==================== block 1
==> src/rtl/enigma_engine.sv <==
// ---------------------------------------------------------------------------
// enigma_engine
//   Multi-cycle rotor-cipher engine. NUM_ROTORS rotors over an ALPHA-symbol
//   alphabet, plus a shared reflector and plugboard. All wirings, rotor
//   positions and notches are loaded at run time through a configuration
//   port. One character is processed at a time:
//     IDLE -> STEP -> FWD (one cycle per rotor) -> REFL
//          -> BWD (one cycle per rotor) -> OUT -> IDLE
//
// Ports
//   clk, rst_n                 clock, asynchronous active-low reset
//   in_valid/in_ready/in_sym   plaintext input handshake
//   out_valid/out_ready/out_sym ciphertext output handshake
//   out_err                    qualifies out_valid: input symbol was >= ALPHA
//   step_en                    1 = rotors step per character, 0 = frozen key
//   cfg_we/cfg_sel/cfg_addr/cfg_data  table write port (honoured in IDLE only)
//     cfg_sel <  N   : rotor k forward wiring (inverse kept in step)
//     cfg_sel == N   : reflector, paired write
//     cfg_sel == N+1 : plugboard, paired write
//     cfg_sel == N+2 : rotor position, cfg_addr = rotor index
//     cfg_sel == N+3 : rotor notch,    cfg_addr = rotor index
//   dbg_state                  current FSM state encoding
// ---------------------------------------------------------------------------
module enigma_engine #(
  parameter int NUM_ROTORS = 3,
  parameter int ALPHA      = 26,
  parameter int SYM_W      = 5,
  parameter int SEL_W      = $clog2(NUM_ROTORS + 4)
) (
  input  logic             clk,
  input  logic             rst_n,
  input  logic             in_valid,
  output logic             in_ready,
  input  logic [SYM_W-1:0] in_sym,
  output logic             out_valid,
  input  logic             out_ready,
  output logic [SYM_W-1:0] out_sym,
  output logic             out_err,
  input  logic             step_en,
  input  logic             cfg_we,
  input  logic [SEL_W-1:0] cfg_sel,
  input  logic [SYM_W-1:0] cfg_addr,
  input  logic [SYM_W-1:0] cfg_data,
  output logic [2:0]       dbg_state
);

  localparam int RW = $clog2(NUM_ROTORS);

  localparam logic [RW-1:0]    LAST_ROT   = RW'(NUM_ROTORS - 1);
  localparam logic [SYM_W:0]   ALPHA_W    = (SYM_W + 1)'(ALPHA);
  localparam logic [SYM_W-1:0] ALPHA_MAX  = SYM_W'(ALPHA - 1);
  localparam logic [SEL_W-1:0] SEL_REFL   = SEL_W'(NUM_ROTORS);
  localparam logic [SEL_W-1:0] SEL_PLUG   = SEL_W'(NUM_ROTORS + 1);
  localparam logic [SEL_W-1:0] SEL_POS    = SEL_W'(NUM_ROTORS + 2);
  localparam logic [SEL_W-1:0] SEL_NOTCH  = SEL_W'(NUM_ROTORS + 3);

  typedef enum logic [2:0] {
    S_IDLE = 3'd0,
    S_STEP = 3'd1,
    S_FWD  = 3'd2,
    S_REFL = 3'd3,
    S_BWD  = 3'd4,
    S_OUT  = 3'd5
  } state_e;

  state_e state_q, state_d;

  // Datapath registers
  logic [RW-1:0]    rot_q;        // rotor currently being traversed
  logic [SYM_W-1:0] x_q;          // symbol in flight
  logic             err_q;        // latched symbol was out of range
  logic [SYM_W-1:0] out_sym_q;
  logic             out_valid_q;
  logic             out_err_q;

  // Key storage
  logic [SYM_W-1:0] fwd_q   [NUM_ROTORS][ALPHA];
  logic [SYM_W-1:0] inv_q   [NUM_ROTORS][ALPHA];
  logic [SYM_W-1:0] refl_q  [ALPHA];
  logic [SYM_W-1:0] plug_q  [ALPHA];
  logic [SYM_W-1:0] pos_q   [NUM_ROTORS];
  logic [SYM_W-1:0] notch_q [NUM_ROTORS];

  // -------------------------------------------------------------------------
  // Handshake and configuration qualifiers
  // -------------------------------------------------------------------------
  logic accept;
  logic cfg_ok;
  logic tbl_ok;
  logic rot_ok;

  // A simultaneous config write takes priority over accepting a symbol.
  assign accept = (state_q == S_IDLE) && in_valid && !cfg_we;
  assign cfg_ok = (state_q == S_IDLE) && cfg_we;
  assign tbl_ok = (cfg_addr < SYM_W'(ALPHA)) && (cfg_data < SYM_W'(ALPHA));
  assign rot_ok = (cfg_addr < SYM_W'(NUM_ROTORS)) && (cfg_data < SYM_W'(ALPHA));

  // -------------------------------------------------------------------------
  // Stepping decisions, all taken from pre-step positions
  // -------------------------------------------------------------------------
  logic [NUM_ROTORS-1:0] at_notch;
  logic [NUM_ROTORS-1:0] step_vec;
  logic [SYM_W-1:0]      pos_inc [NUM_ROTORS];

  // NOTE: every signal assigned in always_comb gets a default before any
  // conditional assignment, so no path leaves it unassigned (no latch).
  always_comb begin
    step_vec = '0;
    for (int k = 0; k < NUM_ROTORS; k++) begin
      at_notch[k] = (pos_q[k] == notch_q[k]);
      pos_inc[k]  = (pos_q[k] == ALPHA_MAX) ? '0 : pos_q[k] + 1'b1;
    end
    step_vec[0] = 1'b1;
    for (int k = 1; k < NUM_ROTORS; k++) begin
      // Middle rotors sitting on their own notch step again (double step).
      step_vec[k] = at_notch[k-1] || ((k < NUM_ROTORS - 1) && at_notch[k]);
    end
  end

  // -------------------------------------------------------------------------
  // One rotor traversal: x -> (table[(x+pos) mod A] - pos) mod A
  // -------------------------------------------------------------------------
  logic [SYM_W-1:0] pos_cur;
  logic [SYM_W:0]   idx_sum;
  logic [SYM_W:0]   idx_mod;
  logic [SYM_W-1:0] idx;
  logic [SYM_W-1:0] lut;
  logic [SYM_W:0]   sub_sum;
  logic [SYM_W:0]   sub_mod;
  logic [SYM_W-1:0] rot_out;

  always_comb begin
    pos_cur = pos_q[rot_q];
    idx_sum = {1'b0, x_q} + {1'b0, pos_cur};
    idx_mod = (idx_sum >= ALPHA_W) ? idx_sum - ALPHA_W : idx_sum;
    idx     = idx_mod[SYM_W-1:0];
    lut     = (state_q == S_BWD) ? inv_q[rot_q][idx] : fwd_q[rot_q][idx];
    // Adding ALPHA before subtracting keeps the intermediate non-negative.
    sub_sum = {1'b0, lut} + ALPHA_W - {1'b0, pos_cur};
    sub_mod = (sub_sum >= ALPHA_W) ? sub_sum - ALPHA_W : sub_sum;
    rot_out = sub_mod[SYM_W-1:0];
  end

  // -------------------------------------------------------------------------
  // FSM: state register
  // -------------------------------------------------------------------------
  // NOTE: sequential state is updated with non-blocking assignments only, so
  // every flop samples values from before the edge regardless of block order.
  always_ff @(posedge clk or negedge rst_n) begin
    if (!rst_n) state_q <= S_IDLE;
    else        state_q <= state_d;
  end

  // FSM: next-state logic
  always_comb begin
    state_d = state_q;
    unique case (state_q)
      S_IDLE: if (accept) state_d = S_STEP;
      S_STEP: state_d = S_FWD;
      S_FWD:  if (rot_q == LAST_ROT) state_d = S_REFL;
      S_REFL: state_d = S_BWD;
      S_BWD:  if (rot_q == '0) state_d = S_OUT;
      S_OUT:  if (out_ready) state_d = S_IDLE;
      default: state_d = S_IDLE;
    endcase
  end

  // FSM: outputs
  always_comb begin
    in_ready  = (state_q == S_IDLE);
    dbg_state = state_q;
    out_valid = out_valid_q;
    out_sym   = out_sym_q;
    out_err   = out_err_q;
  end

  // -------------------------------------------------------------------------
  // Key storage: reset to identity wirings, written by config or stepping
  // -------------------------------------------------------------------------
  // NOTE: the tables are reset explicitly (flop arrays, not RAM) because an
  // asynchronous reset must restore the identity key immediately.
  always_ff @(posedge clk or negedge rst_n) begin
    if (!rst_n) begin
      for (int k = 0; k < NUM_ROTORS; k++) begin
        pos_q[k]   <= '0;
        notch_q[k] <= ALPHA_MAX;
        for (int a = 0; a < ALPHA; a++) begin
          fwd_q[k][a] <= SYM_W'(a);
          inv_q[k][a] <= SYM_W'(a);
        end
      end
      for (int a = 0; a < ALPHA; a++) begin
        refl_q[a] <= SYM_W'(a ^ 1);
        plug_q[a] <= SYM_W'(a);
      end
    end else if (cfg_ok) begin
      if (cfg_sel < SEL_REFL) begin
        if (tbl_ok) begin
          fwd_q[cfg_sel][cfg_addr] <= cfg_data;
          inv_q[cfg_sel][cfg_data] <= cfg_addr;
        end
      end else if (cfg_sel == SEL_REFL) begin
        if (tbl_ok) begin
          refl_q[cfg_addr] <= cfg_data;
          refl_q[cfg_data] <= cfg_addr;
        end
      end else if (cfg_sel == SEL_PLUG) begin
        if (tbl_ok) begin
          plug_q[cfg_addr] <= cfg_data;
          plug_q[cfg_data] <= cfg_addr;
        end
      end else if (cfg_sel == SEL_POS) begin
        if (rot_ok) pos_q[cfg_addr] <= cfg_data;
      end else if (cfg_sel == SEL_NOTCH) begin
        if (rot_ok) notch_q[cfg_addr] <= cfg_data;
      end
    end else if ((state_q == S_STEP) && step_en && !err_q) begin
      for (int k = 0; k < NUM_ROTORS; k++) begin
        if (step_vec[k]) pos_q[k] <= pos_inc[k];
      end
    end
  end

  // -------------------------------------------------------------------------
  // Datapath: symbol in flight and registered output
  // -------------------------------------------------------------------------
  always_ff @(posedge clk or negedge rst_n) begin
    if (!rst_n) begin
      rot_q       <= '0;
      x_q         <= '0;
      err_q       <= 1'b0;
      out_sym_q   <= '0;
      out_valid_q <= 1'b0;
      out_err_q   <= 1'b0;
    end else begin
      unique case (state_q)
        S_IDLE: begin
          if (accept) begin
            x_q   <= in_sym;
            err_q <= (in_sym >= SYM_W'(ALPHA));
          end
        end
        S_STEP: begin
          rot_q <= '0;
          if (!err_q) x_q <= plug_q[x_q];
        end
        S_FWD: begin
          if (!err_q) x_q <= rot_out;
          // Counter parks on the last rotor, where the backward pass begins.
          if (rot_q != LAST_ROT) rot_q <= rot_q + 1'b1;
        end
        S_REFL: begin
          if (!err_q) x_q <= refl_q[x_q];
        end
        S_BWD: begin
          if (rot_q != '0) begin
            if (!err_q) x_q <= rot_out;
            rot_q <= rot_q - 1'b1;
          end else begin
            // Final inverse lookup and plugboard folded into one edge.
            out_sym_q   <= err_q ? x_q : plug_q[rot_out];
            out_err_q   <= err_q;
            out_valid_q <= 1'b1;
          end
        end
        S_OUT: begin
          if (out_ready) begin
            out_valid_q <= 1'b0;
            out_err_q   <= 1'b0;
          end
        end
        default: ;
      endcase
    end
  end

endmodule

==> config.mk <==
export PLATFORM = sky130hd
export DESIGN_NAME = enigma_engine
export DESIGN_NICKNAME = d
export VERILOG_FILES = /design/src/rtl/enigma_engine.sv
export SDC_FILE = /design/constraint.sdc
export NUM_CORES = 2
export LEC_CHECK = 0
export CORE_MARGIN = 1.5
export CORE_UTILIZATION = 33
export CTS_BUF_LIST = sky130_fd_sc_hd__clkbuf_8
export DETAILED_ROUTE_END_ITERATION = 7
export GPL_TIMING_DRIVEN = 0
export HOLD_SLACK_MARGIN = 0.02
export PLACE_DENSITY = 0.52
export RECOVER_POWER = 100
export SYNTH_ARGS = -nofsm -noshare
export SYNTH_HDL_FRONTEND = slang
export SYNTH_SLANG_ARGS = --single-unit
==> constraint.sdc <==
create_clock -name clk -period 9.3 [get_ports clk]
set_clock_uncertainty 0.15 [all_clocks]
set_input_delay 1.86 -clock clk [delete_from_list [all_inputs] [get_ports clk]]
set_output_delay 1.86 -clock clk [all_outputs]
set_load 0.02 [all_outputs]
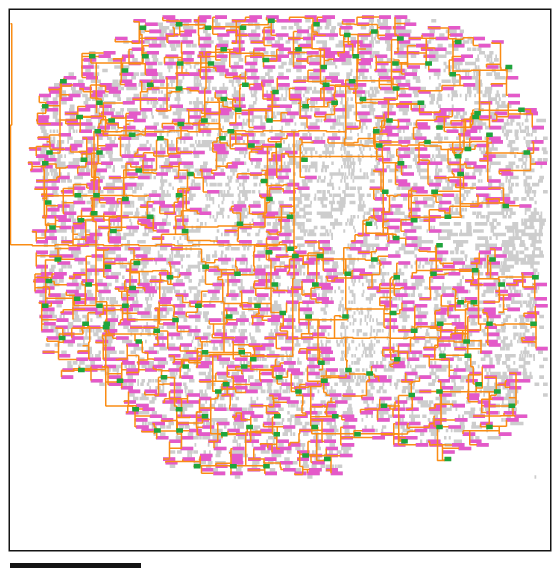
Block 1: clock wires, drivers and flops
Bar = 100 um.
Key: clock-net drivers = green [count 190]; clock wires = orange [length 17100 um]; flip-flops = magenta [count 1083]
Position of the flops: spread over the die.

==> run notes <==
Implementation results. The flow ran to the end, but the final reports show violations. The final reports fail on capacitance limit, slew limit, setup timing. TritonCTS built the clock tree.

Post-CTS timing repair inserted 18 buffers for setup. Slack of the worst reg-to-reg path landed at -60 ps. Hold is met by ~330 ps. The worst hold path terminates at out_err.

The tool flagged a number of max-cap violations equal to 7. First-pass iteration count of the detailed router landed at 8. Once detail routing completed, the nets flagged for antenna violations numbered 0. Looking at area per cell type in the netlist, the leader is sky130_fd_sc_hd__dfrtp_1. The skew report gives the latency at the later pin of the worst-skew pair as roughly 940 ps. On the reported timing paths, the clock transition at the registers reads ~60 ps. The layout stage reports a final design area of roughly 63000 um2. Area overhead of the layout relative to synthesis landed at 14.98%. The root buffer cell chosen for the clock tree is sky130_fd_sc_hd__clkbuf_8. Number of failing setup endpoints in the final timing report landed at 3.

Routed signal wires occupy layers up through met5. The final timing report lists a max-slew violation count of about 600. Combined area of all synthesized cells landed at between 50000 and 60000 um2. After layout, the worst setup slack is -61.32 ps. The final layout contains routed wiring with a total length of about 250 mm. Met2 wire length landed at 108.0 mm. In this run the most critical hold path is launched from out_err. Count of placed standard cells in the final layout, fillers left out landed at ~7500. Number of input and output port buffers inserted landed at 30.

Number of standard cells after synthesis landed at 4833. 35 I/O pins were placed.
## layout make-up
type                            count  area [um2]
Timing Repair Buffer               74       748.2
Sequential cell                  1083       27680
Tap cell                         2189        2739
Buffer                            346        1772
Multi-Input combinational cell   3369       26470
Antenna cell                        6       15.01
Inverter                           32       121.4
Fill cell                       16499      102100
Clock buffer                      243        3344
Clock inverter                    116       601.8
## logic make-up (layout without fill, tap and decap cells)
group / count (synthesis) / count (layout) / synth area share
mux: 1183 / 1184 / 0.2534
compound gates: 1097 / 1097 / 0.1292
flops: 1083 / 1083 / 0.5012
simple gates: 1046 / 1046 / 0.07923
buf+inv: 382 / 811 / 0.02825
fa+ha+maj: 24 / 24 / 0.005710
xor+xnor: 18 / 18 / 0.002991
other cells: 0 / 6 / 0
## critical path, delay by kind of cell (launching register included)
kind	cells	cell delay [ps]
DFF	1	500
xor gates and xnor gates	1	180
AOI/OAI and AO/OA	11	2170
buffers and inverters	13	2320
and+or+nand+nor	6	1670
muxes	1	560
adders and majority gates	5	1590

==================== block 2
Block 2, congestion heat map:
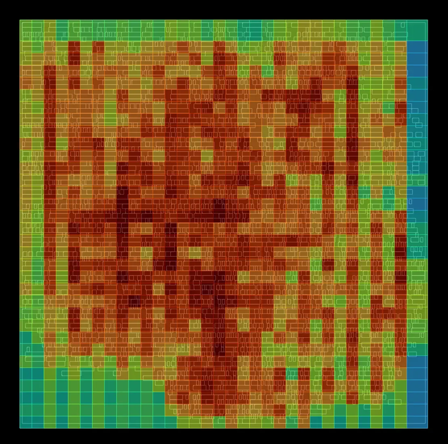
Block 2, sequential cells grouped by signal name:
Other sequential cells in the stronger gray, the rest of the logic in the fainter gray.
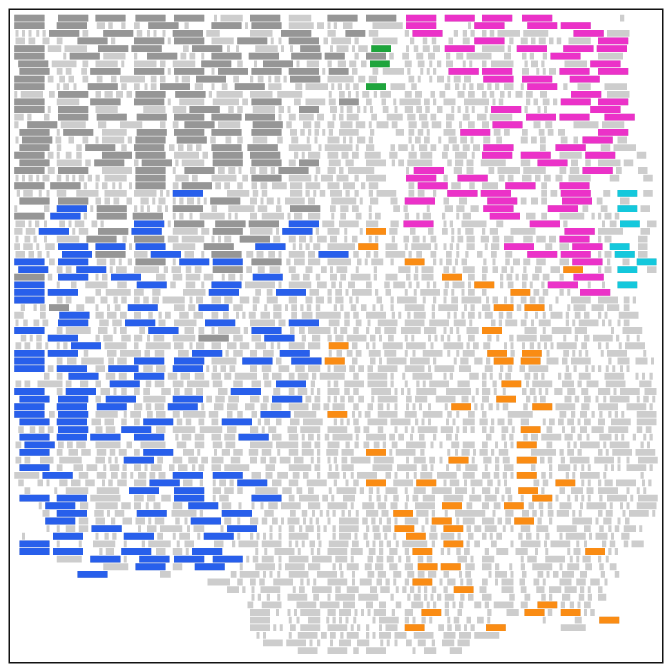
<file path="src/rtl/matmul_pkg.sv">
// Shared definitions for the matrix-multiply engine: FSM states, operand
// bank selects and the accumulator-to-element formatting rule.
package matmul_pkg;

  typedef enum logic [2:0] {IDLE, CLEAR, MAC, WRITE, DONE} state_t;

  localparam logic BANK_A = 1'b0;
  localparam logic BANK_B = 1'b1;

  // Width of the container used by fmt_result; accumulators are extended to it.
  localparam int FMT_W = 64;

  // Map an accumulator (already extended to FMT_W) onto a data_w-bit element.
  // The caller keeps the low data_w bits of the returned value.
  function automatic logic [FMT_W-1:0] fmt_result(
    input logic [FMT_W-1:0] acc,
    input int               data_w,
    input logic             is_signed,
    input logic             saturate
  );
    logic [FMT_W-1:0] umax;
    logic [FMT_W-1:0] smax;
    logic [FMT_W-1:0] smin;
    umax = (64'd1 << data_w) - 64'd1;
    smax = (64'd1 << (data_w - 1)) - 64'd1;
    smin = ~smax;
    if (!saturate) begin
      return acc;
    end
    if (!is_signed) begin
      return (acc > umax) ? umax : acc;
    end
    if ($signed(acc) > $signed(smax)) begin
      return smax;
    end
    if ($signed(acc) < $signed(smin)) begin
      return smin;
    end
    return acc;
  endfunction

endpackage

</file>
<file path="src/rtl/matmul_engine_mac_lane.sv">
// One multiply-accumulate lane: builds one C element as the dot product of
// a row of A and a column of B, one term per enabled cycle.
module mac_lane
  import matmul_pkg::*;
#(
  parameter int DATA_W   = 8,
  parameter int ACC_W    = 2 * DATA_W + 2,
  parameter int SIGNED   = 0,
  parameter int SATURATE = 1
) (
  input  logic              clk,
  input  logic              reset,
  input  logic              clear_i,
  input  logic              en_i,
  input  logic [DATA_W-1:0] a_i,
  input  logic [DATA_W-1:0] b_i,
  output logic [DATA_W-1:0] result_o
);

  logic                  sign_a;
  logic                  sign_b;
  logic                  sign_p;
  logic                  sign_acc;
  logic [2*DATA_W-1:0]   a_ext;
  logic [2*DATA_W-1:0]   b_ext;
  logic [2*DATA_W-1:0]   prod;
  logic [ACC_W-1:0]      prod_ext;
  logic [ACC_W-1:0]      acc_q;
  logic [ACC_W-1:0]      acc_d;

  // Extending both operands to the product width makes the low half of an
  // ordinary multiply the correct signed or unsigned product.
  assign sign_a   = (SIGNED != 0) & a_i[DATA_W-1];
  assign sign_b   = (SIGNED != 0) & b_i[DATA_W-1];
  assign a_ext    = {{DATA_W{sign_a}}, a_i};
  assign b_ext    = {{DATA_W{sign_b}}, b_i};
  assign prod     = a_ext * b_ext;
  assign sign_p   = (SIGNED != 0) & prod[2*DATA_W-1];
  assign prod_ext = {{(ACC_W - 2*DATA_W){sign_p}}, prod};
  assign sign_acc = (SIGNED != 0) & acc_q[ACC_W-1];

  // Next accumulator: a clear together with enable starts a fresh sum with this term.
  always_comb begin
    acc_d = acc_q;
    if (en_i) begin
      acc_d = (clear_i ? '0 : acc_q) + prod_ext;
    end else if (clear_i) begin
      acc_d = '0;
    end
  end

  // Accumulator register.
  always_ff @(posedge clk) begin
    if (reset) begin
      acc_q <= '0;
    end else begin
      acc_q <= acc_d;
    end
  end

  assign result_o = DATA_W'(fmt_result({{(FMT_W - ACC_W){sign_acc}}, acc_q},
                                       DATA_W, SIGNED != 0, SATURATE != 0));

endmodule

</file>
<file path="src/rtl/matmul_engine.sv">
// N x N integer matrix multiply C = A x B with LANES parallel MAC lanes.
// Lane l works on row p*LANES+l in pass p; each column j takes N MAC cycles
// followed by one WRITE cycle that stores every active lane's result.
module matmul_engine
  import matmul_pkg::*;
#(
  parameter int N        = 3,
  parameter int LANES    = 3,
  parameter int DATA_W   = 8,
  parameter int ACC_W    = 2 * DATA_W + $clog2(N),
  parameter int SIGNED   = 0,
  parameter int SATURATE = 1,
  parameter int ADDR_W   = $clog2(N * N)
) (
  input  logic              clk,
  input  logic              reset,
  input  logic              load_en,
  input  logic              load_sel,
  input  logic [ADDR_W-1:0] load_addr,
  input  logic [DATA_W-1:0] load_data,
  input  logic              start,
  output logic              busy,
  output logic              done,
  output logic              load_err,
  input  logic [ADDR_W-1:0] rd_addr,
  output logic [DATA_W-1:0] rd_data
);

  localparam int                PASSES = (N + LANES - 1) / LANES;
  localparam int                CNT_W  = $clog2(N + 1);
  localparam logic [CNT_W-1:0]  K_LAST = CNT_W'(N - 1);
  localparam logic [CNT_W-1:0]  P_LAST = CNT_W'(PASSES - 1);
  localparam logic [ADDR_W:0]   NUM_EL = (ADDR_W + 1)'(N * N);

  state_t            state_q;
  logic              busy_q;
  logic              done_q;
  logic              load_err_q;
  logic [DATA_W-1:0] rd_data_q;
  logic [CNT_W-1:0]  p_q;
  logic [CNT_W-1:0]  j_q;
  logic [CNT_W-1:0]  k_q;

  logic [DATA_W-1:0] a_mem [N*N];
  logic [DATA_W-1:0] b_mem [N*N];
  logic [DATA_W-1:0] c_mem [N*N];

  logic                          load_ok;
  logic                          rd_ok;
  logic                          lane_clear;
  logic [ADDR_W-1:0]             b_idx;
  logic [LANES-1:0]              lane_act;
  logic [LANES-1:0][ADDR_W-1:0]  lane_aidx;
  logic [LANES-1:0][ADDR_W-1:0]  lane_cidx;
  logic [LANES-1:0][DATA_W-1:0]  lane_res;

  assign load_ok    = load_en && !busy_q && ({1'b0, load_addr} < NUM_EL);
  assign rd_ok      = {1'b0, rd_addr} < NUM_EL;
  // The first MAC cycle of every column restarts the sums, so no CLEAR is
  // needed between columns.
  assign lane_clear = (state_q == CLEAR) || ((state_q == MAC) && (k_q == '0));
  assign b_idx      = ADDR_W'(int'(k_q) * N + int'(j_q));

  // Row ownership per lane; lanes beyond the last row are masked off so
  // their out-of-range addresses are never used.
  always_comb begin
    lane_act  = '0;
    lane_aidx = '0;
    lane_cidx = '0;
    for (int l = 0; l < LANES; l++) begin
      lane_act[l] = (int'(p_q) * LANES + l) < N;
      if (lane_act[l]) begin
        lane_aidx[l] = ADDR_W'((int'(p_q) * LANES + l) * N + int'(k_q));
        lane_cidx[l] = ADDR_W'((int'(p_q) * LANES + l) * N + int'(j_q));
      end
    end
  end

  for (genvar gi = 0; gi < LANES; gi++) begin : g_lane
    mac_lane #(
      .DATA_W  (DATA_W),
      .ACC_W   (ACC_W),
      .SIGNED  (SIGNED),
      .SATURATE(SATURATE)
    ) u_lane (
      .clk     (clk),
      .reset   (reset),
      .clear_i (lane_clear),
      .en_i    ((state_q == MAC) && lane_act[gi]),
      .a_i     (a_mem[lane_aidx[gi]]),
      .b_i     (b_mem[b_idx]),
      .result_o(lane_res[gi])
    );
  end

  // Sequencer: pass/column/term counters with registered busy and done.
  always_ff @(posedge clk) begin
    if (reset) begin
      state_q <= IDLE;
      busy_q  <= 1'b0;
      done_q  <= 1'b0;
      p_q     <= '0;
      j_q     <= '0;
      k_q     <= '0;
    end else begin
      done_q <= 1'b0;
      case (state_q)
        IDLE: begin
          if (start) begin
            busy_q  <= 1'b1;
            state_q <= CLEAR;
          end
        end
        CLEAR: begin
          p_q     <= '0;
          j_q     <= '0;
          k_q     <= '0;
          state_q <= MAC;
        end
        MAC: begin
          if (k_q == K_LAST) begin
            state_q <= WRITE;
          end else begin
            k_q <= k_q + 1'b1;
          end
        end
        WRITE: begin
          k_q <= '0;
          if (j_q != K_LAST) begin
            j_q     <= j_q + 1'b1;
            state_q <= MAC;
          end else if (p_q != P_LAST) begin
            p_q     <= p_q + 1'b1;
            j_q     <= '0;
            state_q <= MAC;
          end else begin
            state_q <= DONE;
          end
        end
        DONE: begin
          done_q  <= 1'b1;
          busy_q  <= 1'b0;
          state_q <= IDLE;
        end
        default: state_q <= IDLE;
      endcase
    end
  end

  // Operand banks: written only by accepted loads.
  always_ff @(posedge clk) begin
    if (reset) begin
      for (int i = 0; i < N * N; i++) begin
        a_mem[i] <= '0;
        b_mem[i] <= '0;
      end
    end else if (load_ok) begin
      case (load_sel)
        BANK_A: a_mem[load_addr] <= load_data;
        BANK_B: b_mem[load_addr] <= load_data;
      endcase
    end
  end

  // Result bank with registered read port; readable at any time.
  always_ff @(posedge clk) begin
    if (reset) begin
      for (int i = 0; i < N * N; i++) begin
        c_mem[i] <= '0;
      end
      rd_data_q <= '0;
    end else begin
      if (state_q == WRITE) begin
        for (int l = 0; l < LANES; l++) begin
          if (lane_act[l]) begin
            c_mem[lane_cidx[l]] <= lane_res[l];
          end
        end
      end
      rd_data_q <= rd_ok ? c_mem[rd_addr] : '0;
    end
  end

  // Rejected-load flag, one cycle after the offending request.
  always_ff @(posedge clk) begin
    if (reset) begin
      load_err_q <= 1'b0;
    end else begin
      load_err_q <= load_en && !load_ok;
    end
  end

  assign busy     = busy_q;
  assign done     = done_q;
  assign load_err = load_err_q;
  assign rd_data  = rd_data_q;

endmodule

</file>
<file path="config.mk">
export PLATFORM = sky130hd
export DESIGN_NAME = matmul_engine
export DESIGN_NICKNAME = d
export VERILOG_FILES = /design/src/rtl/matmul_pkg.sv /design/src/rtl/matmul_engine_mac_lane.sv /design/src/rtl/matmul_engine.sv
export SDC_FILE = /design/constraint.sdc
export NUM_CORES = 1
export LEC_CHECK = 0
export CAP_MARGIN = 0
export CELL_PAD_IN_SITES_DETAIL_PLACEMENT = 1
export CELL_PAD_IN_SITES_GLOBAL_PLACEMENT = 1
export CORE_UTILIZATION = 56
export DETAILED_ROUTE_END_ITERATION = 8
export PLACE_DENSITY = 0.9
export SLEW_MARGIN = 20
export SYNTH_ARGS = -nofsm -noshare
export SYNTH_HDL_FRONTEND = slang
export SYNTH_SLANG_ARGS = --single-unit
</file>
<file path="constraint.sdc">
create_clock -name clk -period 19.7 [get_ports clk]
set_input_delay 5.91 -clock clk [delete_from_list [all_inputs] [get_ports clk]]
set_output_delay 5.91 -clock clk [all_outputs]
set_load 0.01 [all_outputs]
</file>
==> run notes <==
Implementation results. Leaving out fill and tap cells, the most frequent cell in the layout is sky130_fd_sc_hd__edfxtp_1. Number of enable-type register cells in the synthesized netlist landed at between 300 and 400. Count of final max-slew check failures landed at 0. Largest fanout on the critical path landed at slightly below 60. Number of cells in Yosys stat landed at 2780. The script parses the final routing iteration and logs DRC violations as 0. The placement report lists the number of port buffers as 31.

After floorplanning, the die was sized to cover 54160 um2. Hold-check failures listed in the final report amount to 0. Per the OpenROAD floorplan log, the area of the core is 52550 um2. Met2 wire length landed at roughly 50 mm. STA classifies the critical path endpoint as a register.

Clock tree synthesis selected as its root buffer the cell sky130_fd_sc_hd__clkbuf_16. The run finished with clean final reports. Total number of vias landed at about 23000. After layout, the design draws a total of approximately 0.0030 W.

STA lists the startpoint of the worst hold path as g_lane[2].u_lane.acc_q[13]. The via count of the first global-routing pass is between 20000 and 30000. The min-delay analysis places its worst path in the category register to register. After detailed routing, no signal wire sits above met4. For this run, the chip area from Yosys synthesis comes to about 30000 um2. Counting instances, the worst hold path has a depth of 2.
About 'congestion heat map' of block 2:
Most Used Layer, Global Route: met2
post-detailed-route wirelength per cell: 28.03 um
met2 Use GR: 0.6312
utilization of the core after routing: 0.6209

About 'sequential cells grouped by signal name' of block 2:
Key: `g_lane.u_lane.acc_q` = orange [flops 54]; `rd_data` = cyan [flops 8]; `a_mem` = blue [flops 128]; `c_mem` = magenta [flops 72, where north-east]; `state_q` = green [flops 3]

==> power groups by stage <==
stage / Sequential, W / Clock [W] / Combinational, W
final: 0.00101 / 0.000918 / 0.00106
after global routing: 0.00101 / 0.000943 / 0.00114
after CTS: 0.00100 / 0.000917 / 0.00104
after detailed placement: 0.00102 / 0 / 0.00102
after global placement: 0.00101 / 0 / 0.000950
after floorplan: 0.00100 / 0 / 0.000716
==> cell type report <==
cell class	instances	area [um2]
clock buffers	60	1315
clock inverters	26	282.8
fillers	5492	19920
inverters	281	1055
multi-input cells	2034	17200
flip-flops and latches	402	11330
well taps	688	860.8
repair buffers	73	585.6
==> cells by family (layout without fill, tap and decap cells) <==
| kind of cell | Yosys count | count (layout) | share of synthesized area |
|---|---|---|---|
| buffers and inverters | 455 | 440 | 0.06073 |
| AND/OR/NAND/NOR | 869 | 869 | 0.1526 |
| adder cells (fa/ha/maj) | 298 | 298 | 0.1649 |
| flip-flops | 402 | 402 | 0.3801 |
| AND-OR/OR-AND | 453 | 453 | 0.1052 |
| XOR/XNOR | 38 | 38 | 0.01343 |
| other | 1 | 112 | 0.0001258 |
| multiplexers | 264 | 264 | 0.1229 |

==================== block 3
Block 3, pin map:
Pins as bars across the die edge, other pins in gray.
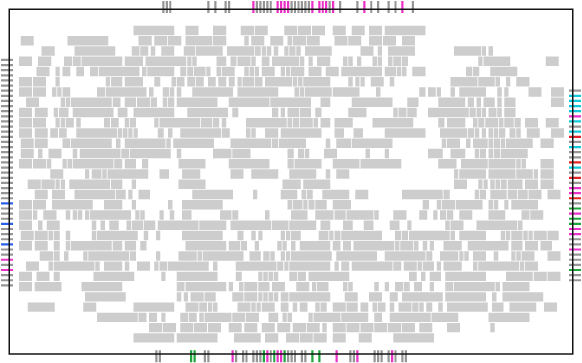
Block 3, clock wires, drivers and flops:
Bar = 50 um.
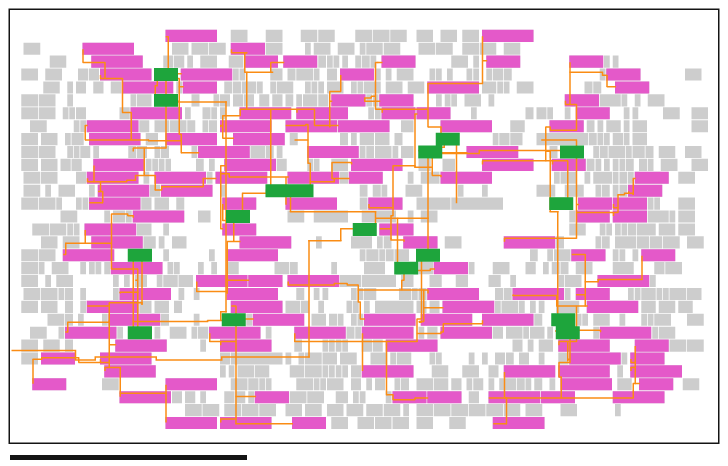
File: config.mk
export PLATFORM = sky130hd
export DESIGN_NAME = cluster_frame_serializer_flat
export DESIGN_NICKNAME = d
export VERILOG_FILES = /design/src/rtl/cluster_frame_serializer_if.sv /design/src/rtl/cluster_frame_serializer.sv /design/src/flat_wrapper.sv
export SDC_FILE = /design/constraint.sdc
export NUM_CORES = 1
export LEC_CHECK = 0
export ABC_AREA = 1
export CAP_MARGIN = 20
export CORE_ASPECT_RATIO = 0.6
export CORE_MARGIN = 2
export CORE_UTILIZATION = 45
export CTS_BUF_LIST = sky130_fd_sc_hd__clkbuf_4 sky130_fd_sc_hd__clkbuf_8
export DETAILED_ROUTE_END_ITERATION = 10
export PLACE_DENSITY = 0.9
export SYNTH_ARGS = -nofsm -noshare
export SYNTH_HDL_FRONTEND = slang
export SYNTH_SLANG_ARGS = --single-unit
export TNS_END_PERCENT = 30
File: constraint.sdc
create_clock -name clock4x -period 3.25 [get_ports clock4x]
set_clock_uncertainty 0.1 [all_clocks]
set_input_delay 0.65 -clock clock4x [delete_from_list [all_inputs] [get_ports clock4x]]
set_output_delay 0.65 -clock clock4x [all_outputs]
set_load 0.02 [all_outputs]
File: src/rtl/cluster_frame_serializer_if.sv
`default_nettype none
// ============================================================================
// Module   : cluster_frame_serializer_if
// Brief    : Cluster capture inputs and 28-bit link-frame outputs.
// Revision : 1.0 - initial release
// ============================================================================
interface cluster_frame_serializer_if;
    logic        latch_in;
    logic [10:0] adr0, adr1, adr2, adr3, adr4, adr5, adr6, adr7;
    logic [2:0]  cnt0, cnt1, cnt2, cnt3, cnt4, cnt5, cnt6, cnt7;
    logic [27:0] frame_out;
    logic        frame_valid;
    logic        frame_start;
    logic [1:0]  frame_phase;
    logic [3:0]  n_clusters;
    logic        adr_err;
    logic [7:0]  sync_err_cnt;

    modport master (
        output latch_in,
        output adr0, adr1, adr2, adr3, adr4, adr5, adr6, adr7,
        output cnt0, cnt1, cnt2, cnt3, cnt4, cnt5, cnt6, cnt7,
        input  frame_out, frame_valid, frame_start, frame_phase,
        input  n_clusters, adr_err, sync_err_cnt
    );

    modport slave (
        input  latch_in,
        input  adr0, adr1, adr2, adr3, adr4, adr5, adr6, adr7,
        input  cnt0, cnt1, cnt2, cnt3, cnt4, cnt5, cnt6, cnt7,
        output frame_out, frame_valid, frame_start, frame_phase,
        output n_clusters, adr_err, sync_err_cnt
    );
endinterface
`default_nettype wire

File: src/rtl/cluster_frame_serializer.sv
`default_nettype none
// ============================================================================
// Module   : cluster_frame_serializer
// Brief    : Serializes eight latched clusters into four 28-bit link words.
// Revision : 1.0 - initial release
// ============================================================================
module cluster_frame_serializer #(
    parameter logic [10:0] INVALID_ADR = 11'h7FE,
    parameter int          MAX_ADR     = 1535
) (
    input  wire logic                  clock4x,
    input  wire logic                  global_reset,
    cluster_frame_serializer_if.slave  bus
);
    localparam logic [10:0] c_MAX_ADR   = 11'(MAX_ADR);
    localparam logic [13:0] c_IDLE_WORD = {3'd0, INVALID_ADR};

    logic [10:0] w_adr [8];
    logic [2:0]  w_cnt [8];
    logic [13:0] w_word [8];
    logic [7:0]  w_valid;
    logic [7:0]  w_bad;
    logic [3:0]  w_n_clusters;
    logic [27:0] w_next_pair;
    logic [1:0]  w_next_phase;
    logic        w_sync_err;

    logic        r_busy;
    logic [1:0]  r_phase;
    logic [27:0] r_pair1, r_pair2, r_pair3;
    logic [27:0] r_frame_out;
    logic        r_frame_valid;
    logic        r_frame_start;
    logic [3:0]  r_n_clusters;
    logic        r_adr_err;
    logic [7:0]  r_sync_err_cnt;

    always_comb begin
        w_adr[0] = bus.adr0; w_adr[1] = bus.adr1; w_adr[2] = bus.adr2; w_adr[3] = bus.adr3;
        w_adr[4] = bus.adr4; w_adr[5] = bus.adr5; w_adr[6] = bus.adr6; w_adr[7] = bus.adr7;
        w_cnt[0] = bus.cnt0; w_cnt[1] = bus.cnt1; w_cnt[2] = bus.cnt2; w_cnt[3] = bus.cnt3;
        w_cnt[4] = bus.cnt4; w_cnt[5] = bus.cnt5; w_cnt[6] = bus.cnt6; w_cnt[7] = bus.cnt7;
    end

    // Out-of-range addresses other than the "no cluster" marker are errors.
    generate
        for (genvar gi = 0; gi < 8; gi++) begin : g_sanitize
            assign w_valid[gi] = (w_adr[gi] <= c_MAX_ADR);
            assign w_bad[gi]   = !w_valid[gi] && (w_adr[gi] != INVALID_ADR);
            assign w_word[gi]  = w_valid[gi] ? {w_cnt[gi], w_adr[gi]} : c_IDLE_WORD;
        end
    endgenerate

    always_comb begin
        w_n_clusters = 4'd0;
        for (int i = 0; i < 8; i++) begin
            w_n_clusters = w_n_clusters + {3'd0, w_valid[i]};
        end
    end

    assign w_next_phase = r_phase + 2'd1;
    assign w_sync_err   = r_busy && (r_phase != 2'd3);

    always_comb begin
        w_next_pair = r_pair3;
        case (r_phase)
            2'd0:    w_next_pair = r_pair1;
            2'd1:    w_next_pair = r_pair2;
            default: w_next_pair = r_pair3;
        endcase
    end

    // Phase 0 goes straight from the inputs; only phases 1..3 need storage.
    always_ff @(posedge clock4x) begin
        if (bus.latch_in && !global_reset) begin
            r_pair1 <= {w_word[3], w_word[2]};
            r_pair2 <= {w_word[5], w_word[4]};
            r_pair3 <= {w_word[7], w_word[6]};
        end
    end

    always_ff @(posedge clock4x) begin
        if (global_reset) begin
            r_busy         <= 1'b0;
            r_phase        <= 2'd0;
            r_frame_out    <= {c_IDLE_WORD, c_IDLE_WORD};
            r_frame_valid  <= 1'b0;
            r_frame_start  <= 1'b0;
            r_n_clusters   <= 4'd0;
            r_adr_err      <= 1'b0;
            r_sync_err_cnt <= 8'd0;
        end else if (bus.latch_in) begin
            r_busy        <= 1'b1;
            r_phase       <= 2'd0;
            r_frame_out   <= {w_word[1], w_word[0]};
            r_frame_valid <= 1'b1;
            r_frame_start <= 1'b1;
            r_n_clusters  <= w_n_clusters;
            r_adr_err     <= |w_bad;
            if (w_sync_err && (r_sync_err_cnt != 8'hFF)) begin
                r_sync_err_cnt <= r_sync_err_cnt + 8'd1;
            end
        end else if (r_busy && (r_phase != 2'd3)) begin
            r_phase       <= w_next_phase;
            r_frame_out   <= w_next_pair;
            r_frame_start <= 1'b0;
            r_adr_err     <= 1'b0;
        end else begin
            r_busy        <= 1'b0;
            r_phase       <= 2'd0;
            r_frame_out   <= {c_IDLE_WORD, c_IDLE_WORD};
            r_frame_valid <= 1'b0;
            r_frame_start <= 1'b0;
            r_n_clusters  <= 4'd0;
            r_adr_err     <= 1'b0;
        end
    end

    assign bus.frame_out    = r_frame_out;
    assign bus.frame_valid  = r_frame_valid;
    assign bus.frame_start  = r_frame_start;
    assign bus.frame_phase  = r_phase;
    assign bus.n_clusters   = r_n_clusters;
    assign bus.adr_err      = r_adr_err;
    assign bus.sync_err_cnt = r_sync_err_cnt;
endmodule
`default_nettype wire

File: src/flat_wrapper.sv
// flat-port wrapper written by rule: the top's interface ports become plain ports
module cluster_frame_serializer_flat 
#(
    parameter logic [10:0] INVALID_ADR = 11'h7FE,
    parameter int          MAX_ADR     = 1535
)
  (clock4x, global_reset, bus_latch_in, bus_adr0, bus_adr1, bus_adr2, bus_adr3, bus_adr4, bus_adr5, bus_adr6, bus_adr7, bus_cnt0, bus_cnt1, bus_cnt2, bus_cnt3, bus_cnt4, bus_cnt5, bus_cnt6, bus_cnt7, bus_frame_out, bus_frame_valid, bus_frame_start, bus_frame_phase, bus_n_clusters, bus_adr_err, bus_sync_err_cnt);
  cluster_frame_serializer_if bus_i ();
  input  wire logic clock4x;
  input  wire logic global_reset;
  input wire logic [$bits(bus_i.latch_in)-1:0] bus_latch_in;
  input wire logic [$bits(bus_i.adr0)-1:0] bus_adr0;
  input wire logic [$bits(bus_i.adr1)-1:0] bus_adr1;
  input wire logic [$bits(bus_i.adr2)-1:0] bus_adr2;
  input wire logic [$bits(bus_i.adr3)-1:0] bus_adr3;
  input wire logic [$bits(bus_i.adr4)-1:0] bus_adr4;
  input wire logic [$bits(bus_i.adr5)-1:0] bus_adr5;
  input wire logic [$bits(bus_i.adr6)-1:0] bus_adr6;
  input wire logic [$bits(bus_i.adr7)-1:0] bus_adr7;
  input wire logic [$bits(bus_i.cnt0)-1:0] bus_cnt0;
  input wire logic [$bits(bus_i.cnt1)-1:0] bus_cnt1;
  input wire logic [$bits(bus_i.cnt2)-1:0] bus_cnt2;
  input wire logic [$bits(bus_i.cnt3)-1:0] bus_cnt3;
  input wire logic [$bits(bus_i.cnt4)-1:0] bus_cnt4;
  input wire logic [$bits(bus_i.cnt5)-1:0] bus_cnt5;
  input wire logic [$bits(bus_i.cnt6)-1:0] bus_cnt6;
  input wire logic [$bits(bus_i.cnt7)-1:0] bus_cnt7;
  output wire logic [$bits(bus_i.frame_out)-1:0] bus_frame_out;
  output wire logic [$bits(bus_i.frame_valid)-1:0] bus_frame_valid;
  output wire logic [$bits(bus_i.frame_start)-1:0] bus_frame_start;
  output wire logic [$bits(bus_i.frame_phase)-1:0] bus_frame_phase;
  output wire logic [$bits(bus_i.n_clusters)-1:0] bus_n_clusters;
  output wire logic [$bits(bus_i.adr_err)-1:0] bus_adr_err;
  output wire logic [$bits(bus_i.sync_err_cnt)-1:0] bus_sync_err_cnt;
  assign bus_i.latch_in = bus_latch_in;
  assign bus_i.adr0 = bus_adr0;
  assign bus_i.adr1 = bus_adr1;
  assign bus_i.adr2 = bus_adr2;
  assign bus_i.adr3 = bus_adr3;
  assign bus_i.adr4 = bus_adr4;
  assign bus_i.adr5 = bus_adr5;
  assign bus_i.adr6 = bus_adr6;
  assign bus_i.adr7 = bus_adr7;
  assign bus_i.cnt0 = bus_cnt0;
  assign bus_i.cnt1 = bus_cnt1;
  assign bus_i.cnt2 = bus_cnt2;
  assign bus_i.cnt3 = bus_cnt3;
  assign bus_i.cnt4 = bus_cnt4;
  assign bus_i.cnt5 = bus_cnt5;
  assign bus_i.cnt6 = bus_cnt6;
  assign bus_i.cnt7 = bus_cnt7;
  assign bus_frame_out = bus_i.frame_out;
  assign bus_frame_valid = bus_i.frame_valid;
  assign bus_frame_start = bus_i.frame_start;
  assign bus_frame_phase = bus_i.frame_phase;
  assign bus_n_clusters = bus_i.n_clusters;
  assign bus_adr_err = bus_i.adr_err;
  assign bus_sync_err_cnt = bus_i.sync_err_cnt;
  cluster_frame_serializer #(.INVALID_ADR(INVALID_ADR), .MAX_ADR(MAX_ADR)) u_core (.clock4x(clock4x), .global_reset(global_reset), .bus(bus_i));
endmodule
==> run notes <==
Implementation results. The timing report notes that buffer and inverter cells on the critical path total 3. In this run the critical register-to-register path is launched from u_core.bus.frame_phase[0]. Global routing met3 resource utilization landed at 0.05176. The flow ran to the end, and the final reports show no timing, DRC or antenna violations. The first TritonRoute pass finished after 5 iterations. After legalization and detailed placement, the total HPWL measured roughly 12 mm.

Once the clock tree was built, the setup fixing pass inserted 0 buffers. Count of placed standard cells in the final layout, fillers left out landed at 913. The share of synthesized area in the top cell type comes to 0.4431. Share of the synthesized netlist area taken by xor and xnor gates landed at 0.004615. The script parses the final routing iteration and logs DRC violations as 0. Number of input and output port buffers inserted landed at roughly 160. Via count of the first global-routing pass landed at about 4800. Cell area after layout landed at ~7900 um2.

Of the total synthesized cell area, the portion taken by full adders, half adders and majority gates is 0.02945. Fraction of layout cells with a size suffix above 1 landed at 0.1564. For this run, the detailed router reports a per-instance via density of between 5 and 6. The area recorded from the Yosys report for this design is roughly 5700 um2. Upper clock frequency limit landed at 316.2 MHz.

Post-cts sizing count landed at 5. Number of antenna repair diodes landed at 0. Total congestion overflow landed at 0.

Among cell families on the critical path, the largest total delay comes from adder cells. The routed wirelength on the met1 layer is recorded as 7.404 mm. Number of buffers added to fix hold violations after cts landed at 0. Counting flops with a built-in enable in the synthesized netlist gives 84. The final timing summary puts the cycle share of the worst path at 0.9730. Clock transition time at the flip-flop clock pins of the worst setup and hold paths landed at 70 ps. On met2, the global router reports a usage of 0.3821.
## Picture notes: 'pin map' of block 3
Key: `bus_frame_out` = magenta [pins 28, direction output, edge 12 north, 7 south, 7 east, 2 west]; `bus_adr7` = green [pins 11, direction input, edge 7 south, 4 east]; `bus_n_clusters` = red [pins 4, direction output, edge east]; `bus_sync_err_cnt` = cyan [pins 8, direction output, edge east]; `bus_cnt5` = blue [pins 3, direction input, edge west]
All pins by edge: 45 west, 39 south, 38 north, 38 east.

## Picture notes: 'clock wires, drivers and flops' of block 3
Key: clock-net drivers = green [count 17]; clock wires = orange [length 1580 um]; flip-flops = magenta [count 129]
Position of the flops: spread over the die. There are 18 routed clock nets.

power breakdown:
part	switching (W)	total, W	internal [W]	leakage [nW]
registers	0.0000350	0.00190	0.00186	1.17
clock network	0.000627	0.00143	0.000799	0.202
logic	0.000279	0.000563	0.000284	1.75
total	0.000942	0.00389	0.00295	3.12
per-stage QoR:
step | hold slack, ps | power, W | TNS, ps
6_report | 363.1 | 0.003887 | 0
5_1_grt | 386.8 | 0.004022 | 0
4_1_cts | 365.2 | 0.003903 | 0
3_5_place_dp | 354.4 | 0.002496 | -1291
3_3_place_gp | 347.2 | 0.002475 | -1015
2_1_floorplan | 371.8 | 0.002182 | 0
layout by cell type, fill, tap and decap left out, drive strengths merged, types with 6 or more instances in the layout:
| cell | n |
|---|---|
| a21oi | 30 |
| a22o | 12 |
| a41oi | 16 |
| buf | 16 |
| clkbuf | 21 |
| clkdlybuf4s50 | 155 |
| clkinv | 6 |
| dfxtp | 45 |
| edfxtp | 84 |
| ha | 7 |
| inv | 54 |
| nand2 | 125 |
| nand3 | 14 |
| nor2 | 68 |
| nor3 | 10 |
| o21ai | 13 |
| or2 | 48 |

==================== block 4
Block 4, clock wires, drivers and flops:
Bar = 20 um.
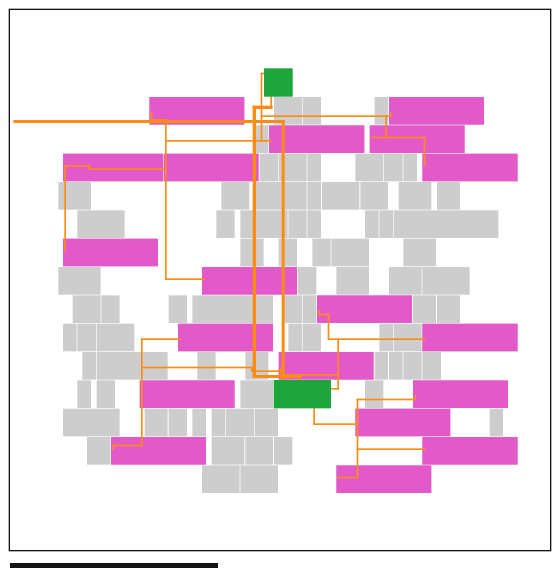
<file path="config.mk">
export PLATFORM = sky130hd
export DESIGN_NAME = watch_cmd_ctrl
export DESIGN_NICKNAME = d
export VERILOG_FILES = /design/src/rtl/watch_cmd_ctrl.sv
export SDC_FILE = /design/constraint.sdc
export NUM_CORES = 1
export LEC_CHECK = 0
export CORE_MARGIN = 3
export CORE_UTILIZATION = 49
export CTS_CLUSTER_SIZE = 16
export DETAILED_ROUTE_END_ITERATION = 10
export DONT_BUFFER_PORTS = 1
export PLACE_DENSITY = 0.76
export SLEW_MARGIN = 20
export SYNTH_ARGS = -nofsm -noshare
export SYNTH_HDL_FRONTEND = slang
export SYNTH_SLANG_ARGS = --single-unit
</file>
<file path="constraint.sdc">
create_clock -name clk -period 2.2 [get_ports clk]
set_input_delay 0.33 -clock clk [delete_from_list [all_inputs] [get_ports clk]]
set_output_delay 0.33 -clock clk [all_outputs]
set_load 0.01 [all_outputs]
</file>
<file path="src/rtl/watch_cmd_ctrl.sv">
// Command sequencer between the UART receiver and the stopwatch: decodes received
// ASCII commands, runs the run/pause/stop FSM and owns the report request handshake.
module watch_cmd_ctrl #(
  parameter int unsigned REP_TIMEOUT = 1000,
  parameter int unsigned TO_W        = 10,
  parameter bit          UP_RESET    = 1'b1
) (
  input  logic       clk,
  input  logic       rst,
  input  logic [7:0] rx_data,
  input  logic       rx_done,
  input  logic       rep_ack,
  output logic       run,
  output logic       paused,
  output logic       up,
  output logic       clear,
  output logic       rep_req,
  output logic       rep_err,
  output logic       bad_cmd
);

  localparam logic [7:0] CMD_C = 8'h43;
  localparam logic [7:0] CMD_G = 8'h47;
  localparam logic [7:0] CMD_P = 8'h50;
  localparam logic [7:0] CMD_U = 8'h55;
  localparam logic [7:0] CMD_R = 8'h52;
  localparam logic [TO_W-1:0] CNT_LAST = TO_W'(REP_TIMEOUT - 1);

  typedef enum logic [1:0] {
    ST_STOP  = 2'd0,
    ST_RUN   = 2'd1,
    ST_PAUSE = 2'd2
  } state_e;

  state_e          state_q, state_d;
  logic            run_q, run_d;
  logic            paused_q, paused_d;
  logic            up_q, up_d;
  logic            clear_q, clear_d;
  logic            req_q, req_d;
  logic            err_q, err_d;
  logic            bad_q, bad_d;
  logic [TO_W-1:0] cnt_q, cnt_d;

  logic [7:0] fold_c;
  logic       is_c_c, is_g_c, is_p_c, is_u_c, is_r_c, is_bad_c;

  // Clearing bit 5 upper-cases letters; no non-letter byte folds onto a command letter.
  always_comb begin
    fold_c   = rx_data & 8'hDF;
    is_c_c   = rx_done && (fold_c == CMD_C);
    is_g_c   = rx_done && (fold_c == CMD_G);
    is_p_c   = rx_done && (fold_c == CMD_P);
    is_u_c   = rx_done && (fold_c == CMD_U);
    is_r_c   = rx_done && (fold_c == CMD_R);
    is_bad_c = rx_done && !(is_c_c || is_g_c || is_p_c || is_u_c || is_r_c);
  end

  always_ff @(posedge clk or posedge rst) begin
    if (rst) begin
      state_q  <= ST_STOP;
      run_q    <= 1'b0;
      paused_q <= 1'b0;
      up_q     <= UP_RESET;
      clear_q  <= 1'b0;
      req_q    <= 1'b0;
      err_q    <= 1'b0;
      bad_q    <= 1'b0;
      cnt_q    <= '0;
    end else begin
      state_q  <= state_d;
      run_q    <= run_d;
      paused_q <= paused_d;
      up_q     <= up_d;
      clear_q  <= clear_d;
      req_q    <= req_d;
      err_q    <= err_d;
      bad_q    <= bad_d;
      cnt_q    <= cnt_d;
    end
  end

  always_comb begin
    state_d = state_q;
    up_d    = up_q;
    clear_d = 1'b0;
    bad_d   = is_bad_c;
    req_d   = req_q;
    err_d   = 1'b0;
    cnt_d   = cnt_q;

    if (is_c_c) begin
      state_d = ST_STOP;
      clear_d = 1'b1;
    end else if (is_g_c) begin
      state_d = ST_RUN;
    end else if (is_p_c) begin
      case (state_q)
        ST_RUN:   state_d = ST_PAUSE;
        ST_PAUSE: state_d = ST_RUN;
        default:  state_d = state_q;
      endcase
    end

    if (is_u_c) begin
      up_d = ~up_q;
    end

    // Re-arm beats ack, ack beats timeout; an R while pending is otherwise dropped.
    if (req_q) begin
      if (is_r_c && rep_ack) begin
        cnt_d = '0;
      end else if (rep_ack) begin
        req_d = 1'b0;
        cnt_d = '0;
      end else if (cnt_q == CNT_LAST) begin
        req_d = 1'b0;
        err_d = 1'b1;
        cnt_d = '0;
      end else begin
        cnt_d = cnt_q + TO_W'(1);
      end
    end else if (is_r_c) begin
      req_d = 1'b1;
      cnt_d = '0;
    end

    run_d    = (state_d == ST_RUN);
    paused_d = (state_d == ST_PAUSE);
  end

  assign run     = run_q;
  assign paused  = paused_q;
  assign up      = up_q;
  assign clear   = clear_q;
  assign rep_req = req_q;
  assign rep_err = err_q;
  assign bad_cmd = bad_q;

endmodule

</file>
==> run notes <==
Implementation results. The run finished with clean final reports. TritonCTS built the clock tree. Area of all sequential standard cells landed at approximately 480 um2.

First-pass iteration count of the detailed router landed at 4. Area of the core region landed at between 1500 and 2000 um2. Count of fill cells added during filler insertion landed at ~160.

Looking at the critical path, the highest net fanout was 6. Number of cells in Yosys stat landed at slightly below 100. Worst-margin pin slew landed at 700.1 ps.

Per the cell usage report, the commonest logic cell in the layout is sky130_fd_sc_hd__dfrtp_1. Post-cts sizing count landed at 0. The data arrival time reported for the critical path is ~1700 ps.

Total of max-cap violations landed at 0. Setup repair after global routing left no endpoint under its margin. Per the synth stats, the proportion of register bits with asynchronous set or reset is 1.000. Tally of yosys warning messages landed at 0.
Notes on 'clock wires, drivers and flops' of block 4 above:
Key: clock-net drivers = green [count 3]; clock wires = orange [length 252 um]; flip-flops = magenta [count 19]
There are 4 routed clock nets.

final timing paths:
path                            end       start  slack [ps]
min                        cnt_q[1]         rst          20
max in group asynchronous   rep_err         rst        1740
max                        cnt_q[6]    cnt_q[0]         730
min in group clk              clear  rx_data[2]         100
min reg2reg                      up          up         520
max reg2reg                cnt_q[6]    cnt_q[0]         730
where the power goes:
group,internal (W),switching (W),total (W)
registers,0.000368,0.0000180,0.000386
logic,0.0000211,0.0000204,0.0000415
clock network,0.0000706,0.000103,0.000173
total,0.000459,0.000141,0.000601
logic make-up (layout without fill, tap and decap cells):
logic type               after synthesis  in the layout  share of synthesized area
AND/OR/NAND/NOR                       47             47                     0.2819
AND-OR/OR-AND                         23             23                     0.1738
buffers and inverters                  2              5                    0.01458
XOR/XNOR                               3              3                    0.02552
multiplexers                           3              3                    0.02916
adder cells (fa/ha/maj)                1              1                    0.01215
flip-flops                            19             19                     0.4629
worst max-delay path, stage by stage (launching register included):
cell	delay (ps)
sky130_fd_sc_hd__dfrtp_1	400
sky130_fd_sc_hd__ha_1	220
sky130_fd_sc_hd__and2_1	200
sky130_fd_sc_hd__a41oi_4	170
sky130_fd_sc_hd__a21o_1	210
sky130_fd_sc_hd__a21o_1	170

==================== block 5
Block 5, congestion heat map:
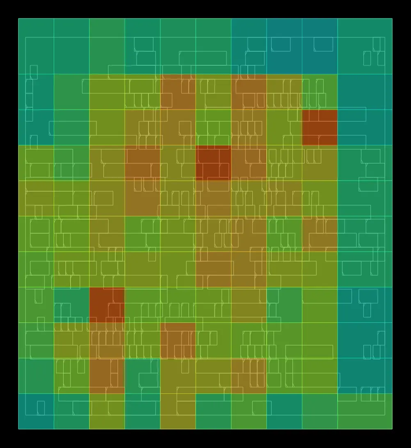
Block 5, metal layers overlaid:
Bar = 20 um.
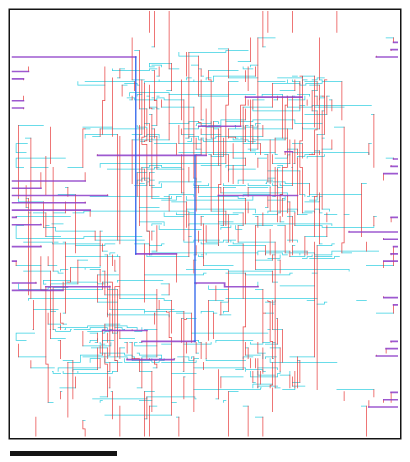
Block 5, clock wires, drivers and flops:
Bar = 20 um.
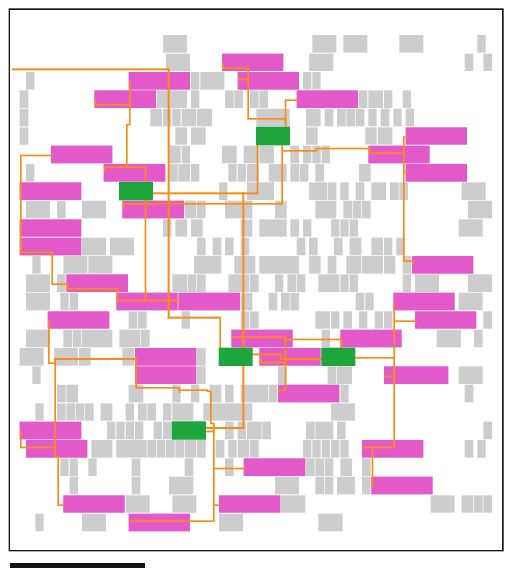
File: src/rtl/start_ctrl_pkg.sv
// start_ctrl shared types: FSM states, default clear depths, counter width.
// Watchdog feature is selected by START_CTRL_WATCHDOG_EN.
package start_ctrl_pkg;

  localparam int DM_DEPTH_DEF = 256;
  localparam int RF_DEPTH_DEF = 16;
  localparam int CNT_W        = 16;

  typedef enum logic [2:0] {
    S_IDLE  = 3'd0,
    S_CLEAR = 3'd1,
    S_ARMED = 3'd2,
    S_RUN   = 3'd3,
    S_DONE  = 3'd4
  } state_t;

  function automatic logic is_busy(state_t s);
    return (s == S_CLEAR) || (s == S_RUN);
  endfunction

endpackage

File: src/rtl/start_ctrl_run_counter.sv
// run_counter: saturating run-cycle counter, zeroed on clear,
// advanced on enable, held otherwise.
module run_counter
  import start_ctrl_pkg::*;
(
  input  logic             clk,
  input  logic             rst_n,
  input  logic             clear,
  input  logic             enable,
  output logic [CNT_W-1:0] count
);

  localparam logic [CNT_W-1:0] CMAX = '1;

  always_ff @(posedge clk or negedge rst_n) begin
    if (!rst_n) begin
      count <= '0;
    end else if (clear) begin
      count <= '0;
    end else if (enable && count != CMAX) begin
      count <= count + 1'b1;
    end
  end

endmodule

File: src/rtl/start_ctrl.sv
// start_ctrl: holds the core, clears DM/RF, launches on start fall.
// Optional run watchdog under START_CTRL_WATCHDOG_EN.
module start_ctrl
  import start_ctrl_pkg::*;
#(
  parameter int DM_DEPTH   = DM_DEPTH_DEF,
  parameter int RF_DEPTH   = RF_DEPTH_DEF,
  parameter int W          = 8,
  parameter int MAX_CYCLES = 50000
) (
  input  logic                        CLK,
  input  logic                        RST_N,
  input  logic                        start,
  input  logic                        core_halt,
  output logic                        core_start,
  output logic                        dm_we,
  output logic [$clog2(DM_DEPTH)-1:0] dm_addr,
  output logic [W-1:0]                dm_wdata,
  output logic                        rf_we,
  output logic [$clog2(RF_DEPTH)-1:0] rf_addr,
  output logic [W-1:0]                rf_wdata,
  output logic                        halt,
  output logic [CNT_W-1:0]            cycle_count,
  output logic                        busy
`ifdef START_CTRL_WATCHDOG_EN
  ,
  output logic                        timeout
`endif
);

  localparam int DAW = $clog2(DM_DEPTH);
  localparam int RAW = $clog2(RF_DEPTH);
  localparam logic [DAW-1:0] LAST = DAW'(DM_DEPTH - 1);

  state_t         state;
  state_t         nxt;
  logic [DAW-1:0] nidx;
  logic           last;
  logic           wd_hit;
  logic           run_entry;
  logic           run_en;

  assign dm_wdata = '0;
  assign rf_wdata = '0;
  assign last     = (dm_addr == LAST);

`ifdef START_CTRL_WATCHDOG_EN
  assign wd_hit = (state == S_RUN) &&
                  (32'(cycle_count) + 1 >= MAX_CYCLES);
`else
  logic unused_wd;
  assign unused_wd = (MAX_CYCLES == 0);
  assign wd_hit    = 1'b0;
`endif

  // start has priority over core_halt, which beats the watchdog
  always_comb begin
    nxt = state;
    unique case (state)
      S_IDLE:  if (start) nxt = S_CLEAR;
      S_CLEAR: if (last) nxt = start ? S_ARMED : S_RUN;
      S_ARMED: if (!start) nxt = S_RUN;
      S_RUN: begin
        if (start)          nxt = S_CLEAR;
        else if (core_halt) nxt = S_DONE;
        else if (wd_hit)    nxt = S_DONE;
      end
      S_DONE:  if (start) nxt = S_CLEAR;
      default: nxt = S_IDLE;
    endcase
  end

  always_comb begin
    nidx = '0;
    if (state == S_CLEAR && nxt == S_CLEAR) begin
      nidx = dm_addr + 1'b1;
    end
  end

  assign run_entry = (nxt == S_RUN) && (state != S_RUN);
  assign run_en    = (state == S_RUN);

  always_ff @(posedge CLK or negedge RST_N) begin
    if (!RST_N) begin
      state      <= S_IDLE;
      core_start <= 1'b1;
      halt       <= 1'b0;
      busy       <= 1'b0;
      dm_we      <= 1'b0;
      dm_addr    <= '0;
      rf_we      <= 1'b0;
      rf_addr    <= '0;
    end else begin
      state      <= nxt;
      core_start <= (nxt != S_RUN);
      halt       <= (nxt == S_DONE);
      busy       <= is_busy(nxt);
      dm_we      <= (nxt == S_CLEAR);
      dm_addr    <= nidx;
      if (nxt == S_CLEAR && 32'(nidx) < RF_DEPTH) begin
        rf_we   <= 1'b1;
        rf_addr <= RAW'(nidx);
      end else begin
        rf_we   <= 1'b0;
        rf_addr <= '0;
      end
    end
  end

`ifdef START_CTRL_WATCHDOG_EN
  always_ff @(posedge CLK or negedge RST_N) begin
    if (!RST_N) begin
      timeout <= 1'b0;
    end else if (nxt == S_CLEAR && state != S_CLEAR) begin
      timeout <= 1'b0;
    end else if (state == S_RUN && nxt == S_DONE &&
                 !core_halt) begin
      timeout <= 1'b1;
    end
  end
`endif

  run_counter u_cnt (
    .clk    (CLK),
    .rst_n  (RST_N),
    .clear  (run_entry),
    .enable (run_en),
    .count  (cycle_count)
  );

endmodule
File: config.mk
export PLATFORM = sky130hd
export DESIGN_NAME = start_ctrl
export DESIGN_NICKNAME = d
export VERILOG_FILES = /design/src/rtl/start_ctrl_pkg.sv /design/src/rtl/start_ctrl_run_counter.sv /design/src/rtl/start_ctrl.sv
export SDC_FILE = /design/constraint.sdc
export NUM_CORES = 1
export LEC_CHECK = 0
export ABC_AREA = 1
export CAP_MARGIN = 0
export CORE_ASPECT_RATIO = 1.1
export CORE_UTILIZATION = 38
export DETAILED_ROUTE_END_ITERATION = 6
export GPL_TIMING_DRIVEN = 0
export HOLD_SLACK_MARGIN = 0.1
export PLACE_DENSITY_LB_ADDON = 0.15
export REMOVE_ABC_BUFFERS = 1
export SETUP_SLACK_MARGIN = 0.1
export SLEW_MARGIN = 0
export SYNTH_ARGS = -nofsm -noshare
export SYNTH_HDL_FRONTEND = slang
export SYNTH_HIERARCHICAL = 1
export SYNTH_SLANG_ARGS = --single-unit
File: constraint.sdc
create_clock -name CLK -period 4.8 [get_ports CLK]
set_input_delay 0.48 -clock CLK [delete_from_list [all_inputs] [get_ports CLK]]
set_output_delay 0.48 -clock CLK [all_outputs]
set_load 0.03 [all_outputs]
==> run notes <==
Implementation results. The flow ran to the end, and the final reports show no timing, DRC or antenna violations. The detailed router finished its first iteration with approximately 110 violations. Walking the worst path, the cells encountered are ha_1 -> nand3_1 -> inv_1 -> nand2_1 -> nor2_1 -> nor2_1 -> inv_1 -> nand2_1 -> nor2_1 -> inv_1 -> o21ai_0 -> a21oi_1 -> nand2_1 -> o21ai_0. Logic gate share of total power landed at 0.274. Ratio of final minimum period to clock period landed at 0.5002. The number of cells reported by Yosys stat comes to 272. Power attributed to sequential cells is ~0.00036 W. Net switching share of the total power landed at 0.3387. Recorded from the global router log, the overflow total was 0.

Number of antenna repair diodes landed at 0. Number of H-tree branching levels landed at 2. Buffer count from post-CTS setup fixing landed at 0. Power attributed to combinational cells landed at between 0.0002 and 0.00025 W.

TritonCTS built the clock tree. On the final layout, the worst clock skew is roughly 6.8 ps. Initial cell density of the core landed at 0.4074. Share of the synthesized netlist area taken by xor and xnor gates landed at 0.03349. Leakage power total landed at about 1.3 nW.

Yosys instantiated no cell more often than sky130_fd_sc_hd__nand2_1. Synthesized area divided by synthesized cell count landed at between 7 and 8 um2.
About 'congestion heat map' of block 5:
GRT met1 Usage: 0.2113
post-detailed-route wirelength per cell: 10.74 um
Most Used Layer, Global Route: met2
met2 Use GR: 0.2626

About 'metal layers overlaid' of block 5:
Key: M4 = blue [wire length 71.4 um]; M1 = cyan [wire length 1890 um]; M3 = purple [wire length 283 um]; M2 = red [wire length 1880 um]

About 'clock wires, drivers and flops' of block 5:
Key: clock-net drivers = green [count 5]; flip-flops = magenta [count 36]; clock wires = orange [length 536 um]
There are 6 routed clock nets. Position of the flops: spread over the die.

## per-stage QoR
step           hold slack [ps]  setup WS, ps  power (W)  instances
6_report                 282.6          2399  0.0008042        384
5_1_grt                  345.6          2056  0.0008442        384
4_1_cts                  302.8          2372  0.0008169        384
3_5_place_dp             549.5          2135  0.0005856        376
3_3_place_gp             537.5          2137  0.0005859        376
2_1_floorplan            184.4          2610  0.0004982        268
## path summary, 6_finish.rpt
path / start / to / slack [ps] / depth (start not counted)
min in group CLK: u_cnt/count[1] / u_cnt/count[1] / 560 / 2
setup reg to reg: dm_addr[0] / u_cnt/count[3] / 2400 / 14
setup / recovery: dm_addr[0] / u_cnt/count[3] / 2400 / 14
hold / removal: RST_N / u_cnt/count[6] / 280 / 1
hold reg to reg: u_cnt/count[1] / u_cnt/count[1] / 560 / 2
max in group asynchronous: RST_N / state[1] / 4010 / 1
## registers in the layout (all words and copies together), names as in the netlist
signal	count
u_cnt/count	16
dm_addr	8
rf_addr	4
state	3
busy	1
core_start	1
dm_we	1
halt	1
rf_we	1

==================== block 6
Block 6, the metal 4 layer:
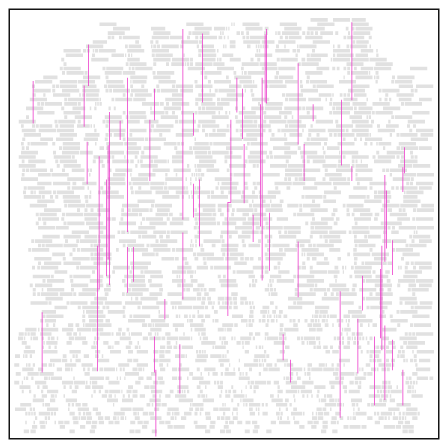
Block 6, congestion heat map:
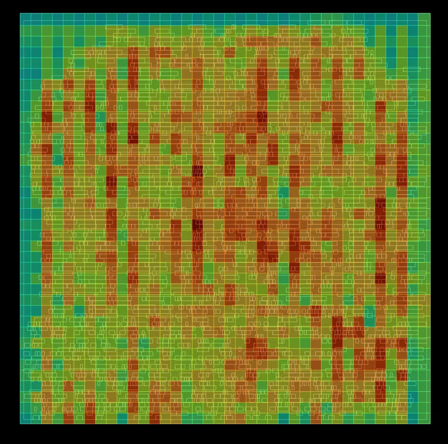
**config.mk**
```make
export PLATFORM = sky130hd
export DESIGN_NAME = cic_comb_seq
export DESIGN_NICKNAME = d
export VERILOG_FILES = /design/src/rtl/cic_comb_seq_pkg.sv /design/src/rtl/cic_comb_state_mem.sv /design/src/rtl/cic_comb_seq.sv
export SDC_FILE = /design/constraint.sdc
export NUM_CORES = 1
export LEC_CHECK = 0
export CELL_PAD_IN_SITES_DETAIL_PLACEMENT = 0
export CELL_PAD_IN_SITES_GLOBAL_PLACEMENT = 2
export CORE_MARGIN = 2
export CORE_UTILIZATION = 43
export CTS_CLUSTER_SIZE = 30
export DETAILED_ROUTE_END_ITERATION = 12
export PLACE_DENSITY_LB_ADDON = 0.1
export SYNTH_ARGS = -nofsm -noshare
export SYNTH_HDL_FRONTEND = slang
export SYNTH_SLANG_ARGS = --single-unit
```
**constraint.sdc**
```tcl
create_clock -name clock -period 4.8 [get_ports clock]
set_clock_uncertainty 0.2 [all_clocks]
set_input_delay 0.72 -clock clock [delete_from_list [all_inputs] [get_ports clock]]
set_output_delay 0.72 -clock clock [all_outputs]
set_load 0.1 [all_outputs]
```
**src/rtl/cic_comb_seq_pkg.sv**
```systemverilog
// Shared types and helpers for the time-multiplexed CIC comb sequencer.
// Index widths below describe the default 4-channel, 5-stage build.
package cic_comb_seq_pkg;

  typedef enum logic {
    S_IDLE,
    S_RUN
  } state_t;

  // Never returns less than 1 so single-entry indices stay legal.
  function automatic int clog2(input int n);
    int r;
    r = 0;
    for (int i = 0; i < 31; i++)
      if ((1 << i) < n) r = i + 1;
    return (r < 1) ? 1 : r;
  endfunction

  localparam int CH_W = clog2(4);
  localparam int ST_W = clog2(5);

endpackage

```
**src/rtl/cic_comb_state_mem.sv**
```systemverilog
// Comb delay storage, one element per {channel, stage}, async read.
// CIC_COMB_SEQ_DM2_EN: two elements per slot for differential delay 2.
module cic_comb_state_mem
  import cic_comb_seq_pkg::*;
#(
  parameter int WIDTH    = 24,
  parameter int CHANNELS = 4,
  parameter int STAGES   = 5
) (
  input  logic                       clock,
  input  logic                       reset_n,
  input  logic                       we,
  input  logic [clog2(CHANNELS)-1:0] ch,
  input  logic [clog2(STAGES)-1:0]   s,
  input  logic [WIDTH-1:0]           wdata,
  output logic [WIDTH-1:0]           tap
);

  logic [WIDTH-1:0] d1 [CHANNELS][STAGES];

`ifdef CIC_COMB_SEQ_DM2_EN
  logic [WIDTH-1:0] d2 [CHANNELS][STAGES];

  always_ff @(posedge clock) begin
    if (!reset_n) begin
      for (int c = 0; c < CHANNELS; c++)
        for (int k = 0; k < STAGES; k++) begin
          d1[c][k] <= '0;
          d2[c][k] <= '0;
        end
    end else if (we) begin
      d1[ch][s] <= wdata;
      d2[ch][s] <= d1[ch][s];
    end
  end

  assign tap = d2[ch][s];
`else
  always_ff @(posedge clock) begin
    if (!reset_n) begin
      for (int c = 0; c < CHANNELS; c++)
        for (int k = 0; k < STAGES; k++)
          d1[c][k] <= '0;
    end else if (we) begin
      d1[ch][s] <= wdata;
    end
  end

  assign tap = d1[ch][s];
`endif

endmodule

```
**src/rtl/cic_comb_seq.sv**
```systemverilog
// Multi-channel CIC comb section sharing one subtractor over all stages.
// CIC_COMB_SEQ_DM2_EN selects differential delay 2 (default 1).
module cic_comb_seq
  import cic_comb_seq_pkg::*;
#(
  parameter int WIDTH    = 24,
  parameter int CHANNELS = 4,
  parameter int STAGES   = 5
) (
  input  logic                       clock,
  input  logic                       reset_n,
  input  logic                       in_strobe,
  input  logic [CHANNELS*WIDTH-1:0]  in_data,
  output logic                       out_strobe,
  output logic [clog2(CHANNELS)-1:0] out_chan,
  output logic [WIDTH-1:0]           out_data,
  output logic                       busy,
  output logic                       overrun,
  input  logic                       overrun_clr
);

  localparam int CW = clog2(CHANNELS);
  localparam int SW = clog2(STAGES);
  localparam logic [CW-1:0] CH_LAST = CW'(CHANNELS - 1);
  localparam logic [SW-1:0] ST_LAST = SW'(STAGES - 1);

  state_t state_q, state_d;
  logic [CW-1:0] ch_q, ch_d;
  logic [SW-1:0] s_q, s_d;
  logic [WIDTH-1:0] x_q, x_d;
  logic [WIDTH-1:0] y, tap;
  logic [CHANNELS*WIDTH-1:0] sh_q, sh_d;
  logic we;
  logic ostb_d;
  logic [CW-1:0] ochan_d;
  logic [WIDTH-1:0] odata_d;
  logic ovr_d;

  cic_comb_state_mem #(
    .WIDTH    (WIDTH),
    .CHANNELS (CHANNELS),
    .STAGES   (STAGES)
  ) u_mem (
    .clock   (clock),
    .reset_n (reset_n),
    .we      (we),
    .ch      (ch_q),
    .s       (s_q),
    .wdata   (x_q),
    .tap     (tap)
  );

  assign y    = x_q - tap;
  assign busy = (state_q == S_RUN);

  always_comb begin
    state_d = state_q;
    ch_d    = ch_q;
    s_d     = s_q;
    x_d     = x_q;
    sh_d    = sh_q;
    we      = 1'b0;
    ostb_d  = 1'b0;
    ochan_d = out_chan;
    odata_d = out_data;
    ovr_d   = overrun;
    if (overrun_clr) ovr_d = 1'b0;
    unique case (state_q)
      S_IDLE: begin
        if (in_strobe) begin
          state_d = S_RUN;
          sh_d    = in_data;
          x_d     = in_data[WIDTH-1:0];
          ch_d    = '0;
          s_d     = '0;
        end
      end
      S_RUN: begin
        // A strobe arriving mid-pass is lost; flag wins over clear.
        if (in_strobe) ovr_d = 1'b1;
        we  = 1'b1;
        x_d = y;
        s_d = s_q + 1'b1;
        if (s_q == ST_LAST) begin
          ostb_d  = 1'b1;
          odata_d = y;
          ochan_d = ch_q;
          s_d     = '0;
          if (ch_q == CH_LAST) begin
            state_d = S_IDLE;
          end else begin
            ch_d = ch_q + 1'b1;
            sh_d = sh_q >> WIDTH;
            x_d  = sh_d[WIDTH-1:0];
          end
        end
      end
    endcase
  end

  always_ff @(posedge clock) begin
    if (!reset_n) begin
      state_q    <= S_IDLE;
      ch_q       <= '0;
      s_q        <= '0;
      x_q        <= '0;
      sh_q       <= '0;
      out_strobe <= 1'b0;
      out_chan   <= '0;
      out_data   <= '0;
      overrun    <= 1'b0;
    end else begin
      state_q    <= state_d;
      ch_q       <= ch_d;
      s_q        <= s_d;
      x_q        <= x_d;
      sh_q       <= sh_d;
      out_strobe <= ostb_d;
      out_chan   <= ochan_d;
      out_data   <= odata_d;
      overrun    <= ovr_d;
    end
  end

endmodule
```
==> run notes <==
Implementation results. The pin closest to its max-slew limit shows a slew of between 1000 and 1500 ps. For this block, the routed nets add up to about 89 mm of wire. Entering global routing, the biggest net connects between 90 and 100 pins. Synthesized area divided by synthesized cell count landed at about 13 um2. The number of gates resized after CTS was 0. At floorplan, the net count of the design was reported as ~2400. For this run, the script counts the antenna cells in the layout as 0. The highest layer touched by signal routing is met4.

Checking hold timing, the worst path is listed with class register to register. After synthesis, the netlist uses 73 different library cells. The total overflow left after global routing is 0. The area growth from synthesis to layout is 15.35%.

Yosys reports the multiplexer fraction of the synthesized area as 0.1159. Met1 layer usage reported by global route landed at 0.3601. The run finished with clean final reports. Per the final report, the share of cell area in clock cells is 0.06268. Number of failing setup endpoints in the final timing report landed at 0.
Notes on 'the metal 4 layer' of block 6 above:
34 nets have wire on it. The layer carries 2420 um of wire. The wires run mostly vertical.

Notes on 'congestion heat map' of block 6 above:
post-detailed-route wirelength per cell: 27.33 um
met2 Use GR: 0.4179
met3 usage in global routing: 0.03152

worst max-delay path: stages, from the launching register on:
cell and delay [ps]:
sky130_fd_sc_hd__dfxtp_4 430, sky130_fd_sc_hd__buf_4 250, sky130_fd_sc_hd__mux4_2 520, sky130_fd_sc_hd__nand2_1 80
sky130_fd_sc_hd__a21oi_1 90, sky130_fd_sc_hd__a21oi_1 260, sky130_fd_sc_hd__o22a_1 210, sky130_fd_sc_hd__inv_1 60
sky130_fd_sc_hd__fa_1 410, sky130_fd_sc_hd__and2b_1 230, sky130_fd_sc_hd__o21ai_2 80, sky130_fd_sc_hd__a21oi_4 260
sky130_fd_sc_hd__o2111ai_2 230, sky130_fd_sc_hd__a2111oi_4 530, sky130_fd_sc_hd__mux2i_1 150, sky130_fd_sc_hd__a311o_1 330
state kept, by name, summed over array words and instances, names as in the netlist, named ones only:
register,count
out_chan,2
s_q,3
ch_q,2
x_q,24
u_mem.d1,480
out_data,24
overrun,1
sh_q,72
busy,1
out_strobe,1

==================== block 7
Block 7, pin map:
Pins as bars across the die edge, other pins in gray.
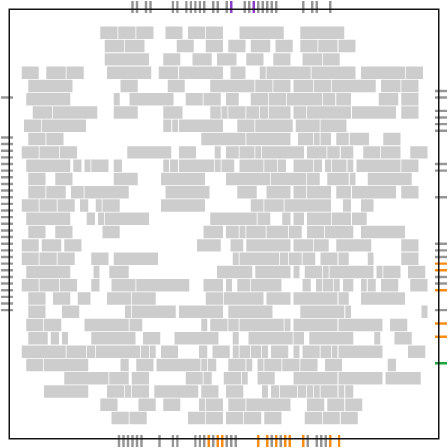
--- config.mk ---
export PLATFORM = sky130hd
export DESIGN_NAME = memory_initiator
export DESIGN_NICKNAME = d
export VERILOG_FILES = /design/src/rtl/memory_pkg.sv /design/src/rtl/byte_lane.sv /design/src/rtl/memory_initiator.sv
export SDC_FILE = /design/constraint.sdc
export NUM_CORES = 1
export LEC_CHECK = 0
export ABC_CLOCK_PERIOD_IN_PS = 1600
export CAP_MARGIN = 5
export CORE_MARGIN = 2
export CORE_UTILIZATION = 39
export CTS_CLUSTER_SIZE = 8
export DETAILED_ROUTE_END_ITERATION = 7
export HOLD_SLACK_MARGIN = 0.06
export MAX_ROUTING_LAYER = met4
export PLACE_DENSITY = 0.81
export SLEW_MARGIN = 0
export SYNTH_ARGS = -nofsm -noshare
export SYNTH_HDL_FRONTEND = slang
export SYNTH_SLANG_ARGS = --single-unit
export TNS_END_PERCENT = 30
--- constraint.sdc ---
create_clock -name clk -period 1.6 [get_ports clk]
set_input_delay 0.32 -clock clk [delete_from_list [all_inputs] [get_ports clk]]
set_output_delay 0.32 -clock clk [all_outputs]
set_load 0.005 [all_outputs]
--- src/rtl/memory_pkg.sv ---
// Shared encodings for the memory initiator: FSM states, byte-lane masks and
// the request fields captured at acceptance.
package memory_pkg;

  localparam logic [1:0] ST_IDLE   = 2'd0;
  localparam logic [1:0] ST_ACCESS = 2'd1;
  localparam logic [1:0] ST_FAULT  = 2'd2;

  localparam logic [1:0] MASK_NONE = 2'b00;
  localparam logic [1:0] MASK_LOW  = 2'b01;
  localparam logic [1:0] MASK_HIGH = 2'b10;
  localparam logic [1:0] MASK_WORD = 2'b11;

  // Request attributes still needed after acceptance; the full address and
  // write data live in the bus_address/bus_data_out registers.
  typedef struct packed {
    logic write;
    logic byte_op;
    logic sign_extend;
    logic addr_lsb;
  } req_t;

endpackage

--- src/rtl/byte_lane.sv ---
// Byte-lane steering: write data replication and mask generation, plus read
// lane selection with optional sign extension.
module byte_lane
  import memory_pkg::*;
(
  input  logic        byte_op,
  input  logic        addr_lsb,
  input  logic        sign_extend,
  input  logic [15:0] wdata,
  input  logic [15:0] bus_data_in,
  output logic [15:0] wr_data,
  output logic [1:0]  wr_mask,
  output logic [15:0] rd_data
);

  logic [7:0] lane;

  always_comb begin
    // NOTE: every output gets a default first so no path leaves it unassigned,
    // which would otherwise infer a latch.
    wr_data = wdata;
    wr_mask = MASK_WORD;
    rd_data = bus_data_in;
    lane    = addr_lsb ? bus_data_in[15:8] : bus_data_in[7:0];
    if (byte_op) begin
      wr_data = {wdata[7:0], wdata[7:0]};
      wr_mask = addr_lsb ? MASK_HIGH : MASK_LOW;
      rd_data = {(sign_extend ? {8{lane[7]}} : 8'h00), lane};
    end
  end

endmodule

--- src/rtl/memory_initiator.sv ---
// CPU-to-memory bus initiator: word/byte reads and writes with a fixed number
// of read wait states and a fault response to misaligned word accesses.
module memory_initiator
  import memory_pkg::*;
#(
  parameter int WAIT_STATES = 1
) (
  input  logic        clk,
  input  logic        reset,
  input  logic        req,
  input  logic        write,
  input  logic        byte_op,
  input  logic        sign_extend,
  input  logic [15:0] addr,
  input  logic [15:0] wdata,
  output logic        ready,
  output logic        done,
  output logic        fault,
  output logic [15:0] rdata,
  output logic [15:0] bus_address,
  output logic [15:0] bus_data_out,
  output logic [1:0]  bus_write_mask,
  output logic        bus_enable,
  output logic        bus_write_enable,
  input  logic [15:0] bus_data_in
);

  localparam logic [2:0] WAIT_LAST = 3'(WAIT_STATES);

  logic [1:0]  state;
  logic [2:0]  count;
  req_t        cur;
  logic        lane_byte_op;
  logic        lane_lsb;
  logic [15:0] lane_wdata;
  logic [1:0]  lane_mask;
  logic [15:0] lane_rdata;

  assign ready = (state == ST_IDLE);

  // In IDLE the lanes are steered from the incoming request so the bus
  // registers load directly; afterwards the captured attributes drive the read side.
  assign lane_byte_op = ready ? byte_op : cur.byte_op;
  assign lane_lsb     = ready ? addr[0] : cur.addr_lsb;

  byte_lane u_byte_lane (
    .byte_op     (lane_byte_op),
    .addr_lsb    (lane_lsb),
    .sign_extend (cur.sign_extend),
    .wdata       (wdata),
    .bus_data_in (bus_data_in),
    .wr_data     (lane_wdata),
    .wr_mask     (lane_mask),
    .rd_data     (lane_rdata)
  );

  // NOTE: sequential state uses non-blocking assignments so every register
  // samples pre-edge values regardless of statement order.
  always_ff @(posedge clk or negedge reset) begin
    if (!reset) begin
      state            <= ST_IDLE;
      count            <= '0;
      cur              <= '0;
      done             <= 1'b0;
      fault            <= 1'b0;
      rdata            <= '0;
      bus_address      <= '0;
      bus_data_out     <= '0;
      bus_write_mask   <= MASK_NONE;
      bus_enable       <= 1'b0;
      bus_write_enable <= 1'b0;
    end else begin
      done  <= 1'b0;
      fault <= 1'b0;
      case (state)
        ST_IDLE: begin
          if (req) begin
            cur   <= '{write: write, byte_op: byte_op,
                       sign_extend: sign_extend, addr_lsb: addr[0]};
            count <= '0;
            if (!byte_op && addr[0]) begin
              state <= ST_FAULT;
              fault <= 1'b1;
            end else begin
              state            <= ST_ACCESS;
              bus_enable       <= 1'b1;
              bus_write_enable <= write;
              bus_address      <= {addr[15:1], 1'b0};
              bus_write_mask   <= lane_mask;
              if (write) bus_data_out <= lane_wdata;
            end
          end
        end
        ST_ACCESS: begin
          if (cur.write || count == WAIT_LAST) begin
            state            <= ST_IDLE;
            done             <= 1'b1;
            bus_enable       <= 1'b0;
            bus_write_enable <= 1'b0;
            bus_write_mask   <= MASK_NONE;
            if (!cur.write) rdata <= lane_rdata;
          end else begin
            count <= count + 3'd1;
          end
        end
        ST_FAULT: state <= ST_IDLE;
        default:  state <= ST_IDLE;
      endcase
    end
  end

endmodule

==> run notes <==
Implementation results. Per the finish-stage timing summary, setup violations number 1. Path depth of the worst reg2reg path landed at 7. The run finished, with violations left. Worst setup slack after layout landed at -1.862 ps. The analysis attributes to cell leakage a power of between 1.5 and 2 nW. Once the clock tree was built, the setup fixing pass inserted 2 buffers. Counting distinct cell types in the post-synthesis netlist gives 36.

The DRC violation total left in the routed layout is recorded as 0. STA classifies the critical path endpoint as a register. Height of the chip landed at between 80 and 90 um. Grouping non-sequential cells by family puts the most area in multiplexers.

met2 is the most crowded layer. Total power of the final layout landed at a little under 0.008 W. The warning tally printed by Yosys for this design is 0.

The final reports fail on setup timing. The via count of the first global-routing pass came to roughly 2200.
Notes on 'pin map' of block 7 above:
Key: `rdata` = orange [pins 16, direction output, edge 11 south, 5 east]; `bus_write_mask` = purple [pins 2, direction output, edge north]; `reset` = green [pins 1, direction input, edge east]

==> cell usage in the layout (no fill, tap or decap), drive strengths merged, types with 2 or more instances in the layout <==
cell type	instances
clkdlybuf4s50	104
o21ai	13
a22o	2
nand3	2
nand3b	2
mux2	28
nand2b	4
ha	2
clkbuf	14
dfrtp	62
a21oi	9
inv	6
a31oi	9
mux2i	18
nor2	22
clkinv	3
buf	30
nand2	21
==> through the flow <==
step / setup slack (ps) / utilization / cells / cell area (um2)
6_report: -1.862 / 0.6591 / 465 / 4478
5_1_grt: -91.74 / 0.6591 / 465 / 4478
4_1_cts: 0.4916 / 0.6398 / 461 / 4347
3_5_place_dp: -344.0 / 0.6059 / 442 / 4116
3_3_place_gp: -267.9 / 0.6059 / 442 / 4116
2_1_floorplan: -45.98 / - / 225 / 2731
==> worst min-delay path: stages, from the launching register on <==
cell and delay [ps]:
sky130_fd_sc_hd__dfrtp_1 340, sky130_fd_sc_hd__nand2_1 50, sky130_fd_sc_hd__o21ai_1 60
==> power by group <==
part / internal (W) / switching [W]
clock: 0.000798 / 0.000597
combinational: 0.00241 / 0.00135
sequential: 0.00232 / 0.000454

==================== block 8
<file path="config.mk">
export PLATFORM = sky130hd
export DESIGN_NAME = vbsme_search_engine
export DESIGN_NICKNAME = d
export VERILOG_FILES = /design/src/rtl/vbsme_pkg.sv /design/src/rtl/vbsme_sad_accum.sv /design/src/rtl/vbsme_search_engine.sv
export SDC_FILE = /design/constraint.sdc
export NUM_CORES = 1
export LEC_CHECK = 0
export ABC_CLOCK_PERIOD_IN_PS = 2800
export CAP_MARGIN = 30
export CORE_UTILIZATION = 41
export DETAILED_ROUTE_END_ITERATION = 7
export GPL_TIMING_DRIVEN = 0
export SYNTH_ARGS = -nofsm -noshare
export SYNTH_HDL_FRONTEND = slang
export SYNTH_SLANG_ARGS = --single-unit
</file>
<file path="constraint.sdc">
create_clock -name Clk -period 2.8 [get_ports Clk]
set_input_delay 0.84 -clock Clk [delete_from_list [all_inputs] [get_ports Clk]]
set_output_delay 0.84 -clock Clk [all_outputs]
set_load 0.05 [all_outputs]
</file>
<file path="src/rtl/vbsme_pkg.sv">
// Shared types, default geometry and width helpers
// for the VBSME full-search motion estimation engine.
package vbsme_pkg;

  localparam int DEF_FRAME_W = 64;
  localparam int DEF_FRAME_H = 64;
  localparam int DEF_BLK_W   = 4;
  localparam int DEF_BLK_H   = 4;
  localparam int DEF_PIX_W   = 8;

  localparam int N      = DEF_BLK_W * DEF_BLK_H;
  localparam int ADDR_W = $clog2(DEF_FRAME_W * DEF_FRAME_H);
  localparam int K_W    = $clog2(N);
  localparam int SAD_W  = DEF_PIX_W + $clog2(N);

  localparam logic [SAD_W-1:0] SAD_INIT = '1;

  typedef enum logic [2:0] {
    IDLE,
    RUN,
    DRAIN,
    CMP,
    DONE
  } state_t;

  function automatic int clog2_min1(input int v);
    return (v > 1) ? $clog2(v) : 1;
  endfunction

  function automatic int sad_w(input int pix_w, input int n);
    return pix_w + clog2_min1(n);
  endfunction

endpackage

</file>
<file path="src/rtl/vbsme_sad_accum.sv">
// Registered sum-of-absolute-differences accumulator
// with synchronous clear and enable.
module vbsme_sad_accum #(
  parameter int PIX_W = 8,
  parameter int SAD_W = 12
) (
  input  logic             i_clk,
  input  logic             i_rst,
  input  logic             i_clr,
  input  logic             i_en,
  input  logic [PIX_W-1:0] i_a,
  input  logic [PIX_W-1:0] i_b,
  output logic [SAD_W-1:0] o_acc
);

  logic signed [PIX_W:0] w_diff;
  logic [PIX_W-1:0]      w_mag;
  logic [SAD_W-1:0]      r_acc;

  assign w_diff = $signed({1'b0, i_a})
                - $signed({1'b0, i_b});

  assign w_mag = w_diff[PIX_W] ? PIX_W'(-w_diff)
                               : w_diff[PIX_W-1:0];

  always_ff @(posedge i_clk or posedge i_rst) begin
    if (i_rst) begin
      r_acc <= '0;
    end else if (i_clr) begin
      r_acc <= '0;
    end else if (i_en) begin
      r_acc <= r_acc + SAD_W'(w_mag);
    end
  end

  assign o_acc = r_acc;

endmodule

</file>
<file path="src/rtl/vbsme_search_engine.sv">
// Full-search block matcher: scans every window position
// in raster order and keeps the first minimum-SAD hit.
module vbsme_search_engine
  import vbsme_pkg::*;
#(
  parameter int FRAME_W = DEF_FRAME_W,
  parameter int FRAME_H = DEF_FRAME_H,
  parameter int BLK_W   = DEF_BLK_W,
  parameter int BLK_H   = DEF_BLK_H,
  parameter int PIX_W   = DEF_PIX_W
) (
  input  logic Clk,
  input  logic Reset,
  input  logic start,
  output logic [clog2_min1(FRAME_W*FRAME_H)-1:0] frame_addr,
  input  logic [PIX_W-1:0] frame_data,
  output logic [clog2_min1(BLK_W*BLK_H)-1:0] window_addr,
  input  logic [PIX_W-1:0] window_data,
  output logic busy,
  output logic complete,
  output logic [clog2_min1(FRAME_W)-1:0] best_x,
  output logic [clog2_min1(FRAME_H)-1:0] best_y,
  output logic [sad_w(PIX_W, BLK_W*BLK_H)-1:0] best_sad
);

  localparam int NP = BLK_W * BLK_H;
  localparam int AW = clog2_min1(FRAME_W * FRAME_H);
  localparam int KW = clog2_min1(NP);
  localparam int XW = clog2_min1(FRAME_W);
  localparam int YW = clog2_min1(FRAME_H);
  localparam int CW = clog2_min1(BLK_W);
  localparam int RW = clog2_min1(BLK_H);
  localparam int SW = sad_w(PIX_W, NP);

  localparam logic [SW-1:0] W_INIT = '1;
  localparam logic [XW-1:0] X_LAST = XW'(FRAME_W - BLK_W);
  localparam logic [YW-1:0] Y_LAST = YW'(FRAME_H - BLK_H);
  localparam logic [KW-1:0] K_LAST = KW'(NP - 1);
  localparam logic [CW-1:0] C_LAST = CW'(BLK_W - 1);

  state_t r_state;
  state_t w_next;

  logic [XW-1:0] r_x;
  logic [YW-1:0] r_y;
  logic [KW-1:0] r_k;
  logic [CW-1:0] r_kc;
  logic [RW-1:0] r_kr;
  logic [XW-1:0] r_best_x;
  logic [YW-1:0] r_best_y;
  logic [SW-1:0] r_best_sad;

  logic [SW-1:0] w_acc;
  logic [AW-1:0] w_row;
  logic [AW-1:0] w_col;
  logic w_accept;
  logic w_k_last;
  logic w_x_last;
  logic w_y_last;
  logic w_acc_en;
  logic w_acc_clr;
  logic w_better;

  assign w_accept = (r_state == IDLE) && start;
  assign w_k_last = (r_k == K_LAST);
  assign w_x_last = (r_x == X_LAST);
  assign w_y_last = (r_y == Y_LAST);
  assign w_better = (w_acc < r_best_sad);

  always_ff @(posedge Clk or posedge Reset) begin
    if (Reset) begin
      r_state <= IDLE;
    end else begin
      r_state <= w_next;
    end
  end

  always_comb begin
    w_next = r_state;
    unique case (r_state)
      IDLE:    if (start) w_next = RUN;
      RUN:     if (w_k_last) w_next = DRAIN;
      DRAIN:   w_next = CMP;
      CMP:     w_next = (w_x_last && w_y_last)
                        ? DONE : RUN;
      DONE:    if (!start) w_next = IDLE;
      default: w_next = IDLE;
    endcase
  end

  // Pixel data lags its address by one cycle,
  // so RUN k=0 has nothing to add yet.
  always_comb begin
    busy      = 1'b0;
    complete  = 1'b0;
    w_acc_en  = 1'b0;
    w_acc_clr = 1'b0;
    unique case (r_state)
      IDLE:  w_acc_clr = start;
      RUN: begin
        busy     = 1'b1;
        w_acc_en = (r_k != '0);
      end
      DRAIN: begin
        busy     = 1'b1;
        w_acc_en = 1'b1;
      end
      CMP: begin
        busy      = 1'b1;
        w_acc_clr = 1'b1;
      end
      DONE:    complete = 1'b1;
      default: ;
    endcase
  end

  always_ff @(posedge Clk or posedge Reset) begin
    if (Reset) begin
      r_x  <= '0;
      r_y  <= '0;
      r_k  <= '0;
      r_kc <= '0;
      r_kr <= '0;
    end else if (w_accept) begin
      r_x  <= '0;
      r_y  <= '0;
      r_k  <= '0;
      r_kc <= '0;
      r_kr <= '0;
    end else if (r_state == RUN) begin
      r_k <= r_k + 1'b1;
      if (r_kc == C_LAST) begin
        r_kc <= '0;
        r_kr <= r_kr + 1'b1;
      end else begin
        r_kc <= r_kc + 1'b1;
      end
    end else if (r_state == CMP) begin
      r_k  <= '0;
      r_kc <= '0;
      r_kr <= '0;
      if (w_x_last) begin
        r_x <= '0;
        r_y <= r_y + 1'b1;
      end else begin
        r_x <= r_x + 1'b1;
      end
    end
  end

  always_ff @(posedge Clk or posedge Reset) begin
    if (Reset) begin
      r_best_x   <= '0;
      r_best_y   <= '0;
      r_best_sad <= W_INIT;
    end else if (w_accept) begin
      r_best_sad <= W_INIT;
    end else if ((r_state == CMP) && w_better) begin
      r_best_x   <= r_x;
      r_best_y   <= r_y;
      r_best_sad <= w_acc;
    end
  end

  assign w_row = AW'(r_y) + AW'(r_kr);
  assign w_col = AW'(r_x) + AW'(r_kc);

  assign frame_addr  = (r_state == RUN)
                     ? w_row * AW'(FRAME_W) + w_col
                     : '0;
  assign window_addr = (r_state == RUN) ? r_k : '0;

  assign best_x   = r_best_x;
  assign best_y   = r_best_y;
  assign best_sad = r_best_sad;

  vbsme_sad_accum #(
    .PIX_W (PIX_W),
    .SAD_W (SW)
  ) u_acc (
    .i_clk (Clk),
    .i_rst (Reset),
    .i_clr (w_acc_clr),
    .i_en  (w_acc_en),
    .i_a   (frame_data),
    .i_b   (window_data),
    .o_acc (w_acc)
  );

endmodule
</file>
==> run notes <==
Implementation results. The run finished, with violations left. The final reports fail on setup timing. Endpoints with negative setup slack in the final report add up to 16.

The clock buffers instantiated in the layout total 12. Per the final layout report, the fraction of cells sized above drive strength 1 comes to 0.3043. According to the hold report, the worst path is of the register to register type.

Of the post-synthesis cell area, the part taken by muxes is 0.03714. Post-detailed-route DRC marker count landed at 0. Arrival time of the worst setup path landed at around 4000 ps. Looking at the clock tree report, the maximum root-to-sink buffer count equals 2. Worst setup slack after layout landed at -995.5 ps. STA classifies the critical path endpoint as a register. Placed wire-length estimate landed at slightly above 7 mm. Number of standard-cell rows in the floorplan landed at 36.

The share of the core area taken by cells at floorplan is 0.4269. The power report attributes to the sequential group a share of 0.232. Worst slack on hold paths landed at just under 500 ps.
==> placed cells by master, fill, tap and decap left out, types with 8 or more instances in the layout <==
cell type / instances
sky130_fd_sc_hd__a21o_1: 16
sky130_fd_sc_hd__a21oi_1: 17
sky130_fd_sc_hd__a21oi_2: 8
sky130_fd_sc_hd__a41oi_1: 10
sky130_fd_sc_hd__buf_2: 9
sky130_fd_sc_hd__buf_4: 23
sky130_fd_sc_hd__buf_6: 13
sky130_fd_sc_hd__clkbuf_1: 8
sky130_fd_sc_hd__clkbuf_8: 12
sky130_fd_sc_hd__clkdlybuf4s50_1: 36
sky130_fd_sc_hd__dfrtp_1: 43
sky130_fd_sc_hd__dfstp_2: 12
sky130_fd_sc_hd__ha_1: 32
sky130_fd_sc_hd__inv_1: 27
sky130_fd_sc_hd__mux2_2: 8
sky130_fd_sc_hd__nand2_1: 28
sky130_fd_sc_hd__nand3_1: 24
sky130_fd_sc_hd__nor2_1: 33
sky130_fd_sc_hd__o21ai_0: 20
sky130_fd_sc_hd__o21ai_1: 9
sky130_fd_sc_hd__xnor2_2: 8
sky130_fd_sc_hd__xor2_1: 25
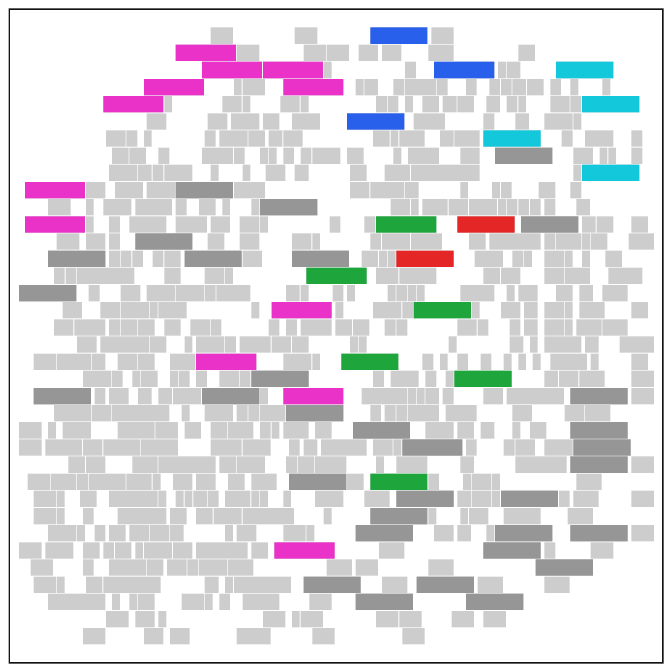
Block 8: sequential cells grouped by signal name
Other sequential cells in the stronger gray, the rest of the logic in the fainter gray.
Key: `r_state` = blue [flops 3]; `r_x` = green [flops 6, where center]; `best_sad` = magenta [flops 12]; `r_kc` = red [flops 2]; `r_k` = cyan [flops 4, where north-east]
Another 32 sequential cells are not colored.


==================== block 9
Block 9, clock wires, drivers and flops:
Bar = 50 um.
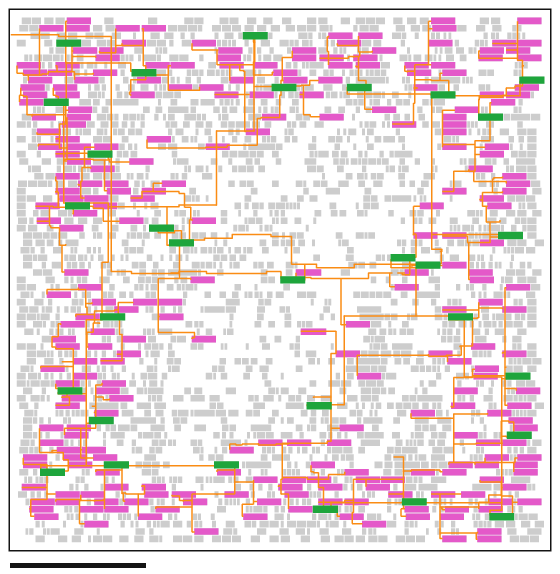
Block 9, the metal 4 layer:
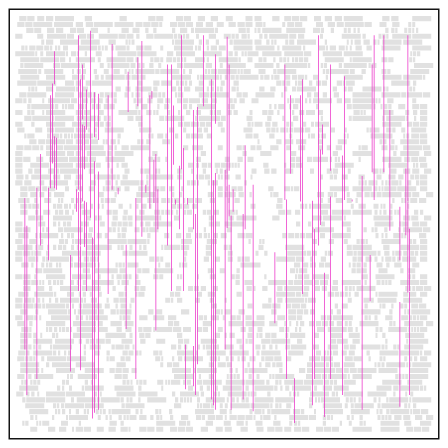
## config.mk

```make
export PLATFORM = sky130hd
export DESIGN_NAME = unpad_stream
export DESIGN_NICKNAME = d
export VERILOG_FILES = /design/src/rtl/unpad_pkg.sv /design/src/rtl/unpad_stream_pad_check.sv /design/src/rtl/unpad_stream.sv
export SDC_FILE = /design/constraint.sdc
export NUM_CORES = 1
export LEC_CHECK = 0
export CAP_MARGIN = 40
export CELL_PAD_IN_SITES_DETAIL_PLACEMENT = 0
export CELL_PAD_IN_SITES_GLOBAL_PLACEMENT = 1
export CORE_MARGIN = 2
export CORE_UTILIZATION = 39
export DETAILED_ROUTE_END_ITERATION = 6
export HOLD_SLACK_MARGIN = 0.02
export MAX_ROUTING_LAYER = met4
export PLACE_DENSITY_LB_ADDON = 0.3
export SLEW_MARGIN = 20
export SYNTH_ARGS = -nofsm -noshare
export SYNTH_HDL_FRONTEND = slang
export SYNTH_SLANG_ARGS = --single-unit
```

## constraint.sdc

```tcl
create_clock -name clk -period 3.51 [get_ports clk]
set_input_delay 0.351 -clock clk [delete_from_list [all_inputs] [get_ports clk]]
set_output_delay 0.351 -clock clk [all_outputs]
set_load 0.005 [all_outputs]
```

## src/rtl/unpad_pkg.sv

```systemverilog
// Shared types and field positions for the padded-block unpacker.
// Block layout: [255:248] length in bits, [247:0] message plus zero padding.
package unpad_pkg;

  typedef enum logic [1:0] {
    IDLE   = 2'd0,
    STREAM = 2'd1,
    FIN    = 2'd2
  } state_t;

  localparam int BLOCK_W = 256;
  localparam int LEN_MSB = 255;
  localparam int LEN_LSB = 248;
  localparam int BYTE_W  = 8;
  localparam int MSG_W   = LEN_LSB;
  localparam int CNT_W   = 6;

  // Ones on message bit positions below leff, zeros on the padding.
  function automatic logic [MSG_W-1:0] keep_mask(input logic [7:0] leff);
    return ~({MSG_W{1'b1}} << leff);
  endfunction

endpackage

```

## src/rtl/unpad_stream_pad_check.sv

```systemverilog
// Combinational padding check: flags any set bit at or above the effective length.
// Zero latency, no handshake.
module pad_check
  import unpad_pkg::*;
(
  input  logic [MSG_W-1:0] block,
  input  logic [7:0]       Leff,
  output logic             nonzero_pad
);

  assign nonzero_pad = |(block & ~keep_mask(Leff));

endmodule

```

## src/rtl/unpad_stream.sv

```systemverilog
// Strips padding from a 256-bit block and streams the message LSB byte first; the
// padding check is built only with UNPAD_CHECK_EN, otherwise pad_err reports length overflow alone.
module unpad_stream
  import unpad_pkg::*;
#(
  parameter int MAX_LEN = 248
) (
  input  logic         clk,
  input  logic         rst_n,
  input  logic [255:0] paddedText,
  input  logic         in_valid,
  output logic         in_ready,
  output logic [7:0]   out_data,
  output logic         out_valid,
  input  logic         out_ready,
  output logic         out_last,
  output logic         done,
  output logic         pad_err
);

  localparam logic [7:0] MAX_LEN_B = 8'(MAX_LEN);

  state_t           r_state;
  state_t           w_next;
  logic [MSG_W-1:0] r_msg;
  logic [CNT_W-1:0] r_cnt;
  logic [CNT_W-1:0] r_nbytes;
  logic             r_err;

  logic [7:0]       w_len;
  logic [7:0]       w_leff;
  logic             w_len_err;
  logic             w_err;
  logic             w_capture;
  logic             w_byte_hs;
  logic             w_last;
  logic [CNT_W-1:0] w_nbytes;
  logic [7:0]       w_byte;

  assign w_len     = paddedText[LEN_MSB:LEN_LSB];
  assign w_len_err = (w_len > MAX_LEN_B);
  assign w_leff    = w_len_err ? MAX_LEN_B : w_len;
  assign w_nbytes  = CNT_W'(({1'b0, w_leff} + 9'd7) >> 3);

`ifdef UNPAD_CHECK_EN
  logic w_nonzero_pad;

  pad_check u_pad_check (
    .block       (paddedText[MSG_W-1:0]),
    .Leff        (w_leff),
    .nonzero_pad (w_nonzero_pad)
  );

  assign w_err = w_len_err | w_nonzero_pad;
`else
  assign w_err = w_len_err;
`endif

  assign w_capture = (r_state == IDLE) && in_valid;
  assign w_byte_hs = (r_state == STREAM) && out_ready;
  assign w_last    = (r_cnt == r_nbytes - 1'b1);

  always_ff @(posedge clk or negedge rst_n) begin
    if (!rst_n) begin
      r_state <= IDLE;
    end else begin
      r_state <= w_next;
    end
  end

  always_comb begin
    w_next = r_state;
    case (r_state)
      IDLE:    if (in_valid) w_next = (w_leff == 8'd0) ? FIN : STREAM;
      STREAM:  if (out_ready && w_last) w_next = FIN;
      FIN:     w_next = IDLE;
      default: w_next = IDLE;
    endcase
  end

  // Padding is cleared at capture so the last byte comes out already masked.
  always_ff @(posedge clk or negedge rst_n) begin
    if (!rst_n) begin
      r_msg    <= '0;
      r_cnt    <= '0;
      r_nbytes <= '0;
      r_err    <= 1'b0;
    end else if (w_capture) begin
      r_msg    <= paddedText[MSG_W-1:0] & keep_mask(w_leff);
      r_cnt    <= '0;
      r_nbytes <= w_nbytes;
      r_err    <= w_err;
    end else if (w_byte_hs) begin
      r_cnt    <= r_cnt + 1'b1;
    end
  end

  always_comb begin
    w_byte = '0;
    for (int k = 0; k < MSG_W / BYTE_W; k++) begin
      if (r_cnt == CNT_W'(k)) w_byte = r_msg[k*BYTE_W +: BYTE_W];
    end
  end

  always_comb begin
    in_ready  = 1'b0;
    out_valid = 1'b0;
    out_last  = 1'b0;
    out_data  = '0;
    done      = 1'b0;
    pad_err   = 1'b0;
    case (r_state)
      IDLE: in_ready = 1'b1;
      STREAM: begin
        out_valid = 1'b1;
        out_last  = w_last;
        out_data  = w_byte;
      end
      FIN: begin
        done    = 1'b1;
        pad_err = r_err;
      end
      default: ;
    endcase
  end

endmodule

```

==> run notes <==
Implementation results. At the later pin of the worst-skew pair, clock insertion delay measures between 500 and 600 ps. After layout, the worst setup slack is -206.7 ps. Count of placed standard cells in the final layout, fillers left out landed at 2837.

The run finished, with violations left. The cell that appears most often on the critical path is sky130_fd_sc_hd__buf_4. The biggest area contributor in the post-synthesis netlist is sky130_fd_sc_hd__dfrtp_1.

Post-detailed-route wirelength per cell landed at between 30 and 40 um. The checks that failed: setup timing. Adder and majority gate portion of the synthesized area landed at 0.004241. Buffer count from post-CTS setup fixing landed at 9. The number of buffers and inverters on the critical path is 4.

Area of all sequential standard cells landed at about 6600 um2. STA puts the critical path data arrival time at around 3400 ps. Among all stages on the critical path, the largest delay is contributed by sky130_fd_sc_hd__dfrtp_1.

Counting every sink on the clock net gives ~260. The pin closest to its max-slew limit shows a slew of ~900 ps. The end-of-flow timing check tallies setup violations at 8. Number of enable-type register cells in the synthesized netlist landed at 0.

Global placement routability congestion landed at 1.089. Power attributed to combinational cells is about 0.0064 W. Number of primary I/O pins landed at about 270. Area of the core region landed at between 30000 and 40000 um2.
Notes on 'clock wires, drivers and flops' of block 9 above:
Key: flip-flops = magenta [count 263]; clock-net drivers = green [count 30]; clock wires = orange [length 3790 um]
There are 31 routed clock nets.

Notes on 'the metal 4 layer' of block 9 above:
73 nets have wire on it. The longest straight run is 148 um.

[layout make-up]
type | instances | share of cell area
Antenna cell | 10 | 0.001151
Clock buffer | 39 | 0.03983
Clock inverter | 14 | 0.008576
Inverter | 27 | 0.004662
Multi-Input combinational cell | 1397 | 0.3779
Sequential cell | 263 | 0.3028
Tap cell | 511 | 0.02941
Timing Repair Buffer | 576 | 0.2356
[worst paths after layout]
check | start | endpoint | slack, ps | cells after the start
hold reg to reg | r_msg[220] | r_msg[220] | 470 | 2
max in group asynchronous | rst_n | r_msg[229] | 2230 | 3
hold / removal | rst_n | r_msg[9] | 310 | 2
min in group clk | paddedText[37] | r_msg[37] | 320 | 3
setup reg to reg | r_state[1] | r_msg[181] | 1360 | 5
setup / recovery | r_cnt[3] | out_data[0] | -210 | 11
[metal layers]
| layer | GRT usage | up-vias | wire length, um |
|---|---|---|---|
| li1 | - | 7573 | - |
| met1 | 0.5780 | 8419 | 34660 |
| met2 | 0.6311 | 1107 | 36460 |
| met3 | 0.1055 | 217 | 8816 |
| met4 | 0.2418 | 0 | 5358 |
| met5 | - | - | 0 |
[registers in the layout (all words and copies together) (netlist names)]
register  flops
r_nbytes      6
r_msg       248
r_cnt         6
r_state       2
r_err         1

==================== block 10
Block 10, pin map:
Pins as bars across the die edge, other pins in gray.
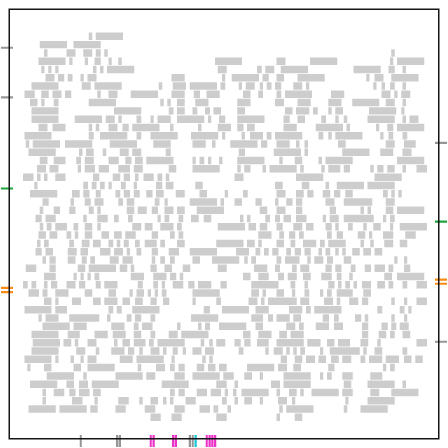
Block 10, sequential cells grouped by signal name:
Other sequential cells in the stronger gray, the rest of the logic in the fainter gray.
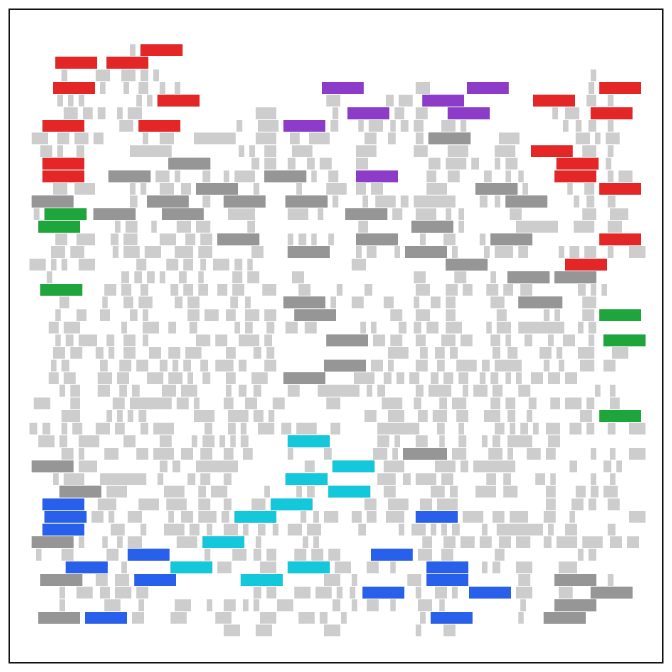
Block 10, clock wires, drivers and flops:
Bar = 50 um.
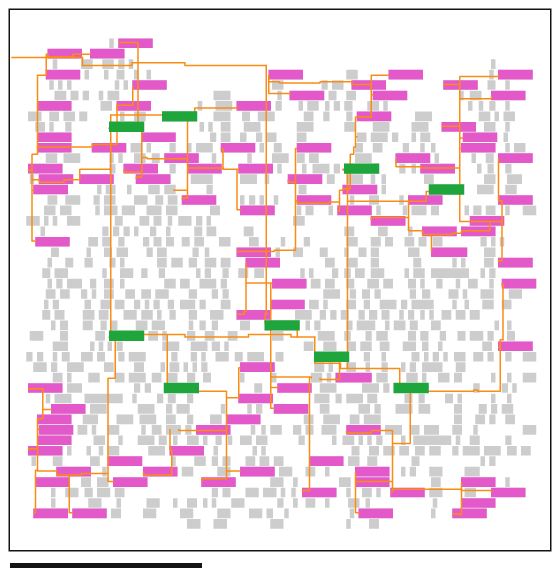
--- src/rtl/motor_pkg.sv ---
// Shared encodings for the miniCar H-bridge driver: command directions, channel FSM states
// and the IN1/IN2 pin patterns driven onto the bridge.
package motor_pkg;

  typedef enum logic [1:0] {
    DIR_COAST = 2'b00,
    DIR_FWD   = 2'b01,
    DIR_REV   = 2'b10,
    DIR_BRAKE = 2'b11
  } dir_e;

  typedef enum logic [2:0] {
    ST_IDLE,
    ST_RUN,
    ST_DECEL,
    ST_DEAD,
    ST_BRAKE
  } state_e;

  localparam logic [1:0] IN_FWD = 2'b10;
  localparam logic [1:0] IN_REV = 2'b01;
  localparam logic [1:0] IN_BRK = 2'b11;
  localparam logic [1:0] IN_OFF = 2'b00;

  function automatic logic is_drive(input dir_e d);
    return (d == DIR_FWD) || (d == DIR_REV);
  endfunction

endpackage

--- src/rtl/motor_channel.sv ---
// One H-bridge channel: target register, ramp/dead-time FSM, glitch-free PWM compare and
// IN-pin decode. Pulls its timing from the shared PWM counter and ramp tick in the top.
module motor_channel
  import motor_pkg::*;
#(
  parameter  int PWM_PERIOD  = 100,
  parameter  int DEAD_CYCLES = 500,
  localparam int PCW         = $clog2(PWM_PERIOD + 1)
) (
  input  logic           clk_in,
  input  logic           rst,
  input  logic           estop,
  input  logic           ramp_tick,
  input  logic           wrap,
  input  logic [PCW-1:0] pcnt,
  input  logic           cmd_we,
  input  dir_e           cmd_dir,
  input  logic [PCW-1:0] cmd_duty,
  output logic [1:0]     in_pins,
  output logic           pwm,
  output logic           busy
);
  localparam int DCW = (DEAD_CYCLES > 1) ? $clog2(DEAD_CYCLES) : 1;

  state_e         state_q, state_d;
  dir_e           tgt_dir_q, cur_dir_q, cur_dir_d;
  logic [PCW-1:0] tgt_duty_q, cur_duty_q, cur_duty_d, cmp_q;
  logic [DCW-1:0] dead_q, dead_d;
  logic           pwm_q, tgt_drive, run_like_d, force_d;

  assign tgt_drive = is_drive(tgt_dir_q) && (tgt_duty_q != '0);

  // NOTE: sequential state is only ever assigned with <= so every register samples
  // the pre-edge values of the others.
  always_ff @(posedge clk_in or posedge rst) begin
    if (rst) begin
      tgt_dir_q  <= DIR_COAST;
      tgt_duty_q <= '0;
    end else if (estop) begin
      tgt_dir_q  <= DIR_COAST;
      tgt_duty_q <= '0;
    end else if (cmd_we) begin
      tgt_dir_q  <= cmd_dir;
      tgt_duty_q <= cmd_duty;
    end
  end

  // NOTE: every signal written here gets a default first, so no path can infer a latch.
  always_comb begin
    state_d    = state_q;
    cur_dir_d  = cur_dir_q;
    cur_duty_d = cur_duty_q;
    dead_d     = '0;
    case (state_q)
      ST_IDLE: begin
        cur_duty_d = '0;
        if (tgt_drive) begin
          state_d   = ST_RUN;
          cur_dir_d = tgt_dir_q;
        end else if (tgt_dir_q == DIR_BRAKE) begin
          state_d = ST_BRAKE;
        end
      end
      ST_RUN: begin
        if (!tgt_drive || (tgt_dir_q != cur_dir_q)) begin
          state_d = ST_DECEL;
        end else if (ramp_tick) begin
          if (cur_duty_q < tgt_duty_q)      cur_duty_d = cur_duty_q + 1'b1;
          else if (cur_duty_q > tgt_duty_q) cur_duty_d = cur_duty_q - 1'b1;
        end
      end
      ST_DECEL: begin
        if (tgt_drive && (tgt_dir_q == cur_dir_q)) begin
          state_d = ST_RUN;
        end else if (cur_duty_q == '0) begin
          if (tgt_drive)                    state_d = ST_DEAD;
          else if (tgt_dir_q == DIR_BRAKE)  state_d = ST_BRAKE;
          else                              state_d = ST_IDLE;
        end else if (ramp_tick) begin
          cur_duty_d = cur_duty_q - 1'b1;
        end
      end
      ST_DEAD: begin
        cur_duty_d = '0;
        if (dead_q == DCW'(DEAD_CYCLES - 1)) begin
          if (tgt_drive) begin
            state_d   = ST_RUN;
            cur_dir_d = tgt_dir_q;
          end else if (tgt_dir_q == DIR_BRAKE) begin
            state_d = ST_BRAKE;
          end else begin
            state_d = ST_IDLE;
          end
        end else begin
          dead_d = dead_q + 1'b1;
        end
      end
      ST_BRAKE: begin
        cur_duty_d = '0;
        // Leaving brake for a driven direction always passes through a full dead time.
        if (tgt_drive)                    state_d = ST_DEAD;
        else if (tgt_dir_q != DIR_BRAKE)  state_d = ST_IDLE;
      end
      default: state_d = ST_IDLE;
    endcase
    if (estop) begin
      state_d    = ST_BRAKE;
      cur_duty_d = '0;
      dead_d     = '0;
    end
  end

  assign run_like_d = (state_d == ST_RUN) || (state_d == ST_DECEL);
  assign force_d    = (state_d == ST_DEAD) || (state_d == ST_BRAKE);

  always_ff @(posedge clk_in or posedge rst) begin
    if (rst) begin
      state_q    <= ST_IDLE;
      cur_dir_q  <= DIR_COAST;
      cur_duty_q <= '0;
      dead_q     <= '0;
      cmp_q      <= '0;
      pwm_q      <= 1'b0;
    end else begin
      state_q    <= state_d;
      cur_dir_q  <= cur_dir_d;
      cur_duty_q <= cur_duty_d;
      dead_q     <= dead_d;
      // Compare value only moves at the period boundary so no partial pulses appear.
      cmp_q      <= !run_like_d ? '0 : (wrap ? cur_duty_d : cmp_q);
      pwm_q      <= force_d || (run_like_d && (pcnt < cmp_q));
    end
  end

  always_comb begin
    in_pins = IN_OFF;
    case (state_q)
      ST_RUN, ST_DECEL:  in_pins = (cur_dir_q == DIR_FWD) ? IN_FWD : IN_REV;
      ST_DEAD, ST_BRAKE: in_pins = IN_BRK;
      default:           in_pins = IN_OFF;
    endcase
  end

  assign pwm  = pwm_q;
  assign busy = !((state_q == ST_IDLE) || (state_q == ST_BRAKE)) &&
                !((state_q == ST_RUN) && (cur_duty_q == tgt_duty_q));

endmodule

--- src/rtl/motor_drive_ramp.sv ---
// N_CH-channel L298N driver: shared PWM counter and ramp prescaler, command decode and
// estop fan-out feeding one motor_channel per bridge, with output packing.
module motor_drive_ramp
  import motor_pkg::*;
#(
  parameter  int N_CH        = 2,
  parameter  int PWM_PERIOD  = 100,
  parameter  int RAMP_DIV    = 1000,
  parameter  int DEAD_CYCLES = 500,
  localparam int CH_W        = (N_CH > 1) ? $clog2(N_CH) : 1
) (
  input  logic              clk_in,
  input  logic              rst,
  input  logic              estop,
  input  logic              cmd_valid,
  output logic              cmd_ready,
  input  logic [CH_W-1:0]   cmd_ch,
  input  logic [1:0]        cmd_dir,
  input  logic [7:0]        cmd_duty,
  output logic [2*N_CH-1:0] DCDriver_IN,
  output logic [N_CH-1:0]   PWM,
  output logic [N_CH-1:0]   busy
);
  localparam int PCW = $clog2(PWM_PERIOD + 1);
  localparam int PRW = (RAMP_DIV > 1) ? $clog2(RAMP_DIV) : 1;

  logic [PCW-1:0] pcnt_q, duty_sat;
  logic [PRW-1:0] pre_q;
  logic           rdy_q, wrap, ramp_tick, accept;

  assign wrap      = (pcnt_q == PCW'(PWM_PERIOD - 1));
  assign ramp_tick = (pre_q == PRW'(RAMP_DIV - 1));
  assign cmd_ready = rdy_q && !estop;
  assign accept    = cmd_valid && cmd_ready;
  assign duty_sat  = (int'(cmd_duty) > PWM_PERIOD) ? PCW'(PWM_PERIOD) : PCW'(cmd_duty);

  always_ff @(posedge clk_in or posedge rst) begin
    if (rst) begin
      pcnt_q <= '0;
      pre_q  <= '0;
      rdy_q  <= 1'b0;
    end else begin
      pcnt_q <= wrap ? '0 : pcnt_q + 1'b1;
      pre_q  <= ramp_tick ? '0 : pre_q + 1'b1;
      rdy_q  <= 1'b1;
    end
  end

  // Out-of-range channel numbers match no instance, so they are accepted and dropped.
  for (genvar k = 0; k < N_CH; k++) begin : g_ch
    motor_channel #(
      .PWM_PERIOD (PWM_PERIOD),
      .DEAD_CYCLES(DEAD_CYCLES)
    ) u_ch (
      .clk_in   (clk_in),
      .rst      (rst),
      .estop    (estop),
      .ramp_tick(ramp_tick),
      .wrap     (wrap),
      .pcnt     (pcnt_q),
      .cmd_we   (accept && (int'(cmd_ch) == k)),
      .cmd_dir  (dir_e'(cmd_dir)),
      .cmd_duty (duty_sat),
      .in_pins  (DCDriver_IN[2*k +: 2]),
      .pwm      (PWM[k]),
      .busy     (busy[k])
    );
  end

endmodule

--- config.mk ---
export PLATFORM = sky130hd
export DESIGN_NAME = motor_drive_ramp
export DESIGN_NICKNAME = d
export VERILOG_FILES = /design/src/rtl/motor_pkg.sv /design/src/rtl/motor_channel.sv /design/src/rtl/motor_drive_ramp.sv
export SDC_FILE = /design/constraint.sdc
export NUM_CORES = 1
export LEC_CHECK = 0
export CELL_PAD_IN_SITES_DETAIL_PLACEMENT = 1
export CELL_PAD_IN_SITES_GLOBAL_PLACEMENT = 1
export CORE_MARGIN = 3
export CORE_UTILIZATION = 35
export CTS_CLUSTER_SIZE = 25
export DETAILED_ROUTE_END_ITERATION = 6
export GPL_ROUTABILITY_DRIVEN = 0
export HOLD_SLACK_MARGIN = 0.02
export PLACE_DENSITY_LB_ADDON = 0.1
export RECOVER_POWER = 50
export SYNTH_ARGS = -nofsm -noshare
export SYNTH_HDL_FRONTEND = slang
export SYNTH_SLANG_ARGS = --single-unit
--- constraint.sdc ---
create_clock -name clk_in -period 2.87 [get_ports clk_in]
set_input_delay 0.4305 -clock clk_in [delete_from_list [all_inputs] [get_ports clk_in]]
set_output_delay 0.4305 -clock clk_in [all_outputs]
set_load 0.005 [all_outputs]
==> run notes <==
Implementation results. Once placement finished, the instance area stood at around 7100 um2. Largest fanout on the critical path landed at 7. Overall global routing resource usage landed at 0.1971.

Grouping stages by cell kind, the critical path spends the most delay in simple AND/OR/NAND/NOR gates. Clock-pin slew was measured on the worst setup and hold paths at 70 ps. Initial antenna violation count landed at 0. The final reports fail on capacitance limit, slew limit. The critical path in this run is classified as register to primary output. The core region is approximately 18000 um2. The run finished, with violations left. Worst slack on hold paths landed at approximately 490 ps.

Per Yosys stat, the portion of area used by sequential elements is 0.3711. Total of max-cap violations landed at 1. Once layout is complete, the utilization of the core stands at 0.4304.

Per the repair_timing log after CTS, setup buffers inserted total 0. For this design the static power due to leakage is between 3 and 4 nW. Count of final max-slew check failures landed at around 61. The chip occupies slightly below 20000 um2. The critical path goes through ha_1 -> and4_1 -> and4_4 -> nand2b_1 -> a21o_1 -> clkdlybuf4s50_1.
Notes on 'pin map' of block 10 above:
Key: `DCDriver_IN` = orange [pins 4, direction output, edge 2 west, 2 east]; `busy` = green [pins 2, direction output, edge 1 west, 1 east]; `cmd_duty` = magenta [pins 8, direction input, edge south]; `cmd_ready` = cyan [pins 1, direction output, edge south]
All pins by edge: 14 south, 5 west, 5 east.

Notes on 'sequential cells grouped by signal name' of block 10 above:
Key: `g_ch.u_ch.tgt_duty_q` = blue [flops 14]; `g_ch.u_ch.dead_q` = red [flops 18]; `pcnt_q` = purple [flops 7, where north]; `pre_q` = cyan [flops 10, where south]; `g_ch.u_ch.state_q` = green [flops 6]

Notes on 'clock wires, drivers and flops' of block 10 above:
Key: clock wires = orange [length 1470 um]; clock-net drivers = green [count 9]; flip-flops = magenta [count 94]
There are 10 routed clock nets.

==> routing by layer <==
metal  global-route usage  up-vias  share of wire
met5                    0        -              0
met4              0.06425        0          0.023
met3              0.03290       31          0.027
met2               0.3377       78           0.50
met1               0.2535     2878           0.45
li1                     -     2760              -
==> per-stage QoR <==
step / worst slack [ps] / setup TNS (ps)
floorplan: 185.1 / 0
global placement: 71.00 / 0
detailed placement: 38.45 / 0
CTS: 31.04 / 0
global route: -36.25 / -101.9
finish: 77.00 / 0
==> power breakdown <==
part           total, W  internal, W  switching [W]
registers       0.00135      0.00133      0.0000148
clock network   0.00118     0.000599       0.000576
logic          0.000259     0.000101       0.000159
total           0.00278      0.00203       0.000750
==> kinds of logic after synthesis <==
family / after synthesis
adder cells (fa/ha/maj): 41
AND-OR/OR-AND: 180
buffers and inverters: 71
other: 1
multiplexers: 12
XOR/XNOR: 33
AND/OR/NAND/NOR: 296
flip-flops: 94
==> cell type report <==
class	count	share of cell area
timing repair buffer	83	0.08985
inverter	43	0.02188
clock inverter	7	0.007626
tap	225	0.03730
multi-input combinational	563	0.5015
sequential	94	0.3120
clock buffer	9	0.02984

==================== block 11
File: src/rtl/tmds_pkg.sv
// Shared TMDS receive definitions: control tokens, state
// encoding and the token / data decode helpers.
package tmds_pkg;

    localparam int SYMBOL_W = 10;

    localparam logic [SYMBOL_W-1:0] CTL_TOKEN_00 = 10'h354;
    localparam logic [SYMBOL_W-1:0] CTL_TOKEN_01 = 10'h0AB;
    localparam logic [SYMBOL_W-1:0] CTL_TOKEN_10 = 10'h154;
    localparam logic [SYMBOL_W-1:0] CTL_TOKEN_11 = 10'h2AB;

    typedef enum logic {
        SEARCH = 1'b0,
        LOCKED = 1'b1
    } align_state_e;

    typedef struct packed {
        logic       hit;
        logic [1:0] ctl;
    } token_t;

    function automatic token_t tmds_is_token(
        input logic [SYMBOL_W-1:0] sym
    );
        token_t r;
        r.hit = 1'b1;
        r.ctl = 2'b00;
        case (sym)
            CTL_TOKEN_00: r.ctl = 2'b00;
            CTL_TOKEN_01: r.ctl = 2'b01;
            CTL_TOKEN_10: r.ctl = 2'b10;
            CTL_TOKEN_11: r.ctl = 2'b11;
            default:      r.hit = 1'b0;
        endcase
        return r;
    endfunction

    function automatic logic [7:0] tmds_decode_data(
        input logic [SYMBOL_W-1:0] sym
    );
        logic [7:0] t;
        logic [7:0] d;
        t    = sym[9] ? ~sym[7:0] : sym[7:0];
        d[0] = t[0];
        for (int i = 1; i < 8; i++) begin
            d[i] = sym[8] ? (t[i] ^ t[i-1]) : ~(t[i] ^ t[i-1]);
        end
        return d;
    endfunction

endpackage

File: src/rtl/tmds_channel_decoder_aligner.sv
// Word aligner: bit-offset search over two adjacent symbols,
// locking on runs of control tokens and dropping lock on silence.
module tmds_word_aligner
    import tmds_pkg::*;
#(
    parameter int LOCK_TOKENS    = 16,
    parameter int SEARCH_TIMEOUT = 1024,
    parameter int LOSS_TIMEOUT   = 4096
) (
    input  logic                pixel_clk,
    input  logic                rst_n,
    input  logic [SYMBOL_W-1:0] sym_i,
    output logic [SYMBOL_W-1:0] win_o,
    output logic                locked_o,
    output logic [3:0]          offset_o,
    output logic [7:0]          realign_count_o
);

    localparam int RUN_W = $clog2(LOCK_TOKENS + 1);
    localparam int SRT_W = $clog2(SEARCH_TIMEOUT + 1);
    localparam int LST_W = $clog2(LOSS_TIMEOUT + 1);
    localparam int TMR_W = (SRT_W > LST_W) ? SRT_W : LST_W;

    localparam logic [RUN_W-1:0] RUN_LAST  = RUN_W'(LOCK_TOKENS - 1);
    localparam logic [TMR_W-1:0] SRCH_LAST = TMR_W'(SEARCH_TIMEOUT - 1);
    localparam logic [TMR_W-1:0] LOSS_LAST = TMR_W'(LOSS_TIMEOUT - 1);

    align_state_e        state_q, state_d;
    logic [SYMBOL_W-1:0] d1_q;
    logic [SYMBOL_W-1:0] win_q, win_d;
    logic [3:0]          offset_q, offset_d;
    logic [7:0]          rc_q, rc_d;
    logic [RUN_W-1:0]    run_q, run_d;
    logic [TMR_W-1:0]    timer_q, timer_d;
    logic                holdoff_q, holdoff_d;
    logic [2*SYMBOL_W-1:0] cat;
    logic [4:0]          sel;
    token_t              tok;

    // Offset mux: pick 10 bits spanning the previous and current symbol
    always_comb begin
        cat   = {sym_i, d1_q};
        sel   = {1'b0, offset_q};
        win_d = cat[sel +: SYMBOL_W];
    end

    // Search / lock state machine, counters and offset stepping
    always_comb begin
        state_d   = state_q;
        offset_d  = offset_q;
        rc_d      = rc_q;
        run_d     = run_q;
        timer_d   = timer_q;
        holdoff_d = 1'b0;
        tok       = tmds_is_token(win_q);
        unique case (state_q)
            SEARCH: begin
                if (!holdoff_q) begin
                    if (tok.hit) begin
                        timer_d = '0;
                        if (run_q == RUN_LAST) begin
                            state_d = LOCKED;
                            run_d   = '0;
                        end else begin
                            run_d = run_q + 1'b1;
                        end
                    end else begin
                        run_d = '0;
                        if (timer_q == SRCH_LAST) begin
                            offset_d  = (offset_q == 4'd9) ? 4'd0
                                                           : offset_q + 4'd1;
                            rc_d      = (rc_q == 8'hFF) ? rc_q : rc_q + 8'd1;
                            timer_d   = '0;
                            holdoff_d = 1'b1;
                        end else begin
                            timer_d = timer_q + 1'b1;
                        end
                    end
                end
            end
            LOCKED: begin
                if (tok.hit) begin
                    timer_d = '0;
                end else if (timer_q == LOSS_LAST) begin
                    state_d = SEARCH;
                    run_d   = '0;
                    timer_d = '0;
                end else begin
                    timer_d = timer_q + 1'b1;
                end
            end
            default: state_d = SEARCH;
        endcase
    end

    // Pipeline and alignment state registers
    always_ff @(posedge pixel_clk or negedge rst_n) begin
        if (!rst_n) begin
            state_q   <= SEARCH;
            d1_q      <= '0;
            win_q     <= '0;
            offset_q  <= '0;
            rc_q      <= '0;
            run_q     <= '0;
            timer_q   <= '0;
            holdoff_q <= 1'b0;
        end else begin
            state_q   <= state_d;
            d1_q      <= sym_i;
            win_q     <= win_d;
            offset_q  <= offset_d;
            rc_q      <= rc_d;
            run_q     <= run_d;
            timer_q   <= timer_d;
            holdoff_q <= holdoff_d;
        end
    end

    assign win_o           = win_q;
    assign locked_o        = (state_q == LOCKED);
    assign offset_o        = offset_q;
    assign realign_count_o = rc_q;

endmodule

File: src/rtl/tmds_channel_decoder.sv
// Per-channel TMDS (DVI) receive decoder: aligns the deserialized
// word stream and decodes control tokens and pixel bytes.
module tmds_channel_decoder
    import tmds_pkg::*;
#(
    parameter int LOCK_TOKENS    = 16,
    parameter int SEARCH_TIMEOUT = 1024,
    parameter int LOSS_TIMEOUT   = 4096
) (
    input  logic                pixel_clk,
    input  logic                rst_n,
    input  logic [SYMBOL_W-1:0] sym_in,
    output logic                locked,
    output logic                de,
    output logic [1:0]          ctl,
    output logic [7:0]          data,
    output logic [3:0]          offset,
    output logic [7:0]          realign_count
);

    logic [SYMBOL_W-1:0] win;
    logic                lock_w;
    logic                de_q, de_d;
    logic [1:0]          ctl_q, ctl_d;
    logic [7:0]          data_q, data_d;
    token_t              tk;

    tmds_word_aligner #(
        .LOCK_TOKENS    (LOCK_TOKENS),
        .SEARCH_TIMEOUT (SEARCH_TIMEOUT),
        .LOSS_TIMEOUT   (LOSS_TIMEOUT)
    ) u_aligner (
        .pixel_clk       (pixel_clk),
        .rst_n           (rst_n),
        .sym_i           (sym_in),
        .win_o           (win),
        .locked_o        (lock_w),
        .offset_o        (offset),
        .realign_count_o (realign_count)
    );

    // Decode the aligned window; silent while not locked
    always_comb begin
        de_d   = 1'b0;
        ctl_d  = ctl_q;
        data_d = 8'h00;
        tk     = tmds_is_token(win);
        if (!lock_w) begin
            ctl_d = 2'b00;
        end else if (tk.hit) begin
            ctl_d = tk.ctl;
        end else begin
            de_d   = 1'b1;
            data_d = tmds_decode_data(win);
        end
    end

    // Decoded output registers
    always_ff @(posedge pixel_clk or negedge rst_n) begin
        if (!rst_n) begin
            de_q   <= 1'b0;
            ctl_q  <= 2'b00;
            data_q <= 8'h00;
        end else begin
            de_q   <= de_d;
            ctl_q  <= ctl_d;
            data_q <= data_d;
        end
    end

    assign locked = lock_w;
    assign de     = de_q;
    assign ctl    = ctl_q;
    assign data   = data_q;

endmodule
File: config.mk
export PLATFORM = sky130hd
export DESIGN_NAME = tmds_channel_decoder
export DESIGN_NICKNAME = d
export VERILOG_FILES = /design/src/rtl/tmds_pkg.sv /design/src/rtl/tmds_channel_decoder_aligner.sv /design/src/rtl/tmds_channel_decoder.sv
export SDC_FILE = /design/constraint.sdc
export NUM_CORES = 1
export LEC_CHECK = 0
export CAP_MARGIN = 15
export CELL_PAD_IN_SITES_DETAIL_PLACEMENT = 1
export CELL_PAD_IN_SITES_GLOBAL_PLACEMENT = 1
export CORE_MARGIN = 2
export CORE_UTILIZATION = 50
export DETAILED_ROUTE_END_ITERATION = 8
export DONT_BUFFER_PORTS = 1
export GPL_TIMING_DRIVEN = 0
export HOLD_SLACK_MARGIN = 0.06
export PLACE_DENSITY_LB_ADDON = 0.1
export SETUP_SLACK_MARGIN = 0.1
export SKIP_LAST_GASP = 1
export SYNTH_ARGS = -nofsm -noshare
export SYNTH_HDL_FRONTEND = slang
export SYNTH_HIERARCHICAL = 1
export SYNTH_SLANG_ARGS = --single-unit
File: constraint.sdc
create_clock -name pixel_clk -period 2.5 [get_ports pixel_clk]
set_clock_uncertainty 0.15 [all_clocks]
set_input_delay 0.5 -clock pixel_clk [delete_from_list [all_inputs] [get_ports pixel_clk]]
set_output_delay 0.5 -clock pixel_clk [all_outputs]
set_load 0.02 [all_outputs]
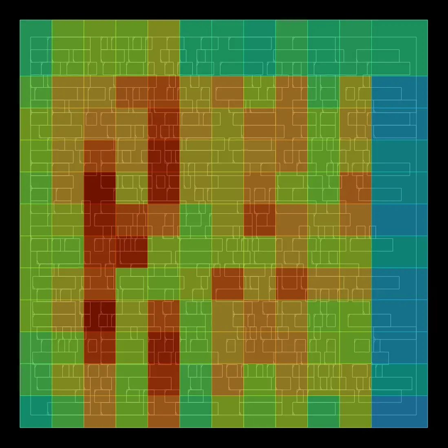
Block 11: congestion heat map
Most Used Layer, Global Route: met2
met2 Use GR: 0.4160

==> run notes <==
Implementation results. By instance count after routing, the leading logic cell type is sky130_fd_sc_hd__dfrtp_1. The flow ran to the end, and the final reports show no timing, DRC or antenna violations. In this run, placement finished with an instance count of 427.

STA classifies the critical path endpoint as a register. Number of clock sinks seen by CTS landed at about 63. Entering global routing, the biggest net connects about 64 pins.

Worst setup slack after layout landed at 187.7 ps. Number of standard-cell rows in the floorplan landed at 30. Number of nets at the end of the flow landed at around 370. The share of the core area taken by cells at floorplan is 0.5193.

The pre-antenna-repair detailed-routing pass consisted of 4 iterations. In the final layout, the share of cells above drive strength 1 is 0.1579. For reference, the top cells by area after synthesis are sky130_fd_sc_hd__dfrtp_1 45%, sky130_fd_sc_hd__mux2i_1 6.2%, sky130_fd_sc_hd__xnor2_1 4.7%. Required time of the critical path landed at 2550 ps. STA lists the startpoint of the worst hold path as sym_in[9]. Post-synth the commonest register cell is sky130_fd_sc_hd__dfrtp_1. Design internal power landed at between 0.0015 and 0.002 W. Counting cells, the worst reg-to-reg path comes to 6. For reference, the final report shows the hold violation count at 0. Post-detailed-route via-to-cell ratio landed at just over 6. Per the CTS log, the root buffer master is sky130_fd_sc_hd__clkbuf_8. STA on the placed design reports a worst setup slack of about 180 ps.

The timing report gives the clock slew at the launch and capture registers of the worst setup and hold paths as about 70 ps. Count of buffers not belonging to the clock network in the layout landed at 28. Via count of the first global-routing pass landed at slightly below 3000. In this run the VDD rail shows a maximum IR drop of 487.4 uV.

Switching power summed over all nets landed at 0.0006716 W. Fraction of area in clock buffers and inverters landed at 0.05824. Of the available clock period, the critical path in the final layout requires 0.9249.
worst max-delay path, stage by stage (launching register included):
cell and delay (ps):
sky130_fd_sc_hd__dfrtp_1 460, sky130_fd_sc_hd__buf_2 250, sky130_fd_sc_hd__clkbuf_4 280, sky130_fd_sc_hd__mux2i_2 310
sky130_fd_sc_hd__nand2_1 120, sky130_fd_sc_hd__o21a_1 140, sky130_fd_sc_hd__mux4_2 480
flip-flops by register name, indices dropped and copies added, names as in the netlist:
register and flops:
u_aligner/run_q 5, u_aligner/locked_o 1, u_aligner/d1_q 10, de 1, data 8, u_aligner/holdoff_q 1, ctl 2, u_aligner/realign_count_o 8
u_aligner/win_o 10, u_aligner/offset_o 4, u_aligner/timer_q 13
worst paths after layout:
kind,endpoint,slack [ps]
max,u_aligner/win_o[4],190
max in group asynchronous,u_aligner/timer_q[0],1370
max reg2reg,u_aligner/win_o[4],190
min,u_aligner/win_o[7],340
min in group asynchronous,u_aligner/timer_q[4],550
min reg2reg,u_aligner/run_q[4],340

==================== block 12
**src/rtl/ps2_host_tx.sv**
```systemverilog
// PS/2 host-to-device command transmitter: inhibit, request-to-send, 8 data + odd parity, stop, ACK sampling.
// Fall-driven; data changes only while the device holds the clock low; start and transfer timeouts abort to ERR.
module ps2_host_tx #(
  parameter int unsigned INHIBIT_CYC  = 5000,
  parameter int unsigned START_TO_CYC = 750000,
  parameter int unsigned XFER_TO_CYC  = 100000,
  parameter int unsigned FILT_LEN     = 8
) (
  input  logic       clk,
  input  logic       rst,
  input  logic       tx_valid,
  input  logic [7:0] tx_data,
  output logic       tx_ready,
  output logic       busy,
  output logic       rx_inhibit,
  output logic       done,
  output logic       ack_ok,
  output logic       error,
  output logic [1:0] err_code,
  input  logic       ps2_clk_i,
  input  logic       ps2_data_i,
  output logic       ps2_clk_oe,
  output logic       ps2_data_oe
);

  localparam int FW = (FILT_LEN > 1) ? $clog2(FILT_LEN) : 1;

  typedef enum logic [3:0] {
    S_IDLE, S_INHIBIT, S_REQ, S_SHIFT, S_STOP, S_ACK, S_WAIT_IDLE, S_DONE, S_ERR
  } state_t;

  state_t        state_q, state_d;
  logic [31:0]   tmr_q, tmr_d;
  logic [31:0]   xfer_q, xfer_d;
  logic [3:0]    bit_q, bit_d;
  logic [8:0]    sh_q, sh_d;
  logic          data_oe_q, data_oe_d;
  logic          ack_q, ack_d;
  logic [1:0]    code_q, code_d;

  logic          clk_s1, clk_s2, data_s1, data_s2;
  logic          clk_filt;
  logic [FW-1:0] filt_cnt;
  logic          fall;
  logic          xfer_exp;

  // The filtered clock only follows the synced pad after FILT_LEN consecutive differing samples.
  always_ff @(posedge clk) begin
    if (rst) begin
      clk_s1   <= 1'b1;
      clk_s2   <= 1'b1;
      data_s1  <= 1'b1;
      data_s2  <= 1'b1;
      clk_filt <= 1'b1;
      filt_cnt <= '0;
    end else begin
      clk_s1  <= ps2_clk_i;
      clk_s2  <= clk_s1;
      data_s1 <= ps2_data_i;
      data_s2 <= data_s1;
      if (clk_s2 == clk_filt) begin
        filt_cnt <= '0;
      end else if (filt_cnt == FW'(FILT_LEN - 1)) begin
        clk_filt <= clk_s2;
        filt_cnt <= '0;
      end else begin
        filt_cnt <= filt_cnt + 1'b1;
      end
    end
  end

  assign fall     = clk_filt && !clk_s2 && (filt_cnt == FW'(FILT_LEN - 1));
  assign xfer_exp = (xfer_q == XFER_TO_CYC - 1);

  always_ff @(posedge clk) begin
    if (rst) begin
      state_q   <= S_IDLE;
      tmr_q     <= '0;
      xfer_q    <= '0;
      bit_q     <= '0;
      sh_q      <= '0;
      data_oe_q <= 1'b0;
      ack_q     <= 1'b0;
      code_q    <= 2'b00;
    end else begin
      state_q   <= state_d;
      tmr_q     <= tmr_d;
      xfer_q    <= xfer_d;
      bit_q     <= bit_d;
      sh_q      <= sh_d;
      data_oe_q <= data_oe_d;
      ack_q     <= ack_d;
      code_q    <= code_d;
    end
  end

  always_comb begin
    state_d   = state_q;
    tmr_d     = tmr_q + 32'd1;
    xfer_d    = xfer_q + 32'd1;
    bit_d     = bit_q;
    sh_d      = sh_q;
    data_oe_d = data_oe_q;
    ack_d     = ack_q;
    code_d    = code_q;
    case (state_q)
      S_IDLE: begin
        tmr_d     = '0;
        xfer_d    = '0;
        data_oe_d = 1'b0;
        if (tx_valid) begin
          sh_d    = {~^tx_data, tx_data};
          ack_d   = 1'b0;
          state_d = S_INHIBIT;
        end
      end
      S_INHIBIT: begin
        if (tmr_q == INHIBIT_CYC - 1) begin
          tmr_d     = '0;
          bit_d     = '0;
          data_oe_d = 1'b1;
          state_d   = S_REQ;
        end
      end
      S_REQ: begin
        if (fall) begin
          data_oe_d = ~sh_q[0];
          sh_d      = {1'b1, sh_q[8:1]};
          bit_d     = 4'd1;
          xfer_d    = '0;
          state_d   = S_SHIFT;
        end else if (tmr_q == START_TO_CYC - 1) begin
          code_d    = 2'b01;
          data_oe_d = 1'b0;
          state_d   = S_ERR;
        end
      end
      S_SHIFT: begin
        if (xfer_exp) begin
          code_d    = 2'b10;
          data_oe_d = 1'b0;
          state_d   = S_ERR;
        end else if (fall) begin
          // Parity sits in sh_q[0] after eight shifts, so fall 9 (bit_q == 8) sends it.
          data_oe_d = ~sh_q[0];
          sh_d      = {1'b1, sh_q[8:1]};
          bit_d     = bit_q + 4'd1;
          if (bit_q == 4'd8) state_d = S_STOP;
        end
      end
      S_STOP: begin
        if (xfer_exp) begin
          code_d    = 2'b10;
          data_oe_d = 1'b0;
          state_d   = S_ERR;
        end else if (fall) begin
          data_oe_d = 1'b0;
          bit_d     = bit_q + 4'd1;
          state_d   = S_ACK;
        end
      end
      S_ACK: begin
        if (xfer_exp) begin
          code_d  = 2'b10;
          state_d = S_ERR;
        end else if (fall) begin
          ack_d   = ~data_s2;
          bit_d   = bit_q + 4'd1;
          state_d = S_WAIT_IDLE;
        end
      end
      S_WAIT_IDLE: begin
        if (xfer_exp) begin
          code_d  = 2'b10;
          state_d = S_ERR;
        end else if (clk_filt && data_s2) begin
          state_d = S_DONE;
        end
      end
      S_DONE: state_d = S_IDLE;
      S_ERR: begin
        data_oe_d = 1'b0;
        state_d   = S_IDLE;
      end
      default: state_d = S_IDLE;
    endcase
  end

  assign tx_ready    = (state_q == S_IDLE);
  assign busy        = (state_q != S_IDLE);
  assign rx_inhibit  = busy;
  assign done        = (state_q == S_DONE);
  assign ack_ok      = (state_q == S_DONE) && ack_q;
  assign error       = (state_q == S_ERR);
  assign err_code    = (state_q == S_ERR) ? code_q : 2'b00;
  assign ps2_clk_oe  = (state_q == S_INHIBIT);
  // Data goes low one cycle before the clock is released so the start bit is set up first.
  assign ps2_data_oe = data_oe_q || ((state_q == S_INHIBIT) && (tmr_q == INHIBIT_CYC - 1));

endmodule

```
**config.mk**
```make
export PLATFORM = sky130hd
export DESIGN_NAME = ps2_host_tx
export DESIGN_NICKNAME = d
export VERILOG_FILES = /design/src/rtl/ps2_host_tx.sv
export SDC_FILE = /design/constraint.sdc
export NUM_CORES = 1
export LEC_CHECK = 0
export CAP_MARGIN = 0
export CORE_UTILIZATION = 45
export DETAILED_ROUTE_END_ITERATION = 6
export HOLD_SLACK_MARGIN = 0.15
export PLACE_DENSITY = 0.74
export RECOVER_POWER = 100
export SYNTH_ARGS = -nofsm -noshare
export SYNTH_HDL_FRONTEND = slang
export SYNTH_SLANG_ARGS = --single-unit
export TNS_END_PERCENT = 20
```
**constraint.sdc**
```tcl
create_clock -name clk -period 4.5 [get_ports clk]
set_input_delay 0.675 -clock clk [delete_from_list [all_inputs] [get_ports clk]]
set_output_delay 0.675 -clock clk [all_outputs]
set_load 0.03 [all_outputs]
```
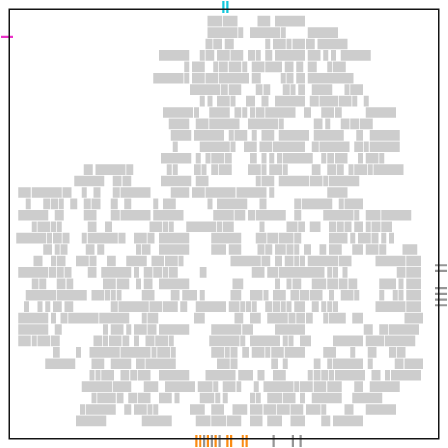
Block 12: pin map
Pins as bars across the die edge, other pins in gray.
Key: `tx_data` = orange [pins 8, direction input, edge south]; `err_code` = cyan [pins 2, direction output, edge north]; `clk` = magenta [pins 1, direction input, edge west]
All pins by edge: 14 south, 6 east, 2 north, 1 west.

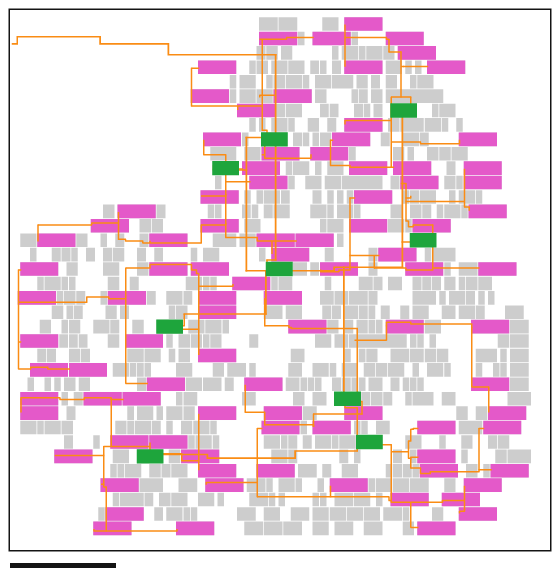
Block 12: clock wires, drivers and flops
Bar = 20 um.
Key: clock-net drivers = green [count 9]; flip-flops = magenta [count 93]; clock wires = orange [length 1150 um]
There are 10 routed clock nets.

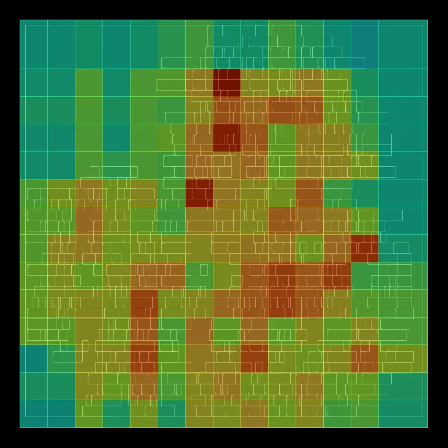
Block 12: congestion heat map
met3 usage in global routing: 0.04172
total global routing track utilization: 0.1926
post-detailed-route wirelength per cell: 13.41 um
GRT met1 Usage: 0.2512

==> run notes <==
Implementation results. Die span in x landed at 101.9 um. Simple-gate portion of the synthesized area landed at 0.3043. Number of input and output port buffers inserted landed at 22. Remaining max-slew budget at the tightest pin landed at -0.1827. The stage logs contain a warning count of 28. Number of clock sinks seen by CTS landed at 93. Yosys reports that the most numerous cell types are 93 x sky130_fd_sc_hd__dfxtp_1, 86 x sky130_fd_sc_hd__nor2_1, 45 x sky130_fd_sc_hd__nand2_1, 36 x sky130_fd_sc_hd__nand3_1, 32 x sky130_fd_sc_hd__xor2_1.

Worst slack on hold paths landed at approximately 430 ps. The final reports fail on capacitance limit, slew limit. Across the run, the number of max-cap violations was 1.

The most critical setup path has its startpoint at state_q[1]. Number of nets at the end of the flow landed at 574. Global-route wire length before repair landed at about 16 mm. In the final timing run, aggregate negative setup slack is 0 ps. The flow ran to the end, but the final reports show violations. Count of final max-slew check failures landed at 19. The largest total area in the synthesized netlist belongs to sky130_fd_sc_hd__dfxtp_1.

Number of enable-type register cells in the synthesized netlist landed at 0. Logic gate share of total power landed at 0.227. Source-to-sink clock delay at the later pin of the worst-skew pair landed at 370 ps. Tally of yosys warning messages landed at 0. Number of antenna repair diodes landed at 0.

Count of fill cells added during filler insertion landed at 916.
-- cells in the final DEF (no fill, tap or decap), drive strengths merged, types with 7 or more instances in the layout --
cell / synthesis / final
a21oi: 22 / 22
nor4: 16 / 16
and3: 7 / 7
xnor2: 24 / 24
ha: 8 / 8
and2: 7 / 7
a311oi: 9 / 9
dlygate4sd3: 0 / 11
or3: 12 / 12
xor2: 32 / 32
dfxtp: 93 / 93
o21ai: 18 / 18
nand4: 18 / 18
and4: 8 / 8
nor2: 86 / 86
nand2: 45 / 45
nor3: 9 / 9
clkdlybuf4s50: 0 / 11
inv: 15 / 15
clkbuf: 14 / 11
nand3: 36 / 36
-- layout make-up --
type	instances	share of cell area
sequential	93	0.3717
tap	133	0.03323
clock buffer	10	0.02748
inverter	15	0.01124
clock inverter	4	0.01474
timing repair buffer	24	0.04622
multi-input combinational	410	0.4954
-- per-layer routing --
layer	routed length [um]	global-route usage	vias to the layer above
met5	0	0	-
met4	153	0.07473	0
met3	389	0.04172	14
met2	4351	0.3124	80
met1	4346	0.2512	1757
li1	-	-	1937

==================== block 13
Block 13, clock wires, drivers and flops:
Bar = 50 um.
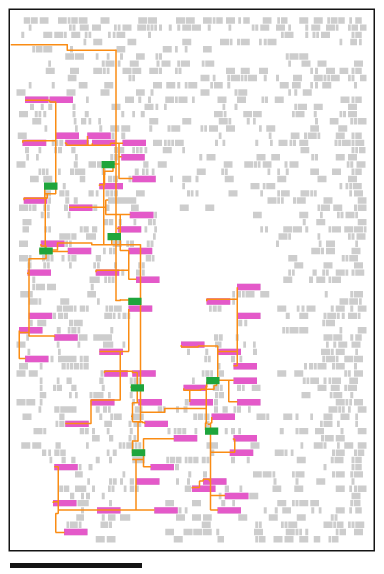
==> src/rtl/fm_sb_pkg.sv <==
// Shared types and constants for the fast-monitoring spy-buffer sequencer.
// Holds the playback-mode encodings and the sequencer state encoding.
package fm_sb_pkg;

  localparam int unsigned PB_MODE_WIDTH = 2;

  typedef enum logic [PB_MODE_WIDTH-1:0] {
    PBM_STOP    = 2'b00,
    PBM_CAPTURE = 2'b01,
    PBM_ONCE    = 2'b10,
    PBM_LOOP    = 2'b11
  } pb_mode_t;

  localparam logic [PB_MODE_WIDTH-1:0] MODE_STOP    = 2'b00;
  localparam logic [PB_MODE_WIDTH-1:0] MODE_CAPTURE = 2'b01;
  localparam logic [PB_MODE_WIDTH-1:0] MODE_ONCE    = 2'b10;
  localparam logic [PB_MODE_WIDTH-1:0] MODE_LOOP    = 2'b11;

  typedef logic [2:0] sb_seq_state_t;

  localparam sb_seq_state_t ST_IDLE      = 3'd0;
  localparam sb_seq_state_t ST_CAPTURE   = 3'd1;
  localparam sb_seq_state_t ST_POST_TRIG = 3'd2;
  localparam sb_seq_state_t ST_FROZEN    = 3'd3;
  localparam sb_seq_state_t ST_PLAYBACK  = 3'd4;
  localparam sb_seq_state_t ST_PB_DONE   = 3'd5;

endpackage

==> src/rtl/fm_sb_seq_if.sv <==
// Spy-buffer memory port bundle (one write port, one registered read port).
//   master : sequencer side (drives we/waddr/wdata/re/raddr, receives rdata)
//   slave  : memory side
interface fm_sb_seq_if #(
  parameter int unsigned SB_DW  = 64,
  parameter int unsigned ADDR_W = 10
);
  logic              mem_we;
  logic [ADDR_W-1:0] mem_waddr;
  logic [SB_DW-1:0]  mem_wdata;
  logic              mem_re;
  logic [ADDR_W-1:0] mem_raddr;
  logic [SB_DW-1:0]  mem_rdata;

  modport master (
    output mem_we, mem_waddr, mem_wdata, mem_re, mem_raddr,
    input  mem_rdata
  );

  modport slave (
    input  mem_we, mem_waddr, mem_wdata, mem_re, mem_raddr,
    output mem_rdata
  );
endinterface

==> src/rtl/fm_sb_rd_seq.sv <==
// Read-pointer generator for spy-buffer playback.
//   start       : pulse on playback entry; clears pointer, samples len
//   run         : high while playing back; issues one read per cycle
//   loop        : wrap to 0 after len instead of stopping
//   len         : last address to read (length minus 1)
//   mem_re/mem_raddr : memory read request
//   mem_rdata   : registered memory data, 1-cycle latency
//   pb_vld/pb_data   : read data aligned with its valid
//   last_issued : the read at len is being issued in a non-looping run
module fm_sb_rd_seq
  import fm_sb_pkg::*;
#(
  parameter int unsigned SB_DW  = 64,
  parameter int unsigned ADDR_W = 10
) (
  input  logic              clk,
  input  logic              rst,
  input  logic              start,
  input  logic              run,
  input  logic              loop,
  input  logic [ADDR_W-1:0] len,
  output logic              mem_re,
  output logic [ADDR_W-1:0] mem_raddr,
  input  logic [SB_DW-1:0]  mem_rdata,
  output logic              pb_vld,
  output logic [SB_DW-1:0]  pb_data,
  output logic              last_issued
);

  logic [ADDR_W-1:0] rd_ptr;
  logic [ADDR_W-1:0] len_q;
  logic              vld_q;

  always_ff @(posedge clk or posedge rst) begin
    if (rst) begin
      rd_ptr <= '0;
      len_q  <= '0;
      vld_q  <= 1'b0;
    end else begin
      // Valid trails the request by the memory's one cycle of read latency,
      // so a read issued in the cycle playback is stopped still shows up.
      vld_q <= run;
      if (start) begin
        rd_ptr <= '0;
        len_q  <= len;
      end else if (run) begin
        if (rd_ptr == len_q) rd_ptr <= '0;
        else                 rd_ptr <= rd_ptr + 1'b1;
      end
    end
  end

  assign mem_re      = run;
  assign mem_raddr   = rd_ptr;
  assign pb_vld      = vld_q;
  assign pb_data     = vld_q ? mem_rdata : '0;
  assign last_issued = run && !loop && (rd_ptr == len_q);

endmodule

==> src/rtl/fm_sb_seq.sv <==
// Per-spy-buffer sequencer: circular capture of a monitored bus, freeze after
// a programmable post-trigger depth, and once/looped playback of stored words.
//   clk, rst          : clock, asynchronous active-high reset
//   pb_mode           : 00 STOP, 01 CAPTURE, 10 PB_ONCE, 11 PB_LOOP
//   freeze_req/clr    : trigger pulse / release-from-frozen pulse
//   post_trig         : words written after the trigger word
//   pb_len            : playback length minus 1
//   mon_data/mon_vld  : monitored bus
//   mem               : spy-buffer memory port bundle (master side)
//   pb_data/vld/done  : playback stream and PB_ONCE completion pulse
//   frozen, wrapped, last_waddr : capture status
//   capture_cnt       : words captured; built only with FM_SB_CAPTURE_CNT_EN
module fm_sb_seq
  import fm_sb_pkg::*;
#(
  parameter int unsigned SB_DW  = 64,
  parameter int unsigned ADDR_W = 10,
  parameter int unsigned CNT_W  = 32
) (
  input  logic                     clk,
  input  logic                     rst,
  input  logic [PB_MODE_WIDTH-1:0] pb_mode,
  input  logic                     freeze_req,
  input  logic                     freeze_clr,
  input  logic [ADDR_W-1:0]        post_trig,
  input  logic [ADDR_W-1:0]        pb_len,
  input  logic [SB_DW-1:0]         mon_data,
  input  logic                     mon_vld,
  fm_sb_seq_if.master              mem,
  output logic [SB_DW-1:0]         pb_data,
  output logic                     pb_vld,
  output logic                     pb_done,
  output logic                     frozen,
  output logic                     wrapped,
  output logic [ADDR_W-1:0]        last_waddr,
  output logic [CNT_W-1:0]         capture_cnt
);

  sb_seq_state_t     state, nxt;
  pb_mode_t          mode_q;
  logic [ADDR_W-1:0] wr_ptr;
  logic [ADDR_W-1:0] trig_cnt;
  logic              wrapped_q;
  logic [ADDR_W-1:0] last_q;
  logic              pb_done_q;
  logic              capturing;
  logic              wr_fire;
  logic              cap_entry;
  logic              rd_start;
  logic              last_issued;

  assign capturing = (state == ST_CAPTURE) || (state == ST_POST_TRIG);
  assign wr_fire   = capturing && mon_vld;

  always_comb begin
    nxt = state;
    if (pb_mode == MODE_STOP) begin
      nxt = ST_IDLE;
    end else begin
      case (state)
        ST_IDLE:
          nxt = (pb_mode == MODE_CAPTURE) ? ST_CAPTURE : ST_PLAYBACK;
        ST_CAPTURE:
          if (pb_mode != MODE_CAPTURE) nxt = ST_IDLE;
          else if (freeze_req)         nxt = (post_trig == '0) ? ST_FROZEN : ST_POST_TRIG;
        ST_POST_TRIG:
          if (pb_mode != MODE_CAPTURE)       nxt = ST_IDLE;
          else if (wr_fire && trig_cnt == 1) nxt = ST_FROZEN;
        ST_FROZEN:
          if (freeze_clr) nxt = ST_IDLE;
        ST_PLAYBACK:
          // A switch between ONCE and LOOP also counts as a mode change.
          if (pb_mode != mode_q) nxt = ST_IDLE;
          else if (last_issued)  nxt = ST_PB_DONE;
        ST_PB_DONE:
          nxt = ST_PB_DONE;
        default:
          nxt = ST_IDLE;
      endcase
    end
  end

  assign cap_entry = (state == ST_IDLE) && (nxt == ST_CAPTURE);
  assign rd_start  = (state == ST_IDLE) && (nxt == ST_PLAYBACK);

  always_ff @(posedge clk or posedge rst) begin
    if (rst) begin
      state     <= ST_IDLE;
      mode_q    <= PBM_STOP;
      wr_ptr    <= '0;
      trig_cnt  <= '0;
      wrapped_q <= 1'b0;
      last_q    <= '0;
      pb_done_q <= 1'b0;
    end else begin
      state     <= nxt;
      pb_done_q <= (state == ST_PLAYBACK) && (nxt == ST_PB_DONE);
      if (state == ST_IDLE) mode_q <= pb_mode_t'(pb_mode);

      if (cap_entry) begin
        wr_ptr    <= '0;
        wrapped_q <= 1'b0;
      end else if (wr_fire) begin
        wr_ptr <= wr_ptr + 1'b1;
        last_q <= wr_ptr;
        if (wr_ptr == '1) wrapped_q <= 1'b1;
      end

      if (state == ST_CAPTURE && nxt == ST_POST_TRIG) trig_cnt <= post_trig;
      else if (state == ST_POST_TRIG && wr_fire)       trig_cnt <= trig_cnt - 1'b1;
    end
  end

  fm_sb_rd_seq #(
    .SB_DW  (SB_DW),
    .ADDR_W (ADDR_W)
  ) u_rd_seq (
    .clk         (clk),
    .rst         (rst),
    .start       (rd_start),
    .run         (state == ST_PLAYBACK),
    .loop        (mode_q == PBM_LOOP),
    .len         (pb_len),
    .mem_re      (mem.mem_re),
    .mem_raddr   (mem.mem_raddr),
    .mem_rdata   (mem.mem_rdata),
    .pb_vld      (pb_vld),
    .pb_data     (pb_data),
    .last_issued (last_issued)
  );

  assign mem.mem_we    = wr_fire;
  assign mem.mem_waddr = wr_ptr;
  assign mem.mem_wdata = wr_fire ? mon_data : '0;

  assign pb_done    = pb_done_q;
  assign frozen     = (state == ST_FROZEN);
  assign wrapped    = wrapped_q;
  assign last_waddr = last_q;

`ifdef FM_SB_CAPTURE_CNT_EN
  logic [CNT_W-1:0] cap_cnt;

  always_ff @(posedge clk or posedge rst) begin
    if (rst)                           cap_cnt <= '0;
    else if (cap_entry)                cap_cnt <= '0;
    else if (wr_fire && cap_cnt != '1) cap_cnt <= cap_cnt + 1'b1;
  end

  assign capture_cnt = cap_cnt;
`else
  assign capture_cnt = '0;
`endif

endmodule

==> src/flat_wrapper.sv <==
// flat-port wrapper written by rule: the top's interface ports become plain ports
module fm_sb_seq_flat import fm_sb_pkg::*;
#(
  parameter int unsigned SB_DW  = 64,
  parameter int unsigned ADDR_W = 10,
  parameter int unsigned CNT_W  = 32
)
  (clk, rst, pb_mode, freeze_req, freeze_clr, post_trig, pb_len, mon_data, mon_vld, pb_data, pb_vld, pb_done, frozen, wrapped, last_waddr, capture_cnt, mem_mem_we, mem_mem_waddr, mem_mem_wdata, mem_mem_re, mem_mem_raddr, mem_mem_rdata);
  fm_sb_seq_if #(.SB_DW(SB_DW), .ADDR_W(ADDR_W)) mem_i ();
  input  logic clk;
  input  logic rst;
  input  logic [PB_MODE_WIDTH-1:0] pb_mode;
  input  logic freeze_req;
  input  logic freeze_clr;
  input  logic [ADDR_W-1:0] post_trig;
  input  logic [ADDR_W-1:0] pb_len;
  input  logic [SB_DW-1:0] mon_data;
  input  logic mon_vld;
  output logic [SB_DW-1:0] pb_data;
  output logic pb_vld;
  output logic pb_done;
  output logic frozen;
  output logic wrapped;
  output logic [ADDR_W-1:0] last_waddr;
  output logic [CNT_W-1:0] capture_cnt;
  output wire logic [$bits(mem_i.mem_we)-1:0] mem_mem_we;
  output wire logic [$bits(mem_i.mem_waddr)-1:0] mem_mem_waddr;
  output wire logic [$bits(mem_i.mem_wdata)-1:0] mem_mem_wdata;
  output wire logic [$bits(mem_i.mem_re)-1:0] mem_mem_re;
  output wire logic [$bits(mem_i.mem_raddr)-1:0] mem_mem_raddr;
  input wire logic [$bits(mem_i.mem_rdata)-1:0] mem_mem_rdata;
  assign mem_mem_we = mem_i.mem_we;
  assign mem_mem_waddr = mem_i.mem_waddr;
  assign mem_mem_wdata = mem_i.mem_wdata;
  assign mem_mem_re = mem_i.mem_re;
  assign mem_mem_raddr = mem_i.mem_raddr;
  assign mem_i.mem_rdata = mem_mem_rdata;
  fm_sb_seq #(.SB_DW(SB_DW), .ADDR_W(ADDR_W), .CNT_W(CNT_W)) u_core (.clk(clk), .rst(rst), .pb_mode(pb_mode), .freeze_req(freeze_req), .freeze_clr(freeze_clr), .post_trig(post_trig), .pb_len(pb_len), .mon_data(mon_data), .mon_vld(mon_vld), .mem(mem_i), .pb_data(pb_data), .pb_vld(pb_vld), .pb_done(pb_done), .frozen(frozen), .wrapped(wrapped), .last_waddr(last_waddr), .capture_cnt(capture_cnt));
endmodule
==> config.mk <==
export PLATFORM = sky130hd
export DESIGN_NAME = fm_sb_seq_flat
export DESIGN_NICKNAME = d
export VERILOG_FILES = /design/src/rtl/fm_sb_pkg.sv /design/src/rtl/fm_sb_seq_if.sv /design/src/rtl/fm_sb_rd_seq.sv /design/src/rtl/fm_sb_seq.sv /design/src/flat_wrapper.sv
export SDC_FILE = /design/constraint.sdc
export NUM_CORES = 1
export LEC_CHECK = 0
export ABC_AREA = 1
export CELL_PAD_IN_SITES_DETAIL_PLACEMENT = 0
export CELL_PAD_IN_SITES_GLOBAL_PLACEMENT = 2
export CORE_ASPECT_RATIO = 1.5
export CORE_MARGIN = 2
export CORE_UTILIZATION = 17
export CTS_BUF_LIST = sky130_fd_sc_hd__clkbuf_8
export DETAILED_ROUTE_END_ITERATION = 12
export GPL_TIMING_DRIVEN = 0
export PLACE_DENSITY_LB_ADDON = 0.1
export SLEW_MARGIN = 20
export SYNTH_ARGS = -nofsm -noshare
export SYNTH_HDL_FRONTEND = slang
export SYNTH_HIERARCHICAL = 1
export SYNTH_SLANG_ARGS = --single-unit
==> constraint.sdc <==
create_clock -name clk -period 3.5 [get_ports clk]
set_input_delay 0.525 -clock clk [delete_from_list [all_inputs] [get_ports clk]]
set_output_delay 0.525 -clock clk [all_outputs]
set_load 0.02 [all_outputs]
==> run notes <==
Implementation results. Logic share of the area landed at 0.2477. Ratio of final minimum period to clock period landed at 0.8856. Count of final max-slew check failures landed at 0. Detailed placement ended at an HPWL of 18.32 mm. The flow ran to the end, and the final reports show no timing, DRC or antenna violations. Sequential power for this build is between 0.001 and 0.0015 W.

Clock buffer instance count of the final layout landed at 11. Number of standard cells after synthesis landed at about 730. Clock network fraction of total power landed at 0.155. Upper clock frequency limit landed at around 320 MHz.

Net switching share of the total power landed at 0.4543. Per the skew report, the later register of the worst-skew pair sees a clock latency of around 360 ps. Fraction of layout cells with a size suffix above 1 landed at 0.08867. Yosys mapped a number of flops with a built-in enable equal to 0. STA lists the startpoint of the worst hold path as u_core/last_waddr[9]. For this run the aggregate overflow at the end of global routing stands at 0. STA lists the endpoint of the worst register-to-register path as u_core/trig_cnt[1]. Final setup TNS landed at 0 ps. For this design, the CTS-stage hold fixing added 0 buffers. For this run, the number of Yosys warnings is 6. Initial DRC count landed at between 100 and 150. Across all checked pins, the minimum headroom to the slew limit is 0.4141.
## Picture notes: 'clock wires, drivers and flops' of block 13
Key: flip-flops = magenta [count 58]; clock wires = orange [length 1090 um]; clock-net drivers = green [count 9]
There are 10 routed clock nets.

==> cell families (layout without fill, tap and decap cells) <==
family / after synthesis / count (layout) / synth area share
AOI/OAI and AO/OA: 52 / 52 / 0.06468
xor gates and xnor gates: 11 / 11 / 0.02128
adders and majority gates: 4 / 4 / 0.01106
buffers and inverters: 251 / 586 / 0.2416
DFF: 58 / 58 / 0.3206
muxes: 1 / 1 / 0.002487
other: 1 / 32 / 0.0008284
and+or+nand+nor: 350 / 350 / 0.3375
==> per-stage QoR <==
step | setup slack [ps] | instances | hold slack [ps] | total power [W] | cell area (um2)
after floorplan | 1492 | 759 | 478.7 | 0.002420 | 4643
after global placement | 504.4 | 1414 | 465.9 | 0.003654 | 8248
after detailed placement | 495.3 | 1415 | 472.6 | 0.003648 | 8268
after CTS | 306.0 | 1431 | 489.9 | 0.004338 | 8472
after global routing | 164.1 | 1431 | 516.5 | 0.004587 | 8472
final | 400.3 | 1431 | 483.6 | 0.004238 | 8472
==> metal layers <==
layer	vias to the layer above	wire [um]	global-route usage
li1	2780	-	-
met1	2284	7723	0.1536
met2	203	11750	0.2893
met3	18	1803	0.03522
met4	4	238	0.03976
met5	-	27	0

==================== block 14
Block 14, pin map:
Pins as bars across the die edge, other pins in gray.
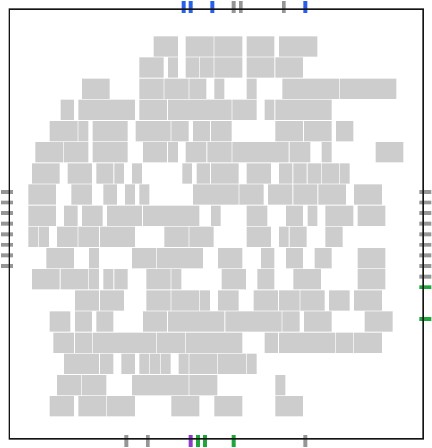
<file path="src/rtl/gray_fifo_ctrl.sv">
// gray_fifo_ctrl: single-clock FIFO pointer controller for an external dual-port RAM.
// Both pointers live as (ADDR_WIDTH+1)-bit Gray codes, with the extra bit as the wrap
// bit. They are exported unchanged so that a dual-clock variant can synchronise them
// directly.
// Optional build macro GRAY_FIFO_CTRL_ERR_EN adds sticky overflow/underflow flags
// (ovf_o, udf_o).

// gray2bin: each binary bit is the XOR of its Gray bit and every more-significant Gray bit.
module gray2bin #(
  parameter int W = 5
) (
  input  logic [W-1:0] gray_i,
  output logic [W-1:0] bin_o
);

  // Prefix-XOR from the MSB down, one reduction per output bit.
  for (genvar i = 0; i < W; i++) begin : g_bit
    assign bin_o[i] = ^gray_i[W-1:i];
  end

endmodule

module gray_fifo_ctrl #(
  parameter int ADDR_WIDTH = 4,
  parameter int AF_LEVEL   = 2**ADDR_WIDTH-1
) (
  input  logic                  clk_i,
  input  logic                  rst_i,
  input  logic                  flush_i,
  input  logic                  push_i,
  input  logic                  pop_i,
  output logic                  wr_en_o,
  output logic [ADDR_WIDTH-1:0] wr_addr_o,
  output logic                  rd_en_o,
  output logic [ADDR_WIDTH-1:0] rd_addr_o,
  output logic [ADDR_WIDTH:0]   wr_ptr_gray_o,
  output logic [ADDR_WIDTH:0]   rd_ptr_gray_o,
  output logic                  full_o,
  output logic                  empty_o,
  output logic                  almost_full_o,
  output logic [ADDR_WIDTH:0]   level_o
`ifdef GRAY_FIFO_CTRL_ERR_EN
  ,
  output logic                  ovf_o,
  output logic                  udf_o
`endif
);

  localparam int PW = ADDR_WIDTH + 1;

  // In Gray code, "full" means the write pointer equals the read pointer with its top
  // two bits inverted. This mask holds exactly those two bits.
  localparam logic [PW-1:0] FULL_MASK = PW'(3) << (ADDR_WIDTH - 1);
  localparam logic [PW-1:0] AF_LVL    = PW'(AF_LEVEL);

  function automatic logic [PW-1:0] bin2gray(input logic [PW-1:0] b);
    return b ^ (b >> 1);
  endfunction

  logic [PW-1:0] wr_gray_q, wr_gray_d;
  logic [PW-1:0] rd_gray_q, rd_gray_d;
  logic [PW-1:0] wr_bin, rd_bin;
  logic          push_ok, pop_ok;

  gray2bin #(.W(PW)) u_wr_g2b (.gray_i(wr_gray_q), .bin_o(wr_bin));
  gray2bin #(.W(PW)) u_rd_g2b (.gray_i(rd_gray_q), .bin_o(rd_bin));

  // All status is decoded from the registered pointers only, never from push_i or pop_i.
  assign empty_o       = (wr_gray_q == rd_gray_q);
  assign full_o        = (wr_gray_q == (rd_gray_q ^ FULL_MASK));
  assign level_o       = wr_bin - rd_bin;
  assign almost_full_o = (level_o >= AF_LVL);

  assign push_ok = push_i & ~full_o  & ~flush_i;
  assign pop_ok  = pop_i  & ~empty_o & ~flush_i;

  assign wr_en_o       = push_ok;
  assign rd_en_o       = pop_ok;
  assign wr_addr_o     = wr_bin[ADDR_WIDTH-1:0];
  assign rd_addr_o     = rd_bin[ADDR_WIDTH-1:0];
  assign wr_ptr_gray_o = wr_gray_q;
  assign rd_ptr_gray_o = rd_gray_q;

  // Next pointers: a flush zeroes both pointers and wins over any accepted request.
  // Otherwise an accepted request advances its pointer by one binary step, re-encoded to Gray.
  always_comb begin
    wr_gray_d = wr_gray_q;
    rd_gray_d = rd_gray_q;
    if (flush_i) begin
      wr_gray_d = '0;
      rd_gray_d = '0;
    end else begin
      if (push_ok) wr_gray_d = bin2gray(wr_bin + PW'(1));
      if (pop_ok)  rd_gray_d = bin2gray(rd_bin + PW'(1));
    end
  end

  // Pointer registers; the synchronous reset discards any update computed this cycle.
  always_ff @(posedge clk_i) begin
    if (rst_i) begin
      wr_gray_q <= '0;
      rd_gray_q <= '0;
    end else begin
      wr_gray_q <= wr_gray_d;
      rd_gray_q <= rd_gray_d;
    end
  end

`ifdef GRAY_FIFO_CTRL_ERR_EN
  logic ovf_q, ovf_d;
  logic udf_q, udf_d;

  // Sticky error flags: a rejected push or pop sets its flag; only reset or flush clears it.
  always_comb begin
    ovf_d = ovf_q | (push_i & full_o);
    udf_d = udf_q | (pop_i & empty_o);
    if (flush_i) begin
      ovf_d = 1'b0;
      udf_d = 1'b0;
    end
  end

  // Error flag registers.
  always_ff @(posedge clk_i) begin
    if (rst_i) begin
      ovf_q <= 1'b0;
      udf_q <= 1'b0;
    end else begin
      ovf_q <= ovf_d;
      udf_q <= udf_d;
    end
  end

  assign ovf_o = ovf_q;
  assign udf_o = udf_q;
`else
  // No error flags in this build: a rejected push or pop is silently dropped.
`endif

endmodule
</file>
<file path="config.mk">
export PLATFORM = sky130hd
export DESIGN_NAME = gray_fifo_ctrl
export DESIGN_NICKNAME = d
export VERILOG_FILES = /design/src/rtl/gray_fifo_ctrl.sv
export SDC_FILE = /design/constraint.sdc
export NUM_CORES = 1
export LEC_CHECK = 0
export ABC_CLOCK_PERIOD_IN_PS = 6700
export CAP_MARGIN = 20
export CORE_AREA = 2 2 51 53
export CTS_CLUSTER_DIAMETER = 60
export DETAILED_ROUTE_END_ITERATION = 8
export DIE_AREA = 0 0 53 55
export PLACE_DENSITY = 0.8
export SLEW_MARGIN = 30
export SYNTH_ARGS = -nofsm -noshare
export SYNTH_HDL_FRONTEND = slang
export SYNTH_HIERARCHICAL = 1
export SYNTH_SLANG_ARGS = --single-unit
</file>
<file path="constraint.sdc">
create_clock -name clk_i -period 6.7 [get_ports clk_i]
set_input_delay 1.34 -clock clk_i [delete_from_list [all_inputs] [get_ports clk_i]]
set_output_delay 1.34 -clock clk_i [all_outputs]
set_load 0.02 [all_outputs]
</file>
==> run notes <==
Implementation results. Power in the clock group landed at 0.0000548 W. Final core utilization landed at 0.6222. The data arrival time reported for the critical path is between 3000 and 4000 ps. Number of primary I/O pins landed at 33. Slack of the worst reg-to-reg path landed at approximately 4100 ps. TritonCTS built the clock tree.

Number of cells in Yosys stat landed at 135. For the pin with the worst max-slew slack, the measured transition is between 600 and 700 ps. In this run the horizontal extent of the chip is about 53 um. Number of enable-type register cells in the synthesized netlist landed at 0. The run finished with clean final reports. Met3 wire length landed at 119 um. The cell-mix breakdown from Yosys lists the compound-gate area share as 0.1385. Share of the synthesized netlist area taken by xor and xnor gates landed at 0.2726. Remaining max-slew budget at the tightest pin landed at 0.5886. Across the VDD grid, the largest voltage drop is 63.84 uV. Post-detailed-route wirelength per cell landed at about 13 um. In the layout the commonest cells are 32 x sky130_fd_sc_hd__clkdlybuf4s50_1, 17 x sky130_fd_sc_hd__xnor2_1, 15 x sky130_fd_sc_hd__nand2_1, 10 x sky130_fd_sc_hd__inv_1, 10 x sky130_fd_sc_hd__dfxtp_1. Required time of the critical path landed at ~5400 ps. The initial utilization of the core area, before any placement, comes to 0.4735.

By area the synthesized netlist is led by sky130_fd_sc_hd__dfxtp_1 18%, sky130_fd_sc_hd__xnor2_1 13%, sky130_fd_sc_hd__xor2_1 7.0%.
Notes on 'pin map' of block 14 above:
Key: `wr_ptr_gray_o` = green [pins 5, direction output, edge 3 south, 2 east]; `rd_addr_o` = blue [pins 4, direction output, edge north]; `clk_i` = purple [pins 1, direction input, edge south]

-- through the flow --
| stage | area (um2) | hold slack [ps] | std cells | setup WS [ps] | power [W] |
|---|---|---|---|---|---|
| after global placement | 1433 | 508.5 | 191 | 2068 | 0.00008375 |
| after floorplan | 1120 | 570.4 | 135 | 1945 | 0.00007648 |
| final | 1471 | 536.6 | 195 | 1600 | 0.0001376 |
| after CTS | 1469 | 535.5 | 195 | 1599 | 0.0001387 |
| after global routing | 1471 | 550.7 | 195 | 1357 | 0.0001465 |
| after detailed placement | 1433 | 524.8 | 191 | 1913 | 0.00008405 |
-- cell type report --
class / instances / area share
repair buffers: 32 / 0.2177
clock buffers: 4 / 0.02466
flip-flops and latches: 10 / 0.1361
multi-input cells: 109 / 0.5706
inverters: 10 / 0.02551
well taps: 30 / 0.02551
-- worst register-to-register path: cells and delay by family (launching register included) --
family	cells	cell delay, ps
flip-flops	1	560
AND/OR/NAND/NOR	1	180
AND-OR/OR-AND	2	310
XOR/XNOR	3	1140
adder cells (fa/ha/maj)	1	310
-- sequential cells by signal (all words and copies together), names as in the netlist --
| name | flops |
|---|---|
| rd_ptr_gray_o | 5 |
| wr_ptr_gray_o | 5 |

==================== block 15
Block 15, clock wires, drivers and flops:
Bar = 100 um.
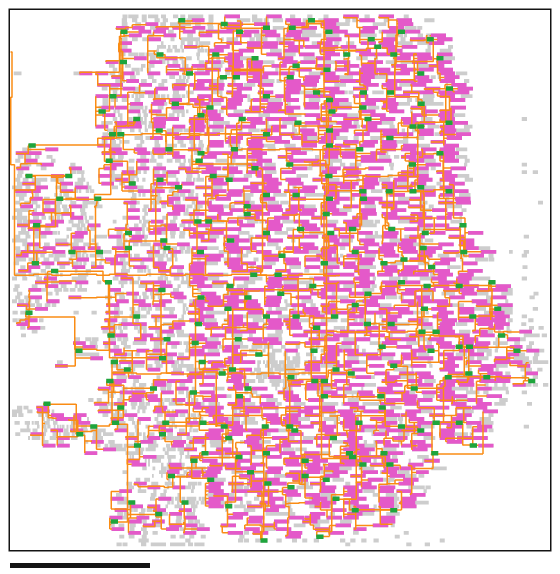
Block 15, congestion heat map:
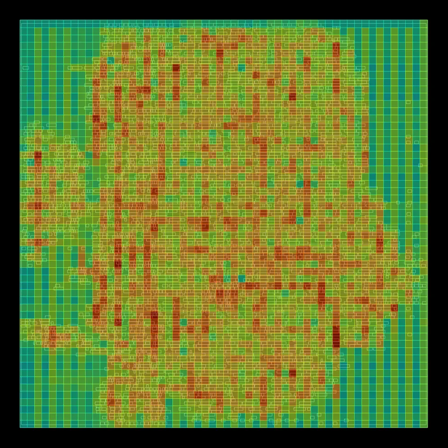
--- src/rtl/trace_pkg.sv ---
// Shared record format for the register-file / sequencer activity tracer.
// Widths mirror the rf_trace_monitor parameter defaults.
package trace_pkg;

    localparam int unsigned TRACE_NUM_PORTS   = 4;
    localparam int unsigned TRACE_ADDR_WIDTH  = 6;
    localparam int unsigned TRACE_DATA_WIDTH  = 16;
    localparam int unsigned TRACE_PC_WIDTH    = 6;
    localparam int unsigned TRACE_INSTR_WIDTH = 27;
    localparam int unsigned TRACE_TS_WIDTH    = 32;

    localparam int unsigned REC_PORT_W = $clog2(TRACE_NUM_PORTS + 1);
    localparam int unsigned REC_ADDR_W =
        (TRACE_ADDR_WIDTH > TRACE_PC_WIDTH) ? TRACE_ADDR_WIDTH : TRACE_PC_WIDTH;
    localparam int unsigned REC_DATA_W =
        (TRACE_DATA_WIDTH > TRACE_INSTR_WIDTH) ? TRACE_DATA_WIDTH : TRACE_INSTR_WIDTH;

    typedef enum logic {
        REC_PC   = 1'b0,
        REC_PORT = 1'b1
    } rec_kind_e;

    typedef struct packed {
        rec_kind_e               kind;
        logic [REC_PORT_W-1:0]   port;
        logic [REC_ADDR_W-1:0]   addr;
        logic [REC_DATA_W-1:0]   data;
        logic [TRACE_TS_WIDTH-1:0] ts;
    } trace_rec_t;

    localparam int unsigned REC_W = $bits(trace_rec_t);

endpackage

--- src/rtl/trace_fifo.sv ---
// Show-ahead FIFO; a push into a full FIFO is legal when a pop happens on the same edge.
// Head reads as zero while empty.
module trace_fifo #(
    parameter int unsigned WIDTH = 8,
    parameter int unsigned DEPTH = 16
) (
    input  logic             clk,
    input  logic             rst_n,
    input  logic             i_push,
    input  logic [WIDTH-1:0] i_din,
    input  logic             i_pop,
    output logic [WIDTH-1:0] o_dout,
    output logic             o_full,
    output logic             o_empty
);

    localparam int unsigned AW = $clog2(DEPTH);

    logic [WIDTH-1:0] r_mem [DEPTH];
    logic [AW:0]      r_wptr;
    logic [AW:0]      r_rptr;
    logic             w_empty;

    assign w_empty = (r_wptr == r_rptr);
    assign o_empty = w_empty;
    assign o_full  = (r_wptr[AW] != r_rptr[AW]) && (r_wptr[AW-1:0] == r_rptr[AW-1:0]);
    assign o_dout  = w_empty ? '0 : r_mem[r_rptr[AW-1:0]];

    always_ff @(posedge clk or negedge rst_n) begin
        if (!rst_n) begin
            r_wptr <= '0;
            r_rptr <= '0;
        end else begin
            if (i_push) r_wptr <= r_wptr + 1'b1;
            if (i_pop)  r_rptr <= r_rptr + 1'b1;
        end
    end

    always_ff @(posedge clk) begin
        if (i_push) r_mem[r_wptr[AW-1:0]] <= i_din;
    end

endmodule

--- src/rtl/rf_trace_monitor.sv ---
// Per-cell tracer: captures PC changes and register-file port accesses into pending slots,
// drains them by fixed priority into a record FIFO, and accounts for lost events.
module rf_trace_monitor
    import trace_pkg::*;
#(
    parameter int unsigned NUM_PORTS   = 4,
    parameter int unsigned ADDR_WIDTH  = 6,
    parameter int unsigned DATA_WIDTH  = 16,
    parameter int unsigned PC_WIDTH    = 6,
    parameter int unsigned INSTR_WIDTH = 27,
    parameter int unsigned FIFO_DEPTH  = 16,
    parameter int unsigned TS_WIDTH    = 32
) (
    input  logic                             clk,
    input  logic                             rst_n,
    input  logic                             enable,
    input  logic [NUM_PORTS-1:0]             addr_en,
    input  logic [NUM_PORTS*ADDR_WIDTH-1:0]  addr,
    input  logic [NUM_PORTS*DATA_WIDTH-1:0]  data,
    input  logic [PC_WIDTH-1:0]              pc,
    input  logic [INSTR_WIDTH-1:0]           instr,
    output logic                             rec_valid,
    input  logic                             rec_ready,
    output trace_rec_t                       rec,
    output logic [15:0]                      drop_count,
    output logic                             overflow
);

    localparam int unsigned NUM_SLOTS = NUM_PORTS + 1;
    localparam int unsigned CNT_W     = $clog2(NUM_SLOTS + 1);

    logic [TS_WIDTH-1:0]  r_ts;
    logic                 r_pc_seen;
    logic [PC_WIDTH-1:0]  r_last_pc;
    logic [NUM_SLOTS-1:0] r_slot_vld;
    trace_rec_t           r_slot_rec [NUM_SLOTS];
    logic [15:0]          r_drop_count;
    logic                 r_overflow;

    logic [NUM_SLOTS-1:0] w_evt;
    logic [NUM_SLOTS-1:0] w_grant;
    logic [NUM_SLOTS-1:0] w_drop;
    trace_rec_t           w_new_rec [NUM_SLOTS];
    trace_rec_t           w_push_rec;
    logic                 w_accept;
    logic                 w_full;
    logic                 w_empty;
    logic                 w_pop;
    logic [REC_W-1:0]     w_dout;
    logic [CNT_W-1:0]     w_drop_n;
    logic [16:0]          w_drop_sum;

    assign w_pop      = rec_valid && rec_ready;
    assign w_accept   = !w_full || w_pop;
    assign rec_valid  = !w_empty;
    assign rec        = trace_rec_t'(w_dout);
    assign drop_count = r_drop_count;
    assign overflow   = r_overflow;

    // Slot 0 is the PC detector, slot i+1 is register-file port i.
    always_comb begin
        w_evt[0]            = enable && (!r_pc_seen || (pc != r_last_pc));
        w_new_rec[0].kind   = REC_PC;
        w_new_rec[0].port   = '0;
        w_new_rec[0].addr   = REC_ADDR_W'(pc);
        w_new_rec[0].data   = REC_DATA_W'(instr);
        w_new_rec[0].ts     = TRACE_TS_WIDTH'(r_ts);
        for (int i = 0; i < NUM_PORTS; i++) begin
            w_evt[i+1]          = enable && addr_en[i];
            w_new_rec[i+1].kind = REC_PORT;
            w_new_rec[i+1].port = REC_PORT_W'(i);
            w_new_rec[i+1].addr = REC_ADDR_W'(addr[i*ADDR_WIDTH +: ADDR_WIDTH]);
            w_new_rec[i+1].data = REC_DATA_W'(data[i*DATA_WIDTH +: DATA_WIDTH]);
            w_new_rec[i+1].ts   = TRACE_TS_WIDTH'(r_ts);
        end
    end

    always_comb begin
        logic found;
        found      = 1'b0;
        w_grant    = '0;
        w_push_rec = '0;
        for (int s = 0; s < NUM_SLOTS; s++) begin
            if (w_accept && r_slot_vld[s] && !found) begin
                found      = 1'b1;
                w_grant[s] = 1'b1;
                w_push_rec = r_slot_rec[s];
            end
        end
    end

    always_comb begin
        w_drop_n = '0;
        for (int s = 0; s < NUM_SLOTS; s++) begin
            w_drop[s] = w_evt[s] && r_slot_vld[s] && !w_grant[s];
            w_drop_n  = w_drop_n + CNT_W'(w_drop[s]);
        end
        w_drop_sum = {1'b0, r_drop_count} + 17'(w_drop_n);
    end

    always_ff @(posedge clk or negedge rst_n) begin
        if (!rst_n) begin
            r_ts         <= '0;
            r_pc_seen    <= 1'b0;
            r_last_pc    <= '0;
            r_slot_vld   <= '0;
            r_drop_count <= '0;
            r_overflow   <= 1'b0;
            for (int s = 0; s < NUM_SLOTS; s++) r_slot_rec[s] <= '0;
        end else begin
            r_ts <= r_ts + 1'b1;
            if (enable) begin
                r_pc_seen <= 1'b1;
                r_last_pc <= pc;
            end
            // A slot drained this edge can be reloaded without loss.
            for (int s = 0; s < NUM_SLOTS; s++) begin
                if (w_evt[s] && (!r_slot_vld[s] || w_grant[s])) begin
                    r_slot_vld[s] <= 1'b1;
                    r_slot_rec[s] <= w_new_rec[s];
                end else if (w_grant[s]) begin
                    r_slot_vld[s] <= 1'b0;
                end
            end
            r_drop_count <= w_drop_sum[16] ? 16'hFFFF : w_drop_sum[15:0];
            if (|w_drop) r_overflow <= 1'b1;
        end
    end

    trace_fifo #(
        .WIDTH (REC_W),
        .DEPTH (FIFO_DEPTH)
    ) u_fifo (
        .clk     (clk),
        .rst_n   (rst_n),
        .i_push  (|w_grant),
        .i_din   (w_push_rec),
        .i_pop   (w_pop),
        .o_dout  (w_dout),
        .o_full  (w_full),
        .o_empty (w_empty)
    );

endmodule

--- config.mk ---
export PLATFORM = sky130hd
export DESIGN_NAME = rf_trace_monitor
export DESIGN_NICKNAME = d
export VERILOG_FILES = /design/src/rtl/trace_pkg.sv /design/src/rtl/trace_fifo.sv /design/src/rtl/rf_trace_monitor.sv
export SDC_FILE = /design/constraint.sdc
export NUM_CORES = 2
export LEC_CHECK = 0
export CORE_UTILIZATION = 40
export CTS_BUF_LIST = sky130_fd_sc_hd__clkbuf_4 sky130_fd_sc_hd__clkbuf_8
export CTS_CLUSTER_SIZE = 25
export DETAILED_ROUTE_END_ITERATION = 6
export SLEW_MARGIN = 10
export SYNTH_ARGS = -nofsm -noshare
export SYNTH_HDL_FRONTEND = slang
export SYNTH_HIERARCHICAL = 1
export SYNTH_SLANG_ARGS = --single-unit
--- constraint.sdc ---
create_clock -name clk -period 11 [get_ports clk]
set_input_delay 1.65 -clock clk [delete_from_list [all_inputs] [get_ports clk]]
set_output_delay 1.65 -clock clk [all_outputs]
set_load 0.01 [all_outputs]
==> run notes <==
Implementation results. Worst hold path cell count landed at 1. Total power normalized to cell area comes to approximately 270 nW/um2. Deepest clock path buffer count landed at 3. For this run, the chip area from Yosys synthesis comes to roughly 59000 um2.

Of the total standard cell area in the layout, the multi-input combinational portion is 0.2359. In this run the horizontal extent of the chip is 386.8 um. The violation tally recorded at the end of detailed-routing iteration 0 is between 2000 and 3000. After synthesis, the cell types taking the most area are sky130_fd_sc_hd__edfxtp_1 56%, sky130_fd_sc_hd__dfrtp_1 15%, sky130_fd_sc_hd__mux4_2 9.2%. Worst slack on hold paths landed at roughly 470 ps. STA shows the worst min-delay path finishing at r_slot_rec[137].

The run finished with clean final reports. At the end of routability-driven placement, the weighted congestion stood at 0.7360. By count the netlist is led by 1104 x sky130_fd_sc_hd__edfxtp_1, 356 x sky130_fd_sc_hd__dfrtp_1, 242 x sky130_fd_sc_hd__mux4_2, 241 x sky130_fd_sc_hd__mux2_2, 138 x sky130_fd_sc_hd__mux2i_1.

Per the detail_route log, the uppermost layer with routed signals is met5. Clock transition time at the flip-flop clock pins of the worst setup and hold paths landed at 60 ps. The design has between 1000 and 1500 sequential cells.
Notes on 'clock wires, drivers and flops' of block 15 above:
Key: clock wires = orange [length 18400 um]; clock-net drivers = green [count 232]; flip-flops = magenta [count 1460]
There are 233 routed clock nets.

Notes on 'congestion heat map' of block 15 above:
Most Used Layer, Global Route: met2
post-detailed-route wirelength per cell: 25.03 um

-- worst max-delay path by stage --
stage,start,to,slack (ps),depth (start not counted)
2_1_floorplan,rec_ready,u_fifo/r_mem[3][0],2910,8
3_3_place_gp,rec_ready,drop_count[5],4250,15
3_5_place_dp,rec_ready,drop_count[1],4240,15
4_1_cts,u_fifo/r_rptr[2],rec[41],3760,6
5_1_grt,u_fifo/r_rptr[2],rec[41],3610,6
6_report,u_fifo/r_rptr[2],rec[41],3900,6
-- worst max-delay path, delay by kind of cell (launching register included) --
kind | cells | cell delay (ps)
AOI/OAI and AO/OA | 1 | 630
DFF | 1 | 1200
muxes | 2 | 460
buffers and inverters | 3 | 2180
-- cells by family after synthesis --
kind of cell               after synthesis  synth area share
adders and majority gates               13          0.003127
DFF                                   1460            0.7102
muxes                                  704            0.1856
xor gates and xnor gates                58          0.008577
other                                    1        0.00006332
buffers and inverters                  216           0.02233
and+or+nand+nor                        385           0.03744
AOI/OAI and AO/OA                      312           0.03272
-- power by group --
group	leakage, nW	switching [W]	total (W)	internal, W
Sequential	14.6	0.000426	0.00782	0.00739
Clock	2.62	0.00218	0.00485	0.00267
Combinational	6.96	0.00332	0.00578	0.00246
Total	24.2	0.00593	0.0184	0.0125

==================== block 16
## src/rtl/divider_pkg.sv

```systemverilog
// Shared definitions for the iterative restoring divider: FSM encoding,
// counter sizing and the parameter-legality rule used at elaboration.
package divider_pkg;

  typedef enum logic [1:0] {
    ST_IDLE = 2'd0,
    ST_CALC = 2'd1,
    ST_FIX  = 2'd2,
    ST_DONE = 2'd3
  } state_e;

  function automatic int clog2(input int value);
    int r;
    r = 0;
    while ((1 << r) < value) r++;
    return r;
  endfunction

  function automatic bit params_ok(input int dividend_w, input int divider_w,
                                   input int bits_per_cycle);
    bit bpc_ok;
    bpc_ok = (bits_per_cycle == 1) || (bits_per_cycle == 2) ||
             (bits_per_cycle == 4) || (bits_per_cycle == 8);
    return bpc_ok && (dividend_w % bits_per_cycle == 0) &&
           (divider_w <= dividend_w) && (divider_w > 0);
  endfunction

endpackage

```

## src/rtl/divider_step.sv

```systemverilog
// Combinational restoring step: BITS_PER_CYCLE chained shift/compare/subtract
// stages, most significant dividend bit first.
module divider_step
  import divider_pkg::*;
#(
  parameter int DIVIDER_WIDTH  = 8,
  parameter int BITS_PER_CYCLE = 2
) (
  input  logic [DIVIDER_WIDTH:0]    rem_i,
  input  logic [BITS_PER_CYCLE-1:0] slice_i,
  input  logic [DIVIDER_WIDTH-1:0]  divisor_i,
  output logic [DIVIDER_WIDTH:0]    rem_o,
  output logic [BITS_PER_CYCLE-1:0] quot_o
);

  logic [DIVIDER_WIDTH:0] r;

  // NOTE: blocking assignments are deliberate here -- each stage must see the
  // previous stage's remainder within the same evaluation. Defaults up front
  // keep every output driven on every path, so no latch can be inferred.
  always_comb begin
    r      = rem_i;
    quot_o = '0;
    for (int j = BITS_PER_CYCLE - 1; j >= 0; j--) begin
      r = {r[DIVIDER_WIDTH-1:0], slice_i[j]};
      if (r >= {1'b0, divisor_i}) begin
        r         = r - {1'b0, divisor_i};
        quot_o[j] = 1'b1;
      end
    end
    rem_o = r;
  end

endmodule

```

## src/rtl/divider_iterative.sv

```systemverilog
// Multi-cycle restoring divider, unsigned or signed (truncating) per operation,
// with valid/ready handshakes and divide-by-zero / signed-overflow flags.
module divider_iterative
  import divider_pkg::*;
#(
  parameter int DIVIDEND_WIDTH = 16,
  parameter int DIVIDER_WIDTH  = 8,
  parameter int BITS_PER_CYCLE = 2,
  parameter int SIGNED_EN      = 1
) (
  input  logic                      in_clk,
  input  logic                      in_rst_n,
  input  logic                      in_data_valid,
  output logic                      out_ready,
  input  logic                      in_signed,
  input  logic [DIVIDEND_WIDTH-1:0] in_dividend,
  input  logic [DIVIDER_WIDTH-1:0]  in_divider,
  output logic                      out_data_valid,
  input  logic                      in_result_ready,
  output logic [DIVIDEND_WIDTH-1:0] out_quotient,
  output logic [DIVIDER_WIDTH-1:0]  out_remainder,
  output logic                      out_div_by_zero,
  output logic                      out_overflow
);

  localparam int DW    = DIVIDEND_WIDTH;
  localparam int VW    = DIVIDER_WIDTH;
  localparam int BPC   = BITS_PER_CYCLE;
  localparam int ITER  = DW / BPC;
  localparam int CNT_W = (ITER > 1) ? clog2(ITER) : 1;

  if (!params_ok(DW, VW, BPC)) begin : g_bad_params
    $error("divider_iterative: illegal width / BITS_PER_CYCLE combination");
  end

  state_e            state_q;
  logic [CNT_W-1:0]  cnt_q;
  logic [DW-1:0]     dvd_q;       // dividend magnitude shifts out, quotient shifts in
  logic [VW:0]       prem_q;
  logic [VW-1:0]     dvs_q;
  logic [VW-1:0]     dvd_lo_q;
  logic              neg_quot_q, neg_rem_q, zero_q, ovf_q;
  logic              valid_q, dz_q, ovf_out_q;
  logic [DW-1:0]     quot_q;
  logic [VW-1:0]     rem_q;

  logic              accept_d, sign_op_d, dvd_neg_d, dvs_neg_d, ovf_d;
  logic [DW-1:0]     dvd_mag_d, quot_fix_d;
  logic [VW-1:0]     dvs_mag_d, rem_mag_d, rem_fix_d;
  logic [VW:0]       prem_d;
  logic [BPC-1:0]    qbits_d;

  assign out_ready = (state_q == ST_IDLE) | ((state_q == ST_DONE) & in_result_ready);
  assign accept_d  = in_data_valid & out_ready;

  always_comb begin
    sign_op_d = (SIGNED_EN != 0) & in_signed;
    dvd_neg_d = sign_op_d & in_dividend[DW-1];
    dvs_neg_d = sign_op_d & in_divider[VW-1];
    dvd_mag_d = dvd_neg_d ? -in_dividend : in_dividend;
    dvs_mag_d = dvs_neg_d ? -in_divider : in_divider;
    ovf_d     = sign_op_d & (in_dividend == {1'b1, {(DW-1){1'b0}}}) & (&in_divider);
  end

  divider_step #(
    .DIVIDER_WIDTH (VW),
    .BITS_PER_CYCLE(BPC)
  ) u_step (
    .rem_i    (prem_q),
    .slice_i  (dvd_q[DW-1 -: BPC]),
    .divisor_i(dvs_q),
    .rem_o    (prem_d),
    .quot_o   (qbits_d)
  );

  // Sign fixup and flag overrides; divide-by-zero outranks overflow.
  always_comb begin
    rem_mag_d  = prem_q[VW-1:0];
    quot_fix_d = neg_quot_q ? -dvd_q : dvd_q;
    rem_fix_d  = neg_rem_q ? -rem_mag_d : rem_mag_d;
    if (zero_q) begin
      quot_fix_d = '1;
      rem_fix_d  = dvd_lo_q;
    end else if (ovf_q) begin
      quot_fix_d = {1'b1, {(DW-1){1'b0}}};
      rem_fix_d  = '0;
    end
  end

  // NOTE: the datapath registers are reset along with the control state so
  // that an aborted operation leaves nothing stale on the outputs.
  always_ff @(posedge in_clk) begin
    if (!in_rst_n) begin
      state_q    <= ST_IDLE;
      cnt_q      <= '0;
      dvd_q      <= '0;
      prem_q     <= '0;
      dvs_q      <= '0;
      dvd_lo_q   <= '0;
      neg_quot_q <= 1'b0;
      neg_rem_q  <= 1'b0;
      zero_q     <= 1'b0;
      ovf_q      <= 1'b0;
      valid_q    <= 1'b0;
      dz_q       <= 1'b0;
      ovf_out_q  <= 1'b0;
      quot_q     <= '0;
      rem_q      <= '0;
    end else if (accept_d) begin
      state_q    <= ST_CALC;
      cnt_q      <= '0;
      dvd_q      <= dvd_mag_d;
      prem_q     <= '0;
      dvs_q      <= dvs_mag_d;
      dvd_lo_q   <= in_dividend[VW-1:0];
      neg_quot_q <= dvd_neg_d ^ dvs_neg_d;
      neg_rem_q  <= dvd_neg_d;
      zero_q     <= (in_divider == '0);
      ovf_q      <= ovf_d;
      valid_q    <= 1'b0;
      dz_q       <= 1'b0;
      ovf_out_q  <= 1'b0;
    end else begin
      unique case (state_q)
        ST_CALC: begin
          prem_q <= prem_d;
          dvd_q  <= (dvd_q << BPC) | DW'(qbits_d);
          cnt_q  <= cnt_q + 1'b1;
          if (cnt_q == CNT_W'(ITER - 1)) state_q <= ST_FIX;
        end
        ST_FIX: begin
          quot_q    <= quot_fix_d;
          rem_q     <= rem_fix_d;
          dz_q      <= zero_q;
          ovf_out_q <= ovf_q & ~zero_q;
          valid_q   <= 1'b1;
          state_q   <= ST_DONE;
        end
        ST_DONE: begin
          if (in_result_ready) begin
            valid_q <= 1'b0;
            state_q <= ST_IDLE;
          end
        end
        default: ;
      endcase
    end
  end

  assign out_data_valid  = valid_q;
  assign out_quotient    = quot_q;
  assign out_remainder   = rem_q;
  assign out_div_by_zero = dz_q;
  assign out_overflow    = ovf_out_q;

endmodule

```

## config.mk

```make
export PLATFORM = sky130hd
export DESIGN_NAME = divider_iterative
export DESIGN_NICKNAME = d
export VERILOG_FILES = /design/src/rtl/divider_pkg.sv /design/src/rtl/divider_step.sv /design/src/rtl/divider_iterative.sv
export SDC_FILE = /design/constraint.sdc
export NUM_CORES = 1
export LEC_CHECK = 0
export CAP_MARGIN = 20
export CORE_MARGIN = 5
export CORE_UTILIZATION = 45
export CTS_CLUSTER_DIAMETER = 100
export DETAILED_ROUTE_END_ITERATION = 8
export PLACE_DENSITY = 0.66
export SLEW_MARGIN = 20
export SYNTH_ARGS = -nofsm -noshare
export SYNTH_HDL_FRONTEND = slang
export SYNTH_SLANG_ARGS = --single-unit
```

## constraint.sdc

```tcl
create_clock -name in_clk -period 4.7 [get_ports in_clk]
set_clock_uncertainty 0.1 [all_clocks]
set_input_delay 0.705 -clock in_clk [delete_from_list [all_inputs] [get_ports in_clk]]
set_output_delay 0.705 -clock in_clk [all_outputs]
set_load 0.03 [all_outputs]
```

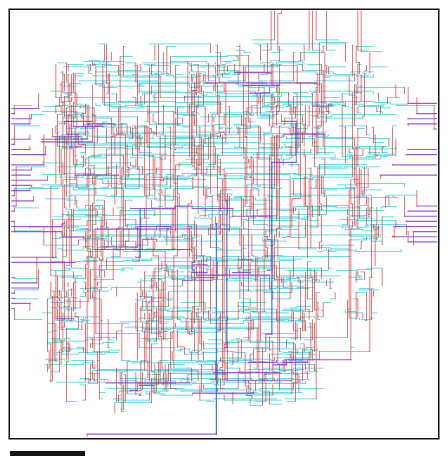
Block 16: metal layers overlaid
Bar = 20 um.
Key: M2 = red [wire length 5470 um]; M4 = blue [wire length 164 um]; M1 = cyan [wire length 6410 um]; M3 = purple [wire length 786 um]

==> run notes <==
Implementation results. The run finished with clean final reports. Clock network fraction of total power landed at 0.162. The placed instances occupy a cell area of ~5400 um2. The launch point of the worst register-to-register path is recorded as prem_q[5]. 0 antenna diodes ended up in the layout. The area taken by sequential standard cells is reported as ~1500 um2. Ranked by power, first place goes to combinational cells.

Total number of vias landed at between 4000 and 5000. Worst slack at placement landed at around 700 ps. Of all nets on the critical path, the largest fanout is 11. Die span in x landed at around 110 um. Total clock buffers created by CTS landed at 9. Clock buffer instance count of the final layout landed at 9. Power attributed to combinational cells landed at roughly 0.002 W. Number of buffers added to fix hold violations after cts landed at 0. Number of input and output port buffers inserted landed at roughly 56. OpenSTA lists the critical path startpoint as prem_q[5]. The global route stage reports its total congestion overflow as 0. Deepest clock path buffer count landed at 2.

Count of antenna-violating nets left after detailed routing landed at 0. Signal nets in the final route climb as high as met4. Walking the critical path from launch to capture passes 16 cell instances. Total power of the final layout landed at about 0.0034 W.
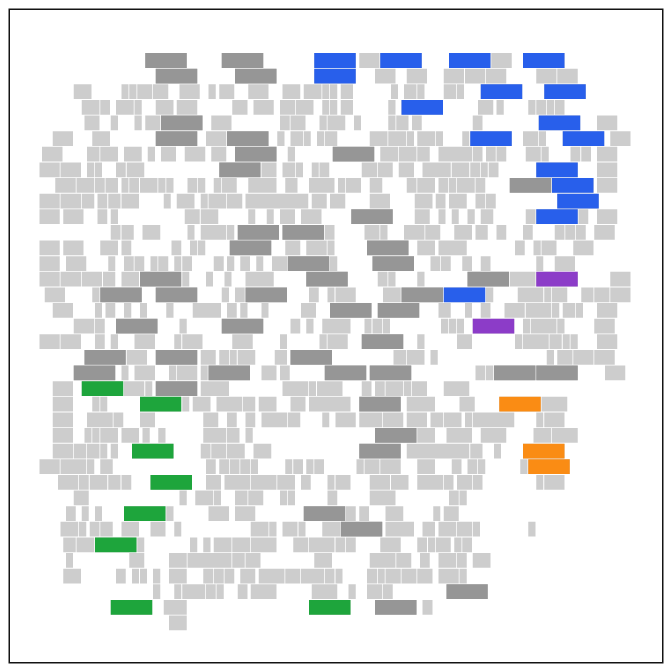
Block 16: sequential cells grouped by signal name
Other sequential cells in the stronger gray, the rest of the logic in the fainter gray.
Key: `dvs_q` = green [flops 8]; `cnt_q` = orange [flops 3]; `state_q` = purple [flops 2]; `out_quotient` = blue [flops 16, where north-east]

==> cells in the mapped netlist, types with 4 or more instances <==
master and number:
sky130_fd_sc_hd__xnor2_1 35, sky130_fd_sc_hd__mux2i_1 19, sky130_fd_sc_hd__inv_1 27, sky130_fd_sc_hd__nor3_1 8, sky130_fd_sc_hd__o21ai_0 27, sky130_fd_sc_hd__xor2_1 14
sky130_fd_sc_hd__nand4_1 5, sky130_fd_sc_hd__nor4_1 7, sky130_fd_sc_hd__o22ai_1 6, sky130_fd_sc_hd__nand2_1 52, sky130_fd_sc_hd__or4_1 4, sky130_fd_sc_hd__o41ai_1 5
sky130_fd_sc_hd__a21oi_1 57, sky130_fd_sc_hd__dfxtp_1 76, sky130_fd_sc_hd__nand2b_1 8, sky130_fd_sc_hd__nand3_1 9, sky130_fd_sc_hd__a222oi_1 7, sky130_fd_sc_hd__buf_6 4
sky130_fd_sc_hd__o31ai_1 7, sky130_fd_sc_hd__a211oi_1 29, sky130_fd_sc_hd__nor2_1 82, sky130_fd_sc_hd__ha_1 28, sky130_fd_sc_hd__clkbuf_1 26, sky130_fd_sc_hd__nor2b_1 5

==================== block 17
Block 17, pin map:
Pins as bars across the die edge, other pins in gray.
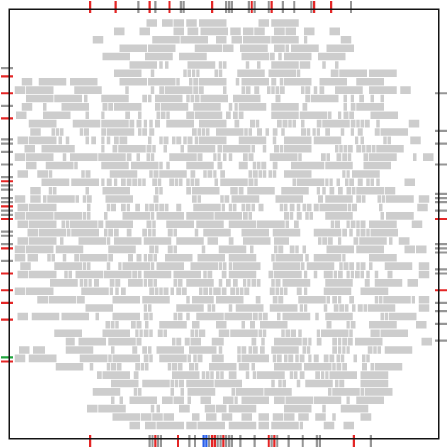
Block 17, the metal 4 layer:
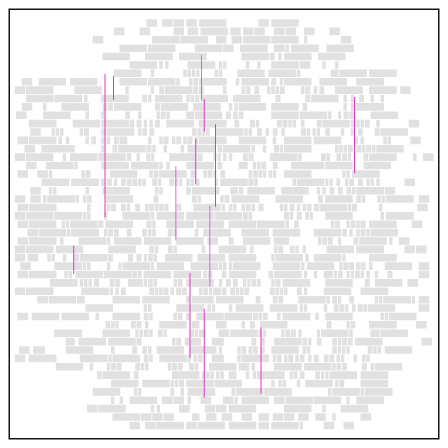
[config.mk]
export PLATFORM = sky130hd
export DESIGN_NAME = gpio_in_capture
export DESIGN_NICKNAME = d
export VERILOG_FILES = /design/src/rtl/gpio_pkg.sv /design/src/rtl/gpio_sync_edge.sv /design/src/rtl/gpio_in_capture.sv
export SDC_FILE = /design/constraint.sdc
export NUM_CORES = 1
export LEC_CHECK = 0
export ABC_AREA = 1
export CAP_MARGIN = 10
export CORE_MARGIN = 1
export CORE_UTILIZATION = 45
export CTS_CLUSTER_DIAMETER = 40
export DETAILED_ROUTE_END_ITERATION = 8
export MAX_ROUTING_LAYER = met4
export PLACE_DENSITY = 0.69
export SYNTH_ARGS = -nofsm -noshare
export SYNTH_HDL_FRONTEND = slang
export SYNTH_SLANG_ARGS = --single-unit
[constraint.sdc]
create_clock -name clk -period 9.7 [get_ports clk]
set_clock_uncertainty 0.2 [all_clocks]
set_input_delay 1.94 -clock clk [delete_from_list [all_inputs] [get_ports clk]]
set_output_delay 1.94 -clock clk [all_outputs]
set_load 0.05 [all_outputs]
[src/rtl/gpio_pkg.sv]
// Shared GPIO register map: address constants used by both the input-capture
// block and the GPIO output block.
package gpio_pkg;

    localparam int ADDR_W = 2;

    localparam logic [ADDR_W-1:0] ADDR_PIN  = 2'd0;
    localparam logic [ADDR_W-1:0] ADDR_RISE = 2'd1;
    localparam logic [ADDR_W-1:0] ADDR_FALL = 2'd2;
    localparam logic [ADDR_W-1:0] ADDR_IEN  = 2'd3;

    // Write-one-to-clear mask: returns data when this register is being written, else 0.
    function automatic logic [31:0] w1c_mask(
        input logic              we,
        input logic [ADDR_W-1:0] addr,
        input logic [ADDR_W-1:0] target,
        input logic [31:0]       data
    );
        return (we && (addr == target)) ? data : 32'd0;
    endfunction

endpackage

[src/rtl/gpio_sync_edge.sv]
// Two-flop synchronizer plus previous-value register and edge detection,
// WIDTH bits in parallel. Everything resets to 0, so a pin held high through
// reset produces exactly one rising edge after release.
module gpio_sync_edge #(
    parameter int WIDTH = 32
) (
    input  logic             clk,
    input  logic             reset,
    input  logic [WIDTH-1:0] pin_async,
    output logic [WIDTH-1:0] pin_sync,
    output logic [WIDTH-1:0] rise,
    output logic [WIDTH-1:0] fall
);

    logic [WIDTH-1:0] meta_q;
    logic [WIDTH-1:0] sync_q;
    logic [WIDTH-1:0] prev_q;

    // Synchronizer chain and one-cycle-old copy of the synchronized value.
    always_ff @(posedge clk or posedge reset) begin
        if (reset) begin
            meta_q <= '0;
            sync_q <= '0;
            prev_q <= '0;
        end else begin
            // NOTE: non-blocking assignments make every stage sample the old
            // value of the one before it, which is what builds a real shift chain.
            meta_q <= pin_async;
            sync_q <= meta_q;
            prev_q <= sync_q;
        end
    end

    assign pin_sync = sync_q;
    assign rise     = sync_q & ~prev_q;
    assign fall     = ~sync_q & prev_q;

endmodule

[src/rtl/gpio_in_capture.sv]
// GPIO input capture: synchronized pin readback, sticky W1C rise/fall status,
// interrupt enable mask and a registered level interrupt.
module gpio_in_capture
    import gpio_pkg::*;
#(
    parameter int WIDTH = 32
) (
    input  logic              clk,
    input  logic              reset,
    input  logic              we,
    input  logic              re,
    input  logic [ADDR_W-1:0] addr,
    input  logic [WIDTH-1:0]  data_in,
    output logic [WIDTH-1:0]  data_out,
    output logic              rvalid,
    input  logic [WIDTH-1:0]  gpio_in,
    output logic              irq
);

    logic [WIDTH-1:0] pin;
    logic [WIDTH-1:0] rise_det;
    logic [WIDTH-1:0] fall_det;
    logic [WIDTH-1:0] rise_q;
    logic [WIDTH-1:0] fall_q;
    logic [WIDTH-1:0] ien_q;
    logic [WIDTH-1:0] rise_clr;
    logic [WIDTH-1:0] fall_clr;
    logic [WIDTH-1:0] rd_data;

    gpio_sync_edge #(
        .WIDTH (WIDTH)
    ) u_sync_edge (
        .clk       (clk),
        .reset     (reset),
        .pin_async (gpio_in),
        .pin_sync  (pin),
        .rise      (rise_det),
        .fall      (fall_det)
    );

    // Decode W1C clear masks for the status registers.
    always_comb begin
        // NOTE: every output of a combinational block gets a value on every
        // path (defaults first), otherwise synthesis infers a latch.
        rise_clr = '0;
        fall_clr = '0;
        if (we && addr == ADDR_RISE) rise_clr = data_in;
        if (we && addr == ADDR_FALL) fall_clr = data_in;
    end

    // Read mux over the current (pre-write) register values.
    always_comb begin
        rd_data = pin;
        case (addr)
            ADDR_PIN:  rd_data = pin;
            ADDR_RISE: rd_data = rise_q;
            ADDR_FALL: rd_data = fall_q;
            ADDR_IEN:  rd_data = ien_q;
            default:   rd_data = pin;
        endcase
    end

    // Sticky status (a new edge beats a same-cycle clear) and interrupt enable.
    always_ff @(posedge clk or posedge reset) begin
        if (reset) begin
            rise_q <= '0;
            fall_q <= '0;
            ien_q  <= '0;
        end else begin
            rise_q <= (rise_q & ~rise_clr) | rise_det;
            fall_q <= (fall_q & ~fall_clr) | fall_det;
            if (we && addr == ADDR_IEN) ien_q <= data_in;
        end
    end

    // Registered read response and interrupt; data_out holds between reads.
    always_ff @(posedge clk or posedge reset) begin
        if (reset) begin
            data_out <= '0;
            rvalid   <= 1'b0;
            irq      <= 1'b0;
        end else begin
            rvalid <= re;
            if (re) data_out <= rd_data;
            irq <= |((rise_q | fall_q) & ien_q);
        end
    end

endmodule

==> run notes <==
Implementation results. Looking at the reg2reg group, the worst path ends at irq. Number of enable-type register cells in the synthesized netlist landed at 0. The largest single stage delay on the critical path is 680 ps. On met1, the global router reports a usage of 0.2714. Post-detailed-route DRC marker count landed at 5.

Per STA, the worst path accumulates the most delay in the family simple AND/OR/NAND/NOR gates. The tool warning count for the run is 28. The checks that failed: DRC. Design internal power landed at approximately 0.0018 W. Remaining max-slew budget at the tightest pin landed at 0.3327. The worst setup path is launched from an input pin. Power attributed to the clock group is 0.00106 W. The first global-routing pass estimated around 31 mm of wire. The multi-input combinational cells in the finished layout cover a total of between 2000 and 2500 um2.

Die span in x landed at between 100 and 150 um. Sequential share of cell area landed at 0.5313. The initial antenna violation count came to 1. Post-detailed-route via-to-cell ratio landed at 4.985. Counting only logic cells after layout, the most numerous master is sky130_fd_sc_hd__nand2_1. Setup slack on the worst reg-to-reg path comes out at 8210 ps.

Per the final report, the share of cell area in non-clock buffers is 0.1030. Logic share of the area landed at 0.2219. The run finished, with violations left. Setup repair after global routing left no endpoint under its margin. Multiplexer share of the synthesized area landed at 0. Post-cts sizing count landed at 0. There are 226 flip-flops and latches. The power report attributes to the combinational group a share of 0.124. The analysis attributes to net switching a power of approximately 0.00065 W.
Notes on 'pin map' of block 17 above:
Key: `reset` = green [pins 1, direction input, edge west]; `gpio_in` = red [pins 32, direction input, edge 12 west, 9 north, 9 south, 2 east]; `addr` = blue [pins 2, direction input, edge south]

Notes on 'the metal 4 layer' of block 17 above:
The layer carries 279 um of wire. The wires run mostly vertical. The longest straight run is 46.2 um. The layer holds 1.5% of the routed length.

-- metrics by stage --
step	util	hold WS (ps)	std cells	total power (W)	worst slack, ps
6_report	0.5866	144.6	1239	0.002441	5424
5_1_grt	0.5866	149.0	1239	0.002544	5243
4_1_cts	0.5854	146.9	1237	0.002463	5441
3_5_place_dp	0.5316	134.7	1183	0.001399	4881
3_3_place_gp	0.5316	131.1	1183	0.001392	4957
2_1_floorplan	-	131.2	875	0.001280	1369
-- state kept, by name, summed over array words and instances, names as in the netlist --
register,count
u_sync_edge.meta_q,32
u_sync_edge.prev_q,32
data_out,32
fall_q,32
irq,1
rise_q,32
ien_q,32
rvalid,1
u_sync_edge.pin_sync,32
-- worst reg2reg max path: cells and delay by family, from the launching register on --
family             cells  cell delay (ps)
AOI/OAI and AO/OA      1              300
DFF                    1              390
and+or+nand+nor        5              470
-- how the worst max path moves through the flow --
stage | from | endpoint | slack, ps | depth (start not counted)
after floorplan | reset | data_out[0] | 1370 | 1
after global placement | addr[1] | ien_q[14] | 4960 | 5
after detailed placement | addr[1] | fall_q[7] | 4880 | 7
after CTS | addr[1] | fall_q[7] | 5440 | 7
after global routing | addr[0] | rise_q[9] | 5240 | 7
final | addr[0] | rise_q[0] | 5420 | 7

==================== block 18
Block 18, metal layers overlaid:
Bar = 20 um.
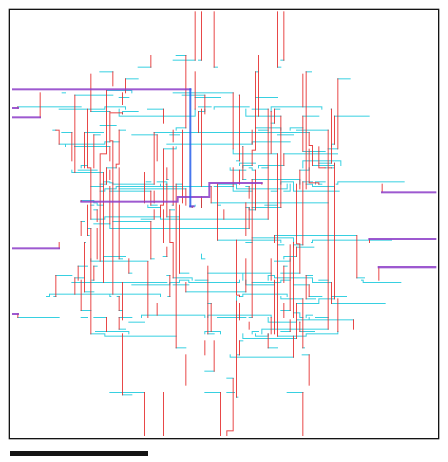
Block 18, congestion heat map:
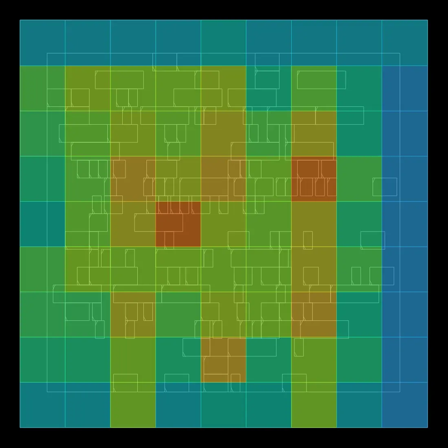
==> src/rtl/serial_adder.sv <==
// serial_adder: bit-serial LSB-first ripple adder (one full-adder cell + carry FF).
// Latency: accept at edge k, done pulse in the cycle after edge k+WIDTH; one op per WIDTH+1 cycles.
// Backpressure: start is ignored while busy; accepted only in IDLE or DONE (DONE+start chains with no gap).
// Optional build macro SERIAL_ADDER_SUB_EN adds a 'sub' input computing a-b as a + ~b + 1.

module serial_adder #(
  parameter int WIDTH = 4
) (
  input  logic             clk,
  input  logic             reset,
  input  logic             start,
  input  logic [WIDTH-1:0] a,
  input  logic [WIDTH-1:0] b,
`ifdef SERIAL_ADDER_SUB_EN
  input  logic             sub,
`endif
  output logic [WIDTH-1:0] sum,
  output logic             carry_out,
  output logic             busy,
  output logic             done
);

  localparam int CW = $clog2(WIDTH) + 1;
  localparam logic [CW-1:0] LAST_BIT = CW'(WIDTH - 1);

  typedef enum logic [1:0] {
    IDLE = 2'd0,
    RUN  = 2'd1,
    DONE = 2'd2
  } state_t;

  state_t           state_q, state_d;
  logic [WIDTH-1:0] a_sh_q, a_sh_d;
  logic [WIDTH-1:0] b_sh_q, b_sh_d;
  logic [WIDTH-1:0] sum_q, sum_d;
  logic [CW-1:0]    count_q, count_d;
  logic             carry_q, carry_d;
  logic             cout_q, cout_d;

  // Operand transform applied at accept: plain add, or add of ~b with carry-in 1 for subtract.
  logic [WIDTH-1:0] b_load;
  logic             carry_in;

  // Select the B operand and carry-in loaded on the accepting edge.
  always_comb begin
    b_load   = b;
    carry_in = 1'b0;
`ifdef SERIAL_ADDER_SUB_EN
    if (sub) begin
      b_load   = ~b;
      carry_in = 1'b1;
    end
`endif
  end

  // Full-adder cell on the current LSBs.
  logic fa_s, fa_c;
  always_comb begin
    fa_s = a_sh_q[0] ^ b_sh_q[0] ^ carry_q;
    fa_c = (a_sh_q[0] & b_sh_q[0]) | (a_sh_q[0] & carry_q) | (b_sh_q[0] & carry_q);
  end

  // Next-state and datapath update: accept in IDLE/DONE, one bit per edge in RUN.
  always_comb begin
    state_d = state_q;
    a_sh_d  = a_sh_q;
    b_sh_d  = b_sh_q;
    sum_d   = sum_q;
    count_d = count_q;
    carry_d = carry_q;
    cout_d  = cout_q;

    unique case (state_q)
      IDLE, DONE: begin
        if (start) begin
          a_sh_d  = a;
          b_sh_d  = b_load;
          carry_d = carry_in;
          count_d = '0;
          sum_d   = '0;
          cout_d  = 1'b0;
          state_d = RUN;
        end else begin
          state_d = IDLE;
        end
      end
      RUN: begin
        sum_d   = {fa_s, sum_q[WIDTH-1:1]};
        a_sh_d  = {1'b0, a_sh_q[WIDTH-1:1]};
        b_sh_d  = {1'b0, b_sh_q[WIDTH-1:1]};
        carry_d = fa_c;
        count_d = count_q + 1'b1;
        if (count_q == LAST_BIT) begin
          cout_d  = fa_c;
          state_d = DONE;
        end
      end
      default: state_d = IDLE;
    endcase
  end

  // State and datapath registers; reset aborts any operation in flight.
  always_ff @(posedge clk) begin
    if (reset) begin
      state_q <= IDLE;
      a_sh_q  <= '0;
      b_sh_q  <= '0;
      sum_q   <= '0;
      count_q <= '0;
      carry_q <= 1'b0;
      cout_q  <= 1'b0;
    end else begin
      state_q <= state_d;
      a_sh_q  <= a_sh_d;
      b_sh_q  <= b_sh_d;
      sum_q   <= sum_d;
      count_q <= count_d;
      carry_q <= carry_d;
      cout_q  <= cout_d;
    end
  end

  assign sum       = sum_q;
  assign carry_out = cout_q;
  assign busy      = (state_q == RUN);
  assign done      = (state_q == DONE);

endmodule

==> config.mk <==
export PLATFORM = sky130hd
export DESIGN_NAME = serial_adder
export DESIGN_NICKNAME = d
export VERILOG_FILES = /design/src/rtl/serial_adder.sv
export SDC_FILE = /design/constraint.sdc
export NUM_CORES = 1
export LEC_CHECK = 0
export ABC_AREA = 1
export CAP_MARGIN = 40
export CORE_MARGIN = 4
export CORE_UTILIZATION = 30
export DETAILED_ROUTE_END_ITERATION = 6
export PLACE_DENSITY_LB_ADDON = 0.15
export SLEW_MARGIN = 25
export SYNTH_ARGS = -nofsm -noshare
export SYNTH_HDL_FRONTEND = slang
export SYNTH_SLANG_ARGS = --single-unit
==> constraint.sdc <==
create_clock -name clk -period 3.1 [get_ports clk]
set_clock_uncertainty 0.15 [all_clocks]
set_input_delay 0.62 -clock clk [delete_from_list [all_inputs] [get_ports clk]]
set_output_delay 0.62 -clock clk [all_outputs]
set_load 0.05 [all_outputs]
==> run notes <==
Implementation results. After synthesis, the design contains roughly 110 cells according to Yosys. Number of standard-cell rows in the floorplan landed at 19. Clock network fraction of total power landed at 0.258. The most critical setup path has its endpoint at busy. The run finished with clean final reports. For this design, the slowest cell found on the critical path is sky130_fd_sc_hd__clkdlybuf4s50_1. Height of the chip landed at 62.19 um. For reference, the top cells by count after synthesis are 25 x sky130_fd_sc_hd__nand2_1, 19 x sky130_fd_sc_hd__dfxtp_1, 12 x sky130_fd_sc_hd__a21oi_1, 10 x sky130_fd_sc_hd__inv_1, 10 x sky130_fd_sc_hd__nand3_1. Per the timing report, the most critical flop-to-flop path originates at state_q[0]. Share of flip-flops with an asynchronous set or reset after synthesis landed at 0.

The post-CTS hold buffer count recorded in the log is 0. After the first detailed-routing iteration, the DRC count stood at 18. Area fraction of the dominant cell type after synthesis landed at 0.4318. Count of final max-slew check failures landed at 0.

Clock period minus worst slack landed at between 2000 and 3000 ps. Summing internal, switching and leakage power gives 0.0004890 W. By instance count, the leading cell after synthesis is sky130_fd_sc_hd__nand2_1.

Setup repair after global routing left no endpoint under its margin. In this run the critical register-to-register path is captured at b_sh_q[0].
Notes on 'metal layers overlaid' of block 18 above:
Key: M3 = purple [wire length 92.4 um]; M1 = cyan [wire length 832 um]; M2 = red [wire length 924 um]; M4 = blue [wire length 17.0 um]

Notes on 'congestion heat map' of block 18 above:
Most Used Layer, Global Route: met2
post-detailed-route wirelength per cell: 11.88 um
total global routing track utilization: 0.1052
met2 Use GR: 0.1671

[worst reg2reg max path, cell delays in order (launching register included)]
cell and delay, ps:
sky130_fd_sc_hd__dfxtp_1 630, sky130_fd_sc_hd__inv_4 50, sky130_fd_sc_hd__nand2_4 120, sky130_fd_sc_hd__nand2_8 90, sky130_fd_sc_hd__inv_6 130, sky130_fd_sc_hd__nand2_1 60, sky130_fd_sc_hd__a21oi_1 160
[cells by family (layout without fill, tap and decap cells)]
logic type	Yosys count	in the layout
AND/OR/NAND/NOR	49	49
adder cells (fa/ha/maj)	3	3
flip-flops	19	19
buffers and inverters	17	36
AND-OR/OR-AND	19	19
[routing by layer]
metal / GRT usage / wire length, um / vias up
met3: 0.04505 / 92 / 2
met1: 0.1274 / 832 / 340
li1: - / - / 387
met4: 0.03252 / 17 / 0
met2: 0.1671 / 924 / 11
met5: 0 / 0 / -
[layout by cell type, fill, tap and decap left out, drive strengths merged]
master / instances
fa: 1
o211ai: 1
clkbuf: 4
ha: 2
clkdlybuf4s50: 17
nand2: 30
nand3b: 5
a21oi: 14
nor2: 4
nand3: 10
buf: 1
dfxtp: 19
o21ai: 4
inv: 14

==================== block 19
Block 19, congestion heat map:
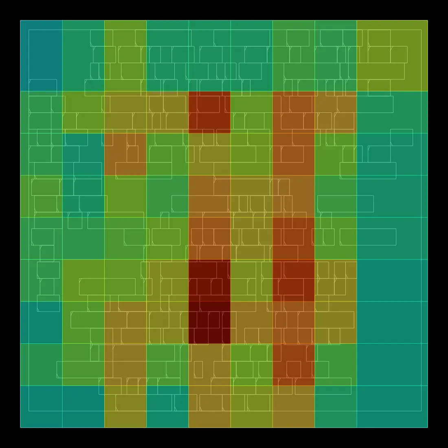
Block 19, metal layers overlaid:
Bar = 20 um.
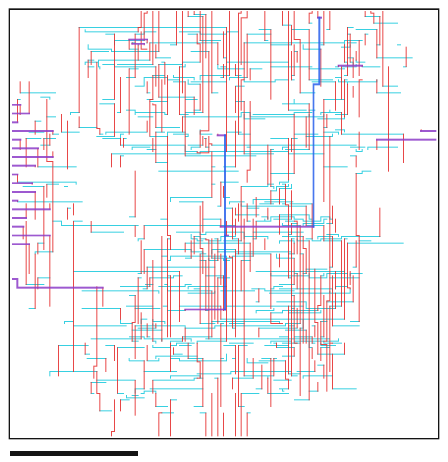
<file path="src/rtl/mem_copy_pkg.sv">
// Shared types and default sizing for the block-copy engine.
package mem_copy_pkg;

  localparam int unsigned DEF_DATA_WIDTH  = 8;
  localparam int unsigned DEF_MEMORY_SIZE = 64;

  typedef enum logic [1:0] {
    IDLE,
    READ,
    WRITE,
    FINISH
  } state_t;

endpackage

</file>
<file path="src/rtl/mem_copy_ptr.sv">
// AW-bit address pointer with load, single-step and up/down direction; wraps naturally.
module mem_copy_ptr
  import mem_copy_pkg::*;
#(
  parameter int unsigned AW = $clog2(DEF_MEMORY_SIZE)
) (
  input  logic          i_clk,
  input  logic          i_rst_n,
  input  logic          i_load,
  input  logic [AW-1:0] i_load_val,
  input  logic          i_step,
  input  logic          i_down,
  output logic [AW-1:0] o_ptr
);

  logic [AW-1:0] r_ptr;

  always_ff @(posedge i_clk or negedge i_rst_n) begin
    if (!i_rst_n) begin
      r_ptr <= '0;
    end else if (i_load) begin
      r_ptr <= i_load_val;
    end else if (i_step) begin
      r_ptr <= i_down ? r_ptr - 1'b1 : r_ptr + 1'b1;
    end
  end

  assign o_ptr = r_ptr;

endmodule

</file>
<file path="src/rtl/mem_copy_engine.sv">
// Block-copy engine: one read then one write per word, done pulse at the end.
// Define MEM_COPY_OVERLAP_SAFE_EN to copy overlapping forward regions in descending order.
module mem_copy_engine
  import mem_copy_pkg::*;
#(
  parameter  int unsigned DATA_WIDTH  = DEF_DATA_WIDTH,
  parameter  int unsigned MEMORY_SIZE = DEF_MEMORY_SIZE,
  parameter  int unsigned LW          = $clog2(MEMORY_SIZE) + 1,
  localparam int unsigned AW          = $clog2(MEMORY_SIZE)
) (
  input  logic                  clk,
  input  logic                  reset,
  input  logic                  start,
  input  logic [AW-1:0]         src_addr,
  input  logic [AW-1:0]         dst_addr,
  input  logic [LW-1:0]         length,
  output logic                  busy,
  output logic                  done,
  output logic                  mem_read,
  output logic [AW-1:0]         mem_read_addr,
  input  logic [DATA_WIDTH-1:0] mem_read_data,
  output logic                  mem_write,
  output logic [AW-1:0]         mem_write_addr,
  output logic [DATA_WIDTH-1:0] mem_write_data
);

  state_t        r_state;
  logic          r_busy;
  logic          r_done;
  logic          r_mem_read;
  logic          r_mem_write;
  logic [LW-1:0] r_remaining;

  logic [LW-1:0] w_len_clamped;
  logic [LW-1:0] w_rem_next;
  logic          w_accept;
  logic          w_step;
  logic          w_down;
  logic [AW-1:0] w_rd_load;
  logic [AW-1:0] w_wr_load;
  logic [AW-1:0] w_rd_ptr;
  logic [AW-1:0] w_wr_ptr;

  assign w_len_clamped = (length > LW'(MEMORY_SIZE)) ? LW'(MEMORY_SIZE) : length;
  assign w_rem_next    = r_remaining - LW'(1);
  assign w_accept      = (r_state == IDLE) && start;
  assign w_step        = (r_state == WRITE);

`ifdef MEM_COPY_OVERLAP_SAFE_EN
  logic          r_desc;
  logic [AW-1:0] w_gap;
  logic [AW-1:0] w_len_m1;
  logic          w_desc_now;

  // Destination overlapping the tail of the source: walk both regions from the top down.
  assign w_gap      = dst_addr - src_addr;
  assign w_len_m1   = AW'(w_len_clamped - LW'(1));
  assign w_desc_now = (w_gap != '0) && (LW'(w_gap) < w_len_clamped);
  assign w_rd_load  = w_desc_now ? src_addr + w_len_m1 : src_addr;
  assign w_wr_load  = w_desc_now ? dst_addr + w_len_m1 : dst_addr;
  assign w_down     = r_desc;

  always_ff @(posedge clk or negedge reset) begin
    if (!reset) begin
      r_desc <= 1'b0;
    end else if (w_accept) begin
      r_desc <= w_desc_now;
    end
  end
`else
  assign w_rd_load = src_addr;
  assign w_wr_load = dst_addr;
  assign w_down    = 1'b0;
`endif

  mem_copy_ptr #(.AW(AW)) u_rd_ptr (
    .i_clk      (clk),
    .i_rst_n    (reset),
    .i_load     (w_accept),
    .i_load_val (w_rd_load),
    .i_step     (w_step),
    .i_down     (w_down),
    .o_ptr      (w_rd_ptr)
  );

  mem_copy_ptr #(.AW(AW)) u_wr_ptr (
    .i_clk      (clk),
    .i_rst_n    (reset),
    .i_load     (w_accept),
    .i_load_val (w_wr_load),
    .i_step     (w_step),
    .i_down     (w_down),
    .o_ptr      (w_wr_ptr)
  );

  // Strobes are registered alongside the next state so they track it exactly.
  always_ff @(posedge clk or negedge reset) begin
    if (!reset) begin
      r_state     <= IDLE;
      r_busy      <= 1'b0;
      r_done      <= 1'b0;
      r_mem_read  <= 1'b0;
      r_mem_write <= 1'b0;
      r_remaining <= '0;
    end else begin
      case (r_state)
        IDLE: begin
          r_done <= 1'b0;
          if (start) begin
            r_remaining <= w_len_clamped;
            r_busy      <= 1'b1;
            if (w_len_clamped != '0) begin
              r_state    <= READ;
              r_mem_read <= 1'b1;
            end else begin
              r_state <= FINISH;
              r_done  <= 1'b1;
            end
          end
        end
        READ: begin
          r_state     <= WRITE;
          r_mem_read  <= 1'b0;
          r_mem_write <= 1'b1;
        end
        WRITE: begin
          r_mem_write <= 1'b0;
          r_remaining <= w_rem_next;
          if (w_rem_next != '0) begin
            r_state    <= READ;
            r_mem_read <= 1'b1;
          end else begin
            r_state <= FINISH;
            r_done  <= 1'b1;
          end
        end
        FINISH: begin
          r_state <= IDLE;
          r_done  <= 1'b0;
          r_busy  <= 1'b0;
        end
        default: begin
          r_state <= IDLE;
        end
      endcase
    end
  end

  assign busy           = r_busy;
  assign done           = r_done;
  assign mem_read       = r_mem_read;
  assign mem_read_addr  = w_rd_ptr;
  assign mem_write      = r_mem_write;
  assign mem_write_addr = w_wr_ptr;
  assign mem_write_data = r_mem_write ? mem_read_data : '0;

endmodule

</file>
<file path="config.mk">
export PLATFORM = sky130hd
export DESIGN_NAME = mem_copy_engine
export DESIGN_NICKNAME = d
export VERILOG_FILES = /design/src/rtl/mem_copy_pkg.sv /design/src/rtl/mem_copy_ptr.sv /design/src/rtl/mem_copy_engine.sv
export SDC_FILE = /design/constraint.sdc
export NUM_CORES = 1
export LEC_CHECK = 0
export CAP_MARGIN = 20
export CORE_UTILIZATION = 38
export DETAILED_ROUTE_END_ITERATION = 8
export GPL_TIMING_DRIVEN = 1
export PLACE_DENSITY = 0.77
export SETUP_SLACK_MARGIN = 0.3
export SKIP_CTS_REPAIR_TIMING = 1
export SKIP_LAST_GASP = 1
export SLEW_MARGIN = 25
export SYNTH_ARGS = -nofsm -noshare
export SYNTH_HDL_FRONTEND = slang
export SYNTH_SLANG_ARGS = --single-unit
</file>
<file path="constraint.sdc">
create_clock -name clk -period 2.6 [get_ports clk]
set_input_delay 0.65 -clock clk [delete_from_list [all_inputs] [get_ports clk]]
set_output_delay 0.65 -clock clk [all_outputs]
set_load 0.005 [all_outputs]
</file>
==> run notes <==
Implementation results. Deepest clock path buffer count landed at 2. The run finished with clean final reports. Global route summary, busiest routing layer listed as met2.

Max-cap violations in this run came to 0. The commonest cells after synthesis are 25 x sky130_fd_sc_hd__dfrtp_1, 20 x sky130_fd_sc_hd__a21oi_1, 17 x sky130_fd_sc_hd__nor2_1. Final wirelength landed at between 3 and 4 mm. Total power of the final layout landed at roughly 0.0023 W. The power report lists the sequential group at between 0.0008 and 0.0009 W. The first global-routing pass estimated approximately 5.7 mm of wire. For this run, the script counts the antenna cells in the layout as 0. In the hold report, the worst path ends at busy. Via count of the first global-routing pass landed at about 1300. The final max-slew violation count recorded for this run is 0. Global placement routability congestion landed at ~0.8.

Height of the chip landed at between 60 and 70 um.
Notes on 'congestion heat map' of block 19 above:
post-detailed-route wirelength per cell: 12.71 um
total global routing track utilization: 0.1673

Notes on 'metal layers overlaid' of block 19 above:
Key: M4 = blue [wire length 60.8 um]; M3 = purple [wire length 108 um]; M1 = cyan [wire length 1570 um]; M2 = red [wire length 1740 um]

area by class of cell:
cell class / count / area (um2) / share of cell area
clock buffer: 3 / 41.29 / 0.01844
clock inverter: 1 / 7.507 / 0.003352
inverter: 7 / 26.28 / 0.01173
multi-input combinational: 131 / 895.9 / 0.4000
sequential: 25 / 625.6 / 0.2793
tap: 50 / 62.56 / 0.02793
timing repair buffer: 57 / 580.6 / 0.2592
worst max-delay path, cell delays in order:
cell and delay, ps:
sky130_fd_sc_hd__clkdlybuf4s50_1 410, sky130_fd_sc_hd__or4_1 530, sky130_fd_sc_hd__nor4_2 350, sky130_fd_sc_hd__nand3_1 130, sky130_fd_sc_hd__o221ai_1 80, sky130_fd_sc_hd__o31a_2 160
stage by stage:
step	instance area [um2]	util	worst slack (ps)	hold WS [ps]
after detailed placement	2171	0.5388	205.0	493.0
after global routing	2240	0.5559	326.5	532.6
after global placement	2171	0.5388	197.7	486.7
after floorplan	1597	-	697.4	354.4
after CTS	2220	0.5509	224.3	515.3
final	2240	0.5559	511.7	508.5

==================== block 20
Block 20, congestion heat map:
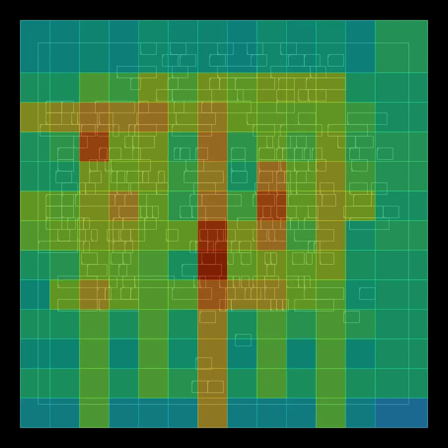
Block 20, clock wires, drivers and flops:
Bar = 20 um.
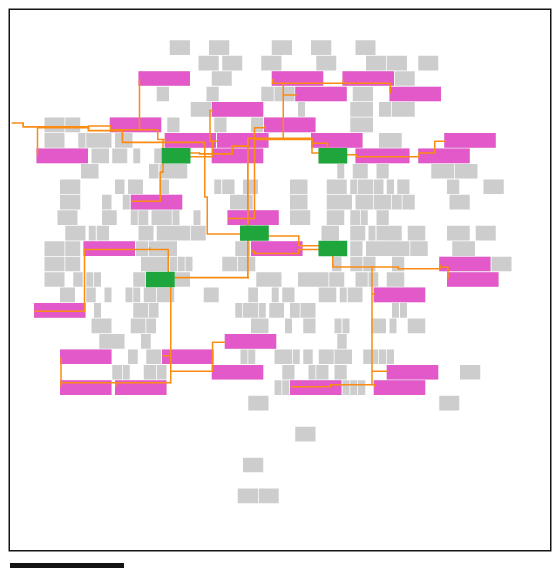
<file path="config.mk">
export PLATFORM = sky130hd
export DESIGN_NAME = sa_os_seq_ctrl
export DESIGN_NICKNAME = d
export VERILOG_FILES = /design/src/rtl/sa_ctrl_pkg.sv /design/src/rtl/sa_skew_line.sv /design/src/rtl/sa_os_seq_ctrl.sv
export SDC_FILE = /design/constraint.sdc
export NUM_CORES = 1
export LEC_CHECK = 0
export CAP_MARGIN = 20
export CORE_MARGIN = 4
export CORE_UTILIZATION = 25
export DETAILED_ROUTE_END_ITERATION = 6
export PLACE_DENSITY = 0.53
export SKIP_CTS_REPAIR_TIMING = 1
export SLEW_MARGIN = 40
export SYNTH_ARGS = -nofsm -noshare
export SYNTH_HDL_FRONTEND = slang
export SYNTH_HIERARCHICAL = 1
export SYNTH_SLANG_ARGS = --single-unit
</file>
<file path="constraint.sdc">
create_clock -name CLK -period 2.4 [get_ports CLK]
set_clock_uncertainty 0.1 [all_clocks]
set_input_delay 0.24 -clock CLK [delete_from_list [all_inputs] [get_ports CLK]]
set_output_delay 0.24 -clock CLK [all_outputs]
set_load 0.005 [all_outputs]
</file>
<file path="src/rtl/sa_ctrl_pkg.sv">
// rtl/sa_ctrl_pkg.sv - shared state encoding and sizing helpers for the systolic-array sequencer
package sa_ctrl_pkg;

    typedef enum logic [2:0] {
        ST_IDLE,
        ST_CLEAR,
        ST_FEED,
        ST_FLUSH,
        ST_DRAIN,
        ST_DONE
    } sa_state_e;

    function automatic int sa_clog2(input int v);
        int r;
        for (r = 0; (1 << r) < v; r++) begin
        end
        return r;
    endfunction

    // Last operand reaches the far corner PE after ROWS-1 + COLS-1 hops, then the PE pipeline.
    function automatic int flush_cycles(input int rows, input int cols, input int pe_lat);
        return rows + cols - 2 + pe_lat;
    endfunction

    localparam int ROWS_DEF   = 4;
    localparam int COLS_DEF   = 4;
    localparam int PE_LAT_DEF = 2;
    localparam int FLUSH_CYC  = flush_cycles(ROWS_DEF, COLS_DEF, PE_LAT_DEF);

endpackage

</file>
<file path="src/rtl/sa_skew_line.sv">
// rtl/sa_skew_line.sv - valid delay line; tap i is din delayed i cycles, tap 0 is din itself
module sa_skew_line #(
    parameter int DEPTH = 3
) (
    input  logic             clk,
    input  logic             rst_n,
    input  logic             clr,
    input  logic             din,
    output logic [DEPTH:0]   vld
);

    logic [DEPTH-1:0] sr;

    assign vld = {sr, din};

    always_ff @(posedge clk or negedge rst_n) begin
        if (!rst_n) begin
            sr <= '0;
        end else if (clr) begin
            sr <= '0;
        end else begin
            sr <= vld[DEPTH-1:0];
        end
    end

endmodule

</file>
<file path="src/rtl/sa_os_seq_ctrl.sv">
// rtl/sa_os_seq_ctrl.sv - job sequencer for an output-stationary Booth systolic array
module sa_os_seq_ctrl
    import sa_ctrl_pkg::*;
#(
    parameter int ROWS   = 4,
    parameter int COLS   = 4,
    parameter int PE_LAT = 2,
    parameter int KW     = 8
) (
    input  logic                      CLK,
    input  logic                      RST,
    input  logic                      start,
    input  logic [KW-1:0]             k_len,
    input  logic                      abort,
    output logic                      start_ack,
    output logic                      start_err,
    output logic                      busy,
    output logic                      acc_clr,
    output logic                      rd_en,
    output logic [KW-1:0]             k_idx,
    output logic [ROWS-1:0]           a_vld,
    output logic [COLS-1:0]           b_vld,
    output logic [sa_clog2(ROWS)-1:0] row_sel,
    output logic                      out_valid,
    input  logic                      out_ready,
    output logic                      done
);

    localparam int FL  = flush_cycles(ROWS, COLS, PE_LAT);
    localparam int FCW = sa_clog2(ROWS + COLS + PE_LAT);
    localparam int RSW = sa_clog2(ROWS);
    localparam logic [FCW-1:0] FL_LAST  = FCW'(FL - 1);
    localparam logic [RSW-1:0] ROW_LAST = RSW'(ROWS - 1);

    sa_state_e      state, state_nxt;
    logic [KW-1:0]  klen_q;
    logic [FCW-1:0] flush_cnt;
    logic           k_last;
    logic           abort_job;
    logic           accept;
    logic           reject;

    // Comparing against k_len-1 keeps k_len = 2^KW-1 from wrapping the counter early.
    assign k_last    = (k_idx == klen_q - KW'(1));
    assign abort_job = abort && (state != ST_IDLE);
    assign accept    = (state == ST_IDLE) && start && !abort && (k_len != '0);
    assign reject    = (state == ST_IDLE) && start && !abort && (k_len == '0);

    always_ff @(posedge CLK or negedge RST) begin
        if (!RST) state <= ST_IDLE;
        else      state <= state_nxt;
    end

    always_comb begin
        state_nxt = state;
        if (abort_job) begin
            state_nxt = ST_IDLE;
        end else begin
            case (state)
                ST_IDLE:  if (accept) state_nxt = ST_CLEAR;
                ST_CLEAR: state_nxt = ST_FEED;
                ST_FEED:  if (k_last) state_nxt = ST_FLUSH;
                ST_FLUSH: if (flush_cnt == FL_LAST) state_nxt = ST_DRAIN;
                ST_DRAIN: if (out_ready && row_sel == ROW_LAST) state_nxt = ST_DONE;
                ST_DONE:  state_nxt = ST_IDLE;
                default:  state_nxt = ST_IDLE;
            endcase
        end
    end

    always_comb begin
        busy      = (state != ST_IDLE);
        acc_clr   = (state == ST_CLEAR);
        rd_en     = (state == ST_FEED);
        out_valid = (state == ST_DRAIN);
        done      = (state == ST_DONE);
    end

    always_ff @(posedge CLK or negedge RST) begin
        if (!RST) begin
            start_ack <= 1'b0;
            start_err <= 1'b0;
            klen_q    <= '0;
            k_idx     <= '0;
            flush_cnt <= '0;
            row_sel   <= '0;
        end else begin
            start_ack <= accept;
            start_err <= reject;
            if (accept) klen_q <= k_len;
            if (abort_job) begin
                k_idx     <= '0;
                flush_cnt <= '0;
                row_sel   <= '0;
            end else begin
                case (state)
                    ST_FEED:  k_idx <= k_last ? '0 : k_idx + KW'(1);
                    ST_FLUSH: flush_cnt <= (flush_cnt == FL_LAST) ? '0 : flush_cnt + FCW'(1);
                    ST_DRAIN: if (out_ready) row_sel <= (row_sel == ROW_LAST) ? '0 : row_sel + RSW'(1);
                    default:  ;
                endcase
            end
        end
    end

    sa_skew_line #(.DEPTH(ROWS - 1)) u_a_skew (
        .clk   (CLK),
        .rst_n (RST),
        .clr   (abort_job),
        .din   (rd_en),
        .vld   (a_vld)
    );

    sa_skew_line #(.DEPTH(COLS - 1)) u_b_skew (
        .clk   (CLK),
        .rst_n (RST),
        .clr   (abort_job),
        .din   (rd_en),
        .vld   (b_vld)
    );

endmodule

</file>
==> run notes <==
Implementation results. The flow ran to the end, and the final reports show no timing, DRC or antenna violations. Total clock buffers created by CTS landed at 5. According to the tapcell log, the count of inserted taps is roughly 99.

In this run the critical path is formed by nor2b_1 -> nor2b_4 -> clkdlybuf4s50_1. Net count after synthesis landed at between 200 and 250. The fraction of cell area in sequential cells is reported as 0.3279. Multiplexer share of the synthesized area landed at 0.05354. According to the floorplan report, the die width is 95.02 um. Upper clock frequency limit landed at between 400 and 500 MHz. Area used by multi-input combinational logic landed at between 1000 and 1500 um2. Clock buffers in the final layout number 7. The floorplan step set the die height to 95.02 um. The final power report lists total power as around 0.0023 W. Fraction of area in clock buffers and inverters landed at 0.04018.

According to the cell report, flip-flops and latches in the layout number 33. Per the final layout report, the fraction of cells sized above drive strength 1 comes to 0.1488.
About 'congestion heat map' of block 20:
Most Used Layer, Global Route: met2
total global routing track utilization: 0.1016

About 'clock wires, drivers and flops' of block 20:
Key: flip-flops = magenta [count 33]; clock wires = orange [length 503 um]; clock-net drivers = green [count 5]
There are 6 routed clock nets.

[metal layers]
layer / track usage / vias to the layer above / wire (um)
li1: - / 787 / -
met1: 0.1385 / 744 / 2106
met2: 0.1527 / 30 / 2064
met3: 0.03552 / 5 / 196
met4: 0.02764 / 0 / 55
met5: 0 / - / 0
[state kept, by name, indices dropped and copies added, names as in the netlist]
name         count
k_idx            8
row_sel          2
state            3
start_ack        1
flush_cnt        4
start_err        1
u_a_skew/sr      3
u_b_skew/sr      3
klen_q           8
[power by group through the flow]
| stage | registers [W] | logic (W) | clock network (W) |
|---|---|---|---|
| finish | 0.000870 | 0.000983 | 0.000467 |
| global route | 0.000896 | 0.00109 | 0.000511 |
| CTS | 0.000871 | 0.000989 | 0.000484 |
| detailed placement | 0.000882 | 0.000982 | 0 |
| global placement | 0.000879 | 0.000978 | 0 |
| floorplan | 0.000849 | 0.000625 | 0 |
[worst max path at each step]
stage	start	to	slack (ps)	depth (start not counted)
CTS	state[2]	rd_en	-30	3
finish	state[2]	rd_en	170	3
floorplan	klen_q[0]	state[0]	230	9
global route	state[2]	out_valid	20	3
global placement	klen_q[1]	state[0]	210	8
detailed placement	klen_q[1]	state[0]	140	8

==================== block 21
[src/rtl/jtag_pkg.sv]
// Shared JTAG types: TAP states, command opcodes, master FSM states, instructions.
`ifndef IR_LENGTH
`define IR_LENGTH 4
`endif

package jtag_pkg;

   typedef enum logic [3:0] {
      TEST_LOGIC_RESET = 4'd0,
      RUN_TEST_IDLE    = 4'd1,
      SELECT_DR_SCAN   = 4'd2,
      CAPTURE_DR       = 4'd3,
      SHIFT_DR         = 4'd4,
      EXIT1_DR         = 4'd5,
      PAUSE_DR         = 4'd6,
      EXIT2_DR         = 4'd7,
      UPDATE_DR        = 4'd8,
      SELECT_IR_SCAN   = 4'd9,
      CAPTURE_IR       = 4'd10,
      SHIFT_IR         = 4'd11,
      EXIT1_IR         = 4'd12,
      PAUSE_IR         = 4'd13,
      EXIT2_IR         = 4'd14,
      UPDATE_IR        = 4'd15
   } tap_state_e;

   typedef enum logic [1:0] {
      OP_IR   = 2'd0,
      OP_DR   = 2'd1,
      OP_RST  = 2'd2,
      OP_RSVD = 2'd3
   } jtag_op_e;

   typedef enum logic [2:0] {
      M_INIT,
      M_IDLE,
      M_PRE,
      M_SHIFT,
      M_POST,
      M_RST
   } master_state_e;

   localparam logic [`IR_LENGTH-1:0] INSN_EXTEST         = `IR_LENGTH'('h0);
   localparam logic [`IR_LENGTH-1:0] INSN_SAMPLE_PRELOAD = `IR_LENGTH'('h1);
   localparam logic [`IR_LENGTH-1:0] INSN_IDCODE         = `IR_LENGTH'('h2);
   localparam logic [`IR_LENGTH-1:0] INSN_DEBUG          = `IR_LENGTH'('h8);
   localparam logic [`IR_LENGTH-1:0] INSN_MBIST          = `IR_LENGTH'('h9);
   localparam logic [`IR_LENGTH-1:0] INSN_BYPASS         = '1;

   // TMS held high this many cycles by a TAP reset, followed by one low cycle.
   localparam int unsigned RST_HIGH_CYCLES = 5;

endpackage

[src/rtl/jtag_tap_mirror.sv]
// Registered IEEE 1149.1 TAP state machine driven by TMS.
module jtag_tap_mirror
   import jtag_pkg::*;
(
   input  logic       clk_i,
   input  logic       rst_ni,
   input  logic       tms_i,
   output tap_state_e tap_state_o
);

   tap_state_e state_q, state_d;

   // Standard 16-state TMS transition table.
   always_comb begin
      state_d = state_q;
      unique case (state_q)
         TEST_LOGIC_RESET: state_d = tms_i ? TEST_LOGIC_RESET : RUN_TEST_IDLE;
         RUN_TEST_IDLE:    state_d = tms_i ? SELECT_DR_SCAN   : RUN_TEST_IDLE;
         SELECT_DR_SCAN:   state_d = tms_i ? SELECT_IR_SCAN   : CAPTURE_DR;
         CAPTURE_DR:       state_d = tms_i ? EXIT1_DR         : SHIFT_DR;
         SHIFT_DR:         state_d = tms_i ? EXIT1_DR         : SHIFT_DR;
         EXIT1_DR:         state_d = tms_i ? UPDATE_DR        : PAUSE_DR;
         PAUSE_DR:         state_d = tms_i ? EXIT2_DR         : PAUSE_DR;
         EXIT2_DR:         state_d = tms_i ? UPDATE_DR        : SHIFT_DR;
         UPDATE_DR:        state_d = tms_i ? SELECT_DR_SCAN   : RUN_TEST_IDLE;
         SELECT_IR_SCAN:   state_d = tms_i ? TEST_LOGIC_RESET : CAPTURE_IR;
         CAPTURE_IR:       state_d = tms_i ? EXIT1_IR         : SHIFT_IR;
         SHIFT_IR:         state_d = tms_i ? EXIT1_IR         : SHIFT_IR;
         EXIT1_IR:         state_d = tms_i ? UPDATE_IR        : PAUSE_IR;
         PAUSE_IR:         state_d = tms_i ? EXIT2_IR         : PAUSE_IR;
         EXIT2_IR:         state_d = tms_i ? UPDATE_IR        : SHIFT_IR;
         UPDATE_IR:        state_d = tms_i ? SELECT_DR_SCAN   : RUN_TEST_IDLE;
         default:          state_d = TEST_LOGIC_RESET;
      endcase
   end

   // State register; reset parks the mirror in Test-Logic-Reset like the TAP.
   always_ff @(posedge clk_i or negedge rst_ni) begin
      if (!rst_ni) state_q <= TEST_LOGIC_RESET;
      else         state_q <= state_d;
   end

   assign tap_state_o = state_q;

endmodule

[src/rtl/jtag_scan_master.sv]
// JTAG scan master: turns IR/DR/reset commands into TMS/TDI sequences and
// returns the TDO bits captured during the shift phase.
module jtag_scan_master
   import jtag_pkg::*;
#(
   parameter int unsigned IR_LENGTH = `IR_LENGTH,
   parameter int unsigned DR_MAX    = 32,
   parameter int unsigned CNT_W     = $clog2(DR_MAX + 1)
) (
   input  logic              tck_pad_i,
   input  logic              trst_pad_i,
   input  logic              cmd_valid_i,
   output logic              cmd_ready_o,
   input  logic [1:0]        cmd_op_i,
   input  logic [CNT_W-1:0]  cmd_len_i,
   input  logic [DR_MAX-1:0] cmd_data_i,
   output logic              tms_o,
   output logic              tdi_o,
   input  logic              tdo_i,
   output logic              rsp_valid_o,
   output logic              rsp_err_o,
   output logic [DR_MAX-1:0] rsp_data_o,
   output logic [3:0]        tap_state_o
);

   master_state_e      state_q;
   logic               tms_q, tdi_q, ready_q, rsp_valid_q, rsp_err_q;
   logic               err_q, is_ir_q;
   logic [DR_MAX-1:0]  rsp_data_q, data_q, cap_q;
   logic [CNT_W-1:0]   cnt_q, len_q;
   tap_state_e         tap_state;
   jtag_op_e           op_d;
   logic               bad_d, shift_d, finish_d;
   logic [CNT_W-1:0]   pre_last_d, shamt_d;

   jtag_tap_mirror u_mirror (
      .clk_i       (tck_pad_i),
      .rst_ni      (trst_pad_i),
      .tms_i       (tms_q),
      .tap_state_o (tap_state)
   );

   // Command decode, capture qualifier and end-of-command detection.
   always_comb begin
      op_d       = jtag_op_e'(cmd_op_i);
      bad_d      = (op_d == OP_RSVD) ||
                   ((op_d == OP_DR) && ((cmd_len_i == '0) || (cmd_len_i > CNT_W'(DR_MAX))));
      shift_d    = (tap_state == SHIFT_DR) || (tap_state == SHIFT_IR);
      pre_last_d = is_ir_q ? CNT_W'(3) : CNT_W'(2);
      shamt_d    = CNT_W'(DR_MAX) - len_q;
      finish_d   = ((state_q == M_POST) && (cnt_q == CNT_W'(1))) ||
                   ((state_q == M_RST) && (cnt_q == CNT_W'(RST_HIGH_CYCLES)));
   end

   // Master FSM with registered TMS/TDI, handshake and response outputs.
   always_ff @(posedge tck_pad_i or negedge trst_pad_i) begin
      if (!trst_pad_i) begin
         state_q     <= M_INIT;
         tms_q       <= 1'b1;
         tdi_q       <= 1'b0;
         ready_q     <= 1'b0;
         rsp_valid_q <= 1'b0;
         rsp_err_q   <= 1'b0;
         rsp_data_q  <= '0;
         err_q       <= 1'b0;
         is_ir_q     <= 1'b0;
         data_q      <= '0;
         cap_q       <= '0;
         cnt_q       <= '0;
         len_q       <= '0;
      end else begin
         rsp_valid_q <= 1'b0;
         // TDO enters at the top and moves down; the response shift below
         // right-aligns the n captured bits so bit k is the k-th sample.
         if (shift_d) cap_q <= {tdo_i, cap_q[DR_MAX-1:1]};

         unique case (state_q)
            M_INIT: begin
               if (tms_q) begin
                  tms_q <= 1'b0;
               end else begin
                  state_q <= M_IDLE;
                  ready_q <= 1'b1;
               end
            end
            M_IDLE: begin
               if (cmd_valid_i && ready_q) begin
                  ready_q <= 1'b0;
                  data_q  <= cmd_data_i;
                  cap_q   <= '0;
                  cnt_q   <= '0;
                  is_ir_q <= (op_d == OP_IR);
                  len_q   <= (op_d == OP_IR) ? CNT_W'(IR_LENGTH) : cmd_len_i;
                  err_q   <= bad_d;
                  if (bad_d) begin
                     // Reuse the final POST step: TMS stays low, response next cycle.
                     state_q <= M_POST;
                     cnt_q   <= CNT_W'(1);
                  end else begin
                     tms_q   <= 1'b1;
                     state_q <= (op_d == OP_RST) ? M_RST : M_PRE;
                  end
               end
            end
            M_PRE: begin
               if (cnt_q == pre_last_d) begin
                  state_q <= M_SHIFT;
                  cnt_q   <= '0;
                  tms_q   <= (len_q == CNT_W'(1));
                  tdi_q   <= data_q[0];
                  data_q  <= data_q >> 1;
               end else begin
                  cnt_q <= cnt_q + CNT_W'(1);
                  tms_q <= is_ir_q && (cnt_q == '0);
               end
            end
            M_SHIFT: begin
               if (cnt_q == len_q - CNT_W'(1)) begin
                  state_q <= M_POST;
                  cnt_q   <= '0;
                  tms_q   <= 1'b1;
                  tdi_q   <= 1'b0;
               end else begin
                  cnt_q  <= cnt_q + CNT_W'(1);
                  tms_q  <= (cnt_q + CNT_W'(2) == len_q);
                  tdi_q  <= data_q[0];
                  data_q <= data_q >> 1;
               end
            end
            M_POST: begin
               if (cnt_q == '0) begin
                  cnt_q <= CNT_W'(1);
                  tms_q <= 1'b0;
               end
            end
            M_RST: begin
               if (cnt_q != CNT_W'(RST_HIGH_CYCLES)) begin
                  cnt_q <= cnt_q + CNT_W'(1);
                  if (cnt_q == CNT_W'(RST_HIGH_CYCLES - 1)) tms_q <= 1'b0;
               end
            end
            default: state_q <= M_INIT;
         endcase

         if (finish_d) begin
            state_q     <= M_IDLE;
            ready_q     <= 1'b1;
            rsp_valid_q <= 1'b1;
            rsp_err_q   <= err_q;
            rsp_data_q  <= cap_q >> shamt_d;
         end
      end
   end

   assign cmd_ready_o = ready_q;
   assign tms_o       = tms_q;
   assign tdi_o       = tdi_q;
   assign rsp_valid_o = rsp_valid_q;
   assign rsp_err_o   = rsp_err_q;
   assign rsp_data_o  = rsp_data_q;
   assign tap_state_o = tap_state;

endmodule

[config.mk]
export PLATFORM = sky130hd
export DESIGN_NAME = jtag_scan_master
export DESIGN_NICKNAME = d
export VERILOG_FILES = /design/src/rtl/jtag_pkg.sv /design/src/rtl/jtag_tap_mirror.sv /design/src/rtl/jtag_scan_master.sv
export SDC_FILE = /design/constraint.sdc
export NUM_CORES = 1
export LEC_CHECK = 0
export ABC_AREA = 0
export ABC_CLOCK_PERIOD_IN_PS = 4200
export CAP_MARGIN = 20
export CORE_MARGIN = 2
export CORE_UTILIZATION = 42
export CTS_CLUSTER_SIZE = 8
export DETAILED_ROUTE_END_ITERATION = 16
export PLACE_DENSITY_LB_ADDON = 0.1
export REMOVE_ABC_BUFFERS = 1
export SYNTH_ARGS = -nofsm -noshare
export SYNTH_HDL_FRONTEND = slang
export SYNTH_HIERARCHICAL = 1
export SYNTH_SLANG_ARGS = --single-unit
[constraint.sdc]
create_clock -name tck_pad_i -period 4.2 [get_ports tck_pad_i]
set_clock_uncertainty 0.05 [all_clocks]
set_input_delay 0.42 -clock tck_pad_i [delete_from_list [all_inputs] [get_ports tck_pad_i]]
set_output_delay 0.42 -clock tck_pad_i [all_outputs]
set_load 0.03 [all_outputs]
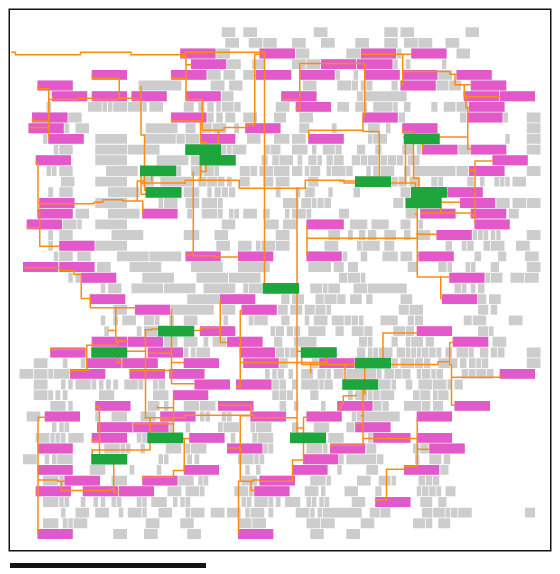
Block 21: clock wires, drivers and flops
Bar = 50 um.
Key: clock wires = orange [length 1670 um]; clock-net drivers = green [count 17]; flip-flops = magenta [count 122]
Position of the flops: spread over the die.

==> run notes <==
Implementation results. The final timing report counts setup violations totalling 0. Per the cell usage report, the commonest logic cell in the layout is sky130_fd_sc_hd__nand2_1. During synthesis, Yosys emitted a total of 6 warnings. The floorplan step defined a core boundary enclosing around 17000 um2. Number of standard-cell rows in the floorplan landed at roughly 48. The worst register-to-register path begins at len_q[1]. The run finished with clean final reports. Sorting the synthesized cells by area gives the leading types as sky130_fd_sc_hd__dfrtp_1 40%, sky130_fd_sc_hd__mux4_2 8.4%, sky130_fd_sc_hd__mux2i_1 7.7%. Remaining max-slew budget at the tightest pin landed at 0.4431. Power density over the cells landed at around 840 nW/um2. Per the OpenROAD floorplan log, the area of the die is ~19000 um2. The routed design uses slightly below 900 um of met3 wire. First-pass iteration count of the detailed router landed at 5. Detailed-route wire length on metal 1 landed at around 8.7 mm.

Post-synthesis, Yosys gives the total cell area as roughly 7500 um2. Per the repair_timing log after CTS, setup buffers inserted total 0. Of the total power, the clock network draws 0.209. In this run the number of cells on the critical path is 9.

Entering global routing, the biggest net connects approximately 58 pins. Share of the synthesized netlist area taken by xor and xnor gates landed at 0.01403. Final setup TNS landed at 0 ps. The script logs the ratio of routed vias to standard cells as between 5 and 6. The share of synthesized area in the top cell type comes to 0.4041. The critical path's slowest stage uses the library cell sky130_fd_sc_hd__or4_1.

Dividing the final minimum period by the clock period gives 0.7192. Total count of hold-check failures in the final report landed at 0. The biggest area contributor in the post-synthesis netlist is sky130_fd_sc_hd__dfrtp_1. The final report gives the core utilization as 0.5290.
[power groups by stage]
stage,sequential (W),clock (W),combinational (W)
2_1_floorplan,0.00236,0,0.00256
3_3_place_gp,0.00220,0,0.00380
3_5_place_dp,0.00224,0,0.00386
4_1_cts,0.00222,0.00164,0.00388
5_1_grt,0.00231,0.00170,0.00424
6_report,0.00222,0.00161,0.00390
[kinds of logic (layout without fill, tap and decap cells)]
group | after synthesis | after routing
xor gates and xnor gates | 12 | 12
buffers and inverters | 66 | 144
DFF | 122 | 122
muxes | 125 | 125
and+or+nand+nor | 301 | 301
adders and majority gates | 7 | 7
AOI/OAI and AO/OA | 134 | 134
[layout make-up]
type	count	area share
multi-input cells	579	0.4549
flip-flops and latches	122	0.3328
repair buffers	99	0.1058
clock buffers	19	0.04715
well taps	225	0.03066
clock inverters	13	0.02344
inverters	13	0.005315
[flip-flops by register name, summed over array words and instances (netlist names), 3 cells and up]
signal                cells
cnt_q                     6
state_q                   3
u_mirror/tap_state_o      4
cap_q                    32
rsp_data_o               32
data_q                   32
len_q                     6

==================== block 22
**src/rtl/skid_reg.sv**
```systemverilog
// skid_reg: two-entry elastic pipeline register (skid buffer).
//
// ready_o and v_o are decoded from the state flop only. This means no
// combinational path crosses from the consumer's ready to the producer's ready.
// When the consumer is always ready, the buffer passes one transfer per cycle.
//
// Optional feature (macro RVGA_SKID_STALL_CNT_EN):
//   defined   -> a 16-bit saturating counter of v_o && !ready_i cycles drives
//                stall_cnt_o. Only rst_ni clears it.
//   undefined -> no counter flops, and stall_cnt_o is tied to zero.
//
// Ports:
//   clk_i        clock, all state updates on posedge
//   rst_ni       synchronous active-low reset
//   flush_i      synchronous clear of all stored entries
//   v_i          producer data valid
//   ready_o      buffer can accept data this cycle
//   data_i       producer payload (width bits)
//   v_o          data_o holds a valid entry
//   ready_i      consumer accepts data_o this cycle
//   data_o       head entry payload (width bits)
//   stall_cnt_o  backpressure cycle count (16 bits)
module skid_reg #(
    parameter int unsigned width = 32
) (
    input  logic             clk_i,
    input  logic             rst_ni,
    input  logic             flush_i,
    input  logic             v_i,
    output logic             ready_o,
    input  logic [width-1:0] data_i,
    output logic             v_o,
    input  logic             ready_i,
    output logic [width-1:0] data_o,
    output logic [15:0]      stall_cnt_o
);

    localparam int unsigned CNT_W = 16;

    typedef enum logic [1:0] {
        EMPTY = 2'd0,
        ONE   = 2'd1,
        FULL  = 2'd2
    } state_e;

    state_e             state_q, state_d;
    logic [width-1:0]   main_q, main_d;
    logic [width-1:0]   skid_q, skid_d;
    logic               enq_c, deq_c;

    // Handshake decode, from state flops only.
    assign v_o     = (state_q != EMPTY);
    assign ready_o = (state_q != FULL);
    assign data_o  = main_q;
    assign enq_c   = v_i && ready_o;
    assign deq_c   = v_o && ready_i;

    // Next-state and data-path steering.
    always_comb begin
        state_d = state_q;
        main_d  = main_q;
        skid_d  = skid_q;
        if (flush_i) begin
            // Flush drops any concurrent enqueue. The data registers are left untouched.
            state_d = EMPTY;
        end else begin
            unique case (state_q)
                EMPTY: begin
                    if (enq_c) begin
                        state_d = ONE;
                        main_d  = data_i;
                    end
                end
                ONE: begin
                    if (enq_c && deq_c) begin
                        main_d = data_i;
                    end else if (enq_c) begin
                        state_d = FULL;
                        skid_d  = data_i;
                    end else if (deq_c) begin
                        state_d = EMPTY;
                    end
                end
                FULL: begin
                    if (deq_c) begin
                        state_d = ONE;
                        main_d  = skid_q;
                    end
                end
                default: begin
                    state_d = EMPTY;
                end
            endcase
        end
    end

    // State and payload registers.
    always_ff @(posedge clk_i) begin
        if (!rst_ni) begin
            state_q <= EMPTY;
            main_q  <= '0;
            skid_q  <= '0;
        end else begin
            state_q <= state_d;
            main_q  <= main_d;
            skid_q  <= skid_d;
        end
    end

`ifdef RVGA_SKID_STALL_CNT_EN
    logic [CNT_W-1:0] stall_cnt_q;

    // Saturating backpressure counter. Flush does not clear it.
    always_ff @(posedge clk_i) begin
        if (!rst_ni) begin
            stall_cnt_q <= '0;
        end else if (v_o && !ready_i && (stall_cnt_q != {CNT_W{1'b1}})) begin
            stall_cnt_q <= stall_cnt_q + CNT_W'(1);
        end
    end

    assign stall_cnt_o = stall_cnt_q;
`else
    assign stall_cnt_o = CNT_W'(0);
`endif

endmodule
```
**config.mk**
```make
export PLATFORM = sky130hd
export DESIGN_NAME = skid_reg
export DESIGN_NICKNAME = d
export VERILOG_FILES = /design/src/rtl/skid_reg.sv
export SDC_FILE = /design/constraint.sdc
export NUM_CORES = 1
export LEC_CHECK = 0
export ABC_AREA = 1
export CORE_MARGIN = 2
export CORE_UTILIZATION = 51
export CTS_BUF_LIST = sky130_fd_sc_hd__clkbuf_4
export CTS_CLUSTER_SIZE = 8
export DETAILED_ROUTE_END_ITERATION = 12
export PLACE_DENSITY = 0.86
export SLEW_MARGIN = 20
export SYNTH_ARGS = -nofsm -noshare
export SYNTH_HDL_FRONTEND = slang
export SYNTH_SLANG_ARGS = --single-unit
```
**constraint.sdc**
```tcl
create_clock -name clk_i -period 1.75 [get_ports clk_i]
set_input_delay 0.35 -clock clk_i [delete_from_list [all_inputs] [get_ports clk_i]]
set_output_delay 0.35 -clock clk_i [all_outputs]
set_load 0.05 [all_outputs]
```
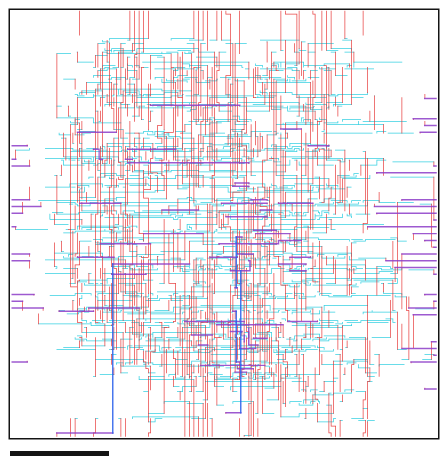
Block 22: metal layers overlaid
Bar = 20 um.
Key: M3 = purple [wire length 510 um]; M1 = cyan [wire length 3700 um]; M2 = red [wire length 3910 um]; M4 = blue [wire length 83.0 um]

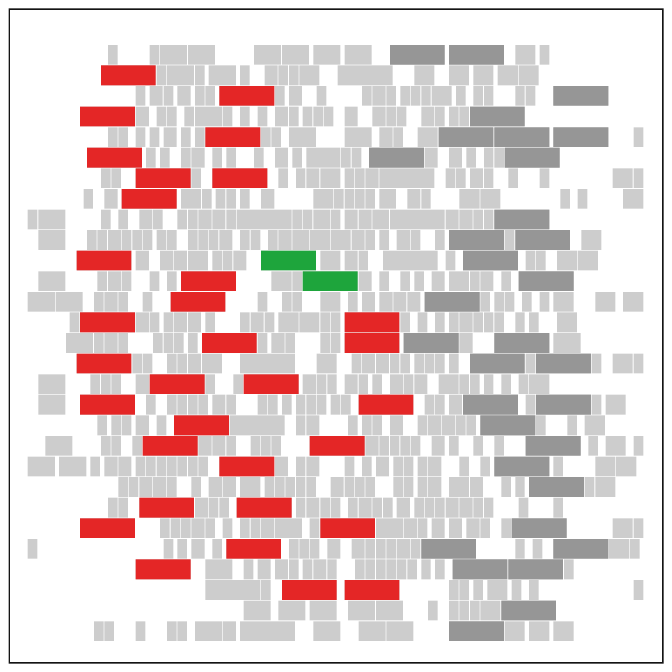
Block 22: sequential cells grouped by signal name
Other sequential cells in the stronger gray, the rest of the logic in the fainter gray.
Key: `state_q` = green [flops 2]; `skid_q` = red [flops 32]
Another 32 sequential cells are not colored.

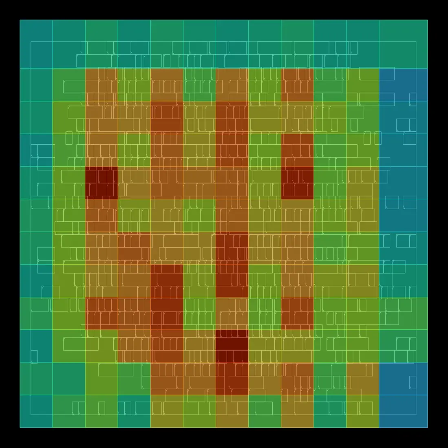
Block 22: congestion heat map
met3 usage in global routing: 0.03369
post-detailed-route wirelength per cell: 11.61 um
GRT met1 Usage: 0.3045
utilization of the core after routing: 0.6610
met2 Use GR: 0.3665

==> run notes <==
Implementation results. The run finished with clean final reports. Of the total standard cell area in the layout, the sequential portion is 0.3112. Clock-pin slew was measured on the worst setup and hold paths at roughly 100 ps.

The layout report lists the multi-input gate area as 1609 um2. Global-route wire length before repair landed at around 14 mm. In the final report, the number of endpoints failing setup comes to 0. In this run, the synthesized area fraction spent on and/or/nand/nor cells is recorded as 0.4442.

STA classifies the critical path startpoint as a register. Arrival time of the worst setup path landed at approximately 1300 ps. The largest part of the power goes to registers. The CTS report gives the tree buffer count as 9.

Flip-flop and latch power landed at approximately 0.0016 W. The longest clock path from root to sink contains 2 buffers. Post-detailed-route via-to-cell ratio landed at 4.853.

Adder and majority gate portion of the synthesized area landed at 0. After synthesis, the cell types taking the most area are sky130_fd_sc_hd__dfxtp_1 38%, sky130_fd_sc_hd__nand2_1 15%, sky130_fd_sc_hd__nand3_1 15%. After layout, the inverter instance count without clock inverters stands at between 70 and 80. The switching component of the power was reported as between 0.001 and 0.0015 W. Total number of vias landed at between 3000 and 4000. Logic share of the area landed at 0.3790. Synthesized-area fraction occupied by ao, oa, aoi and oai cells landed at 0.005816.

The finished layout holds 706 standard cells, fillers aside. Entering global routing, the biggest net connects approximately 45 pins. The global router reports that the layer with the highest usage is met2. Per the power-grid run, VDD falls by no more than around 370 uV. Worst setup slack after layout landed at 79.45 ps. Count of buffers not belonging to the clock network in the layout landed at ~87.
## how the worst min path moves through the flow
stage | from | end | slack (ps) | depth (start not counted)
after floorplan | skid_q[0] | skid_q[0] | 440 | 2
after global placement | skid_q[0] | skid_q[0] | 450 | 2
after detailed placement | skid_q[21] | skid_q[21] | 460 | 2
after CTS | rst_ni | skid_q[4] | 230 | 3
after global routing | rst_ni | skid_q[4] | 240 | 3
final | rst_ni | skid_q[4] | 250 | 3
## Yosys cell counts
master,instances
sky130_fd_sc_hd__inv_2,3
sky130_fd_sc_hd__buf_1,3
sky130_fd_sc_hd__dfxtp_1,66
sky130_fd_sc_hd__nor2_1,130
sky130_fd_sc_hd__inv_1,69
sky130_fd_sc_hd__buf_4,24
sky130_fd_sc_hd__buf_2,13
sky130_fd_sc_hd__conb_1,1
sky130_fd_sc_hd__nand2_2,1
sky130_fd_sc_hd__nor2_2,3
sky130_fd_sc_hd__nand3_1,100
sky130_fd_sc_hd__a21oi_1,4
sky130_fd_sc_hd__nand2_1,134
sky130_fd_sc_hd__nand4_2,1
sky130_fd_sc_hd__clkbuf_1,11
## metal layers
layer	share of wire	wire length, um
met4	0.010	82
met3	0.062	510
met5	0	0
met1	0.45	3695
met2	0.48	3906


==> layout pictures side by side <==
Pin map.
Pins as bars across the die edge, other pins in gray.
image #1
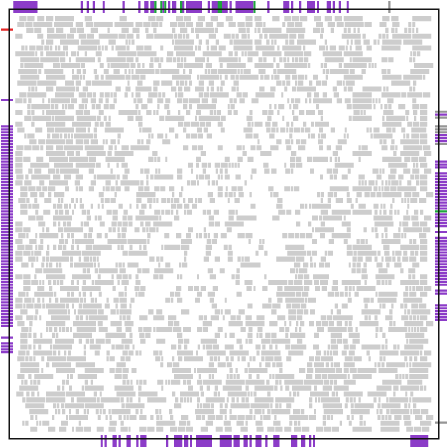
image #2
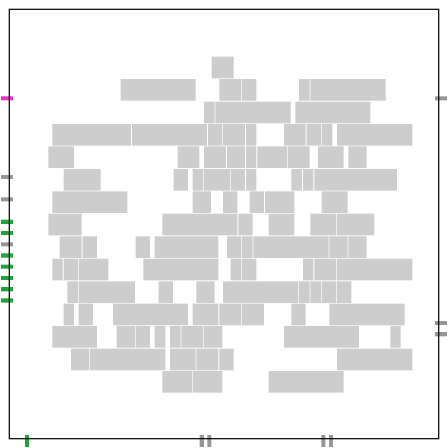
image #3
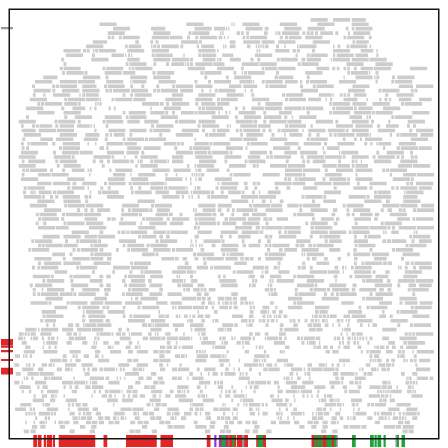
image #4
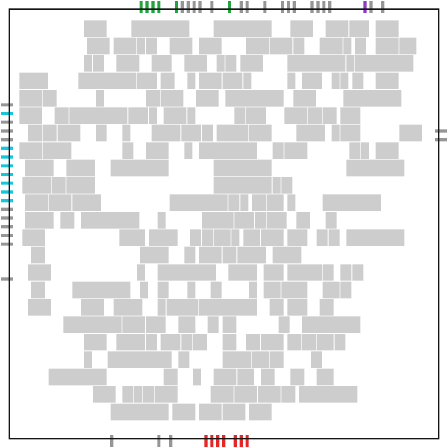
image #5
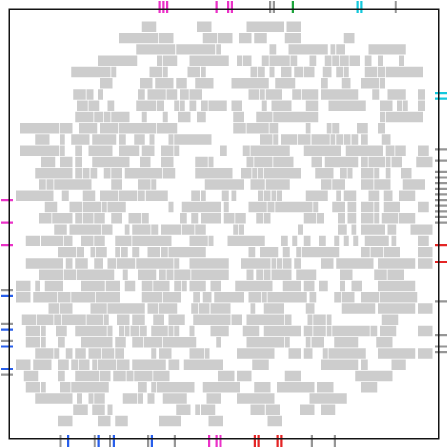
image #6
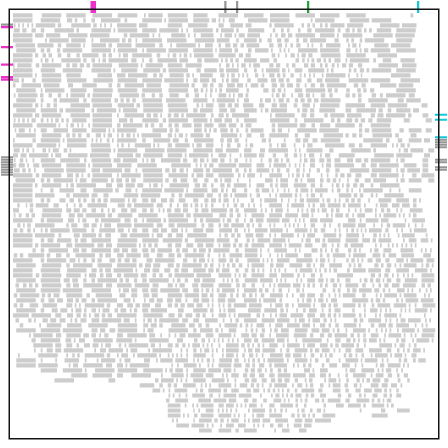
| from | picture |
|---|---|
| block 19 | image #4 |
| block 2 | image #6 |
| block 8 | image #5 |
| block 6 | image #3 |
| block 9 | image #1 |
| block 4 | image #2 |
- fewest pins: image #2
- most pins: image #1

Key to image #3:
Key: `overrun_clr` = blue [pins 1, direction input, edge south]; `out_data` = green [pins 24, direction output, edge south]; `in_data` = red [pins 96, direction input, edge 87 south, 9 west]; `out_chan` = purple [pins 2, direction output, edge south]
All pins by edge: 119 south, 10 west.


==> layout pictures side by side <==
Pin map.
Pins as bars across the die edge, other pins in gray.
panel A
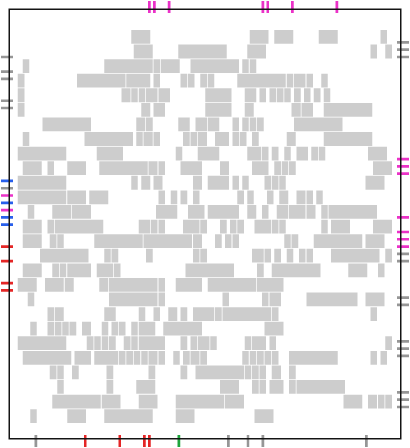
panel B
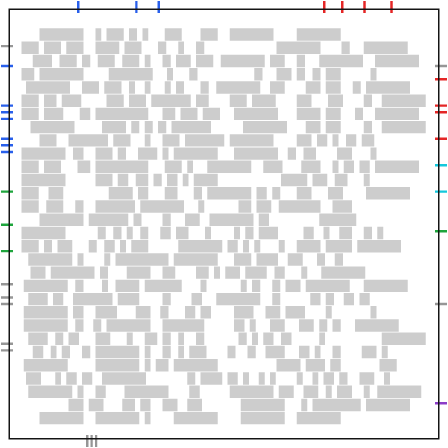
panel C
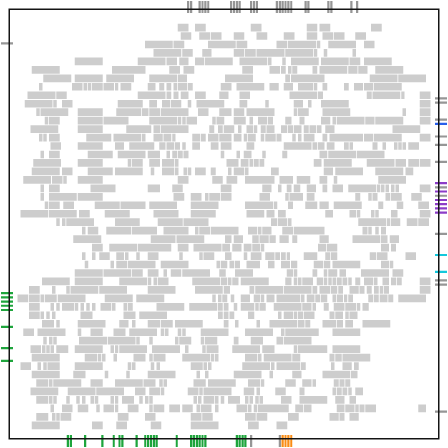
panel D
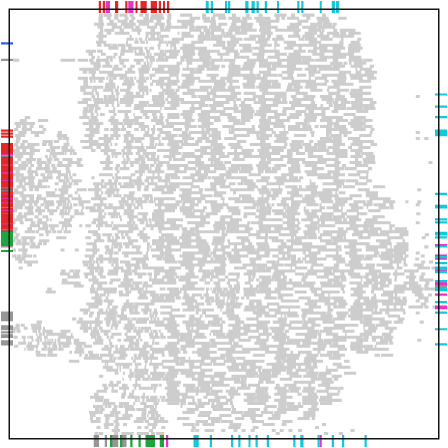
panel E
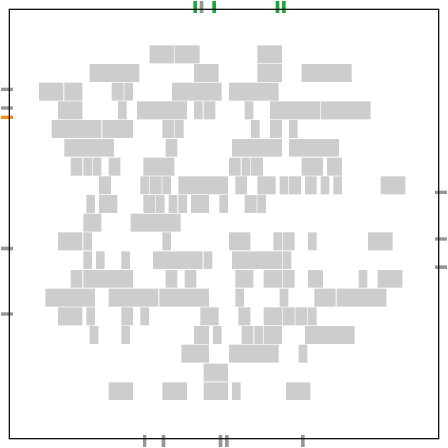
panel F
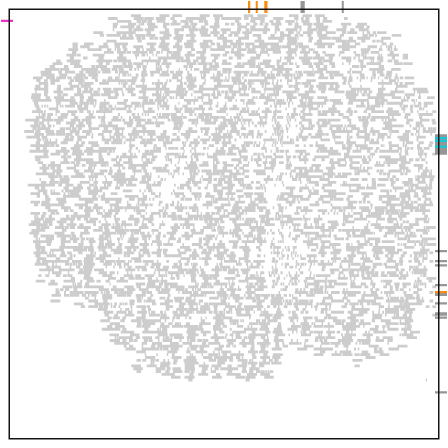
panel C: block 21
panel D: block 15
panel A: block 5
panel B: block 11
panel F: block 1
panel E: block 18

Key to panel F:
Key: `clk` = magenta [pins 1, direction input, edge west]; `dbg_state` = cyan [pins 3, direction output, edge east]; `cfg_addr` = orange [pins 5, direction input, edge 4 north, 1 east]
All pins by edge: 26 east, 8 north, 1 west.

Power and IR drop assume default switching activity.
